=== design 1 ===
design_1/clocks.png
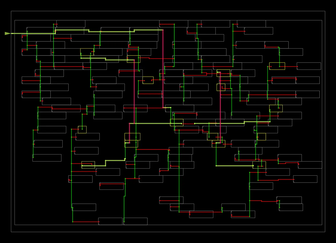

`src/rtl/spi_reg_pkg.sv`:
```
// Shared definitions for the SPI register-file write path: frame layout,
// register map and sequencer state encoding.
package spi_reg_pkg;

  localparam int         FRAME_BITS = 16;
  localparam logic       RW_WRITE   = 1'b1;
  localparam logic [6:0] MAX_ADDR   = 7'h04;

  localparam logic [6:0] ADDR_EN_OUT_7_0  = 7'h00;
  localparam logic [6:0] ADDR_EN_OUT_15_8 = 7'h01;
  localparam logic [6:0] ADDR_EN_PWM_7_0  = 7'h02;
  localparam logic [6:0] ADDR_EN_PWM_15_8 = 7'h03;
  localparam logic [6:0] ADDR_PWM_DUTY    = 7'h04;

  typedef enum logic [2:0] {
    ST_IDLE,
    ST_SETUP,
    ST_HIGH,
    ST_LOW,
    ST_HOLD,
    ST_GAP
  } state_t;

  typedef struct packed {
    logic [6:0] addr;
    logic [7:0] data;
  } req_t;

  function automatic logic [FRAME_BITS-1:0] build_frame(input req_t r);
    return {RW_WRITE, r.addr, r.data};
  endfunction

endpackage

```
`src/rtl/spi_req_fifo.sv`:
```
// Small show-ahead FIFO holding pending register writes; the head entry is
// readable in the same cycle it is popped.
module spi_req_fifo #(
  parameter int DEPTH = 4,
  parameter int WIDTH = 15
) (
  input  logic                     clk,
  input  logic                     rst_n,
  input  logic                     push,
  input  logic [WIDTH-1:0]         push_data,
  input  logic                     pop,
  output logic [WIDTH-1:0]         pop_data,
  output logic                     full,
  output logic                     empty,
  output logic [$clog2(DEPTH):0]   count
);

  localparam int AW = $clog2(DEPTH);

  logic [WIDTH-1:0] mem [DEPTH];
  logic [AW-1:0]    wr_ptr_reg;
  logic [AW-1:0]    rd_ptr_reg;
  logic [AW:0]      count_reg;
  logic             do_push;
  logic             do_pop;

  assign full     = (count_reg == (AW+1)'(DEPTH));
  assign empty    = (count_reg == '0);
  assign count    = count_reg;
  assign pop_data = mem[rd_ptr_reg];
  assign do_push  = push & ~full;
  assign do_pop   = pop & ~empty;

  always_ff @(posedge clk) begin
    if (do_push) begin
      mem[wr_ptr_reg] <= push_data;
    end
  end

  // Pointers wrap naturally because DEPTH is a power of two.
  always_ff @(posedge clk or negedge rst_n) begin
    if (!rst_n) begin
      wr_ptr_reg <= '0;
      rd_ptr_reg <= '0;
      count_reg  <= '0;
    end else begin
      if (do_push) wr_ptr_reg <= wr_ptr_reg + 1'b1;
      if (do_pop)  rd_ptr_reg <= rd_ptr_reg + 1'b1;
      case ({do_push, do_pop})
        2'b10:   count_reg <= count_reg + 1'b1;
        2'b01:   count_reg <= count_reg - 1'b1;
        default: count_reg <= count_reg;
      endcase
    end
  end

endmodule

```
`src/rtl/spi_write_sequencer.sv`:
```
// SPI mode-0 master that turns queued register writes into 16-bit frames
// {write, addr, data} for the write-only register-file peripheral.
module spi_write_sequencer
  import spi_reg_pkg::*;
#(
  parameter int CLK_DIV    = 4,
  parameter int GAP_CYCLES = 8,
  parameter int FIFO_DEPTH = 4
) (
  input  logic       clk,
  input  logic       rst_n,
  input  logic       req_valid,
  output logic       req_ready,
  input  logic [6:0] req_addr,
  input  logic [7:0] req_data,
  output logic       sclk,
  output logic       copi,
  output logic       ncs,
  output logic       busy,
  output logic       done,
  output logic       err_addr
);

  localparam int         CW       = $clog2(FIFO_DEPTH) + 1;
  localparam logic [7:0] DIV_LAST = 8'(CLK_DIV - 1);
  localparam logic [7:0] GAP_LAST = 8'(GAP_CYCLES - 1);

  state_t                state_reg, state_next;
  logic [7:0]            div_reg, div_next;
  logic [4:0]            bit_reg, bit_next;
  logic [7:0]            gap_reg, gap_next;
  logic [FRAME_BITS-1:0] shift_reg, shift_next;
  logic                  sclk_reg, sclk_next;
  logic                  copi_reg, copi_next;
  logic                  ncs_reg, ncs_next;
  logic                  done_reg, done_next;
  logic                  err_reg, err_next;
  logic                  busy_reg, busy_next;

  logic                  fifo_full, fifo_empty, push, pop, handshake;
  logic [CW-1:0]         fifo_count;
  req_t                  head;
  logic [14:0]           head_bits;

  assign req_ready = rst_n & ~fifo_full;
  assign handshake = req_valid & req_ready;
  assign push      = handshake & (req_addr <= MAX_ADDR);
  assign err_next  = handshake & (req_addr > MAX_ADDR);
  assign head      = req_t'(head_bits);

  spi_req_fifo #(.DEPTH(FIFO_DEPTH), .WIDTH(15)) u_fifo (
    .clk       (clk),
    .rst_n     (rst_n),
    .push      (push),
    .push_data ({req_addr, req_data}),
    .pop       (pop),
    .pop_data  (head_bits),
    .full      (fifo_full),
    .empty     (fifo_empty),
    .count     (fifo_count)
  );

  always_comb begin
    state_next = state_reg;
    div_next   = div_reg;
    bit_next   = bit_reg;
    gap_next   = gap_reg;
    shift_next = shift_reg;
    sclk_next  = sclk_reg;
    copi_next  = copi_reg;
    ncs_next   = ncs_reg;
    done_next  = 1'b0;
    pop        = 1'b0;
    case (state_reg)
      ST_IDLE: begin
        if (!fifo_empty) begin
          pop        = 1'b1;
          shift_next = build_frame(head);
          copi_next  = shift_next[FRAME_BITS-1];
          ncs_next   = 1'b0;
          sclk_next  = 1'b0;
          div_next   = '0;
          bit_next   = '0;
          state_next = ST_SETUP;
        end
      end
      ST_SETUP, ST_LOW: begin
        if (div_reg == DIV_LAST) begin
          div_next   = '0;
          sclk_next  = 1'b1;
          bit_next   = bit_reg + 1'b1;
          state_next = ST_HIGH;
        end else begin
          div_next = div_reg + 1'b1;
        end
      end
      ST_HIGH: begin
        if (div_reg == DIV_LAST) begin
          div_next  = '0;
          sclk_next = 1'b0;
          // Next bit changes on the falling edge so it is stable a full half-period before the rise.
          if (bit_reg < 5'(FRAME_BITS)) begin
            shift_next = {shift_reg[FRAME_BITS-2:0], 1'b0};
            copi_next  = shift_reg[FRAME_BITS-2];
            state_next = ST_LOW;
          end else begin
            state_next = ST_HOLD;
          end
        end else begin
          div_next = div_reg + 1'b1;
        end
      end
      ST_HOLD: begin
        if (div_reg == DIV_LAST) begin
          div_next   = '0;
          ncs_next   = 1'b1;
          done_next  = 1'b1;
          copi_next  = 1'b0;
          gap_next   = '0;
          state_next = ST_GAP;
        end else begin
          div_next = div_reg + 1'b1;
        end
      end
      ST_GAP: begin
        if (gap_reg == GAP_LAST) begin
          state_next = ST_IDLE;
        end else begin
          gap_next = gap_reg + 1'b1;
        end
      end
      default: state_next = ST_IDLE;
    endcase
  end

  // Registered busy reflects the FIFO occupancy after this cycle's push/pop.
  assign busy_next = (state_next != ST_IDLE) | push | (fifo_count > CW'(pop));

  always_ff @(posedge clk or negedge rst_n) begin
    if (!rst_n) begin
      state_reg <= ST_IDLE;
      div_reg   <= '0;
      bit_reg   <= '0;
      gap_reg   <= '0;
      shift_reg <= '0;
      sclk_reg  <= 1'b0;
      copi_reg  <= 1'b0;
      ncs_reg   <= 1'b1;
      done_reg  <= 1'b0;
      err_reg   <= 1'b0;
      busy_reg  <= 1'b0;
    end else begin
      state_reg <= state_next;
      div_reg   <= div_next;
      bit_reg   <= bit_next;
      gap_reg   <= gap_next;
      shift_reg <= shift_next;
      sclk_reg  <= sclk_next;
      copi_reg  <= copi_next;
      ncs_reg   <= ncs_next;
      done_reg  <= done_next;
      err_reg   <= err_next;
      busy_reg  <= busy_next;
    end
  end

  assign sclk     = sclk_reg;
  assign copi     = copi_reg;
  assign ncs      = ncs_reg;
  assign done     = done_reg;
  assign err_addr = err_reg;
  assign busy     = busy_reg;

endmodule

```
`config.mk`:
```
export PLATFORM = sky130hd
export DESIGN_NAME = spi_write_sequencer
export DESIGN_NICKNAME = d
export VERILOG_FILES = /design/src/rtl/spi_reg_pkg.sv /design/src/rtl/spi_req_fifo.sv /design/src/rtl/spi_write_sequencer.sv
export SDC_FILE = /design/constraint.sdc
export NUM_CORES = 1
export LEC_CHECK = 0
export CORE_ASPECT_RATIO = 0.7
export CORE_MARGIN = 1
export CORE_UTILIZATION = 50
export CTS_BUF_LIST = sky130_fd_sc_hd__clkbuf_8
export DETAILED_ROUTE_END_ITERATION = 10
export PLACE_DENSITY = 0.68
export SLEW_MARGIN = 0
export SYNTH_ARGS = -nofsm -noshare
export SYNTH_HDL_FRONTEND = slang
export SYNTH_HIERARCHICAL = 1
export SYNTH_SLANG_ARGS = --single-unit
```
`constraint.sdc`:
```
create_clock -name clk -period 4 [get_ports clk]
set_input_delay 1 -clock clk [delete_from_list [all_inputs] [get_ports clk]]
set_output_delay 1 -clock clk [all_outputs]
set_load 0.005 [all_outputs]
```
=== design 2 ===
[config.mk]
export PLATFORM = sky130hd
export DESIGN_NAME = validator_array
export DESIGN_NICKNAME = d
export VERILOG_FILES = /design/src/rtl/validator_pkg.sv /design/src/rtl/validator_array_fifo.sv /design/src/rtl/validator_array.sv
export SDC_FILE = /design/constraint.sdc
export NUM_CORES = 2
export LEC_CHECK = 0
export CORE_MARGIN = 2
export CORE_UTILIZATION = 25
export DETAILED_ROUTE_END_ITERATION = 10
export GPL_ROUTABILITY_DRIVEN = 0
export PLACE_DENSITY = 0.44
export SETUP_SLACK_MARGIN = 0.1
export SLEW_MARGIN = 25
export SYNTH_ARGS = -nofsm -noshare
export SYNTH_HDL_FRONTEND = slang
export SYNTH_HIERARCHICAL = 1
export SYNTH_SLANG_ARGS = --single-unit
[constraint.sdc]
create_clock -name clk -period 29.8 [get_ports clk]
set_input_delay 5.96 -clock clk [delete_from_list [all_inputs] [get_ports clk]]
set_output_delay 5.96 -clock clk [all_outputs]
set_load 0.005 [all_outputs]
[src/rtl/validator_pkg.sv]
// Shared definitions for the validator_array block.
//   - Default widths and sizes for the array and its lane buffers.
//   - CNT_W: width of the pass/drop statistics counters.
//   - sat_inc(): counter increment that sticks at all-ones instead of wrapping.
package validator_pkg;

    localparam int W_DEF     = 128;
    localparam int LANES_DEF = 4;
    localparam int DEPTH_DEF = 8;
    localparam int DW_DEF    = 8;
    localparam int CNT_W     = 32;

    function automatic logic [CNT_W-1:0] sat_inc(input logic [CNT_W-1:0] v);
        if (v == {CNT_W{1'b1}}) begin
            return v;
        end
        return v + 1'b1;
    endfunction

endpackage

[src/rtl/validator_array_fifo.sv]
// sync_fifo: single-clock show-ahead FIFO used as a per-lane input buffer.
//   clk, rst        clock and synchronous active-high reset (pointers only)
//   wr_en, wr_data  push; ignored while full
//   rd_en           pop the head; ignored while empty
//   rd_data         current head entry (valid whenever !empty)
//   empty, full     occupancy flags
// Pointers carry one extra wrap bit so that equal indices can be resolved
// into either empty (same wrap) or full (opposite wrap).
module sync_fifo
    import validator_pkg::*;
#(
    parameter int W     = W_DEF,
    parameter int DEPTH = DEPTH_DEF
) (
    input  logic         clk,
    input  logic         rst,
    input  logic         wr_en,
    input  logic [W-1:0] wr_data,
    input  logic         rd_en,
    output logic [W-1:0] rd_data,
    output logic         empty,
    output logic         full
);

    localparam int AW = $clog2(DEPTH);

    logic [W-1:0]  mem_q [DEPTH];
    logic [AW:0]   wr_ptr_q, wr_ptr_d;
    logic [AW:0]   rd_ptr_q, rd_ptr_d;
    logic          do_wr;
    logic          do_rd;

    always_comb begin
        empty    = (wr_ptr_q == rd_ptr_q);
        full     = (wr_ptr_q[AW] != rd_ptr_q[AW]) &&
                   (wr_ptr_q[AW-1:0] == rd_ptr_q[AW-1:0]);
        do_wr    = wr_en && !full;
        do_rd    = rd_en && !empty;
        wr_ptr_d = wr_ptr_q + {{AW{1'b0}}, do_wr};
        rd_ptr_d = rd_ptr_q + {{AW{1'b0}}, do_rd};
        rd_data  = mem_q[rd_ptr_q[AW-1:0]];
    end

    always_ff @(posedge clk) begin
        if (rst) begin
            wr_ptr_q <= '0;
            rd_ptr_q <= '0;
        end else begin
            wr_ptr_q <= wr_ptr_d;
            rd_ptr_q <= rd_ptr_d;
        end
    end

    // Storage is not reset: an entry is only observable after it is written.
    always_ff @(posedge clk) begin
        if (do_wr) begin
            mem_q[wr_ptr_q[AW-1:0]] <= wr_data;
        end
    end

endmodule

[src/rtl/validator_array.sv]
// validator_array: screens transactions against a leading-zero difficulty,
// deals the passing ones round-robin to LANES external validator lanes
// (each behind a sync_fifo) and merges lane results back in dispatch order.
//   clk, rst                   clock, synchronous active-high reset
//   i_valid/i_ready            transaction handshake; i_transaction, i_difficulty
//   lane_valid_o/lane_data_o   per-lane buffer head (show-ahead), lane_ack_i pops
//   res_valid_i/res_data_i     per-lane results, res_ack_o takes one
//   o_valid/o_hash/o_ready     merged, order-preserving result stream
//   o_pass_count/o_drop_count  saturating statistics
module validator_array
    import validator_pkg::*;
#(
    parameter int W     = W_DEF,
    parameter int LANES = LANES_DEF,
    parameter int DEPTH = DEPTH_DEF,
    parameter int DW    = DW_DEF
) (
    input  logic               clk,
    input  logic               rst,
    input  logic               i_valid,
    input  logic [W-1:0]       i_transaction,
    output logic               i_ready,
    input  logic [DW-1:0]      i_difficulty,
    output logic [LANES-1:0]   lane_valid_o,
    output logic [LANES*W-1:0] lane_data_o,
    input  logic [LANES-1:0]   lane_ack_i,
    input  logic [LANES-1:0]   res_valid_i,
    input  logic [LANES*W-1:0] res_data_i,
    output logic [LANES-1:0]   res_ack_o,
    output logic               o_valid,
    output logic [W-1:0]       o_hash,
    input  logic               o_ready,
    output logic [CNT_W-1:0]   o_pass_count,
    output logic [CNT_W-1:0]   o_drop_count
);

    localparam int PW = (LANES > 1) ? $clog2(LANES) : 1;
    localparam logic [PW-1:0] LAST = PW'(LANES - 1);

    logic [LANES-1:0] fifo_empty;
    logic [LANES-1:0] fifo_full;
    logic [LANES-1:0] fifo_wr;
    logic [LANES-1:0] fifo_rd;

    logic [PW-1:0]    dptr_q, dptr_d;
    logic [PW-1:0]    cptr_q, cptr_d;
    logic             rdy_en_q;
    logic             o_valid_q, o_valid_d;
    logic [W-1:0]     o_hash_q, o_hash_d;
    logic [CNT_W-1:0] pass_cnt_q, pass_cnt_d;
    logic [CNT_W-1:0] drop_cnt_q, drop_cnt_d;

    logic             pass;
    logic             take;
    logic             res_take;

    // Leading-zero screen: bit W-1-i is examined when i < d, so d >= W
    // demands the whole word be zero and d = 0 examines nothing.
    always_comb begin
        pass = 1'b1;
        for (int i = 0; i < W; i++) begin
            if (($unsigned(i) < 32'(i_difficulty)) && i_transaction[W-1-i]) begin
                pass = 1'b0;
            end
        end
    end

    // Dispatch: the source is gated by the current target lane even for
    // transactions that will be dropped, so rotation order is never skipped.
    // rdy_en_q holds i_ready low for the first cycle out of reset.
    always_comb begin
        i_ready = rdy_en_q && !fifo_full[dptr_q];
        take    = i_valid && i_ready;
        fifo_wr = '0;
        fifo_wr[dptr_q] = take && pass;
        dptr_d  = dptr_q;
        if (take && pass) begin
            dptr_d = (dptr_q == LAST) ? '0 : dptr_q + 1'b1;
        end
        pass_cnt_d = (take && pass)  ? sat_inc(pass_cnt_q) : pass_cnt_q;
        drop_cnt_d = (take && !pass) ? sat_inc(drop_cnt_q) : drop_cnt_q;
    end

    always_comb begin
        lane_valid_o = ~fifo_empty;
        fifo_rd      = lane_ack_i & ~fifo_empty;
    end

    // Collect: only the lane named by cptr may hand over a result, which is
    // what restores dispatch order across lanes.
    always_comb begin
        res_take  = res_valid_i[cptr_q] && (!o_valid_q || o_ready) && !rst;
        res_ack_o = '0;
        res_ack_o[cptr_q] = res_take;
        cptr_d    = cptr_q;
        o_valid_d = o_valid_q;
        o_hash_d  = o_hash_q;
        if (res_take) begin
            cptr_d    = (cptr_q == LAST) ? '0 : cptr_q + 1'b1;
            o_valid_d = 1'b1;
            o_hash_d  = res_data_i[cptr_q*W +: W];
        end else if (o_ready) begin
            o_valid_d = 1'b0;
        end
    end

    always_ff @(posedge clk) begin
        if (rst) begin
            dptr_q     <= '0;
            cptr_q     <= '0;
            rdy_en_q   <= 1'b0;
            o_valid_q  <= 1'b0;
            o_hash_q   <= '0;
            pass_cnt_q <= '0;
            drop_cnt_q <= '0;
        end else begin
            dptr_q     <= dptr_d;
            cptr_q     <= cptr_d;
            rdy_en_q   <= 1'b1;
            o_valid_q  <= o_valid_d;
            o_hash_q   <= o_hash_d;
            pass_cnt_q <= pass_cnt_d;
            drop_cnt_q <= drop_cnt_d;
        end
    end

    always_comb begin
        o_valid      = o_valid_q;
        o_hash       = o_hash_q;
        o_pass_count = pass_cnt_q;
        o_drop_count = drop_cnt_q;
    end

    for (genvar k = 0; k < LANES; k++) begin : g_lane
        sync_fifo #(
            .W     (W),
            .DEPTH (DEPTH)
        ) u_fifo (
            .clk     (clk),
            .rst     (rst),
            .wr_en   (fifo_wr[k]),
            .wr_data (i_transaction),
            .rd_en   (fifo_rd[k]),
            .rd_data (lane_data_o[k*W +: W]),
            .empty   (fifo_empty[k]),
            .full    (fifo_full[k])
        );
    end

endmodule

=== design 3 ===
[src/rtl/pwm_generator.sv]
// Fixed-period PWM generator with a double-buffered on-time.
// On-time changes land only at period boundaries, and stopping lets the current period finish first.
`timescale 1ns/1ps

module pwm_generator #(
    parameter int PERIOD_VALUE   = 2000,
    parameter int RESET_ON_VALUE = 1500,
    localparam int CW            = $clog2(PERIOD_VALUE + 1)
) (
    input  logic          clock_i,
    input  logic          reset_i,
    input  logic          enable_i,
    input  logic [CW-1:0] on_value_i,
    input  logic          load_i,
    output logic          pwm_o,
    output logic          period_start_o,
    output logic          pending_o,
    output logic [CW-1:0] active_value_o,
    output logic          running_o
);

    localparam logic [1:0] ST_IDLE  = 2'd0;
    localparam logic [1:0] ST_RUN   = 2'd1;
    localparam logic [1:0] ST_DRAIN = 2'd2;

    localparam logic [CW-1:0] PERIOD_CW   = CW'(PERIOD_VALUE);
    localparam logic [CW-1:0] LAST_COUNT  = CW'(PERIOD_VALUE - 1);
    localparam logic [CW-1:0] RESET_ON_CW = CW'(RESET_ON_VALUE);

    logic [1:0]    state, state_nxt;
    logic [CW-1:0] count, count_nxt;
    logic [CW-1:0] active, active_nxt;
    logic [CW-1:0] pending_value, pending_value_nxt;
    logic          pending, pending_nxt;
    logic          pwm, pwm_nxt;
    logic          period_start, period_start_nxt;
    logic [CW-1:0] load_value;
    logic          wrap;

    // Requests above one full period saturate to 100% duty.
    assign load_value = (on_value_i > PERIOD_CW) ? PERIOD_CW : on_value_i;
    assign wrap       = (state != ST_IDLE) && (count == LAST_COUNT);

    always_comb begin
        // NOTE: every variable gets a default first so no path leaves it unassigned (no latch).
        state_nxt         = state;
        count_nxt         = count;
        active_nxt        = active;
        pending_value_nxt = pending_value;
        pending_nxt       = pending;

        case (state)
            ST_IDLE: begin
                count_nxt = '0;
                if (load_i) begin
                    active_nxt = load_value;
                end
                if (enable_i) begin
                    state_nxt = ST_RUN;
                end
            end

            ST_RUN, ST_DRAIN: begin
                if (wrap) begin
                    // A load on the last tick bypasses the buffer and supersedes anything pending.
                    count_nxt   = '0;
                    pending_nxt = 1'b0;
                    if (load_i) begin
                        active_nxt = load_value;
                    end else if (pending) begin
                        active_nxt = pending_value;
                    end
                end else begin
                    count_nxt = count + CW'(1);
                    if (load_i) begin
                        pending_value_nxt = load_value;
                        pending_nxt       = 1'b1;
                    end
                end

                if (enable_i) begin
                    state_nxt = ST_RUN;
                end else if (state == ST_RUN) begin
                    state_nxt = ST_DRAIN;
                end else if (wrap) begin
                    state_nxt = ST_IDLE;
                    count_nxt = '0;
                end
            end

            default: begin
                state_nxt   = ST_IDLE;
                count_nxt   = '0;
                pending_nxt = 1'b0;
            end
        endcase
    end

    // Outputs are computed from next-state values so they register in step with count.
    assign period_start_nxt = (state_nxt != ST_IDLE) && (count_nxt == '0);
    assign pwm_nxt          = (state_nxt != ST_IDLE) && (count_nxt < active_nxt);

    always_ff @(posedge clock_i or posedge reset_i) begin
        if (reset_i) begin
            state         <= ST_IDLE;
            count         <= '0;
            active        <= RESET_ON_CW;
            pending_value <= '0;
            pending       <= 1'b0;
            pwm           <= 1'b0;
            period_start  <= 1'b0;
        end else begin
            // NOTE: non-blocking assignments so every register samples pre-edge values.
            state         <= state_nxt;
            count         <= count_nxt;
            active        <= active_nxt;
            pending_value <= pending_value_nxt;
            pending       <= pending_nxt;
            pwm           <= pwm_nxt;
            period_start  <= period_start_nxt;
        end
    end

    assign pwm_o          = pwm;
    assign period_start_o = period_start;
    assign pending_o      = pending;
    assign active_value_o = active;
    assign running_o      = (state == ST_RUN) || (state == ST_DRAIN);

endmodule

[config.mk]
export PLATFORM = sky130hd
export DESIGN_NAME = pwm_generator
export DESIGN_NICKNAME = d
export VERILOG_FILES = /design/src/rtl/pwm_generator.sv
export SDC_FILE = /design/constraint.sdc
export NUM_CORES = 1
export LEC_CHECK = 0
export CAP_MARGIN = 20
export CORE_MARGIN = 2
export CORE_UTILIZATION = 50
export CTS_BUF_LIST = sky130_fd_sc_hd__clkbuf_8
export DETAILED_ROUTE_END_ITERATION = 10
export GPL_TIMING_DRIVEN = 0
export PLACE_DENSITY = 0.73
export SLEW_MARGIN = 20
export SYNTH_ARGS = -nofsm -noshare
export SYNTH_HDL_FRONTEND = slang
export SYNTH_SLANG_ARGS = --single-unit
[constraint.sdc]
create_clock -name clock_i -period 3.55 [get_ports clock_i]
set_input_delay 0.71 -clock clock_i [delete_from_list [all_inputs] [get_ports clock_i]]
set_output_delay 0.71 -clock clock_i [all_outputs]
set_load 0.01 [all_outputs]
design_2/flops_by_reg.png
Bar = 200 um. Other sequential cells in the stronger gray, the rest of the logic in the fainter gray.
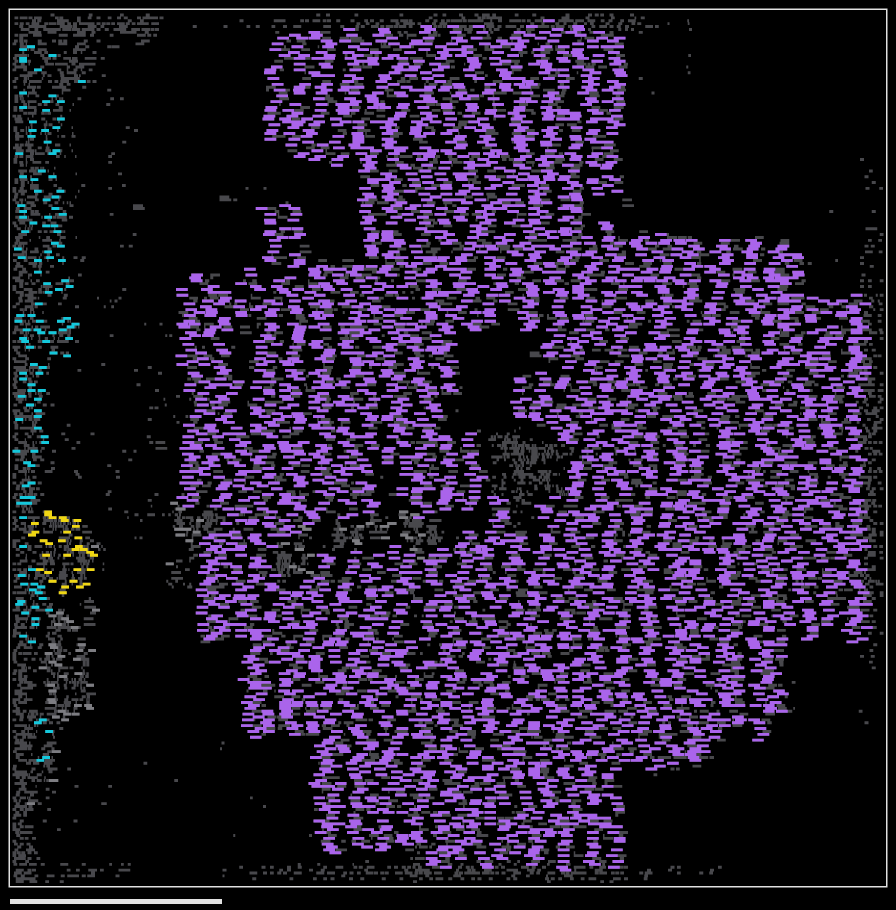
legend:
  o_drop_count:
    color: yellow
    flops: 32
    where: middle left
  o_hash:
    color: cyan
    flops: 128
  g_lane.u_fifo/mem_q:
    color: purple
    flops: 4,096
not colored: 70
seq pwr: 6.74 mW
Register Area: 128,000 um2

==> summary.txt, design 2 <==
Worst Path Required = 23.84 ns
Met2 Use GR = 32.9%
PwrDens = 63.7 nW/um2
Chip area in the Yosys report = 168,000 um2
Yosys simple share = 1.99%
Largest net degree at the start of global routing = 153
Gates resized, CTS repair = 0
Area fraction in compound gates = 1.22%
Detailed placer's ending HPWL = 457 mm
Area leader, netlist = edfxtp_1
Global-route wire length before repair = 867 mm
# IOs = 1,374
Slew margin rel. = 12.1%
Chip area = 680,000 um2
Cell internal pwr = 10.2 mW
Reg2reg end = g_lane[3].u_fifo/mem_q[7][66]
Critical Path Start = res_valid_i[3]
Mapped Nets = 8,281
Delay-heaviest family, CP = buffers and inverters
Switching part of the total = 23.2%
DRC = 0
Ys flops = 4,326
Top cells excl fill/tap = 4,096 x edfxtp_1, 1,314 x clkdlybuf4s50_1, 1,154 x mux4_2
Dominant logic cell type in the layout = edfxtp_1
Top pwr grp = registers
Period utilisation layout = 45.8%
Leakage = 62.7 nW
Clock Tree Buf Depth = 4
Mapped Cells = 7,595
Via Count = 88,400
Worst Clk Skew = 0.148 ns
Vias/cell = 4.64
Fmax = 73.3 MHz
Final Hold Vio Count = 0
Reg power frac = 50.5%
Status = completed
Reg2Reg Setup Slack = 23.09 ns
R2R cell count = 12
-- design 2: area by class of cell --
type / instances / area share, %
clock buffers: 606 / 5.98
well taps: 8938 / 5.34
inverters: 29 / 0.0520
diodes: 400 / 0.478
multi-input cells: 2816 / 18.4
clock inverters: 266 / 1.19
repair buffers: 1686 / 7.62
flip-flops and latches: 4326 / 61.0
-- design 2: sequential cells by signal (all words and copies together), names as in the netlist --
name,flops
g_lane.u_fifo/rd_ptr_q,16
g_lane.u_fifo/mem_q,4096
o_pass_count,32
o_hash,128
rdy_en_q,1
o_drop_count,32
dptr_q,2
cptr_q,2
o_valid,1
g_lane.u_fifo/wr_ptr_q,16
-- design 2: per-stage QoR --
| stage | total power [mW] | hold slack [ns] | cells | worst slack (ns) | instance area [um2] |
|---|---|---|---|---|---|
| global route | 13.7 | 0.475 | 19000 | 16.11 | 209000 |
| CTS | 13.5 | 0.456 | 18700 | 16.15 | 208000 |
| floorplan | 7.16 | 0.453 | 7595 | 7.09 | 168000 |
| global placement | 7.73 | 0.443 | 17800 | 16.14 | 193000 |
| detailed placement | 7.73 | 0.448 | 17800 | 16.16 | 193000 |
| finish | 13.3 | 0.459 | 19100 | 16.16 | 209000 |
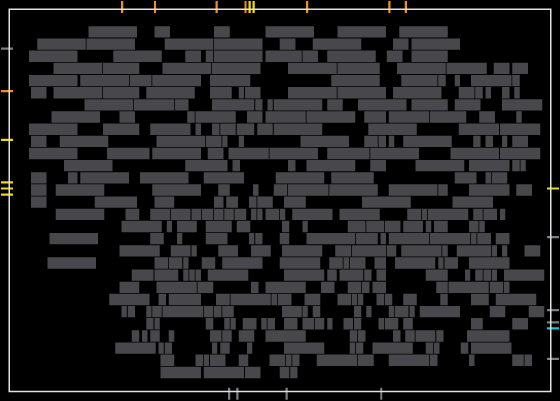
design_1/io_placement.png
Pins as bars across the die edge, other pins in gray.
legend:
  req_data:
    color: orange
    pins: 8
    direction: input
    edge: 7 top, 1 left
  ncs:
    color: cyan
    pins: 1
    direction: output
    edge: right
  req_addr:
    color: yellow
    pins: 7
    direction: input
    edge: 4 left, 2 top, 1 right
IO buf count: 24
Die Width: 121 um
Die H: 85.1 um

design_1/wires.png
Two of the layers only.
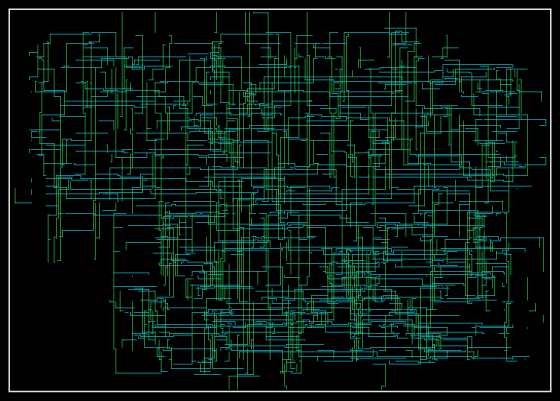
legend:
  metal 2:
    color: green
    wire_length: 3,970 um
  metal 1:
    color: cyan
    wire_length: 4,590 um
gr usage total: 19.4%
WL/cell: 17.7 um

## Picture notes: design_1/clocks.png
CTS sink cnt: 112
clk ins delay skew pair: 0.38 ns

==> summary.txt, design 1 <==
Hold path cells = 2
Slew margin rel. = 25.6%
CTS tree = yes
Number of diodes = 0
Synth top cells by count = 60 x edfxtp_1, 51 x dfrtp_1, 32 x nand2_1
Dominant logic cell type in the layout = edfxtp_1
Mux frac, synth = 11.4%
FILL cells = 733
Clk slew on worst S/H paths = 0.11 ns
Crit start category = input pin
Bufs and invs on worst path = 3
Post-synth design cell area = 4940 um2
Area leader, netlist = edfxtp_1
R2R cell count = 9
Placer congestion estimate = 0.753
# Post-CTS Setup Buffers = 0
Fp util = 52.9%
Largest net degree at the start of global routing = 53
Xor/xnor share = 2.84%
DRT iter0 DRCs = 192
Setup CP Type = input pin to flip-flop
Top cells by area = edfxtp_1 36%, dfrtp_1 26%, mux4_1 3.7%
Mapped Cells = 348
Vias in the first global route = 2,721
Router iterations before antenna repair = 4
Logic family by area = multiplexers
Leakage = 2.14 nW
GRT Residual Overflow = 0
Top Usage Layer GRT = met1
Area leader share = 36.5%
Antenna-violating nets left = 0
Status = completed
## design 1: per-stage QoR
step | area, um2 | hold WS [ns] | instances | util [%] | power, mW
5_1_grt | 5460 | 0.531 | 502 | 58.5 | 3.19
6_report | 5460 | 0.501 | 502 | 58.5 | 3.00
4_1_cts | 5460 | 0.505 | 502 | 58.5 | 3.03
3_5_place_dp | 5250 | 0.477 | 486 | 56.3 | 2.35
3_3_place_gp | 5250 | 0.466 | 486 | 56.3 | 2.32
2_1_floorplan | 4940 | 0.450 | 348 | - | 2.18
## design 1: where the power goes
part | switching (mW) | total (mW) | leakage (nW) | internal [mW]
registers | 0.216 | 1.59 | 1.20 | 1.37
clock network | 0.426 | 0.678 | 0.104 | 0.251
logic | 0.356 | 0.733 | 0.836 | 0.378
## design 1: layout make-up
| cell class | instances | area, um2 | share of cell area [%] |
|---|---|---|---|
| sequential | 112 | 3100 | 56.9 |
| multi-input combinational | 210 | 1680 | 30.8 |
| timing repair buffer | 29 | 273 | 5.00 |
| tap | 124 | 155 | 2.84 |
| clock buffer | 9 | 124 | 2.27 |
| clock inverter | 7 | 81.3 | 1.49 |
| inverter | 11 | 41.3 | 0.756 |
design_3/logic_types.png
Bar = 20 um.
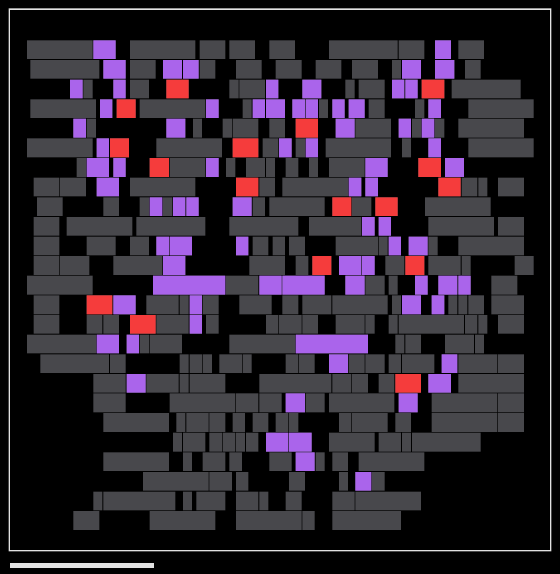
legend:
  non-inverting ao/oa cells:
    color: red
    cells: 17
  aoi and oai cells:
    color: purple
    cells: 78
Layout Cells excl Fill: 383
combinational share of cell area: 47.6%

==> summary.txt, design 3 <==
R2R cell count = 15
Area leader share = 30.9%
Cell internal pwr = 1.52 mW
CLK BUF = 6
Seq pwr = 756 uW
Ys flops = 38
Reg2reg end = pwm_o
Mux frac, synth = 0.897%
P_comb = 1.53 mW
Placed cell areas = 2910 um2
DRT iter0 DRCs = 194
Seq area share = 30.1%
Post-synth EDFFs = 0
Fin nets = 344
Slew margin rel. = 63.1%
Delay-heaviest family, CP = AND-OR/OR-AND gates
Hold Crit Class = flip-flop to flip-flop
Worst path max stage delay = 0.54 ns
# rows = 25
Arrival time worst endpoint = 3.64 ns
Critical Path Sink Type = flip-flop
Register Area = 962 um2
Leakage = 1.35 nW
IO buf count = 29
Clock Tree Buf Depth = 2
Signal buffers = 52
Status = completed
Tmin final = 3.41 ns
FILL cells = 396
Slew Viols, Final = 0
Vias in the first global route = 2,052
Post-synthesis sequential area ratio = 38.2%
Top Usage Layer GRT = met1
Crit start category = input pin
Final clock-cell share = 2.97%
Design Area, Final = 3200 um2
==> design 3: metal layers <==
metal  wire, um  part of all wire (%)
met5          0                     0
met4        164                   2.5
met3        363                   5.6
met2       3030                    46
met1       2980                    46
==> design 3: through the flow <==
stage | TNS, ns | util (%) | instances
2_1_floorplan | 0 | - | 270
3_3_place_gp | -0.407 | 60.3 | 366
3_5_place_dp | -0.451 | 60.9 | 367
4_1_cts | 0 | 64.9 | 381
5_1_grt | -0.0371 | 66.8 | 383
6_report | 0 | 66.8 | 383
==> design 3: state kept, by name, indices dropped and copies added, names as in the netlist <==
register and flops:
active_value_o 11, count 11, pending_value 11, state 2
pending_o 1, period_start_o 1, pwm_o 1
==> design 3: placed cells by master, fill, tap and decap left out, types with 7 or more instances in the layout <==
master,n
a21oi_1,18
and3_1,7
buf_4,7
clkdlybuf4s50_1,29
dfrtp_1,29
dfstp_2,7
ha_1,11
inv_1,13
nand2_1,13
nand3_1,7
nand4_1,7
nor2_1,17
o21ai_0,20
o31ai_1,9
xnor2_1,7
==> design 3: timing repair <==
item | 4_1_cts | 5_1_grt
buffers inserted | 6 | 2
gates resized | 8 | 19
endpoints found under the setup margin | 1 | 1
pin swaps | 3 | 6

=== design 4 ===
design_4/wires.png
Two of the layers only.
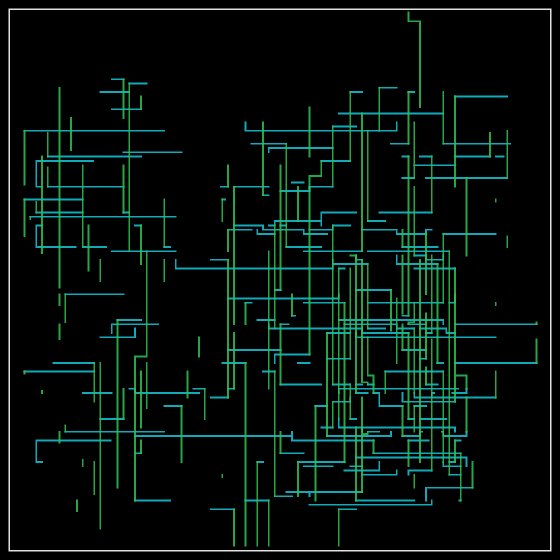

**config.mk**
```make
export PLATFORM = sky130hd
export DESIGN_NAME = rr_mux_arbiter
export DESIGN_NICKNAME = d
export VERILOG_FILES = /design/src/rtl/rr_mux_arbiter.sv
export SDC_FILE = /design/constraint.sdc
export NUM_CORES = 1
export LEC_CHECK = 0
export ABC_CLOCK_PERIOD_IN_PS = 5100
export CORE_MARGIN = 2
export CORE_UTILIZATION = 37
export DETAILED_ROUTE_END_ITERATION = 8
export PLACE_DENSITY = 0.82
export SLEW_MARGIN = 20
export SYNTH_ARGS = -nofsm -noshare
export SYNTH_HDL_FRONTEND = slang
export SYNTH_SLANG_ARGS = --single-unit
```
**constraint.sdc**
```tcl
create_clock -name clk -period 5.1 [get_ports clk]
set_input_delay 1.275 -clock clk [delete_from_list [all_inputs] [get_ports clk]]
set_output_delay 1.275 -clock clk [all_outputs]
set_load 0.02 [all_outputs]
```
**src/rtl/rr_mux_arbiter.sv**
```systemverilog
// Two-requester round-robin arbiter that owns the shared 2:1 data mux
// and forwards bursts from the granted producer to one valid/ready channel.
//
// Ports:
//   clk        in   rising-edge clock
//   rst        in   asynchronous, active-high reset
//   req0/1     in   producer requests
//   data0/1    in   producer data, valid while the matching req is high
//   last0/1    in   final beat of the producer's burst
//   gnt0/1     out  registered grant, one-hot or zero
//   sel        out  registered mux select (owner of the channel)
//   out_valid  out  downstream beat valid
//   out_data   out  downstream data, sel ? data1 : data0
//   out_ready  in   downstream accept
//   busy       out  high while a grant is held
module rr_mux_arbiter #(
    parameter int WIDTH     = 8,
    parameter int MAX_BURST = 4
) (
    input  logic             clk,
    input  logic             rst,
    input  logic             req0,
    input  logic             req1,
    input  logic [WIDTH-1:0] data0,
    input  logic [WIDTH-1:0] data1,
    input  logic             last0,
    input  logic             last1,
    output logic             gnt0,
    output logic             gnt1,
    output logic             sel,
    output logic             out_valid,
    output logic [WIDTH-1:0] out_data,
    input  logic             out_ready,
    output logic             busy
);

    localparam int CW = $clog2(MAX_BURST + 1);
    localparam logic [CW-1:0] CNT_LAST = CW'(MAX_BURST - 1);

    typedef enum logic {
        IDLE,
        GRANT
    } state_e;

    state_e          state_q, state_d;
    logic            sel_q,   sel_d;
    logic            prio_q,  prio_d;
    logic            gnt0_q,  gnt0_d;
    logic            gnt1_q,  gnt1_d;
    logic [CW-1:0]   cnt_q,   cnt_d;

    logic            req_own;
    logic            last_own;
    logic            req_prio;
    logic            req_alt;
    logic            in_grant;
    logic            accept;

    // Requests seen from the owner's and the pointer's point of view.
    assign req_own  = sel_q  ? req1  : req0;
    assign last_own = sel_q  ? last1 : last0;
    assign req_prio = prio_q ? req1  : req0;
    assign req_alt  = prio_q ? req0  : req1;

    assign in_grant = (state_q == GRANT);

    // Valid follows the owner's request directly, so a withdrawn
    // request never presents a beat downstream.
    assign out_valid = in_grant & req_own;
    assign out_data  = sel_q ? data1 : data0;
    assign accept    = out_valid & out_ready;

    assign gnt0 = gnt0_q;
    assign gnt1 = gnt1_q;
    assign sel  = sel_q;
    assign busy = in_grant;

    always_comb begin
        state_d = state_q;
        sel_d   = sel_q;
        prio_d  = prio_q;
        gnt0_d  = gnt0_q;
        gnt1_d  = gnt1_q;
        cnt_d   = cnt_q;

        unique case (state_q)
            IDLE: begin
                if (req_prio || req_alt) begin
                    state_d = GRANT;
                    cnt_d   = '0;
                    sel_d   = req_prio ? prio_q : ~prio_q;
                    gnt0_d  = ~sel_d;
                    gnt1_d  = sel_d;
                end
            end
            GRANT: begin
                if (!req_own) begin
                    // Withdrawn: release without a transfer.
                    state_d = IDLE;
                    gnt0_d  = 1'b0;
                    gnt1_d  = 1'b0;
                    prio_d  = ~sel_q;
                    cnt_d   = '0;
                end else if (accept) begin
                    if (last_own || (cnt_q == CNT_LAST)) begin
                        state_d = IDLE;
                        gnt0_d  = 1'b0;
                        gnt1_d  = 1'b0;
                        prio_d  = ~sel_q;
                        cnt_d   = '0;
                    end else begin
                        cnt_d = cnt_q + CW'(1);
                    end
                end
            end
            default: begin
                state_d = IDLE;
                gnt0_d  = 1'b0;
                gnt1_d  = 1'b0;
            end
        endcase
    end

    always_ff @(posedge clk or posedge rst) begin
        if (rst) begin
            state_q <= IDLE;
            sel_q   <= 1'b0;
            prio_q  <= 1'b0;
            gnt0_q  <= 1'b0;
            gnt1_q  <= 1'b0;
            cnt_q   <= '0;
        end else begin
            state_q <= state_d;
            sel_q   <= sel_d;
            prio_q  <= prio_d;
            gnt0_q  <= gnt0_d;
            gnt1_q  <= gnt1_d;
            cnt_q   <= cnt_d;
        end
    end

endmodule

```
=== design 5 ===
[src/rtl/counter_pkg.sv]
// Shared constants for counter_n_bits: MODO encodings and default geometry.
// Imported by the counter and by any wrapper that cascades several counters.
package counter_pkg;

    localparam int          DEFAULT_WIDTH    = 16;
    localparam int unsigned DEFAULT_DEC_STEP = 3;

    typedef enum logic [1:0] {
        MODO_UP        = 2'b00,
        MODO_DOWN      = 2'b01,
        MODO_DOWN_STEP = 2'b10,
        MODO_LOAD      = 2'b11
    } modo_t;

endpackage

[src/rtl/counter_n_bits.sv]
// Up/down/step-down counter with parallel load, registered ripple-carry-out
// and a combinational terminal-count for synchronous TC->CI cascading.
module counter_n_bits
    import counter_pkg::*;
#(
    parameter int          WIDTH    = DEFAULT_WIDTH,
    parameter int unsigned DEC_STEP = DEFAULT_DEC_STEP
) (
    input  logic             CLK,
    input  logic             RESET,
    input  logic             ENB,
    input  logic [1:0]       MODO,
    input  logic             CI,
    input  logic [WIDTH-1:0] D,
    output logic [WIDTH-1:0] Q,
    output logic             RCO,
    output logic             TC
);

    // Step is reduced modulo 2^WIDTH so the wrap test and the subtraction agree.
    localparam logic [WIDTH-1:0] STEP = WIDTH'(DEC_STEP);

    logic [WIDTH-1:0] r_q;
    logic             r_rco;
    modo_t            w_modo;
    logic             w_wrap;
    logic             w_tc;

    assign w_modo = modo_t'(MODO);

    // Wrap condition for the selected mode, evaluated on the current count.
    always_comb begin
        w_wrap = 1'b0;
        case (w_modo)
            MODO_UP:        w_wrap = (r_q == {WIDTH{1'b1}});
            MODO_DOWN:      w_wrap = (r_q == '0);
            MODO_DOWN_STEP: w_wrap = (r_q < STEP);
            default:        w_wrap = 1'b0;
        endcase
    end

    // RESET is ANDed in first so TC is a clean 0 even while Q is still unknown.
    assign w_tc = ~RESET & ENB & CI & w_wrap;

    always_ff @(posedge CLK) begin
        if (RESET) begin
            r_q   <= '0;
            r_rco <= 1'b0;
        end else if (!ENB) begin
            r_rco <= 1'b0;
        end else begin
            r_rco <= w_tc;
            case (w_modo)
                MODO_UP:        if (CI) r_q <= r_q + WIDTH'(1);
                MODO_DOWN:      if (CI) r_q <= r_q - WIDTH'(1);
                MODO_DOWN_STEP: if (CI) r_q <= r_q - STEP;
                default:        r_q <= D;
            endcase
        end
    end

    assign Q   = r_q;
    assign RCO = r_rco;
    assign TC  = w_tc;

endmodule

[config.mk]
export PLATFORM = sky130hd
export DESIGN_NAME = counter_n_bits
export DESIGN_NICKNAME = d
export VERILOG_FILES = /design/src/rtl/counter_pkg.sv /design/src/rtl/counter_n_bits.sv
export SDC_FILE = /design/constraint.sdc
export NUM_CORES = 1
export LEC_CHECK = 0
export CAP_MARGIN = 0
export CORE_ASPECT_RATIO = 1.25
export CORE_MARGIN = 4
export CORE_UTILIZATION = 45
export CTS_BUF_LIST = sky130_fd_sc_hd__clkbuf_16
export DETAILED_ROUTE_END_ITERATION = 10
export PLACE_DENSITY = 0.71
export SKIP_LAST_GASP = 1
export SLEW_MARGIN = 25
export SYNTH_ARGS = -nofsm -noshare
export SYNTH_HDL_FRONTEND = slang
export SYNTH_SLANG_ARGS = --single-unit
[constraint.sdc]
create_clock -name CLK -period 2.9 [get_ports CLK]
set_input_delay 0.29 -clock CLK [delete_from_list [all_inputs] [get_ports CLK]]
set_output_delay 0.29 -clock CLK [all_outputs]
set_load 0.03 [all_outputs]
=== design 6 ===
==> config.mk <==
export PLATFORM = sky130hd
export DESIGN_NAME = instr_fetch_stage
export DESIGN_NICKNAME = d
export VERILOG_FILES = /design/src/rtl/mips_pipe_pkg.sv /design/src/rtl/fetch_pc_reg.sv /design/src/rtl/instr_fetch_stage.sv
export SDC_FILE = /design/constraint.sdc
export NUM_CORES = 1
export LEC_CHECK = 0
export CORE_ASPECT_RATIO = 0.6
export CORE_MARGIN = 2
export CORE_UTILIZATION = 35
export DETAILED_ROUTE_END_ITERATION = 10
export PLACE_DENSITY = 0.66
export SETUP_SLACK_MARGIN = 0.5
export SLEW_MARGIN = 5
export SYNTH_ARGS = -nofsm -noshare
export SYNTH_HDL_FRONTEND = slang
export SYNTH_SLANG_ARGS = --single-unit
==> constraint.sdc <==
create_clock -name clk -period 4.6 [get_ports clk]
set_clock_uncertainty 0.05 [all_clocks]
set_input_delay 0.69 -clock clk [delete_from_list [all_inputs] [get_ports clk]]
set_output_delay 0.69 -clock clk [all_outputs]
set_load 0.1 [all_outputs]
==> src/rtl/mips_pipe_pkg.sv <==
// rtl/mips_pipe_pkg.sv - shared IF-stage types, constants and PC alignment helper
package mips_pipe_pkg;

    typedef enum logic [1:0] {
        S_FETCH = 2'd0,
        S_HOLD  = 2'd1,
        S_DRAIN = 2'd2
    } fetch_state_t;

    typedef enum logic [1:0] {
        PC_HOLD     = 2'd0,
        PC_INC      = 2'd1,
        PC_TARGET   = 2'd2,
        PC_REDIRECT = 2'd3
    } pc_sel_t;

    localparam logic [31:0] NOP_INSTR_DEF = 32'h0000_0000;
    localparam logic [31:0] RESET_PC_DEF  = 32'h0000_0000;

    function automatic logic [31:0] align_word(input logic [31:0] addr);
        return {addr[31:2], 2'b00};
    endfunction

endpackage

==> src/rtl/fetch_pc_reg.sv <==
// rtl/fetch_pc_reg.sv - program counter register with next-PC select and target alignment
module fetch_pc_reg
    import mips_pipe_pkg::*;
#(
    parameter logic [31:0] RESET_PC = RESET_PC_DEF
) (
    input  logic        clk,
    input  logic        reset,
    input  pc_sel_t     pc_sel,
    input  logic [31:0] branch_target,
    input  logic [31:0] redirect,
    output logic [31:0] pc,
    output logic [31:0] pc_plus4
);

    logic [31:0] pc_next;

    // Modulo-2^32 increment: 32'hFFFF_FFFC wraps to 0.
    assign pc_plus4 = pc + 32'd4;

    always_comb begin
        pc_next = pc;
        case (pc_sel)
            PC_HOLD:     pc_next = pc;
            PC_INC:      pc_next = pc_plus4;
            PC_TARGET:   pc_next = align_word(branch_target);
            PC_REDIRECT: pc_next = align_word(redirect);
            default:     pc_next = pc;
        endcase
    end

    always_ff @(posedge clk or posedge reset) begin
        if (reset) begin
            pc <= align_word(RESET_PC);
        end else begin
            pc <= pc_next;
        end
    end

endmodule

==> src/rtl/instr_fetch_stage.sv <==
// rtl/instr_fetch_stage.sv - MIPS IF stage: PC, imem handshake, flush/stall; FETCH_PERF_CNT_EN adds perf counters
module instr_fetch_stage
    import mips_pipe_pkg::*;
#(
    parameter logic [31:0] RESET_PC   = RESET_PC_DEF,
    parameter logic [31:0] NOP_INSTR  = NOP_INSTR_DEF,
    parameter int          PERF_CNT_W = 32
) (
    input  logic                  clk,
    input  logic                  reset,
    input  logic                  pc_write,
    input  logic                  branch_taken,
    input  logic [31:0]           branch_target,
    output logic                  imem_req,
    output logic [31:0]           imem_addr,
    input  logic                  imem_ready,
    input  logic [31:0]           imem_rdata,
    output logic [31:0]           if_pc_plus4,
    output logic [31:0]           if_instruction,
    output logic                  if_id_write
`ifdef FETCH_PERF_CNT_EN
    ,
    output logic [PERF_CNT_W-1:0] perf_fetch_cnt,
    output logic [PERF_CNT_W-1:0] perf_bubble_cnt
`endif
);

    fetch_state_t state, state_n;
    pc_sel_t      pc_sel;
    logic [31:0]  pc, pc_plus4;
    logic [31:0]  hold_buf, redirect;
    logic         hold_load, redirect_load;
    logic         req_raw;
    logic         deliver_valid;
    logic [31:0]  deliver_data;

    fetch_pc_reg #(
        .RESET_PC(RESET_PC)
    ) u_pc_reg (
        .clk          (clk),
        .reset        (reset),
        .pc_sel       (pc_sel),
        .branch_target(branch_target),
        .redirect     (redirect),
        .pc           (pc),
        .pc_plus4     (pc_plus4)
    );

    always_ff @(posedge clk or posedge reset) begin
        if (reset) begin
            state    <= S_FETCH;
            hold_buf <= 32'h0;
            redirect <= 32'h0;
        end else begin
            state <= state_n;
            if (hold_load) begin
                hold_buf <= imem_rdata;
            end
            if (redirect_load) begin
                redirect <= align_word(branch_target);
            end
        end
    end

    always_comb begin
        state_n       = state;
        pc_sel        = PC_HOLD;
        hold_load     = 1'b0;
        redirect_load = 1'b0;
        req_raw       = 1'b0;
        deliver_valid = 1'b0;
        deliver_data  = NOP_INSTR;
        case (state)
            S_FETCH: begin
                req_raw = 1'b1;
                if (imem_ready) begin
                    if (branch_taken) begin
                        pc_sel = PC_TARGET;
                    end else if (pc_write) begin
                        deliver_valid = 1'b1;
                        deliver_data  = imem_rdata;
                        pc_sel        = PC_INC;
                    end else begin
                        hold_load = 1'b1;
                        state_n   = S_HOLD;
                    end
                end else if (branch_taken) begin
                    // The bus cannot cancel a request, so wait it out before redirecting.
                    redirect_load = 1'b1;
                    state_n       = S_DRAIN;
                end
            end
            S_HOLD: begin
                if (branch_taken) begin
                    pc_sel  = PC_TARGET;
                    state_n = S_FETCH;
                end else if (pc_write) begin
                    deliver_valid = 1'b1;
                    deliver_data  = hold_buf;
                    pc_sel        = PC_INC;
                    state_n       = S_FETCH;
                end
            end
            S_DRAIN: begin
                req_raw = 1'b1;
                if (branch_taken) begin
                    redirect_load = 1'b1;
                end
                if (imem_ready) begin
                    // A branch landing on the completing cycle is the newest redirect.
                    pc_sel  = branch_taken ? PC_TARGET : PC_REDIRECT;
                    state_n = S_FETCH;
                end
            end
            default: begin
                state_n = S_FETCH;
            end
        endcase
    end

    assign imem_req       = !reset && req_raw;
    assign imem_addr      = reset ? 32'h0 : pc;
    assign if_pc_plus4    = reset ? 32'h0 : pc_plus4;
    assign if_id_write    = !reset && (pc_write || branch_taken);
    assign if_instruction = reset ? 32'h0 : (deliver_valid ? deliver_data : NOP_INSTR);

`ifdef FETCH_PERF_CNT_EN
    logic perf_fetch_inc, perf_bubble_inc;

    assign perf_fetch_inc  = if_id_write && deliver_valid;
    assign perf_bubble_inc = if_id_write && !deliver_valid;

    always_ff @(posedge clk or posedge reset) begin
        if (reset) begin
            perf_fetch_cnt  <= '0;
            perf_bubble_cnt <= '0;
        end else begin
            if (perf_fetch_inc && (perf_fetch_cnt != '1)) begin
                perf_fetch_cnt <= perf_fetch_cnt + 1'b1;
            end
            if (perf_bubble_inc && (perf_bubble_cnt != '1)) begin
                perf_bubble_cnt <= perf_bubble_cnt + 1'b1;
            end
        end
    end
`endif

endmodule
=== design 7 ===
===== src/rtl/adxl362_pkg.sv =====
// Shared types and constants for the ADXL362 register-access sequencer.
package adxl362_pkg;

    typedef enum logic [1:0] {
        ST_IDLE  = 2'd0,
        ST_ISSUE = 2'd1,
        ST_WAIT  = 2'd2,
        ST_FIN   = 2'd3
    } state_e;

    // SPI command bytes and the filler byte clocked out while reading
    localparam logic [7:0] DEF_CMD_WRITE = 8'h0A;
    localparam logic [7:0] DEF_CMD_READ  = 8'h0B;
    localparam logic [7:0] DEF_READ_FILL = 8'h00;

    // Frequently used ADXL362 register addresses
    localparam logic [7:0] DEVID_AD   = 8'h00;
    localparam logic [7:0] DEVID_MST  = 8'h01;
    localparam logic [7:0] PARTID     = 8'h02;
    localparam logic [7:0] REVID      = 8'h03;
    localparam logic [7:0] XDATA      = 8'h08;
    localparam logic [7:0] YDATA      = 8'h09;
    localparam logic [7:0] ZDATA      = 8'h0A;
    localparam logic [7:0] STATUS     = 8'h0B;
    localparam logic [7:0] SOFT_RESET = 8'h1F;
    localparam logic [7:0] FILTER_CTL = 8'h2C;
    localparam logic [7:0] POWER_CTL  = 8'h2D;

    // Index of the final byte (data phase) in a register transaction
    localparam logic [1:0] LAST_BYTE = 2'd2;

endpackage


===== src/rtl/adxl362_controller.sv =====
// Sequences one ADXL362 register read/write into three spi_controller bytes:
// command, address, data.
//
// state    | meaning
// ---------+-------------------------------------------------------------
// ST_IDLE  | waiting for start; request fields latched on acceptance
// ST_ISSUE | waiting for the byte engine to be free, then strobes spi_start
// ST_WAIT  | byte in flight; waits for spi_done, advances byte_idx
// ST_FIN   | one-cycle done pulse, then back to idle
module adxl362_controller
    import adxl362_pkg::*;
#(
    parameter logic [7:0] CMD_WRITE = DEF_CMD_WRITE,
    parameter logic [7:0] CMD_READ  = DEF_CMD_READ,
    parameter logic [7:0] READ_FILL = DEF_READ_FILL
) (
    input  logic       clk,
    input  logic       rst,
    input  logic       start,
    input  logic       write,
    input  logic [7:0] address,
    input  logic [7:0] data_to_send,
    output logic [7:0] data_received,
    output logic       busy,
    output logic       done,
    output logic       spi_start,
    output logic [7:0] spi_data_to_send,
    output logic       spi_hold_cs,
    input  logic       spi_busy,
    input  logic       spi_done,
    input  logic [7:0] spi_data_received
);

    state_e     state_q, state_d;
    logic [1:0] byte_idx_q, byte_idx_d;
    logic       write_q, write_d;
    logic [7:0] addr_q, addr_d;
    logic [7:0] wdata_q, wdata_d;
    logic [7:0] rdata_q, rdata_d;
    logic [7:0] spi_byte_q, spi_byte_d;
    logic       hold_q, hold_d;

    // State and datapath registers with synchronous reset
    always_ff @(posedge clk) begin
        if (rst) begin
            state_q    <= ST_IDLE;
            byte_idx_q <= 2'd0;
            write_q    <= 1'b0;
            addr_q     <= 8'h00;
            wdata_q    <= 8'h00;
            rdata_q    <= 8'h00;
            spi_byte_q <= 8'h00;
            hold_q     <= 1'b0;
        end else begin
            state_q    <= state_d;
            byte_idx_q <= byte_idx_d;
            write_q    <= write_d;
            addr_q     <= addr_d;
            wdata_q    <= wdata_d;
            rdata_q    <= rdata_d;
            spi_byte_q <= spi_byte_d;
            hold_q     <= hold_d;
        end
    end

    // Next-state logic; the outgoing byte and hold_cs are loaded on each
    // ISSUE entry so they stay stable for the whole byte.
    always_comb begin
        state_d    = state_q;
        byte_idx_d = byte_idx_q;
        write_d    = write_q;
        addr_d     = addr_q;
        wdata_d    = wdata_q;
        rdata_d    = rdata_q;
        spi_byte_d = spi_byte_q;
        hold_d     = hold_q;
        case (state_q)
            ST_IDLE: begin
                if (start) begin
                    state_d    = ST_ISSUE;
                    byte_idx_d = 2'd0;
                    write_d    = write;
                    addr_d     = address;
                    wdata_d    = data_to_send;
                    spi_byte_d = write ? CMD_WRITE : CMD_READ;
                    hold_d     = 1'b1;
                end
            end
            ST_ISSUE: begin
                if (!spi_busy) begin
                    state_d = ST_WAIT;
                end
            end
            ST_WAIT: begin
                if (spi_done) begin
                    if (byte_idx_q == LAST_BYTE) begin
                        state_d = ST_FIN;
                        if (!write_q) begin
                            rdata_d = spi_data_received;
                        end
                    end else begin
                        state_d    = ST_ISSUE;
                        byte_idx_d = byte_idx_q + 2'd1;
                        hold_d     = (byte_idx_q + 2'd1) != LAST_BYTE;
                        if (byte_idx_q == 2'd0) begin
                            spi_byte_d = addr_q;
                        end else begin
                            spi_byte_d = write_q ? wdata_q : READ_FILL;
                        end
                    end
                end
            end
            ST_FIN: begin
                state_d = ST_IDLE;
            end
            default: begin
                state_d = ST_IDLE;
            end
        endcase
    end

    assign spi_start        = (state_q == ST_ISSUE) && !spi_busy;
    assign busy             = (state_q != ST_IDLE);
    assign done             = (state_q == ST_FIN);
    assign spi_data_to_send = spi_byte_q;
    assign spi_hold_cs      = hold_q;
    assign data_received    = rdata_q;

endmodule


===== config.mk =====
export PLATFORM = sky130hd
export DESIGN_NAME = adxl362_controller
export DESIGN_NICKNAME = d
export VERILOG_FILES = /design/src/rtl/adxl362_pkg.sv /design/src/rtl/adxl362_controller.sv
export SDC_FILE = /design/constraint.sdc
export NUM_CORES = 1
export LEC_CHECK = 0
export ABC_AREA = 1
export CORE_ASPECT_RATIO = 1.25
export CORE_MARGIN = 5
export CORE_UTILIZATION = 45
export DETAILED_ROUTE_END_ITERATION = 10
export PLACE_DENSITY_LB_ADDON = 0.12
export SYNTH_ARGS = -nofsm -noshare
export SYNTH_HDL_FRONTEND = slang
export SYNTH_SLANG_ARGS = --single-unit

===== constraint.sdc =====
create_clock -name clk -period 2 [get_ports clk]
set_input_delay 0.3 -clock clk [delete_from_list [all_inputs] [get_ports clk]]
set_output_delay 0.3 -clock clk [all_outputs]
set_load 0.02 [all_outputs]

=== design 8 ===
<file path="src/rtl/pmem_stream_loader.sv">
// pmem_stream_loader
// Receives a program image as a byte stream (valid/ready), assembles 12-bit
// instructions from LO/HI byte pairs, writes them into program memory through
// the LE/LA/LI load port, and validates a trailing XOR checksum. The result is
// reported as the level signals load_done / load_err, which are held until the
// next start.
//
// Image format: HDR (word count N, 1..PMEM_DEPTH), N x {LO, HI}, CSUM.
// HI[7:4] must be zero, and CSUM must equal the XOR of HDR and every LO/HI byte.

module pmem_stream_loader #(
    parameter int PMEM_DEPTH = 10,
    parameter int ADDR_W     = 8,
    parameter int INSTR_W    = 12
) (
    input  logic               clk,
    input  logic               rst,
    input  logic               start,
    input  logic               in_valid,
    input  logic [7:0]         in_data,
    output logic               in_ready,
    output logic               load_en,
    output logic [ADDR_W-1:0]  load_addr,
    output logic [INSTR_W-1:0] load_instr,
    output logic               load_done,
    output logic               load_err,
    output logic               busy
);

    typedef enum logic [2:0] {
        S_IDLE,
        S_HDR,
        S_LO,
        S_HI,
        S_WRITE,
        S_CSUM,
        S_DONE,
        S_ERR
    } state_t;

    state_t state;
    state_t state_nxt;

    // Datapath state.
    logic [ADDR_W-1:0] word_count;   // index of the word being assembled
    logic [ADDR_W-1:0] word_total;   // N from the header
    logic [7:0]        lo_byte;      // low byte of the word being assembled
    logic [7:0]        run_xor;      // running checksum over HDR and all LO/HI bytes

    // Decoded conditions.
    logic accept;
    logic can_start;
    logic hdr_ok;
    logic hi_ok;
    logic more_words;

    // Next values of the registered status outputs.
    logic in_ready_nxt;
    logic load_en_nxt;
    logic load_done_nxt;
    logic load_err_nxt;
    logic busy_nxt;

    // in_ready is itself a registered decode of the state, so a byte is taken
    // exactly when the current state can consume it.
    assign accept     = in_valid && in_ready;
    assign can_start  = start && (state == S_IDLE || state == S_DONE || state == S_ERR);
    assign hdr_ok     = (in_data != 8'd0) && (int'(in_data) <= PMEM_DEPTH);
    assign hi_ok      = (in_data[7:4] == 4'd0);
    // The header check keeps N below 2^ADDR_W, so the increment never wraps.
    assign more_words = ((word_count + 1'b1) < word_total);

    // State register.
    // NOTE: sequential state uses non-blocking assignments so every flop
    // samples pre-edge values regardless of the order the blocks are evaluated in.
    always_ff @(posedge clk or negedge rst) begin
        if (!rst) begin
            state <= S_IDLE;
        end else begin
            state <= state_nxt;
        end
    end

    // Next-state logic: byte-driven sequencing of the image format.
    // NOTE: the default assignment at the top of a combinational block
    // guarantees every path assigns state_nxt, so no latch is inferred.
    always_comb begin
        state_nxt = state;
        case (state)
            S_IDLE, S_DONE, S_ERR: begin
                if (start) begin
                    state_nxt = S_HDR;
                end
            end
            S_HDR: begin
                if (accept) begin
                    state_nxt = hdr_ok ? S_LO : S_ERR;
                end
            end
            S_LO: begin
                if (accept) begin
                    state_nxt = S_HI;
                end
            end
            S_HI: begin
                if (accept) begin
                    state_nxt = hi_ok ? S_WRITE : S_ERR;
                end
            end
            S_WRITE: begin
                state_nxt = more_words ? S_LO : S_CSUM;
            end
            S_CSUM: begin
                if (accept) begin
                    state_nxt = (in_data == run_xor) ? S_DONE : S_ERR;
                end
            end
            default: begin
                state_nxt = S_IDLE;
            end
        endcase
    end

    // Output decode: status outputs are computed from the next state and
    // registered, so they line up with the state they describe.
    always_comb begin
        in_ready_nxt  = 1'b0;
        load_en_nxt   = 1'b0;
        load_done_nxt = 1'b0;
        load_err_nxt  = 1'b0;
        busy_nxt      = 1'b1;
        case (state_nxt)
            S_IDLE: begin
                busy_nxt = 1'b0;
            end
            S_HDR, S_LO, S_HI, S_CSUM: begin
                in_ready_nxt = 1'b1;
            end
            S_WRITE: begin
                load_en_nxt = 1'b1;
            end
            S_DONE: begin
                load_done_nxt = 1'b1;
                busy_nxt      = 1'b0;
            end
            S_ERR: begin
                load_err_nxt = 1'b1;
                busy_nxt     = 1'b0;
            end
            default: begin
                busy_nxt = 1'b0;
            end
        endcase
    end

    // Registered status outputs.
    always_ff @(posedge clk or negedge rst) begin
        if (!rst) begin
            in_ready  <= 1'b0;
            load_en   <= 1'b0;
            load_done <= 1'b0;
            load_err  <= 1'b0;
            busy      <= 1'b0;
        end else begin
            in_ready  <= in_ready_nxt;
            load_en   <= load_en_nxt;
            load_done <= load_done_nxt;
            load_err  <= load_err_nxt;
            busy      <= busy_nxt;
        end
    end

    // Datapath: word counter, header count, byte assembly, running checksum and
    // the load address/instruction registers (which hold outside WRITE).
    // NOTE: every datapath register is reset, not just the ones that are visible
    // on ports, so a reset in the middle of a load leaves nothing stale behind.
    always_ff @(posedge clk or negedge rst) begin
        if (!rst) begin
            word_count <= '0;
            word_total <= '0;
            lo_byte    <= '0;
            run_xor    <= '0;
            load_addr  <= '0;
            load_instr <= '0;
        end else begin
            if (can_start) begin
                word_count <= '0;
                run_xor    <= '0;
            end
            if (accept) begin
                case (state)
                    S_HDR: begin
                        word_total <= ADDR_W'(in_data);
                        run_xor    <= in_data;
                    end
                    S_LO: begin
                        lo_byte <= in_data;
                        run_xor <= run_xor ^ in_data;
                    end
                    S_HI: begin
                        run_xor <= run_xor ^ in_data;
                        if (hi_ok) begin
                            load_addr  <= word_count;
                            load_instr <= INSTR_W'({in_data[3:0], lo_byte});
                        end
                    end
                    default: begin
                    end
                endcase
            end
            if (state == S_WRITE) begin
                word_count <= word_count + 1'b1;
            end
        end
    end

endmodule

</file>
<file path="config.mk">
export PLATFORM = sky130hd
export DESIGN_NAME = pmem_stream_loader
export DESIGN_NICKNAME = d
export VERILOG_FILES = /design/src/rtl/pmem_stream_loader.sv
export SDC_FILE = /design/constraint.sdc
export NUM_CORES = 1
export LEC_CHECK = 0
export CORE_MARGIN = 2
export CORE_UTILIZATION = 50
export CTS_BUF_LIST = sky130_fd_sc_hd__clkbuf_4 sky130_fd_sc_hd__clkbuf_8
export CTS_CLUSTER_SIZE = 28
export DETAILED_ROUTE_END_ITERATION = 12
export GPL_TIMING_DRIVEN = 0
export PLACE_DENSITY = 0.73
export SYNTH_ARGS = -nofsm -noshare
export SYNTH_HDL_FRONTEND = slang
export SYNTH_SLANG_ARGS = --single-unit
</file>
<file path="constraint.sdc">
create_clock -name clk -period 6.56 [get_ports clk]
set_input_delay 0.656 -clock clk [delete_from_list [all_inputs] [get_ports clk]]
set_output_delay 0.656 -clock clk [all_outputs]
set_load 0.02 [all_outputs]
</file>
design_6/flops_by_reg.png
Bar = 50 um. Other sequential cells in the stronger gray, the rest of the logic in the fainter gray.
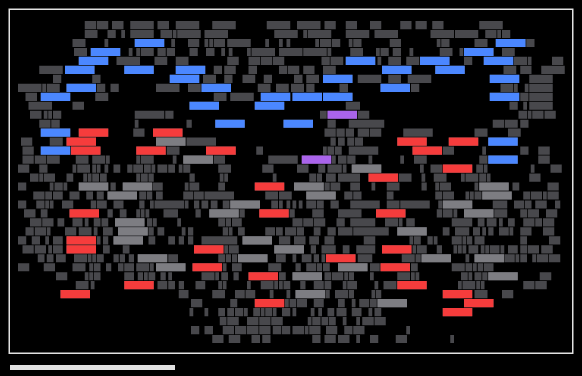
legend:
  state:
    color: purple
    flops: 2
  redirect:
    color: red
    flops: 30
  hold_buf:
    color: blue
    flops: 32
    where: a band across the top
not colored: 30
Register Area: 2350 um2
Seq area share: 29.0%

design_6/clocks.png
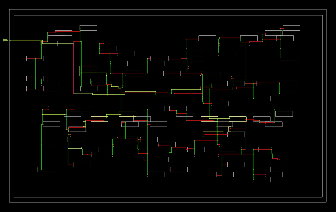
registers: 94
Clock Power: 840 uW
clk ins delay skew pair: 0.33 ns
CTS buffer count: 9
CTS sink cnt: 94

==> summary.txt, design 6 <==
Met2 Use GR = 28.7%
# IOs = 167
Global-route wire length before repair = 25.9 mm
Actual slew at the worst max-slew pin = 1.02 ns
GRT met3 Usage = 4.62%
Syn. warnings = 0
# Taps = 228
PwrDens = 407 nW/um2
Area leader share = 40.4%
#MultiIn Comb = 477
Synth top cells by count = 94 x dfrtp_1, 77 x nor2_1, 76 x nand2_1
Async S/R FF share, synth = 100%
Setup violations, final = 0
Gr usage total = 18.3%
Via Count = 5,052
DRT iter0 DRCs = 312
Most common reg cell = dfrtp_1
IO buf count = 160
Unique cell types = 51
RR Startpoint = u_pc_reg.pc[2]
Met1 Use GR = 26.1%
Status = completed
Design Area, Final = 8120 um2
Avg Inst Size Synth = 9.26 um2
Slew Viols, Final = 0
Signal buffers = 172
Post-CTS Hold Buffers = 0
Tmin final = 3.87 ns
Core box area = 16,300 um2
GRT Residual Overflow = 0
Final clock-cell share = 4.09%
Mapped Cells = 628
Total number of H-tree levels = 3
Crit start category = input pin
Post-Route WL = 16.3 mm
Multi-input gate area = 3180 um2
Ys flops = 94
Reg2reg end = u_pc_reg.pc[24]
Signal buf overhead = 24.1%
Power Total = 3.30 mW
==> design 6: sequential cells by signal (all words and copies together), names as in the netlist <==
signal,flops
redirect,30
u_pc_reg.pc,30
hold_buf,32
state,2
==> design 6: worst max-delay path, cell delays in order <==
cell	delay, ns
clkdlybuf4s50_1	0.46
nor2_1	0.44
a211o_1	0.19
nand2_1	0.07
or3_2	0.73
nor2_1	0.32
buf_12	0.21
==> design 6: what timing repair did <==
action / 4_1_cts / 5_1_grt
buffers inserted: 0 / 0
setup endpoints to repair: 0 / 28
resized: 0 / 1
==> design 6: report_power, final <==
group / switching, mW / total [mW] / internal (mW)
Combinational: 0.875 / 1.29 / 0.414
Sequential: 0.175 / 1.17 / 0.997
Clock: 0.308 / 0.840 / 0.532
Total: 1.36 / 3.30 / 1.94
==> design 6: cell usage in the layout (no fill, tap or decap), types with 9 or more instances in the layout <==
cell / instances
nand2_1: 76
dfrtp_1: 94
a22oi_1: 32
nand4_1: 12
xor2_1: 37
clkbuf_16: 9
a21oi_1: 23
buf_4: 33
nor2b_1: 32
xnor2_1: 13
clkdlybuf4s50_1: 106
mux2_2: 64
buf_12: 32
nor2_1: 77
nand3_1: 22
and3_1: 33
design_4/clocks.png
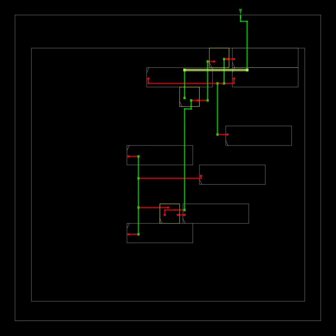
CTS buffer count: 3
Clock Power: 46.7 uW
clk ins delay skew pair: 0.25 ns

## Picture notes: design_4/wires.png
legend:
  metal 1:
    color: cyan
    wire_length: 549 um
  metal 2:
    color: green
    wire_length: 663 um

==> summary.txt, design 4 <==
# Post-CTS Setup Buffers = 0
Bufs and invs on worst path = 2
Hold path cells = 2
Mapped Nets = 83
Period utilisation layout = 79.3%
Worst Clk Skew = 0.000268 ns
Detailed placer's ending HPWL = 1.12 mm
Layout area overhead = 70.0%
CP max FO = 7
Via Count = 573
Chip area in the Yosys report = 554 um2
Fp util = 41.1%
Most common reg cell = dfrtp_1
Slowest CP cell = clkdlybuf4s50_1
Clock Tree Buf Depth = 2
Area leader, netlist = dfrtp_1
Syn. warnings = 0
Status = completed
Peak VDD IR = 0.190 mV
Fin nets = 122
Fin util = 69.8%
Hold slack = 0.481 ns
Global-route wire length before repair = 2.21 mm
Placed cell areas = 920 um2
Met1 Use GR = 15.6%
Synth top cells by count = 8 x dfrtp_1, 8 x mux2_2, 7 x inv_1
GRT met3 Usage = 5.53%
[design 4: per-layer routing]
| metal | part of all wire (%) | wire length, um | vias up |
|---|---|---|---|
| li1 | - | - | 284 |
| met2 | 49 | 663 | 36 |
| met1 | 41 | 549 | 253 |
| met5 | 0 | 0 | - |
| met4 | 0 | 0 | 0 |
| met3 | 10 | 140 | 0 |
[design 4: final cells by class]
cell class / count / area [um2]
fill: 117 / 408
timing repair buffer: 35 / 350
tap: 15 / 18.8
multi-input combinational: 42 / 324
sequential: 8 / 200
clock buffer: 3 / 22.5
inverter: 7 / 26.3
[design 4: flip-flops by register name, summed over array words and instances, names as in the netlist]
register  count
cnt_q         3
gnt1          1
prio_q        1
gnt0          1
busy          1
sel           1
[design 4: power by group]
| part | switching, mW | total [mW] | internal, mW |
|---|---|---|---|
| Clock | 0.0199 | 0.0467 | 0.0268 |
| Combinational | 0.106 | 0.237 | 0.131 |
| Sequential | 0.0357 | 0.119 | 0.0835 |
| Total | 0.162 | 0.403 | 0.241 |
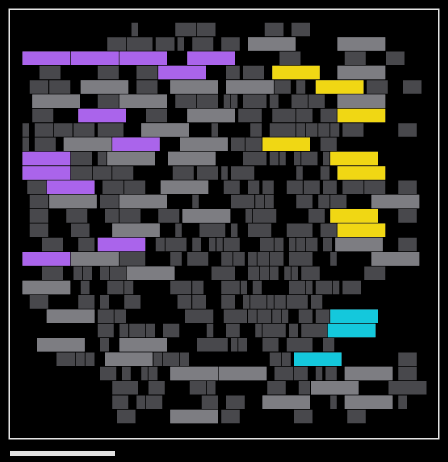
design_8/flops_by_reg.png
Bar = 20 um. Other sequential cells in the stronger gray, the rest of the logic in the fainter gray.
legend:
  word_count:
    color: yellow
    flops: 8
  load_instr:
    color: purple
    flops: 12
  state:
    color: cyan
    flops: 3

design_8/logic_types.png
Bar = 20 um.
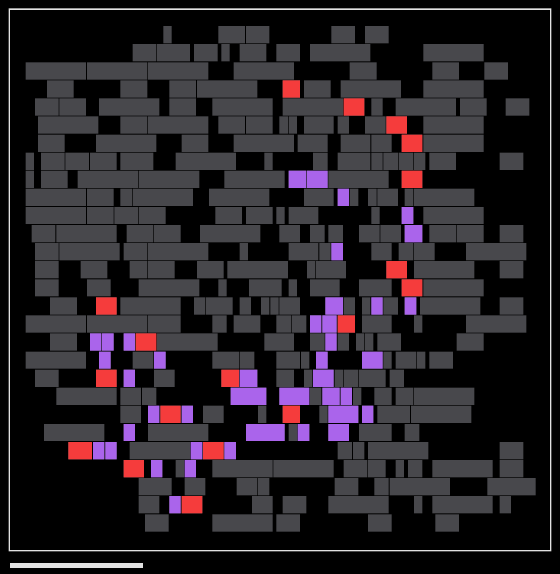
legend:
  aoi and oai cells:
    color: purple
    cells: 41
  non-inverting ao/oa cells:
    color: red
    cells: 18

==> summary.txt, design 8 <==
Fp util = 51.0%
Avg Inst Size Synth = 11.7 um2
Die Width = 81.2 um
Number of cells in Yosys stat = 254
Count leader, synth = dfrtp_1
Vias/cell = 5.48
Signal buffers = 45
Slew margin rel. = 50.9%
Synth top cells by count = 60 x dfrtp_1, 36 x mux2_2, 22 x o21ai_0
Multi-input gate area = 1380 um2
Top reg by flops = load_instr
Syn. warnings = 0
R2R cell count = 11
Initial antenna violation count = 0
Worst Clk Skew = 0.0139 ns
WL/cell = 15.1 um
Most Frequent Cell on Critical Path = and3_1
Setup CP Type = flip-flop to flip-flop
Status = completed
Reg2Reg Setup Slack = 3.70 ns
Critical Path Start = word_count[0]
Stage-log warning count = 26
## design 8: placed cells by master, fill, tap and decap left out, types with 9 or more instances in the layout
cell              n
dfrtp_1          60
mux2_2           36
clkdlybuf4s50_1  31
o21ai_0          22
a22o_1           13
xor2_1           11
inv_1            11
nand2_1          10
ha_1              9
clkbuf_8          9
## design 8: metal layers
metal  global-route usage [%]  vias up  share of wire (%)
li1                         -     1016                  -
met1                     26.6      997                 48
met2                     29.4       50                 45
met3                     5.00        9                4.8
met4                     10.0        0                1.9
met5                        0        -                  0
## design 8: metrics by stage
| step | instances | instance area (um2) | worst slack (ns) | total power, mW |
|---|---|---|---|---|
| CTS | 378 | 3590 | 3.69 | 1.51 |
| detailed placement | 362 | 3410 | 3.62 | 1.21 |
| finish | 378 | 3590 | 3.70 | 1.50 |
| floorplan | 254 | 2980 | 4.03 | 1.02 |
| global route | 378 | 3590 | 3.49 | 1.62 |
| global placement | 361 | 3400 | 2.94 | 1.19 |
## design 8: where the power goes
group	internal (mW)	leakage, nW	switching, mW
Combinational	0.309	0.800	0.325
Sequential	0.494	0.782	0.0780
Clock	0.138	0.0856	0.154
design_5/io_placement.png
Pins as bars across the die edge, other pins in gray.
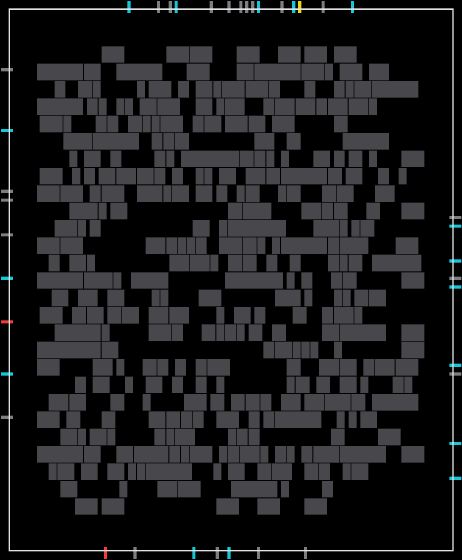
legend:
  RCO:
    color: yellow
    pins: 1
    direction: output
    edge: top
  Q:
    color: cyan
    pins: 16
    direction: output
    edge: 6 right, 5 top, 3 left, 2 bottom
  MODO:
    color: red
    pins: 2
    direction: input
    edge: 1 left, 1 bottom

design_5/placement_by_type.png
Fill, decap, tap and diode cells in gray.
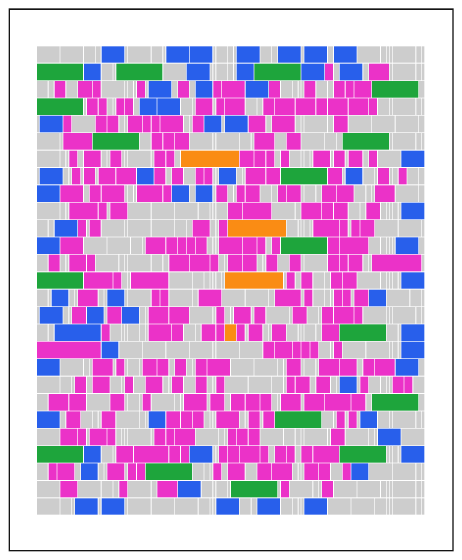
legend:
  combinational and other logic:
    color: magenta
    cells: 258
    share_of_their_area: 62%
  sequential cells:
    color: green
    cells: 17
    share_of_their_area: 13%
  remaining buffers and delay cells:
    color: blue
    cells: 61
    share_of_their_area: 22%
  clock drivers and dummy loads:
    color: orange
    cells: 4
    share_of_their_area: 3.1%
Design Area, Final: 2660 um2
# rows: 27

==> summary.txt, design 5 <==
# IOs = 40
Yosys simple share = 35.0%
Registers = 17
Actual slew at the worst max-slew pin = 0.584 ns
Area fraction in compound gates = 30.8%
Antenna-violating nets left = 0
Status = completed
Post-synthesis sequential area ratio = 16.2%
Setup violations, final = 0
Top cells by area = dfxtp_1 16%, nand2_1 6.8%, nor2_1 5.7%
Total number of H-tree levels = 1
DRC = 0
Hold slack = 0.557 ns
FILL cells = 442
Vias/cell = 6.30
Area leader, netlist = dfxtp_1
Xor/xnor share = 4.16%
Slew Viols, Final = 0
GRT Residual Overflow = 0
Tmin final = 2.69 ns
Vias in the first global route = 2,380
Leakage = 0.944 nW
Met2 Use GR = 44.5%
Mux frac, synth = 3.03%
Final Hold Vio Count = 0
WL/cell = 18.7 um
Mapped Nets = 332
R2R cell count = 9
-- design 5: synth_stat cells (4+ instances only) --
library cell,count
o21ai_0,17
buf_4,4
a22oi_1,4
nor2_1,32
xor2_1,6
nand3_1,15
xnor2_1,4
dfxtp_1,17
inv_1,7
a31oi_1,9
buf_2,10
nand4_1,9
o211ai_1,4
nor3_1,11
nor4_1,6
a21oi_1,15
clkbuf_1,12
o22ai_1,4
nand2_1,38
-- design 5: power by group --
part,switching (mW),internal [mW]
clock network,0.121,0.186
logic,0.313,0.238
registers,0.0452,0.254
total,0.480,0.677
-- design 5: worst paths after layout --
path              start  endpoint  slack [ns]
setup / recovery   Q[3]        TC        0.21
hold / removal     Q[1]      Q[1]        0.56
setup reg to reg   Q[1]     Q[10]        0.65
hold reg to reg    Q[1]      Q[1]        0.56
-- design 5: registers in the layout, indices dropped and copies added (netlist names) --
signal	flops
Q	16
RCO	1
-- design 5: cell families (layout without fill, tap and decap cells) --
family | Yosys count | count (layout)
compound gates | 91 | 91
xor+xnor | 10 | 10
fa+ha+maj | 3 | 3
buf+inv | 39 | 72
flops | 17 | 17
mux | 6 | 6
simple gates | 141 | 141
design_7/flops_by_reg.png
Bar = 20 um. Other sequential cells in the stronger gray, the rest of the logic in the fainter gray.
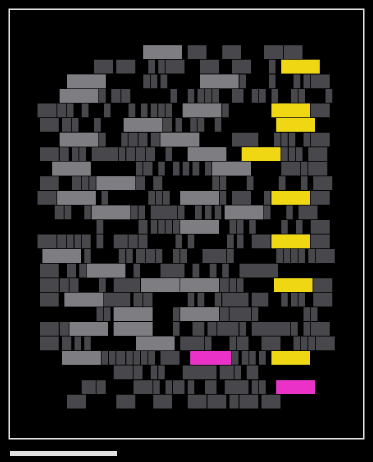
legend:
  data_received:
    color: yellow
    flops: 8
  state_q:
    color: magenta
    flops: 2
not colored: 28

==> summary.txt, design 7 <==
Status = completed
Register Area = 762 um2
Fin util = 63.0%
Setup CP Type = flip-flop to output port
DP Worst Slack = 0.217 ns
Global-route wire length before repair = 6.21 mm
Met3 WL = 231 um
Chip area in the Yosys report = 1760 um2
Unique cell types = 26
Peak VDD IR = 0.501 mV
Avg Inst Size Synth = 6.85 um2
Critical Path Start = state_q[1]
Placed cell areas = 2290 um2
Bufs and invs on worst path = 2
Leakage = 1.09 nW
Post-CTS Hold Buffers = 0
GRT met3 Usage = 3.24%
WL/cell = 10.1 um
Worst Clk Skew = 0.00393 ns
DRC = 0
RR Startpoint = byte_idx_q[0]
Via Count = 1,617
Layout Cells excl Fill = 362
RSZ-0062 raised after global routing = false
PnR worst setup slack = 0.163 ns
Period utilisation layout = 91.9%
Worst path max stage delay = 0.59 ns
Slew Viols, Final = 0
Slowest CP cell = clkdlybuf4s50_1
-- design 7: area by class of cell --
class                   instances  area share, %
multi-input cells             173           33.4
flip-flops and latches         38           32.0
inverters                      37           5.82
well taps                      54           2.83
clock buffers                   7           3.62
repair buffers                 52           22.1
clock inverters                 1          0.210
-- design 7: repair_timing --
action,4_1_cts,5_1_grt
setup endpoints to repair,1,1
gates resized,1,1
endpoints found under the hold margin,0,0
-- design 7: worst paths after layout --
check	to	depth (start not counted)	slack, ns
max reg2reg	spi_data_to_send[0]	6	0.38
min reg2reg	data_received[4]	2	0.48
max	busy	3	0.16
min	data_received[4]	2	0.48
-- design 7: cell families (layout without fill, tap and decap cells) --
group / count (synthesis) / after routing / share of synthesized area [%]
flops: 38 / 38 / 43.2
compound gates: 28 / 28 / 8.17
simple gates: 142 / 142 / 34.9
buf+inv: 46 / 97 / 11.6
fa+ha+maj: 3 / 3 / 2.13
-- design 7: power groups by stage --
stage	Combinational [mW]	Sequential (mW)	Clock, mW
4_1_cts	0.496	0.899	0.548
6_report	0.489	0.899	0.533
2_1_floorplan	0.289	0.933	0
3_3_place_gp	0.490	0.912	0
3_5_place_dp	0.492	0.917	0
5_1_grt	0.553	0.910	0.582

=== design 9 ===
===== config.mk =====
export PLATFORM = sky130hd
export DESIGN_NAME = seq_alu_flat
export DESIGN_NICKNAME = d
export VERILOG_FILES = /design/src/rtl/seq_alu_if.sv /design/src/rtl/seq_alu.sv /design/src/flat_wrapper.sv
export SDC_FILE = /design/constraint.sdc
export NUM_CORES = 1
export LEC_CHECK = 0
export CORE_MARGIN = 2
export CORE_UTILIZATION = 50
export CTS_CLUSTER_DIAMETER = 50
export DETAILED_ROUTE_END_ITERATION = 8
export HOLD_SLACK_MARGIN = 0.08
export MAX_ROUTING_LAYER = met4
export PLACE_DENSITY = 0.69
export RECOVER_POWER = 100
export SYNTH_ARGS = -nofsm -noshare
export SYNTH_HDL_FRONTEND = slang
export SYNTH_SLANG_ARGS = --single-unit

===== constraint.sdc =====
create_clock -name clk -period 8.43 [get_ports clk]
set_input_delay 0.843 -clock clk [delete_from_list [all_inputs] [get_ports clk]]
set_output_delay 0.843 -clock clk [all_outputs]
set_load 0.02 [all_outputs]

===== src/rtl/seq_alu_if.sv =====
// Handshake and operand/result bundle between the control unit and seq_alu.
interface seq_alu_if #(
  parameter int W = 32
);
  logic           start;
  logic [3:0]     op;
  logic [W-1:0]   a;
  logic [W-1:0]   b;
  logic           ready;
  logic           done;
  logic [2*W-1:0] z;
  logic           div0;

  // Control unit side: issues requests, observes results.
  modport master (
    output start, op, a, b,
    input  ready, done, z, div0
  );

  // ALU side: accepts requests, produces results.
  modport slave (
    input  start, op, a, b,
    output ready, done, z, div0
  );
endinterface


===== src/rtl/seq_alu.sv =====
// Registered miniSRC ALU. Simple ops finish in one cycle; signed multiply
// (radix-2 Booth) and signed divide (restoring, on magnitudes) take one
// iteration per cycle. The 2W-bit result feeds the HI/LO and Z registers.
module seq_alu #(
  parameter  int W  = 32,
  localparam int SW = $clog2(W)
) (
  input  logic     clk,
  input  logic     clear_n,
  seq_alu_if.slave bus
);

  localparam int CW = SW + 1;

  localparam logic [3:0] OP_ADD  = 4'd0;
  localparam logic [3:0] OP_SUB  = 4'd1;
  localparam logic [3:0] OP_MUL  = 4'd2;
  localparam logic [3:0] OP_DIV  = 4'd3;
  localparam logic [3:0] OP_SHR  = 4'd4;
  localparam logic [3:0] OP_SHRA = 4'd5;
  localparam logic [3:0] OP_SHL  = 4'd6;
  localparam logic [3:0] OP_ROR  = 4'd7;
  localparam logic [3:0] OP_ROL  = 4'd8;
  localparam logic [3:0] OP_AND  = 4'd9;
  localparam logic [3:0] OP_OR   = 4'd10;
  localparam logic [3:0] OP_NEG  = 4'd11;
  localparam logic [3:0] OP_NOT  = 4'd12;

  typedef enum logic [1:0] {
    ST_IDLE = 2'd0,
    ST_RUN  = 2'd1,
    ST_DONE = 2'd2
  } state_t;

  // Single-cycle operations; MUL/DIV never reach this function.
  function automatic logic [W-1:0] simple_op(input logic [3:0] op,
                                             input logic [W-1:0] a,
                                             input logic [W-1:0] b);
    logic [SW-1:0]  amt;
    logic [2*W-1:0] dbl;
    logic [2*W-1:0] tmp;
    logic [W-1:0]   res;
    amt = b[SW-1:0];
    dbl = {a, a};
    tmp = '0;
    res = '0;
    case (op)
      OP_ADD:  res = a + b;
      OP_SUB:  res = a - b;
      OP_SHR:  res = a >> amt;
      OP_SHRA: res = $signed(a) >>> amt;
      OP_SHL:  res = a << amt;
      OP_ROR: begin
        tmp = dbl >> amt;
        res = tmp[W-1:0];
      end
      OP_ROL: begin
        tmp = dbl << amt;
        res = tmp[2*W-1:W];
      end
      OP_AND:  res = a & b;
      OP_OR:   res = a | b;
      OP_NEG:  res = -a;
      OP_NOT:  res = ~a;
      default: res = '0;
    endcase
    return res;
  endfunction

  // One Booth iteration: conditional add/sub of the multiplicand into the
  // W+1 bit accumulator (the extra bit keeps -(-2^(W-1)) representable),
  // then arithmetic shift of {acc, qr, qm1}. Returns {acc, qr, qm1}.
  function automatic logic [2*W+1:0] booth_step(input logic signed [W:0]   acc,
                                                input logic [W-1:0]       qr,
                                                input logic               qm1,
                                                input logic signed [W-1:0] m);
    logic signed [W:0] mx;
    logic signed [W:0] sum;
    mx = {m[W-1], m};
    case ({qr[0], qm1})
      2'b01:   sum = acc + mx;
      2'b10:   sum = acc - mx;
      default: sum = acc;
    endcase
    return {sum[W], sum, qr};
  endfunction

  // One restoring-division iteration on magnitudes. The partial remainder
  // stays below the divisor (at most 2^(W-1)), so its MSB is always zero
  // and the shifted value still fits in W bits. Returns {rem, quo}.
  function automatic logic [2*W-1:0] div_step(input logic [W-1:0] rem,
                                              input logic [W-1:0] quo,
                                              input logic [W-1:0] d);
    logic [W-1:0] rs;
    logic [W:0]   diff;
    rs   = {rem[W-2:0], quo[W-1]};
    diff = {1'b0, rs} - {1'b0, d};
    if (!diff[W]) begin
      return {diff[W-1:0], quo[W-2:0], 1'b1};
    end
    return {rs, quo[W-2:0], 1'b0};
  endfunction

  state_t              state_q, state_d;
  logic [CW-1:0]       cnt_q, cnt_d;
  logic [2*W-1:0]      z_q, z_d;
  logic                div0_q, div0_d;

  logic                is_div_q, is_div_d;
  logic signed [W:0]   acc_q, acc_d;
  logic [W-1:0]        qr_q, qr_d;
  logic                qm1_q, qm1_d;
  logic signed [W-1:0] m_q, m_d;
  logic                sa_q, sa_d;
  logic                sb_q, sb_d;

  logic [2*W+1:0]      booth_r;
  logic [2*W-1:0]      div_r;
  logic signed [W:0]   b_acc;
  logic [W-1:0]        b_qr;
  logic                b_qm1;
  logic [W-1:0]        d_rem;
  logic [W-1:0]        d_quo;
  logic [W-1:0]        fin_quo;
  logic [W-1:0]        fin_rem;

  assign booth_r = booth_step(acc_q, qr_q, qm1_q, m_q);
  assign div_r   = div_step(acc_q[W-1:0], qr_q, m_q);
  assign b_acc   = booth_r[2*W+1:W+1];
  assign b_qr    = booth_r[W:1];
  assign b_qm1   = booth_r[0];
  assign d_rem   = div_r[2*W-1:W];
  assign d_quo   = div_r[W-1:0];
  // Quotient truncates toward zero; remainder follows the dividend sign.
  assign fin_quo = (sa_q ^ sb_q) ? -d_quo : d_quo;
  assign fin_rem = sa_q ? -d_rem : d_rem;

  // Next-state, iteration and result selection.
  always_comb begin
    state_d  = state_q;
    cnt_d    = cnt_q;
    z_d      = z_q;
    div0_d   = div0_q;
    is_div_d = is_div_q;
    acc_d    = acc_q;
    qr_d     = qr_q;
    qm1_d    = qm1_q;
    m_d      = m_q;
    sa_d     = sa_q;
    sb_d     = sb_q;
    case (state_q)
      ST_IDLE: begin
        if (bus.start) begin
          div0_d = 1'b0;
          if (bus.op == OP_MUL) begin
            is_div_d = 1'b0;
            acc_d    = '0;
            qr_d     = bus.b;
            qm1_d    = 1'b0;
            m_d      = bus.a;
            cnt_d    = CW'(W);
            state_d  = ST_RUN;
          end else if (bus.op == OP_DIV && bus.b != '0) begin
            is_div_d = 1'b1;
            acc_d    = '0;
            qr_d     = bus.a[W-1] ? -bus.a : bus.a;
            qm1_d    = 1'b0;
            m_d      = bus.b[W-1] ? -bus.b : bus.b;
            sa_d     = bus.a[W-1];
            sb_d     = bus.b[W-1];
            cnt_d    = CW'(W);
            state_d  = ST_RUN;
          end else if (bus.op == OP_DIV) begin
            z_d     = {bus.a, {W{1'b1}}};
            div0_d  = 1'b1;
            state_d = ST_DONE;
          end else begin
            z_d     = {{W{1'b0}}, simple_op(bus.op, bus.a, bus.b)};
            state_d = ST_DONE;
          end
        end
      end
      ST_RUN: begin
        cnt_d = cnt_q - CW'(1);
        if (is_div_q) begin
          acc_d = {1'b0, d_rem};
          qr_d  = d_quo;
        end else begin
          acc_d = b_acc;
          qr_d  = b_qr;
          qm1_d = b_qm1;
        end
        // The last iteration lands its result in z on the same edge.
        if (cnt_q <= CW'(1)) begin
          cnt_d   = '0;
          z_d     = is_div_q ? {fin_rem, fin_quo} : {b_acc[W-1:0], b_qr};
          state_d = ST_DONE;
        end
      end
      ST_DONE: state_d = ST_IDLE;
      default: state_d = ST_IDLE;
    endcase
  end

  // Control state, counter and visible results; cleared by clear_n.
  always_ff @(posedge clk) begin
    if (!clear_n) begin
      state_q <= ST_IDLE;
      cnt_q   <= '0;
      z_q     <= '0;
      div0_q  <= 1'b0;
    end else begin
      state_q <= state_d;
      cnt_q   <= cnt_d;
      z_q     <= z_d;
      div0_q  <= div0_d;
    end
  end

  // Iteration datapath; only meaningful while RUN, so no reset needed.
  always_ff @(posedge clk) begin
    is_div_q <= is_div_d;
    acc_q    <= acc_d;
    qr_q     <= qr_d;
    qm1_q    <= qm1_d;
    m_q      <= m_d;
    sa_q     <= sa_d;
    sb_q     <= sb_d;
  end

  assign bus.ready = (state_q == ST_IDLE);
  assign bus.done  = (state_q == ST_DONE);
  assign bus.z     = z_q;
  assign bus.div0  = div0_q;

endmodule


===== src/flat_wrapper.sv =====
// flat-port wrapper written by rule: the top's interface ports become plain ports
module seq_alu_flat 
#(
  parameter  int W  = 32,
  localparam int SW = $clog2(W)
)
  (clk, clear_n, bus_start, bus_op, bus_a, bus_b, bus_ready, bus_done, bus_z, bus_div0);
  seq_alu_if #(.W(W)) bus_i ();
  input  logic clk;
  input  logic clear_n;
  input wire logic [$bits(bus_i.start)-1:0] bus_start;
  input wire logic [$bits(bus_i.op)-1:0] bus_op;
  input wire logic [$bits(bus_i.a)-1:0] bus_a;
  input wire logic [$bits(bus_i.b)-1:0] bus_b;
  output wire logic [$bits(bus_i.ready)-1:0] bus_ready;
  output wire logic [$bits(bus_i.done)-1:0] bus_done;
  output wire logic [$bits(bus_i.z)-1:0] bus_z;
  output wire logic [$bits(bus_i.div0)-1:0] bus_div0;
  assign bus_i.start = bus_start;
  assign bus_i.op = bus_op;
  assign bus_i.a = bus_a;
  assign bus_i.b = bus_b;
  assign bus_ready = bus_i.ready;
  assign bus_done = bus_i.done;
  assign bus_z = bus_i.z;
  assign bus_div0 = bus_i.div0;
  seq_alu #(.W(W)) u_core (.clk(clk), .clear_n(clear_n), .bus(bus_i));
endmodule

=== design 10 ===
File: config.mk
export PLATFORM = sky130hd
export DESIGN_NAME = snn_core_param_flat
export DESIGN_NICKNAME = d
export VERILOG_FILES = /design/src/rtl/snn_core_param_if.sv /design/src/rtl/snn_core_param.sv /design/src/flat_wrapper.sv
export SDC_FILE = /design/constraint.sdc
export NUM_CORES = 1
export LEC_CHECK = 0
export CORE_ASPECT_RATIO = 1.25
export CORE_MARGIN = 10
export CORE_UTILIZATION = 53
export CTS_BUF_LIST = sky130_fd_sc_hd__clkbuf_4 sky130_fd_sc_hd__clkbuf_8 sky130_fd_sc_hd__clkbuf_16
export DETAILED_ROUTE_END_ITERATION = 8
export DONT_BUFFER_PORTS = 1
export PLACE_DENSITY_LB_ADDON = 0.05
export SYNTH_ARGS = -nofsm -noshare
export SYNTH_HDL_FRONTEND = slang
export SYNTH_SLANG_ARGS = --single-unit
File: constraint.sdc
create_clock -name clk -period 18.2 [get_ports clk]
set_input_delay 3.64 -clock clk [delete_from_list [all_inputs] [get_ports clk]]
set_output_delay 3.64 -clock clk [all_outputs]
set_load 0.02 [all_outputs]
File: src/rtl/snn_core_param_if.sv
// Handshake and memory bus of snn_core_param: control/result signals plus the
// image RAM, weight ROM and activation LUT ports.
`timescale 1ns/1ps
interface snn_core_param_if #(
   parameter int N_IN  = 784,
   parameter int N_HID = 32,
   parameter int N_OUT = 10
);
   localparam int IAW = $clog2(N_IN);
   localparam int HAW = (N_HID > 1) ? $clog2(N_HID) : 1;
   localparam int OAW = $clog2(N_OUT);

   logic                   start;
   logic                   abort;
   logic                   busy;
   logic                   done;
   logic [OAW-1:0]         digit;
   logic [OAW-1:0]         digit2;
   logic [7:0]             margin;
   logic [IAW-1:0]         addr_input_unit;
   logic                   q_input;
   logic [HAW+IAW-1:0]     addr_w_h;
   logic signed [7:0]      w_h;
   logic [OAW+HAW-1:0]     addr_w_o;
   logic signed [7:0]      w_o;
   logic [10:0]            act_addr;
   logic signed [7:0]      act_q;

   modport slave (
      input  start, abort, q_input, w_h, w_o, act_q,
      output busy, done, digit, digit2, margin,
             addr_input_unit, addr_w_h, addr_w_o, act_addr
   );

   modport master (
      output start, abort, q_input, w_h, w_o, act_q,
      input  busy, done, digit, digit2, margin,
             addr_input_unit, addr_w_h, addr_w_o, act_addr
   );
endinterface

File: src/rtl/snn_core_param.sv
// Parametrised input-hidden-output inference core over external ROMs and an
// activation LUT; reports best class, runner-up and their activation margin.
`timescale 1ns/1ps
module snn_core_param #(
   parameter int N_IN  = 784,
   parameter int N_HID = 32,
   parameter int N_OUT = 10,
   parameter int ACC_W = 26
)(
   input logic clk,
   input logic rst_n,
   snn_core_param_if.slave bus
);
   localparam int IAW = $clog2(N_IN);
   localparam int HAW = (N_HID > 1) ? $clog2(N_HID) : 1;
   localparam int OAW = $clog2(N_OUT);
   localparam logic signed [ACC_W-1:0] S_MAX = ACC_W'(1023);
   localparam logic signed [ACC_W-1:0] S_MIN = ACC_W'(-1024);

   typedef enum logic [3:0] {
      IDLE, HID_MAC, HID_DRAIN, HID_ACT, HID_WR,
      OUT_MAC, OUT_DRAIN, OUT_ACT, OUT_CMP, DONE
   } state_t;

   state_t                  state;
   logic [IAW-1:0]          i_cnt;
   logic [HAW-1:0]          h_cnt, j_cnt;
   logic [OAW-1:0]          o_cnt;
   logic signed [ACC_W-1:0] acc, acc_sum, scaled;
   logic signed [7:0]       op_a, op_b, hid_q;
   logic signed [15:0]      prod;
   logic                    mac_en, out_phase;
   logic [10:0]             act_next, act_addr;
   logic signed [7:0]       hidden [N_HID];
   logic signed [7:0]       best, second, nb, ns;
   logic [OAW-1:0]          best_idx, second_idx, nbi, nsi;
   logic                    busy, done;
   logic [OAW-1:0]          digit, digit2;
   logic [7:0]              margin;
   logic                    i_last, h_last, j_last, o_last;

   assign i_last = (i_cnt == IAW'(N_IN - 1));
   assign h_last = (h_cnt == HAW'(N_HID - 1));
   assign j_last = (j_cnt == HAW'(N_HID - 1));
   assign o_last = (o_cnt == OAW'(N_OUT - 1));

   // Operands arrive one cycle after their address, so the layer select and
   // accumulate enable are delayed copies of the MAC state.
   always_comb begin
      op_a    = out_phase ? hid_q : (bus.q_input ? 8'sh7F : 8'sh00);
      op_b    = out_phase ? bus.w_o : bus.w_h;
      prod    = op_a * op_b;
      acc_sum = acc + ACC_W'(prod);
      scaled  = acc_sum >>> 7;
      if (scaled > S_MAX)
         act_next = 11'h7FF;
      else if (scaled < S_MIN)
         act_next = 11'h000;
      else
         act_next = scaled[10:0] ^ 11'h400;
   end

   always_comb begin
      nb  = best;
      ns  = second;
      nbi = best_idx;
      nsi = second_idx;
      if (bus.act_q > best) begin
         nb  = bus.act_q;
         nbi = o_cnt;
         ns  = best;
         nsi = best_idx;
      end else if (bus.act_q > second) begin
         ns  = bus.act_q;
         nsi = o_cnt;
      end
   end

   always_ff @(posedge clk) begin
      if (!rst_n) begin
         mac_en    <= 1'b0;
         out_phase <= 1'b0;
         hid_q     <= '0;
      end else begin
         mac_en    <= !bus.abort && (state == HID_MAC || state == OUT_MAC);
         out_phase <= (state == OUT_MAC);
         hid_q     <= hidden[j_cnt];
      end
   end

   always_ff @(posedge clk) begin
      if (state == HID_WR)
         hidden[h_cnt] <= bus.act_q;
   end

   always_ff @(posedge clk) begin
      if (!rst_n) begin
         state      <= IDLE;
         i_cnt      <= '0;
         h_cnt      <= '0;
         j_cnt      <= '0;
         o_cnt      <= '0;
         acc        <= '0;
         act_addr   <= '0;
         busy       <= 1'b0;
         done       <= 1'b0;
         digit      <= '0;
         digit2     <= '0;
         margin     <= '0;
         best       <= 8'sh80;
         second     <= 8'sh80;
         best_idx   <= '0;
         second_idx <= '0;
      end else if (bus.abort && state != IDLE) begin
         state  <= IDLE;
         i_cnt  <= '0;
         h_cnt  <= '0;
         j_cnt  <= '0;
         o_cnt  <= '0;
         acc    <= '0;
         busy   <= 1'b0;
         done   <= 1'b0;
         digit  <= '0;
         digit2 <= '0;
         margin <= '0;
      end else begin
         if (mac_en)
            acc <= acc_sum;
         case (state)
            IDLE, DONE: begin
               if (bus.start) begin
                  state      <= HID_MAC;
                  busy       <= 1'b1;
                  done       <= 1'b0;
                  i_cnt      <= '0;
                  h_cnt      <= '0;
                  j_cnt      <= '0;
                  o_cnt      <= '0;
                  acc        <= '0;
                  best       <= 8'sh80;
                  second     <= 8'sh80;
                  best_idx   <= '0;
                  second_idx <= '0;
               end
            end
            HID_MAC: begin
               i_cnt <= i_last ? '0 : i_cnt + IAW'(1);
               if (i_last)
                  state <= HID_DRAIN;
            end
            HID_DRAIN: begin
               act_addr <= act_next;
               state    <= HID_ACT;
            end
            HID_ACT: state <= HID_WR;
            HID_WR: begin
               acc   <= '0;
               h_cnt <= h_last ? '0 : h_cnt + HAW'(1);
               state <= h_last ? OUT_MAC : HID_MAC;
            end
            OUT_MAC: begin
               j_cnt <= j_last ? '0 : j_cnt + HAW'(1);
               if (j_last)
                  state <= OUT_DRAIN;
            end
            OUT_DRAIN: begin
               act_addr <= act_next;
               state    <= OUT_ACT;
            end
            OUT_ACT: state <= OUT_CMP;
            OUT_CMP: begin
               acc        <= '0;
               best       <= nb;
               second     <= ns;
               best_idx   <= nbi;
               second_idx <= nsi;
               if (o_last) begin
                  o_cnt  <= '0;
                  state  <= DONE;
                  busy   <= 1'b0;
                  done   <= 1'b1;
                  digit  <= nbi;
                  digit2 <= nsi;
                  margin <= nb - ns;
               end else begin
                  o_cnt <= o_cnt + OAW'(1);
                  state <= OUT_MAC;
               end
            end
            default: state <= IDLE;
         endcase
      end
   end

   assign bus.addr_input_unit = i_cnt;
   assign bus.addr_w_h        = {h_cnt, i_cnt};
   assign bus.addr_w_o        = {o_cnt, j_cnt};
   assign bus.act_addr        = act_addr;
   assign bus.busy            = busy;
   assign bus.done            = done;
   assign bus.digit           = digit;
   assign bus.digit2          = digit2;
   assign bus.margin          = margin;
endmodule

File: src/flat_wrapper.sv
// flat-port wrapper written by rule: the top's interface ports become plain ports
module snn_core_param_flat 
#(
   parameter int N_IN  = 784,
   parameter int N_HID = 32,
   parameter int N_OUT = 10,
   parameter int ACC_W = 26
)
  (clk, rst_n, bus_start, bus_abort, bus_q_input, bus_w_h, bus_w_o, bus_act_q, bus_busy, bus_done, bus_digit, bus_digit2, bus_margin, bus_addr_input_unit, bus_addr_w_h, bus_addr_w_o, bus_act_addr);
  snn_core_param_if #(.N_IN(N_IN), .N_HID(N_HID), .N_OUT(N_OUT)) bus_i ();
  input logic clk;
  input logic rst_n;
  input wire logic [$bits(bus_i.start)-1:0] bus_start;
  input wire logic [$bits(bus_i.abort)-1:0] bus_abort;
  input wire logic [$bits(bus_i.q_input)-1:0] bus_q_input;
  input wire logic [$bits(bus_i.w_h)-1:0] bus_w_h;
  input wire logic [$bits(bus_i.w_o)-1:0] bus_w_o;
  input wire logic [$bits(bus_i.act_q)-1:0] bus_act_q;
  output wire logic [$bits(bus_i.busy)-1:0] bus_busy;
  output wire logic [$bits(bus_i.done)-1:0] bus_done;
  output wire logic [$bits(bus_i.digit)-1:0] bus_digit;
  output wire logic [$bits(bus_i.digit2)-1:0] bus_digit2;
  output wire logic [$bits(bus_i.margin)-1:0] bus_margin;
  output wire logic [$bits(bus_i.addr_input_unit)-1:0] bus_addr_input_unit;
  output wire logic [$bits(bus_i.addr_w_h)-1:0] bus_addr_w_h;
  output wire logic [$bits(bus_i.addr_w_o)-1:0] bus_addr_w_o;
  output wire logic [$bits(bus_i.act_addr)-1:0] bus_act_addr;
  assign bus_i.start = bus_start;
  assign bus_i.abort = bus_abort;
  assign bus_i.q_input = bus_q_input;
  assign bus_i.w_h = bus_w_h;
  assign bus_i.w_o = bus_w_o;
  assign bus_i.act_q = bus_act_q;
  assign bus_busy = bus_i.busy;
  assign bus_done = bus_i.done;
  assign bus_digit = bus_i.digit;
  assign bus_digit2 = bus_i.digit2;
  assign bus_margin = bus_i.margin;
  assign bus_addr_input_unit = bus_i.addr_input_unit;
  assign bus_addr_w_h = bus_i.addr_w_h;
  assign bus_addr_w_o = bus_i.addr_w_o;
  assign bus_act_addr = bus_i.act_addr;
  snn_core_param #(.N_IN(N_IN), .N_HID(N_HID), .N_OUT(N_OUT), .ACC_W(ACC_W)) u_core (.clk(clk), .rst_n(rst_n), .bus(bus_i));
endmodule
design_9/flops_by_reg.png
Bar = 50 um. Other sequential cells in the stronger gray, the rest of the logic in the fainter gray.
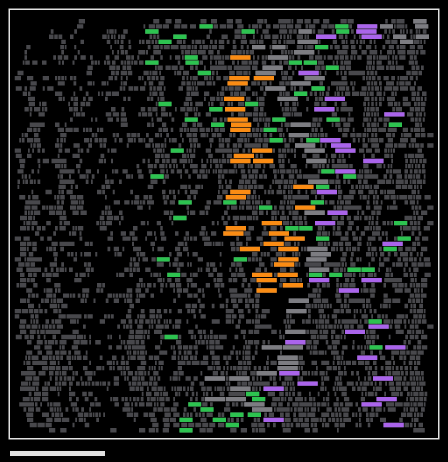
legend:
  u_core.acc_q:
    color: purple
    flops: 33
    where: a vertical strip on the right
  u_core.qr_q:
    color: orange
    flops: 32
  u_core.bus.z:
    color: green
    flops: 64

design_9/io_placement.png
Pins as bars across the die edge, other pins in gray.
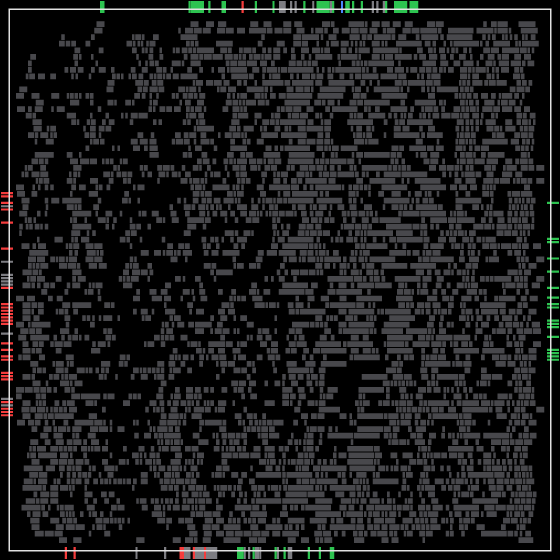
legend:
  bus_div0:
    color: blue
    pins: 1
    direction: output
    edge: top
  bus_z:
    color: green
    pins: 64
    direction: output
    edge: 37 top, 17 right, 10 bottom
  bus_a:
    color: red
    pins: 32
    direction: input
    edge: 25 left, 6 bottom, 1 top
all pins by edge: 49 top, 38 bottom, 34 left, 17 right
IO buf count: 137
Die Width: 225 um
Die H: 225 um

==> summary.txt, design 9 <==
Multi-input gate area = 18,400 um2
GRT met3 Usage = 7.22%
Async S/R FF share, synth = 0%
PnR worst setup slack = 1.50 ns
Max-Cap Viols = 10
Failing checks = max-capacitance violations, max-slew violations
Status = finished with violations
Ys flops = 174
# Taps = 615
Clock Tree Buf Depth = 2
Top cells excl fill/tap = 338 x nand2_1, 326 x nor2_1, 323 x a21oi_1
RR Startpoint = u_core.qr_q[31]
GRT Residual Overflow = 0
Mapped Nets = 3,534
Layout area overhead = 8.23%
Number of flip-flops under the largest register name = 64
Registers = 174
Slew Viols, Final = 447
Top cells by area = edfxtp_1 12%, a21oi_1 6.6%, o21ai_0 6.6%
Dominant logic cell type in the layout = nand2_1
Fin nets = 3,480
CTS sink cnt = 174
Hold Crit Class = flip-flop to flip-flop
Slew margin rel. = -124%
-- design 9: power by group --
part	leakage [nW]	internal [mW]	switching (mW)
Clock	0.251	0.378	0.371
Sequential	1.53	0.949	0.0518
Combinational	8.52	0.455	0.860
-- design 9: through the flow --
stage	power [mW]	hold WS (ns)	instances	util, %
floorplan	1.81	0.438	3352	-
global placement	2.28	0.452	3894	54.2
detailed placement	2.29	0.455	3894	54.2
CTS	3.02	0.467	3926	55.3
global route	3.16	0.509	3931	55.0
finish	3.06	0.467	3932	55.0
-- design 9: cells by family (layout without fill, tap and decap cells) --
family	after synthesis	after routing	synth area share (%)
AOI/OAI and AO/OA	1209	1209	31.8
and+or+nand+nor	1018	1018	19.3
buffers and inverters	370	329	5.88
xor gates and xnor gates	275	275	9.88
muxes	195	195	8.96
DFF	174	174	18.4
adders and majority gates	111	111	5.79
other	0	6	0
-- design 9: worst max-delay path, stage by stage --
cell and delay, ns:
dlygate4sd3_1 0.77, or4_1 0.68, nor4_1 0.28, nor2b_1 0.22, nand4_1 0.32, nand3b_1 0.50, nor4_1 0.87, a21oi_1 0.44
a21boi_4 0.24, clkbuf_2 1.43, o21ai_0 0.31, o31ai_1 0.35
design_10/io_placement.png
Pins as bars across the die edge, other pins in gray.
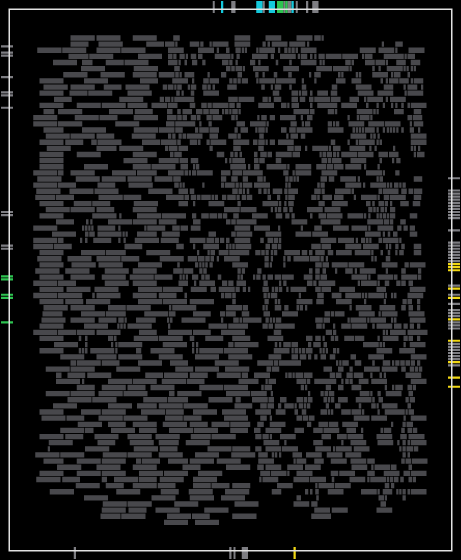
legend:
  bus_addr_w_o:
    color: green
    pins: 9
    direction: output
    edge: 5 left, 4 top
  bus_act_addr:
    color: yellow
    pins: 11
    direction: output
    edge: 10 right, 1 bottom
  bus_margin:
    color: cyan
    pins: 8
    direction: output
    edge: top
all pins by edge: 45 right, 24 top, 16 left, 7 bottom
Die H: 240 um
IO buf count: 0

==> summary.txt, design 10 <==
Status = completed
Final clock-cell share = 5.94%
Die Width = 196 um
Area fraction in compound gates = 7.89%
Final Hold Vio Count = 0
PnR worst setup slack = 8.39 ns
Unique cell types = 72
# Post-CTS Setup Buffers = 0
Chip area in the Yosys report = 20,400 um2
Crit-path cells = mux2i_1 > a21oi_1 > ha_1 > inv_1 > fa_1 > inv_1 > fa_1 > fa_1 > ha_1 > ha_1 > a21oi_1 > and2_2 > o21ai_0 > or3_4 > a211oi_2 > nand3_2 > o41ai_4 > o22ai_1
Critical Path Sink Type = flip-flop
DP Worst Slack = 7.83 ns
Inverters, non-clock = 127
Leakage = 8.08 nW
Antenna-violating nets left = 0
Total number of H-tree levels = 2
Fp util = 53.6%
Dominant logic cell type in the layout = edfxtp_1
Clock Tree Buf Depth = 3
Tmin final = 9.81 ns
Slew margin rel. = 25.9%
Logic family by area = adder cells
WL/cell = 22.8 um
Delay-heaviest family, CP = adder cells
Layout Cells excl Fill = 2,103
DRT iter0 DRCs = 720
R2R cell count = 19
Seq area share = 45.2%
Seq pwr = 947 uW
Post-CTS Hold Buffers = 0
CTS root buffer = clkbuf_16
Slew Viols, Final = 0
# IOs = 92
CLK BUF = 54
Gates resized, CTS repair = 0
Sw power = 639 uW
Share of cells above drive strength 1 = 12.2%
Async S/R FF share, synth = 0%
# Taps = 492
Signal buffers = 15
Global-route wire length before repair = 75.2 mm
Clock Power = 816 uW
CTS tree = yes
Syn. warnings = 0
[design 10: metrics by stage]
stage	cell area, um2	hold WS, ns	utilization (%)	power [mW]
floorplan	20400	0.440	-	1.28
finish	22200	0.463	58.2	2.20
CTS	22200	0.466	58.2	2.22
global route	22200	0.491	58.2	2.31
detailed placement	20900	0.457	54.7	1.40
global placement	20900	0.449	54.7	1.40
[design 10: worst paths after layout]
kind,from,endpoint
setup reg to reg,u_core.out_phase,u_core.bus.act_addr[2]
setup / recovery,bus_w_o[7],u_core.bus.act_addr[2]
hold / removal,u_core.second_idx[2],u_core.second_idx[2]
hold reg to reg,u_core.second_idx[2],u_core.second_idx[2]
[design 10: per-layer routing]
metal  global-route usage, %  part of all wire [%]
met1                    24.8                    40
met3                    4.06                   5.4
met5                       0                     0
met4                    6.16                   2.7
met2                    36.5                    52
[design 10: state kept, by name, indices dropped and copies added, names as in the netlist, 5 cells and up]
signal	count
u_core.bus.addr_input_unit	10
u_core.hidden	256
u_core.hid_q	8
u_core.second	8
u_core.best	8
u_core.j_cnt	5
u_core.bus.act_addr	11
u_core.acc	26
u_core.bus.margin	8
u_core.h_cnt	5

==> screenshots <==
Metal layers overlaid.
Two of the layers only.
Plate I
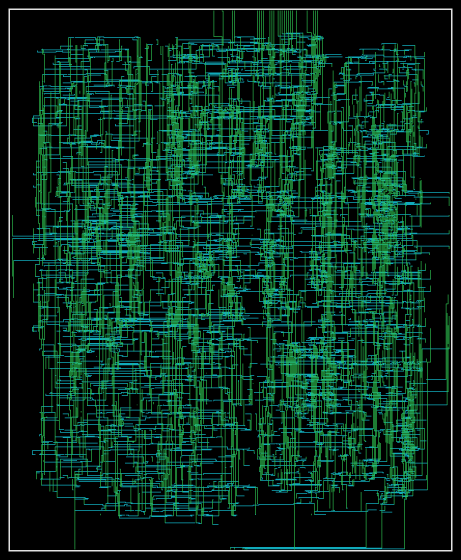
Plate II
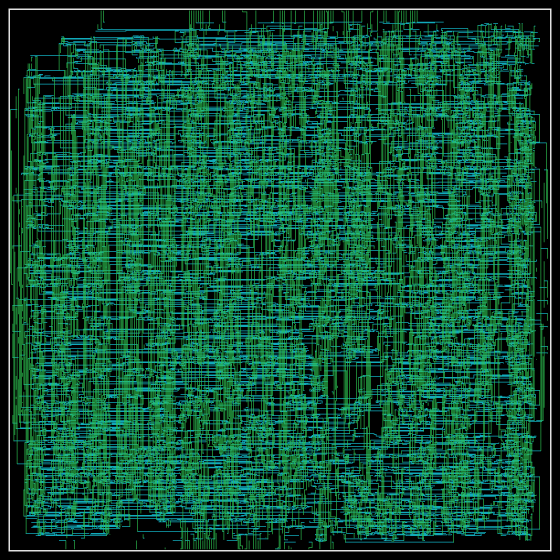
Of these, most wire: Plate II
design 10: Plate I
design 9: Plate II

Key to Plate I:
legend:
  metal 1:
    color: cyan
    wire_length: 19,000 um
  metal 2:
    color: green
    wire_length: 25.2 mm


=== design 11 ===
`config.mk`:
```
export PLATFORM = sky130hd
export DESIGN_NAME = tdc_readout_arbiter_flat
export DESIGN_NICKNAME = d
export VERILOG_FILES = /design/src/rtl/tdc_readout_arbiter_if.sv /design/src/rtl/tdc_readout_arbiter.sv /design/src/flat_wrapper.sv
export SDC_FILE = /design/constraint.sdc
export NUM_CORES = 1
export LEC_CHECK = 0
export ABC_AREA = 1
export CORE_ASPECT_RATIO = 0.9
export CORE_MARGIN = 3
export CORE_UTILIZATION = 35
export CTS_CLUSTER_SIZE = 30
export DETAILED_ROUTE_END_ITERATION = 7
export HOLD_SLACK_MARGIN = 0.15
export PLACE_DENSITY = 0.61
export SLEW_MARGIN = 20
export SYNTH_ARGS = -nofsm -noshare
export SYNTH_HDL_FRONTEND = slang
export SYNTH_SLANG_ARGS = --single-unit
```
`constraint.sdc`:
```
create_clock -name CLK -period 2.4 [get_ports CLK]
set_input_delay 0.72 -clock CLK [delete_from_list [all_inputs] [get_ports CLK]]
set_output_delay 0.72 -clock CLK [all_outputs]
set_load 0.05 [all_outputs]
```
`src/rtl/tdc_readout_arbiter_if.sv`:
```
// Readout bus between the per-channel TDC hit FIFOs, the arbiter and the DATA_OUT pad.
// The master side is the arbiter; the slave side is the requester/pad environment.
interface tdc_readout_arbiter_if #(
  parameter int NCH      = 4,
  parameter int TS_WIDTH = 16
);
  logic                    ENABLE;
  logic [NCH-1:0]          HIT_VALID;
  logic [NCH*TS_WIDTH-1:0] HIT_TS;
  logic [NCH-1:0]          HIT_ACK;
  logic                    DATA_OUT;
  logic                    BUSY;
  logic [15:0]             FRAME_CNT;

  modport master (
    input  ENABLE, HIT_VALID, HIT_TS,
    output HIT_ACK, DATA_OUT, BUSY, FRAME_CNT
  );

  modport slave (
    output ENABLE, HIT_VALID, HIT_TS,
    input  HIT_ACK, DATA_OUT, BUSY, FRAME_CNT
  );
endinterface

```
`src/rtl/tdc_readout_arbiter.sv`:
```
// Round-robin readout scheduler: grants one pending TDC channel at a time, pops its
// head timestamp and serializes {1, channel id, timestamp} MSB first on DATA_OUT,
// followed by one idle gap cycle.
module tdc_readout_arbiter #(
  parameter int NCH      = 4,
  parameter int TS_WIDTH = 16
) (
  input  logic                  CLK,
  input  logic                  RESETB,
  tdc_readout_arbiter_if.master bus
);
  localparam int CH_W  = $clog2(NCH);
  localparam int FLEN  = 1 + CH_W + TS_WIDTH;
  localparam int CNT_W = $clog2(FLEN + 1);

  typedef enum logic [1:0] {IDLE, SHIFT, GAP} state_t;

  state_t           state;
  state_t           state_nxt;
  logic [FLEN-1:0]  sr;
  logic [CNT_W-1:0] bit_cnt;
  logic [CH_W-1:0]  last;
  logic [CH_W-1:0]  win;
  logic [CH_W-1:0]  cand;
  logic             found;
  logic             grant;
  logic             last_bit;
  logic             load_sr;
  logic             shift_sr;
  logic             clr_sr;

  // Round-robin search starting one past the last granted channel; first valid wins.
  always_comb begin
    found = 1'b0;
    win   = last;
    cand  = last;
    for (int i = 1; i <= NCH; i++) begin
      cand = last + CH_W'(i);
      if (!found && bus.HIT_VALID[cand]) begin
        found = 1'b1;
        win   = cand;
      end
    end
  end

  // GAP grants exactly like IDLE so back-to-back frames are FLEN+1 cycles apart.
  assign grant    = bus.ENABLE && found && (state != SHIFT);
  assign last_bit = (bit_cnt == CNT_W'(FLEN - 1));

  // State register; BUSY is registered from the next state so it tracks state exactly.
  always_ff @(posedge CLK or negedge RESETB) begin
    if (!RESETB) begin
      state    <= IDLE;
      bus.BUSY <= 1'b0;
    end else begin
      state    <= state_nxt;
      bus.BUSY <= (state_nxt != IDLE);
    end
  end

  // Next-state logic.
  always_comb begin
    state_nxt = state;
    case (state)
      IDLE, GAP: state_nxt = grant ? SHIFT : IDLE;
      SHIFT:     if (last_bit) state_nxt = GAP;
      default:   state_nxt = IDLE;
    endcase
  end

  // Datapath control strobes decoded from the current state.
  always_comb begin
    load_sr  = grant;
    shift_sr = (state == SHIFT) && !last_bit;
    clr_sr   = (state == SHIFT) && last_bit;
  end

  // Shift register, bit counter, RR pointer, pop strobe and frame counter.
  always_ff @(posedge CLK or negedge RESETB) begin
    if (!RESETB) begin
      sr            <= '0;
      bit_cnt       <= '0;
      last          <= CH_W'(NCH - 1);
      bus.HIT_ACK   <= '0;
      bus.FRAME_CNT <= '0;
    end else begin
      bus.HIT_ACK <= '0;
      if (load_sr) begin
        sr            <= {1'b1, win, bus.HIT_TS[win*TS_WIDTH +: TS_WIDTH]};
        bit_cnt       <= '0;
        last          <= win;
        bus.HIT_ACK   <= NCH'(1) << win;
        bus.FRAME_CNT <= bus.FRAME_CNT + 16'd1;
      end else if (shift_sr) begin
        sr      <= {sr[FLEN-2:0], 1'b0};
        bit_cnt <= bit_cnt + CNT_W'(1);
      end else if (clr_sr) begin
        sr <= '0;
      end
    end
  end

  assign bus.DATA_OUT = sr[FLEN-1];

endmodule
```
`src/flat_wrapper.sv`:
```
// flat-port wrapper written by rule: the top's interface ports become plain ports
module tdc_readout_arbiter_flat 
#(
  parameter int NCH      = 4,
  parameter int TS_WIDTH = 16
)
  (CLK, RESETB, bus_ENABLE, bus_HIT_VALID, bus_HIT_TS, bus_HIT_ACK, bus_DATA_OUT, bus_BUSY, bus_FRAME_CNT);
  tdc_readout_arbiter_if #(.NCH(NCH), .TS_WIDTH(TS_WIDTH)) bus_i ();
  input  logic CLK;
  input  logic RESETB;
  input wire logic [$bits(bus_i.ENABLE)-1:0] bus_ENABLE;
  input wire logic [$bits(bus_i.HIT_VALID)-1:0] bus_HIT_VALID;
  input wire logic [$bits(bus_i.HIT_TS)-1:0] bus_HIT_TS;
  output wire logic [$bits(bus_i.HIT_ACK)-1:0] bus_HIT_ACK;
  output wire logic [$bits(bus_i.DATA_OUT)-1:0] bus_DATA_OUT;
  output wire logic [$bits(bus_i.BUSY)-1:0] bus_BUSY;
  output wire logic [$bits(bus_i.FRAME_CNT)-1:0] bus_FRAME_CNT;
  assign bus_i.ENABLE = bus_ENABLE;
  assign bus_i.HIT_VALID = bus_HIT_VALID;
  assign bus_i.HIT_TS = bus_HIT_TS;
  assign bus_HIT_ACK = bus_i.HIT_ACK;
  assign bus_DATA_OUT = bus_i.DATA_OUT;
  assign bus_BUSY = bus_i.BUSY;
  assign bus_FRAME_CNT = bus_i.FRAME_CNT;
  tdc_readout_arbiter #(.NCH(NCH), .TS_WIDTH(TS_WIDTH)) u_core (.CLK(CLK), .RESETB(RESETB), .bus(bus_i));
endmodule
```
=== design 12 ===
===== config.mk =====
export PLATFORM = sky130hd
export DESIGN_NAME = cobra_bus_arbiter
export DESIGN_NICKNAME = d
export VERILOG_FILES = /design/src/rtl/cobra_bus_arbiter.sv
export SDC_FILE = /design/constraint.sdc
export NUM_CORES = 1
export LEC_CHECK = 0
export CORE_MARGIN = 2
export CORE_UTILIZATION = 33
export CTS_CLUSTER_DIAMETER = 150
export DETAILED_ROUTE_END_ITERATION = 7
export GPL_TIMING_DRIVEN = 0
export PLACE_DENSITY = 0.94
export SLEW_MARGIN = 0
export SYNTH_ARGS = -nofsm -noshare
export SYNTH_HDL_FRONTEND = slang
export SYNTH_SLANG_ARGS = --single-unit

===== constraint.sdc =====
create_clock -name clk -period 3.1 [get_ports clk]
set_input_delay 0.465 -clock clk [delete_from_list [all_inputs] [get_ports clk]]
set_output_delay 0.465 -clock clk [all_outputs]
set_load 0.02 [all_outputs]

===== src/rtl/cobra_bus_arbiter.sv =====
// cobra_bus_arbiter: Cobra-1 memory/IO bus controller.
// It handles reset-time address relocation and ROM > VRAM > RAM region decode.
// It also arbitrates the single VRAM port between the CPU and the video fetcher.
// A CPU access can lose to video at most MAX_STALL times before it is served.
module cobra_bus_arbiter #(
  parameter logic [15:0] ROM_BASE   = 16'hC000,
  parameter int          ROM_AW     = 11,
  parameter logic [15:0] VRAM_BASE  = 16'hF800,
  parameter int          VRAM_AW    = 11,
  parameter logic [15:0] RELOC_MASK = 16'hC000,
  parameter logic [7:0]  RELOC_PORT = 8'h1F,
  parameter bit          REARM_EN   = 1'b0,
  parameter int          MAX_STALL  = 4
) (
  input  logic               clk,
  input  logic               rst,
  input  logic [15:0]        cpu_a,
  input  logic [7:0]         cpu_do,
  input  logic               cpu_mreq_n,
  input  logic               cpu_iorq_n,
  input  logic               cpu_rd_n,
  input  logic               cpu_wr_n,
  output logic [7:0]         cpu_di,
  output logic               cpu_wait_n,
  input  logic [7:0]         io_di,
  output logic               reloc_active,
  output logic [15:0]        ram_a,
  output logic [7:0]         ram_do,
  output logic               ram_w,
  input  logic [7:0]         ram_di,
  output logic [ROM_AW-1:0]  rom_a,
  input  logic [7:0]         rom_di,
  output logic [VRAM_AW-1:0] vram_a,
  output logic [7:0]         vram_do,
  output logic               vram_w,
  input  logic [7:0]         vram_di,
  input  logic               vid_req,
  input  logic [VRAM_AW-1:0] vid_a,
  output logic               vid_ack,
  output logic [7:0]         vid_data
);

  localparam int             SW           = $clog2(MAX_STALL + 1);
  localparam logic [SW-1:0]  STALL_MAX_C  = SW'(MAX_STALL);
  localparam logic [7:0]     REARM_PORT_C = RELOC_PORT + 8'd1;

  typedef enum logic [2:0] {
    ST_IDLE   = 3'd0,
    ST_VID    = 3'd1,
    ST_CPU_RD = 3'd2,
    ST_CPU_WR = 3'd3,
    ST_HOLD   = 3'd4
  } vram_state_t;

  vram_state_t      state_r, state_s;
  logic             reloc_r;
  logic             done_r;
  logic [SW-1:0]    stall_r;
  logic [7:0]       rbuf_r;

  logic [15:0]      ea_s;
  logic             rom_hit_s, vram_hit_s, vram_sel_s;
  logic             cpu_pend_s, stall_max_s;
  logic             vid_grant_s, cpu_grant_s;
  logic             cpu_wr_s, io_wr_s;

  assign ea_s        = reloc_r ? (cpu_a | RELOC_MASK) : cpu_a;
  assign rom_hit_s   = (ea_s[15:ROM_AW] == ROM_BASE[15:ROM_AW]);
  assign vram_hit_s  = (ea_s[15:VRAM_AW] == VRAM_BASE[15:VRAM_AW]);
  assign vram_sel_s  = vram_hit_s & ~rom_hit_s;
  assign cpu_pend_s  = ~cpu_mreq_n & vram_sel_s & ~done_r;
  assign stall_max_s = (stall_r == STALL_MAX_C);
  // A write grant needs an asserted write strobe with no read strobe alongside it.
  assign cpu_wr_s    = ~cpu_wr_n & cpu_rd_n;
  assign io_wr_s     = ~cpu_iorq_n & ~cpu_wr_n;

  assign reloc_active = reloc_r;
  assign cpu_wait_n   = ~cpu_pend_s;
  assign ram_a        = ea_s;
  assign ram_do       = cpu_do;
  assign ram_w        = ~cpu_mreq_n & ~cpu_wr_n & ~rom_hit_s & ~vram_hit_s;
  assign rom_a        = cpu_a[ROM_AW-1:0];
  assign vid_data     = vram_di;

  // Decide who owns the VRAM port this cycle; video wins unless the CPU has hit its stall limit.
  always_comb begin
    vid_grant_s = 1'b0;
    cpu_grant_s = 1'b0;
    if (rst) begin
      vid_grant_s = 1'b0;
      cpu_grant_s = 1'b0;
    end else if (vid_req && !(cpu_pend_s && stall_max_s)) begin
      vid_grant_s = 1'b1;
    end else if (cpu_pend_s) begin
      cpu_grant_s = 1'b1;
    end else begin
      vid_grant_s = 1'b0;
      cpu_grant_s = 1'b0;
    end
  end

  // VRAM arbitration state register.
  always_ff @(posedge clk) begin
    if (rst) state_r <= ST_IDLE;
    else     state_r <= state_s;
  end

  // Next state: every state accepts new grants; otherwise park in HOLD while the CPU cycle is open.
  always_comb begin
    state_s = ST_IDLE;
    if (vid_grant_s) begin
      state_s = ST_VID;
    end else if (cpu_grant_s) begin
      state_s = cpu_wr_s ? ST_CPU_WR : ST_CPU_RD;
    end else if (done_r && !cpu_mreq_n) begin
      state_s = ST_HOLD;
    end else begin
      state_s = ST_IDLE;
    end
  end

  // VRAM port and video acknowledge outputs.
  always_comb begin
    vid_ack = 1'b0;
    vram_a  = ea_s[VRAM_AW-1:0];
    vram_w  = 1'b0;
    vram_do = 8'h00;
    case (state_r)
      ST_VID:  vid_ack = 1'b1;
      default: vid_ack = 1'b0;
    endcase
    if (vid_grant_s) begin
      vram_a = vid_a;
    end else if (cpu_grant_s) begin
      vram_a  = ea_s[VRAM_AW-1:0];
      vram_w  = cpu_wr_s;
      vram_do = cpu_wr_s ? cpu_do : 8'h00;
    end else begin
      vram_a = ea_s[VRAM_AW-1:0];
    end
  end

  // CPU read data mux; the VRAM buffer is bypassed on the cycle the read data arrives.
  always_comb begin
    cpu_di = ram_di;
    if (cpu_mreq_n) begin
      cpu_di = io_di;
    end else if (rom_hit_s) begin
      cpu_di = rom_di;
    end else if (vram_sel_s) begin
      cpu_di = (state_r == ST_CPU_RD) ? vram_di : rbuf_r;
    end else begin
      cpu_di = ram_di;
    end
  end

  // Relocation flag: set by reset, cleared by an OUT to RELOC_PORT, optionally re-armed by RELOC_PORT+1.
  always_ff @(posedge clk) begin
    if (rst) begin
      reloc_r <= 1'b1;
    end else if (io_wr_s && (cpu_a[7:0] == RELOC_PORT)) begin
      reloc_r <= 1'b0;
    end else if (REARM_EN && io_wr_s && (cpu_a[7:0] == REARM_PORT_C)) begin
      reloc_r <= 1'b1;
    end else begin
      reloc_r <= reloc_r;
    end
  end

  // One VRAM operation per CPU memory cycle: done is set on grant and released when MREQ goes high.
  always_ff @(posedge clk) begin
    if (rst) begin
      done_r <= 1'b0;
    end else if (cpu_mreq_n) begin
      done_r <= 1'b0;
    end else if (cpu_grant_s) begin
      done_r <= 1'b1;
    end else begin
      done_r <= done_r;
    end
  end

  // Count cycles a pending CPU access loses to video, saturating at the limit.
  always_ff @(posedge clk) begin
    if (rst) begin
      stall_r <= '0;
    end else if (cpu_grant_s) begin
      stall_r <= '0;
    end else if (vid_grant_s && cpu_pend_s && !stall_max_s) begin
      stall_r <= stall_r + SW'(1);
    end else begin
      stall_r <= stall_r;
    end
  end

  // Capture CPU VRAM read data one cycle after the read grant.
  always_ff @(posedge clk) begin
    if (rst) begin
      rbuf_r <= 8'h00;
    end else if (state_r == ST_CPU_RD) begin
      rbuf_r <= vram_di;
    end else begin
      rbuf_r <= rbuf_r;
    end
  end

endmodule


=== design 13 ===
File: src/rtl/mips_pkg.sv
// Shared definitions for the 5-stage MIPS core: ALU control classes,
// the hard-wired zero register and the decoded control bundle.
package mips_pkg;

  localparam int DATA_W_DEF     = 32;
  localparam int REG_ADDR_W_DEF = 5;

  localparam logic [REG_ADDR_W_DEF-1:0] REG_ZERO = '0;

  typedef enum logic [1:0] {
    ALU_OP_ADD   = 2'b00,
    ALU_OP_SUB   = 2'b01,
    ALU_OP_FUNCT = 2'b10,
    ALU_OP_RSVD  = 2'b11
  } alu_op_e;

  typedef struct packed {
    logic    reg_write;
    logic    mem_to_reg;
    logic    mem_read;
    logic    mem_write;
    logic    branch;
    logic    alu_src;
    logic    reg_dst;
    alu_op_e alu_op;
  } ctrl_t;

  localparam ctrl_t CTRL_NOP = '{
    reg_write:  1'b0,
    mem_to_reg: 1'b0,
    mem_read:   1'b0,
    mem_write:  1'b0,
    branch:     1'b0,
    alu_src:    1'b0,
    reg_dst:    1'b0,
    alu_op:     ALU_OP_ADD
  };

endpackage

File: src/rtl/load_use_detect.sv
// Combinational load-use hazard compare: a valid load sitting in EX whose
// destination (rt) is read by the valid instruction currently in ID.
module load_use_detect
  import mips_pkg::*;
#(
  parameter int REG_ADDR_W = 5
) (
  input  logic                  ex_valid,
  input  logic                  ex_mem_read,
  input  logic [REG_ADDR_W-1:0] ex_rt,
  input  logic                  id_valid,
  input  logic [REG_ADDR_W-1:0] id_rs,
  input  logic [REG_ADDR_W-1:0] id_rt,
  output logic                  load_use_stall
);

  logic dest_nonzero;
  logic src_match;

  // $0 as a load destination can never produce a value worth waiting for.
  assign dest_nonzero   = (ex_rt != REG_ADDR_W'(REG_ZERO));
  assign src_match      = (ex_rt == id_rs) || (ex_rt == id_rt);
  assign load_use_stall = ex_valid && ex_mem_read && id_valid && dest_nonzero && src_match;

endmodule

File: src/rtl/id_ex_register.sv
// ID/EX pipeline register: captures decoded operands, immediate and control,
// applies stall (hold) and flush / load-use (bubble) rules.
module id_ex_register
  import mips_pkg::*;
#(
  parameter int DATA_W     = 32,
  parameter int REG_ADDR_W = 5
) (
  input  logic                  clk,
  input  logic                  reset,
  input  logic                  stall,
  input  logic                  flush,
  input  logic                  id_valid,
  input  logic [DATA_W-1:0]     id_pc_plus4,
  input  logic [DATA_W-1:0]     id_rs_data,
  input  logic [DATA_W-1:0]     id_rt_data,
  input  logic [DATA_W-1:0]     id_imm_ext,
  input  logic [REG_ADDR_W-1:0] id_rs,
  input  logic [REG_ADDR_W-1:0] id_rt,
  input  logic [REG_ADDR_W-1:0] id_rd,
  input  logic [4:0]            id_shamt,
  input  logic                  id_reg_write,
  input  logic                  id_mem_to_reg,
  input  logic                  id_mem_read,
  input  logic                  id_mem_write,
  input  logic                  id_branch,
  input  logic                  id_alu_src,
  input  logic                  id_reg_dst,
  input  logic [1:0]            id_alu_op,
  output logic                  ex_valid,
  output logic [DATA_W-1:0]     ex_pc_plus4,
  output logic [DATA_W-1:0]     ex_rs_data,
  output logic [DATA_W-1:0]     ex_rt_data,
  output logic [DATA_W-1:0]     ex_imm_ext,
  output logic [REG_ADDR_W-1:0] ex_rs,
  output logic [REG_ADDR_W-1:0] ex_rt,
  output logic [REG_ADDR_W-1:0] ex_rd,
  output logic [4:0]            ex_shamt,
  output logic                  ex_reg_write,
  output logic                  ex_mem_to_reg,
  output logic                  ex_mem_read,
  output logic                  ex_mem_write,
  output logic                  ex_branch,
  output logic                  ex_alu_src,
  output logic                  ex_reg_dst,
  output logic [1:0]            ex_alu_op,
  output logic                  load_use_stall
);

  ctrl_t id_ctrl;
  ctrl_t ex_ctrl;
  logic  bubble;

  // Control is gated with id_valid so an empty ID slot can never write state.
  always_comb begin
    id_ctrl = CTRL_NOP;
    if (id_valid) begin
      id_ctrl.reg_write  = id_reg_write;
      id_ctrl.mem_to_reg = id_mem_to_reg;
      id_ctrl.mem_read   = id_mem_read;
      id_ctrl.mem_write  = id_mem_write;
      id_ctrl.branch     = id_branch;
      id_ctrl.alu_src    = id_alu_src;
      id_ctrl.reg_dst    = id_reg_dst;
      id_ctrl.alu_op     = alu_op_e'(id_alu_op);
    end
  end

  load_use_detect #(
    .REG_ADDR_W (REG_ADDR_W)
  ) u_load_use_detect (
    .ex_valid       (ex_valid),
    .ex_mem_read    (ex_ctrl.mem_read),
    .ex_rt          (ex_rt),
    .id_valid       (id_valid),
    .id_rs          (id_rs),
    .id_rt          (id_rt),
    .load_use_stall (load_use_stall)
  );

  assign bubble = flush || load_use_stall;

  // Priority: reset, then stall (hold), then flush / load-use (bubble), then load.
  always_ff @(posedge clk or posedge reset) begin
    if (reset) begin
      ex_valid    <= 1'b0;
      ex_pc_plus4 <= '0;
      ex_rs_data  <= '0;
      ex_rt_data  <= '0;
      ex_imm_ext  <= '0;
      ex_rs       <= '0;
      ex_rt       <= '0;
      ex_rd       <= '0;
      ex_shamt    <= '0;
      ex_ctrl     <= CTRL_NOP;
    end else if (!stall) begin
      if (bubble) begin
        ex_valid    <= 1'b0;
        ex_pc_plus4 <= '0;
        ex_rs_data  <= '0;
        ex_rt_data  <= '0;
        ex_imm_ext  <= '0;
        ex_rs       <= '0;
        ex_rt       <= '0;
        ex_rd       <= '0;
        ex_shamt    <= '0;
        ex_ctrl     <= CTRL_NOP;
      end else begin
        ex_valid    <= id_valid;
        ex_pc_plus4 <= id_pc_plus4;
        ex_rs_data  <= id_rs_data;
        ex_rt_data  <= id_rt_data;
        ex_imm_ext  <= id_imm_ext;
        ex_rs       <= id_rs;
        ex_rt       <= id_rt;
        ex_rd       <= id_rd;
        ex_shamt    <= id_shamt;
        ex_ctrl     <= id_ctrl;
      end
    end
  end

  assign ex_reg_write  = ex_ctrl.reg_write;
  assign ex_mem_to_reg = ex_ctrl.mem_to_reg;
  assign ex_mem_read   = ex_ctrl.mem_read;
  assign ex_mem_write  = ex_ctrl.mem_write;
  assign ex_branch     = ex_ctrl.branch;
  assign ex_alu_src    = ex_ctrl.alu_src;
  assign ex_reg_dst    = ex_ctrl.reg_dst;
  assign ex_alu_op     = ex_ctrl.alu_op;

endmodule

File: config.mk
export PLATFORM = sky130hd
export DESIGN_NAME = id_ex_register
export DESIGN_NICKNAME = d
export VERILOG_FILES = /design/src/rtl/mips_pkg.sv /design/src/rtl/load_use_detect.sv /design/src/rtl/id_ex_register.sv
export SDC_FILE = /design/constraint.sdc
export NUM_CORES = 1
export LEC_CHECK = 0
export ABC_CLOCK_PERIOD_IN_PS = 5400
export CORE_MARGIN = 4
export CORE_UTILIZATION = 39
export CTS_CLUSTER_SIZE = 24
export DETAILED_ROUTE_END_ITERATION = 7
export GPL_TIMING_DRIVEN = 0
export PLACE_DENSITY_LB_ADDON = 0.15
export SLEW_MARGIN = 10
export SYNTH_ARGS = -nofsm -noshare
export SYNTH_HDL_FRONTEND = slang
export SYNTH_SLANG_ARGS = --single-unit
File: constraint.sdc
create_clock -name clk -period 5.4 [get_ports clk]
set_input_delay 0.81 -clock clk [delete_from_list [all_inputs] [get_ports clk]]
set_output_delay 0.81 -clock clk [all_outputs]
set_load 0.05 [all_outputs]
=== design 14 ===
### config.mk
export PLATFORM = sky130hd
export DESIGN_NAME = prg_ray_rcv
export DESIGN_NICKNAME = d
export VERILOG_FILES = /design/src/rtl/prg_ray_rcv.sv
export SDC_FILE = /design/constraint.sdc
export NUM_CORES = 2
export LEC_CHECK = 0
export ABC_CLOCK_PERIOD_IN_PS = 6600
export CAP_MARGIN = 25
export CORE_ASPECT_RATIO = 1.5
export CORE_MARGIN = 2
export CORE_UTILIZATION = 30
export DETAILED_ROUTE_END_ITERATION = 16
export GPL_TIMING_DRIVEN = 0
export MAX_ROUTING_LAYER = met4
export PLACE_DENSITY = 0.45
export REMOVE_ABC_BUFFERS = 1
export SYNTH_ARGS = -nofsm -noshare
export SYNTH_HDL_FRONTEND = slang
export SYNTH_SLANG_ARGS = --single-unit
### constraint.sdc
create_clock -name clk -period 6.6 [get_ports clk]
set_clock_uncertainty 0.15 [all_clocks]
set_input_delay 1.32 -clock clk [delete_from_list [all_inputs] [get_ports clk]]
set_output_delay 1.32 -clock clk [all_outputs]
set_load 0.02 [all_outputs]
### src/rtl/prg_ray_rcv.sv
// Primary-ray receive buffer: reserves a slot per launched pixel, pairs rays in launch order (frame_done via PRG_RCV_FRAME_DONE_EN).
// Latency: captured ray visible at the head the cycle after ray_ready; frame_done one cycle after the final pop.
// Backpressure: credit admission via registered issue_ok; ds_stall holds the head stable, no ray is ever dropped.
`ifndef VGA_NUM_COLS
`define VGA_NUM_COLS 640
`endif
`ifndef VGA_NUM_ROWS
`define VGA_NUM_ROWS 480
`endif

package prg_ray_pkg;
    localparam int COLS = `VGA_NUM_COLS;
    localparam int ROWS = `VGA_NUM_ROWS;
    localparam int XW   = $clog2(COLS);
    localparam int YW   = $clog2(ROWS);

    typedef struct packed {
        logic [31:0] x;
        logic [31:0] y;
        logic [31:0] z;
    } vec3_t;

    typedef struct packed {
        vec3_t orig;
        vec3_t dir;
    } ray_vec_t;
endpackage

module prg_ray_rcv
    import prg_ray_pkg::*;
#(
    parameter int DEPTH = 8
) (
    input  logic            clk,
    input  logic            rst_n,
    input  logic            v0,
    input  logic            issue_req,
    input  logic [XW-1:0]   pix_x,
    input  logic [YW-1:0]   pix_y,
    output logic            issue_ok,
    input  logic            ray_ready,
    input  ray_vec_t        prg_data,
    output logic            ray_valid,
    output ray_vec_t        ray_out,
    output logic [XW-1:0]   ray_x,
    output logic [YW-1:0]   ray_y,
    input  logic            ds_stall,
    output logic [$clog2(DEPTH):0] occupancy,
    output logic            err,
    output logic            frame_done
);
    localparam int AW = $clog2(DEPTH);
    localparam logic [AW:0] FULL_CNT = (AW+1)'(DEPTH);

    typedef struct packed {
        logic [XW-1:0] x;
        logic [YW-1:0] y;
        ray_vec_t      ray;
        logic          filled;
    } entry_t;

    entry_t      entry_q [DEPTH];
    entry_t      entry_d [DEPTH];
    logic [AW:0] alloc_q, alloc_d;
    logic [AW:0] fill_q, fill_d;
    logic [AW:0] rd_q, rd_d;
    logic        issue_ok_q, issue_ok_d;
    logic        err_q, err_d;
    logic        launch, capture, orphan, pop;
    logic [AW:0] occ;

    assign ray_valid = (rd_q != fill_q);
    assign ray_out   = entry_q[rd_q[AW-1:0]].ray;
    assign ray_x     = entry_q[rd_q[AW-1:0]].x;
    assign ray_y     = entry_q[rd_q[AW-1:0]].y;
    assign occupancy = occ;
    assign issue_ok  = issue_ok_q;
    assign err       = err_q;

    always_comb begin
        occ     = alloc_q - rd_q;
        launch  = v0 & issue_req & issue_ok_q;
        capture = ray_ready & (fill_q != alloc_q);
        orphan  = ray_ready & (fill_q == alloc_q);
        pop     = ray_valid & ~ds_stall;

        entry_d = entry_q;
        alloc_d = alloc_q;
        fill_d  = fill_q;
        rd_d    = rd_q;

        // The one-cycle lag on issue_ok is safe because launches are at most one per v0 rotation.
        if (launch) begin
            entry_d[alloc_q[AW-1:0]].x      = pix_x;
            entry_d[alloc_q[AW-1:0]].y      = pix_y;
            entry_d[alloc_q[AW-1:0]].filled = 1'b0;
            alloc_d = alloc_q + 1'b1;
        end
        if (capture) begin
            entry_d[fill_q[AW-1:0]].ray    = prg_data;
            entry_d[fill_q[AW-1:0]].filled = 1'b1;
            fill_d = fill_q + 1'b1;
        end
        if (pop) begin
            rd_d = rd_q + 1'b1;
        end

        issue_ok_d = (occ < FULL_CNT);
        err_d      = err_q | orphan;
    end

    always_ff @(posedge clk or negedge rst_n) begin
        if (!rst_n) begin
            for (int i = 0; i < DEPTH; i++) begin
                entry_q[i] <= '0;
            end
            alloc_q    <= '0;
            fill_q     <= '0;
            rd_q       <= '0;
            issue_ok_q <= 1'b0;
            err_q      <= 1'b0;
        end else begin
            entry_q    <= entry_d;
            alloc_q    <= alloc_d;
            fill_q     <= fill_d;
            rd_q       <= rd_d;
            issue_ok_q <= issue_ok_d;
            err_q      <= err_d;
        end
    end

`ifdef PRG_RCV_FRAME_DONE_EN
    logic frame_done_q, frame_done_d;

    always_comb begin
        frame_done_d = pop & (ray_x == XW'(COLS - 1)) & (ray_y == YW'(ROWS - 1));
    end

    always_ff @(posedge clk or negedge rst_n) begin
        if (!rst_n) begin
            frame_done_q <= 1'b0;
        end else begin
            frame_done_q <= frame_done_d;
        end
    end

    assign frame_done = frame_done_q;
`else
    assign frame_done = 1'b0;
`endif

endmodule

design_14/io_placement.png
Pins as bars across the die edge, other pins in gray.
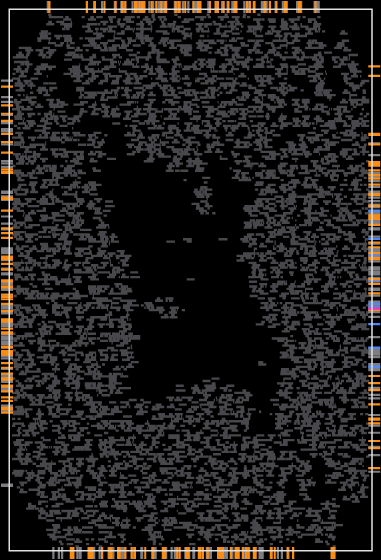
legend:
  ray_out:
    color: orange
    pins: 192
    direction: output
    edge: 55 left, 50 bottom, 47 top, 40 right
  frame_done:
    color: magenta
    pins: 1
    direction: output
    edge: right
  pix_y:
    color: blue
    pins: 9
    direction: input
    edge: right
all pins by edge: 120 right, 116 left, 103 bottom, 97 top

==> summary.txt, design 14 <==
Count leader, synth = dfrtp_1
Ys flops = 1,702
Period utilisation layout = 93.3%
Antenna-violating nets left = 0
Total negative slack = 0 ns
Hold slack = 0.300 ns
Die H = 622 um
Status = completed
Crit start category = flip-flop
Unique cell types = 33
Core box area = 253,000 um2
Vias/cell = 4.84
RR Startpoint = fill_q[1]
Clock Tree Buf Depth = 4
CP max FO = 35
Met3 WL = 10.5 mm
Fin util = 36.9%
Top cells by area = dfrtp_1 56%, mux2_2 21%, mux4_2 12%
Setup CP Type = flip-flop to output port
Vias in the first global route = 47,400
Most common reg cell = dfrtp_1
Xor/xnor share = 0.230%
Chip area in the Yosys report = 76,300 um2
Post-synth EDFFs = 0
Area leader, netlist = dfrtp_1
PwrDens = 563 nW/um2
Mapped Cells = 4,850
Detailed placer's ending HPWL = 132 mm
Met2 Use GR = 27.5%
==> design 14: report_power, final <==
| part | switching, mW | total [mW] | leakage, nW | internal [mW] |
|---|---|---|---|---|
| combinational | 10.3 | 23.3 | 16.3 | 13.0 |
| clock | 4.53 | 11.0 | 3.16 | 6.50 |
| sequential | 2.57 | 18.2 | 20.7 | 15.6 |
==> design 14: worst max-delay path, stage by stage (launching register included) <==
cell and delay, ns:
dfrtp_4 0.88, buf_16 0.33, buf_16 0.34, buf_16 0.28, buf_12 0.28, buf_16 0.30
mux4_2 0.53, nand2_1 0.09, nand2_1 0.08, clkdlybuf4s50_1 0.61
==> design 14: layout make-up <==
class	count	area (um2)	area share, %
well taps	3306	4140	4.44
inverters	5	31.3	0.0336
flip-flops and latches	1702	42600	45.7
clock inverters	52	663	0.711
multi-input cells	2816	32200	34.6
clock buffers	290	5750	6.17
diodes	34	85.1	0.0913
repair buffers	632	7730	8.30
==> design 14: what timing repair did <==
item | CTS | global route
gates resized | 1 | 0
setup endpoints to repair | 2 | 1
pin swaps | 0 | 0
cloned | 0 | 0
setup buffers | 0 | 1
hold buffers | 0 | 0
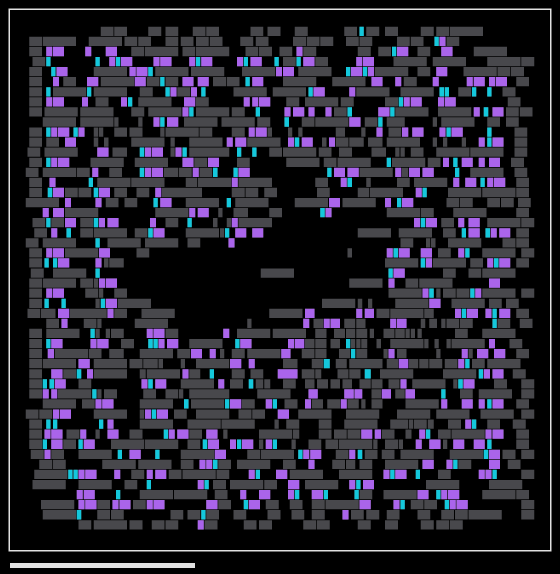
design_13/logic_types.png
Bar = 50 um.
legend:
  aoi and oai cells:
    color: purple
    cells: 318
    where: spread over the die
  nand cells:
    color: cyan
    cells: 152
    where: spread over the die
combinational share of cell area: 26.2%
Layout Cells excl Fill: 1,337
dominant logic cell type in the layout: clkdlybuf4s50_1

==> summary.txt, design 13 <==
Status = completed
Ys flops = 158
Gr usage total = 24.4%
Slew Viols, Final = 0
Top cells by area = dfrtp_1 53%, a32oi_1 17%, nand2_1 7.6%
DRC = 0
Fin util = 61.7%
Tmin final = 4.16 ns
Placed cell areas = 10,900 um2
Mux frac, synth = 0%
Initial antenna violation count = 0
Crit-path cells = clkdlybuf4s50_1 > xnor2_1 > nand3_1 > o22ai_1 > clkbuf_1 > nor2b_1 > clkdlybuf4s50_1
Mapped Cells = 751
Post-CTS Hold Buffers = 0
Die Width = 146 um
GRT Residual Overflow = 0
Worst Path Required = 4.59 ns
WL/cell = 19.9 um
Hold Crit Class = flip-flop to flip-flop
Area leader, netlist = dfrtp_1
Post-Route WL = 26.7 mm
Unique cell types = 21
RSZ-0062 raised after global routing = false
Comb power frac = 33.8%
Arrival time worst endpoint = 3.35 ns
CTS buffer count = 17
Multi-input gate area = 3030 um2
Design Area, Final = 11,500 um2
==> design 13: cell families (layout without fill, tap and decap cells) <==
logic type / after synthesis / count (layout)
compound gates: 318 / 318
xor+xnor: 10 / 10
buf+inv: 89 / 441
flops: 158 / 158
simple gates: 176 / 176
==> design 13: power by group through the flow <==
stage | sequential [mW] | clock, mW | combinational, mW
final | 1.43 | 1.26 | 1.37
after global routing | 1.45 | 1.34 | 1.44
after CTS | 1.43 | 1.28 | 1.38
after detailed placement | 1.45 | 0 | 1.38
after global placement | 1.45 | 0 | 1.36
after floorplan | 1.98 | 0 | 0.273
==> design 13: worst paths after layout <==
kind	start	end	slack, ns	cells past startpoint
worst max-delay path	id_rs[4]	load_use_stall	1.24	7
worst min-delay path	ex_rt_data[8]	ex_rt_data[8]	0.49	2
worst max register to register	ex_rt[1]	ex_rd[4]	3.16	6
worst min register to register	ex_rt_data[8]	ex_rt_data[8]	0.49	2
max in group asynchronous	reset	ex_rt[4]	3.72	3
min in group asynchronous	reset	ex_pc_plus4[19]	0.81	2
==> design 13: layer usage <==
layer | global-route usage (%) | wire length (um)
met5 | 0 | 0
met4 | 8.31 | 703
met3 | 7.35 | 2000
met2 | 39.1 | 12700
met1 | 31.8 | 11200
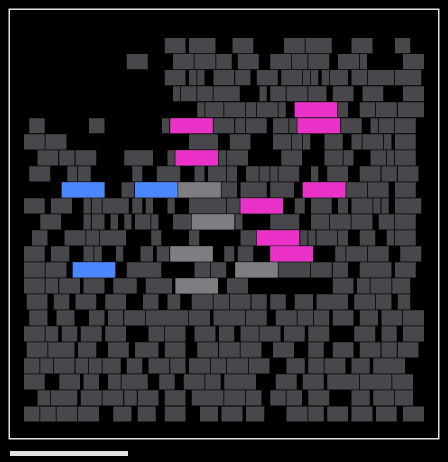
design_12/flops_by_reg.png
Bar = 20 um. Other sequential cells in the stronger gray, the rest of the logic in the fainter gray.
legend:
  rbuf_r:
    color: magenta
    flops: 8
  stall_r:
    color: blue
    flops: 3
not colored: 5
Register Area: 320 um2
seq pwr: 208 uW

==> summary.txt, design 12 <==
Hold slack = 0.480 ns
Bufs and invs on worst path = 4
Avg Inst Size Synth = 8.33 um2
CLK BUF = 3
Status = completed
Chip area in the Yosys report = 1560 um2
Most Frequent Cell on Critical Path = clkdlybuf4s50_1
Slew Viols, Final = 0
Worst path max stage delay = 0.61 ns
Total number of H-tree levels = 1
Synth top cells by count = 42 x buf_4, 21 x nand2_1, 16 x dfxtp_1
Hold Crit Class = flip-flop to flip-flop
# Taps = 52
Die Width = 72.7 um
Detailed placer's ending HPWL = 4.72 mm
Via Count = 1,822
Vias/cell = 4.68
Slew margin rel. = 66.3%
Signal buffers = 199
Clk slew on worst S/H paths = 0.06 ns
Xor/xnor share = 0%
WL/cell = 14.5 um
Final clock-cell share = 1.31%
CTS buffer count = 3
design 12: path summary, 6_finish.rpt:
kind	from	to	slack, ns	cells after the start
max	cpu_a[13]	vram_w	0.12	7
min	stall_r[1]	stall_r[1]	0.48	2
max reg2reg	stall_r[0]	state_r[0]	1.60	7
min reg2reg	stall_r[1]	stall_r[1]	0.48	2
design 12: repair_timing:
action | in CTS | in global routing
resized | 17 | 11
buffers inserted | 0 | 0
endpoints found under the setup margin | 24 | 11
pin swaps | 0 | 0
design 12: layout by cell type, fill, tap and decap left out, types with 2 or more instances in the layout:
cell type        count
clkbuf_1             2
dfxtp_1             16
ha_1                 2
nor3_1               3
nor2_1               9
clkbuf_8             3
buf_6                2
and2_1              10
nor4bb_1             2
buf_2                3
inv_1                3
or3_1                3
nor2b_1              2
a21oi_1             13
nor3b_1              3
or2_2                2
nand2_1             21
dlygate4sd2_1       16
mux2_2               2
mux2_4               9
dlymetal6s2s_1      11
buf_4               42
a211o_1              8
o211ai_1             8
a21o_1               3
mux2i_1              8
clkdlybuf4s50_1    121
design 12: metal layers:
layer / wire, um / vias to the layer above
met3: 355 / 5
met2: 3070 / 67
li1: - / 902
met4: 29 / 0
met5: 0 / -
met1: 2160 / 848
design_11/logic_types.png
Bar = 20 um.
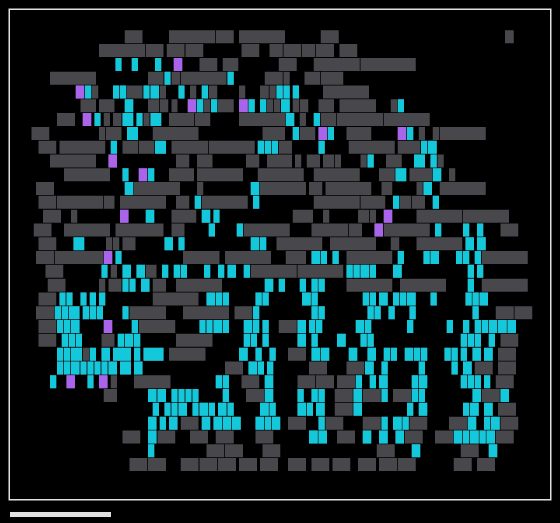
legend:
  nand cells:
    color: cyan
    cells: 309
  aoi and oai cells:
    color: purple
    cells: 16
dominant logic cell type in the layout: nand2_1
Layout Cells excl Fill: 686
combinational share of cell area: 37.9%

design_11/io_placement.png
Pins as bars across the die edge, other pins in gray.
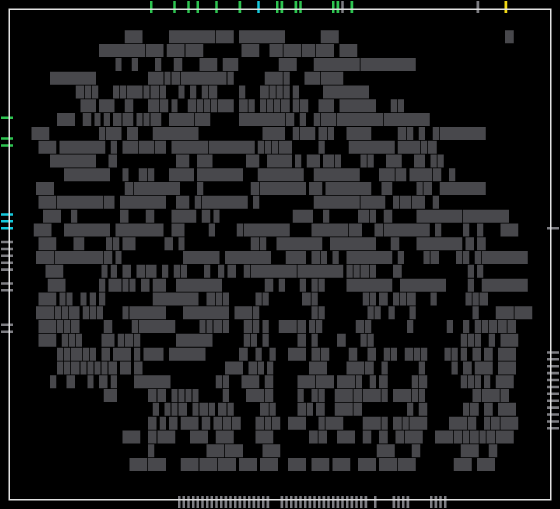
legend:
  RESETB:
    color: yellow
    pins: 1
    direction: input
    edge: top
  bus_FRAME_CNT:
    color: green
    pins: 16
    direction: output
    edge: 13 top, 3 left
  bus_HIT_ACK:
    color: cyan
    pins: 4
    direction: output
    edge: 3 left, 1 top
all pins by edge: 48 bottom, 17 top, 15 left, 13 right
Die H: 96.4 um
Die Width: 106 um
IO buf count: 92

==> summary.txt, design 11 <==
Top reg by flops = u_core.sr
RR Startpoint = u_core.last[0]
Top cells by area = dfrtp_1 37%, nand2_1 24%, nand3_1 15%
Post-synthesis sequential area ratio = 38.7%
Reg2reg end = u_core.sr[13]
DP Worst Slack = -0.199 ns
Antenna-violating nets left = 0
Top Usage Layer GRT = met2
Avg Inst Size Synth = 6.81 um2
CTS root buffer = clkbuf_8
Status = completed
Mapped Cells = 467
Bufs and invs on worst path = 1
Clk ins delay skew pair = 0.30 ns
Hold slack = 0.364 ns
Tmin final = 2.32 ns
## design 11: layout by cell type (no fill, tap or decap), drive strengths merged
master	count
a21oi	2
nand4	8
clkinvlp	1
bufinv	1
buf	25
dfstp	2
clkbuf	6
or2	1
ha	3
inv	26
nand3	97
nor3	7
nor4	2
nor2	14
nand2	204
xor2	10
clkdlybuf4s50	89
o21ai	14
xnor2	7
dfrtp	47
dlymetal6s2s	1
## design 11: power groups by stage
stage	Clock (mW)	Combinational, mW	Sequential [mW]
3_5_place_dp	0	4.23	1.40
2_1_floorplan	0	2.63	1.67
3_3_place_gp	0	4.19	1.40
5_1_grt	0.665	4.73	1.44
4_1_cts	0.639	4.24	1.40
6_report	0.628	4.20	1.40
## design 11: logic make-up (layout without fill, tap and decap cells)
family | after synthesis | in the layout
xor gates and xnor gates | 17 | 17
buffers and inverters | 49 | 149
adders and majority gates | 3 | 3
DFF | 49 | 49
AOI/OAI and AO/OA | 16 | 16
and+or+nand+nor | 333 | 333
## design 11: cell type report
class / instances / area, um2
well taps: 119 / 149
multi-input cells: 369 / 1710
repair buffers: 115 / 1200
clock inverters: 2 / 37.5
flip-flops and latches: 49 / 1230
fillers: 888 / 4180
clock buffers: 6 / 82.6
inverters: 26 / 103


==> gallery <==
The clock network.
picture 1
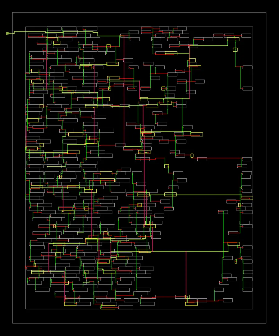
picture 2
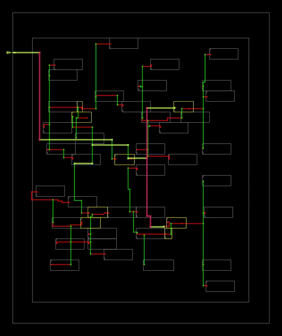
picture 3
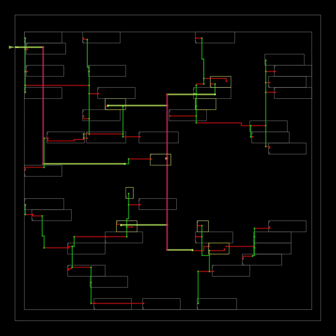
picture 4
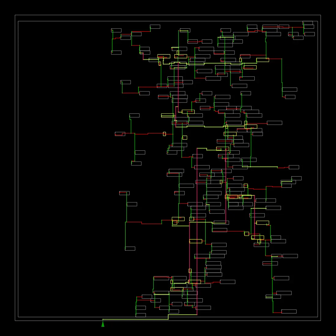
picture 5
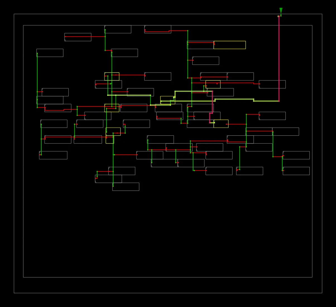
picture 6
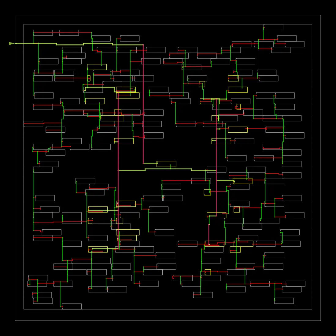
design 13: picture 6
design 10: picture 1
design 9: picture 4
design 3: picture 3
design 7: picture 2
design 11: picture 5
- most sequential cells: picture 1
- most clock buffers: picture 1


==> gallery <==
I/O pins on the die edge.
Pins as bars across the die edge, other pins in gray.
(a)
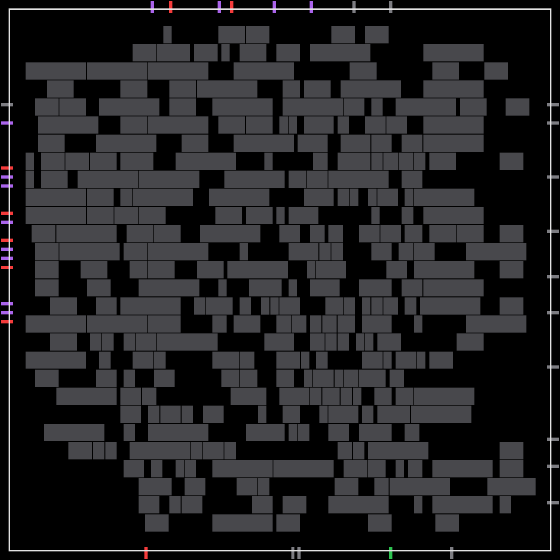
(b)
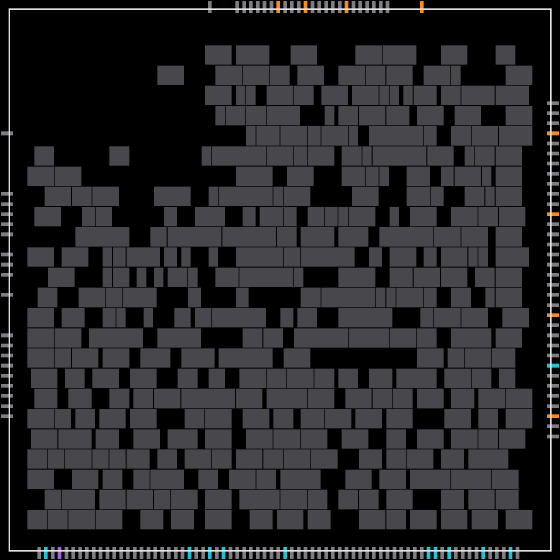
(c)
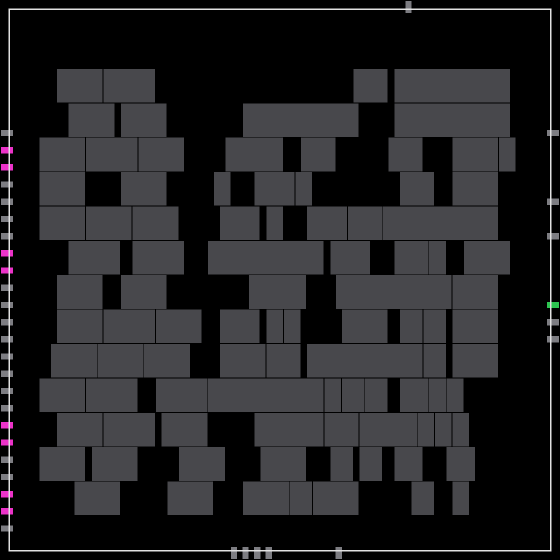
(d)
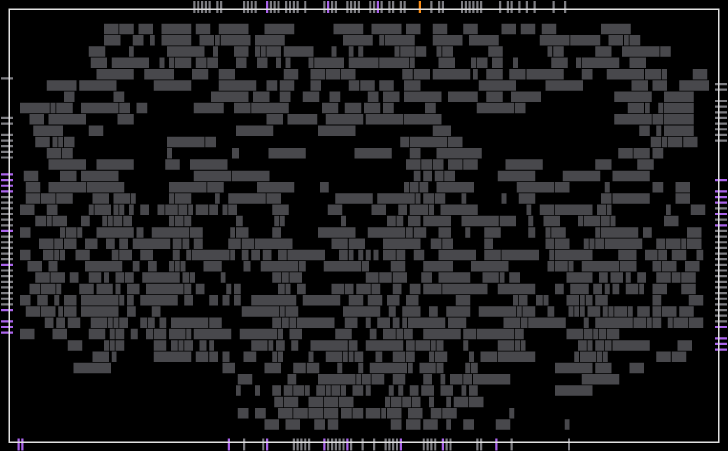
(e)
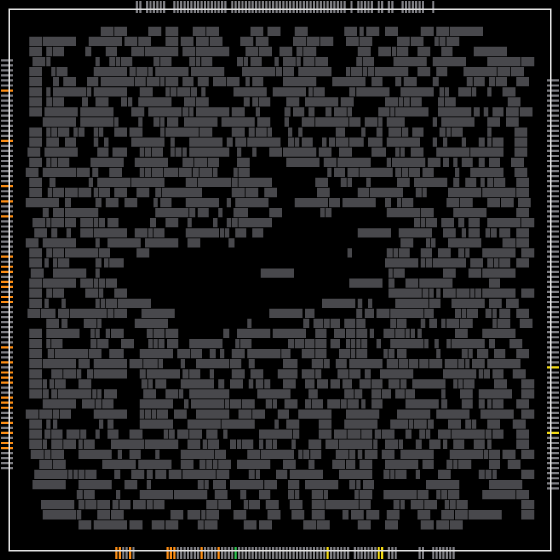
(f)
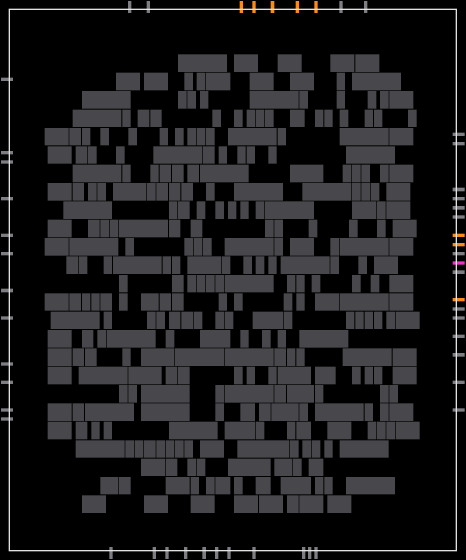
design 13 -> (e)
design 8 -> (a)
design 6 -> (d)
design 12 -> (b)
design 4 -> (c)
design 7 -> (f)
- most pins: (e)

Key to (d):
legend:
  imem_req:
    color: orange
    pins: 1
    direction: output
    edge: top
  branch_target:
    color: purple
    pins: 32
    direction: input
    edge: 10 right, 10 left, 9 bottom, 3 top

Power is estimated from default activity; no workload was simulated.
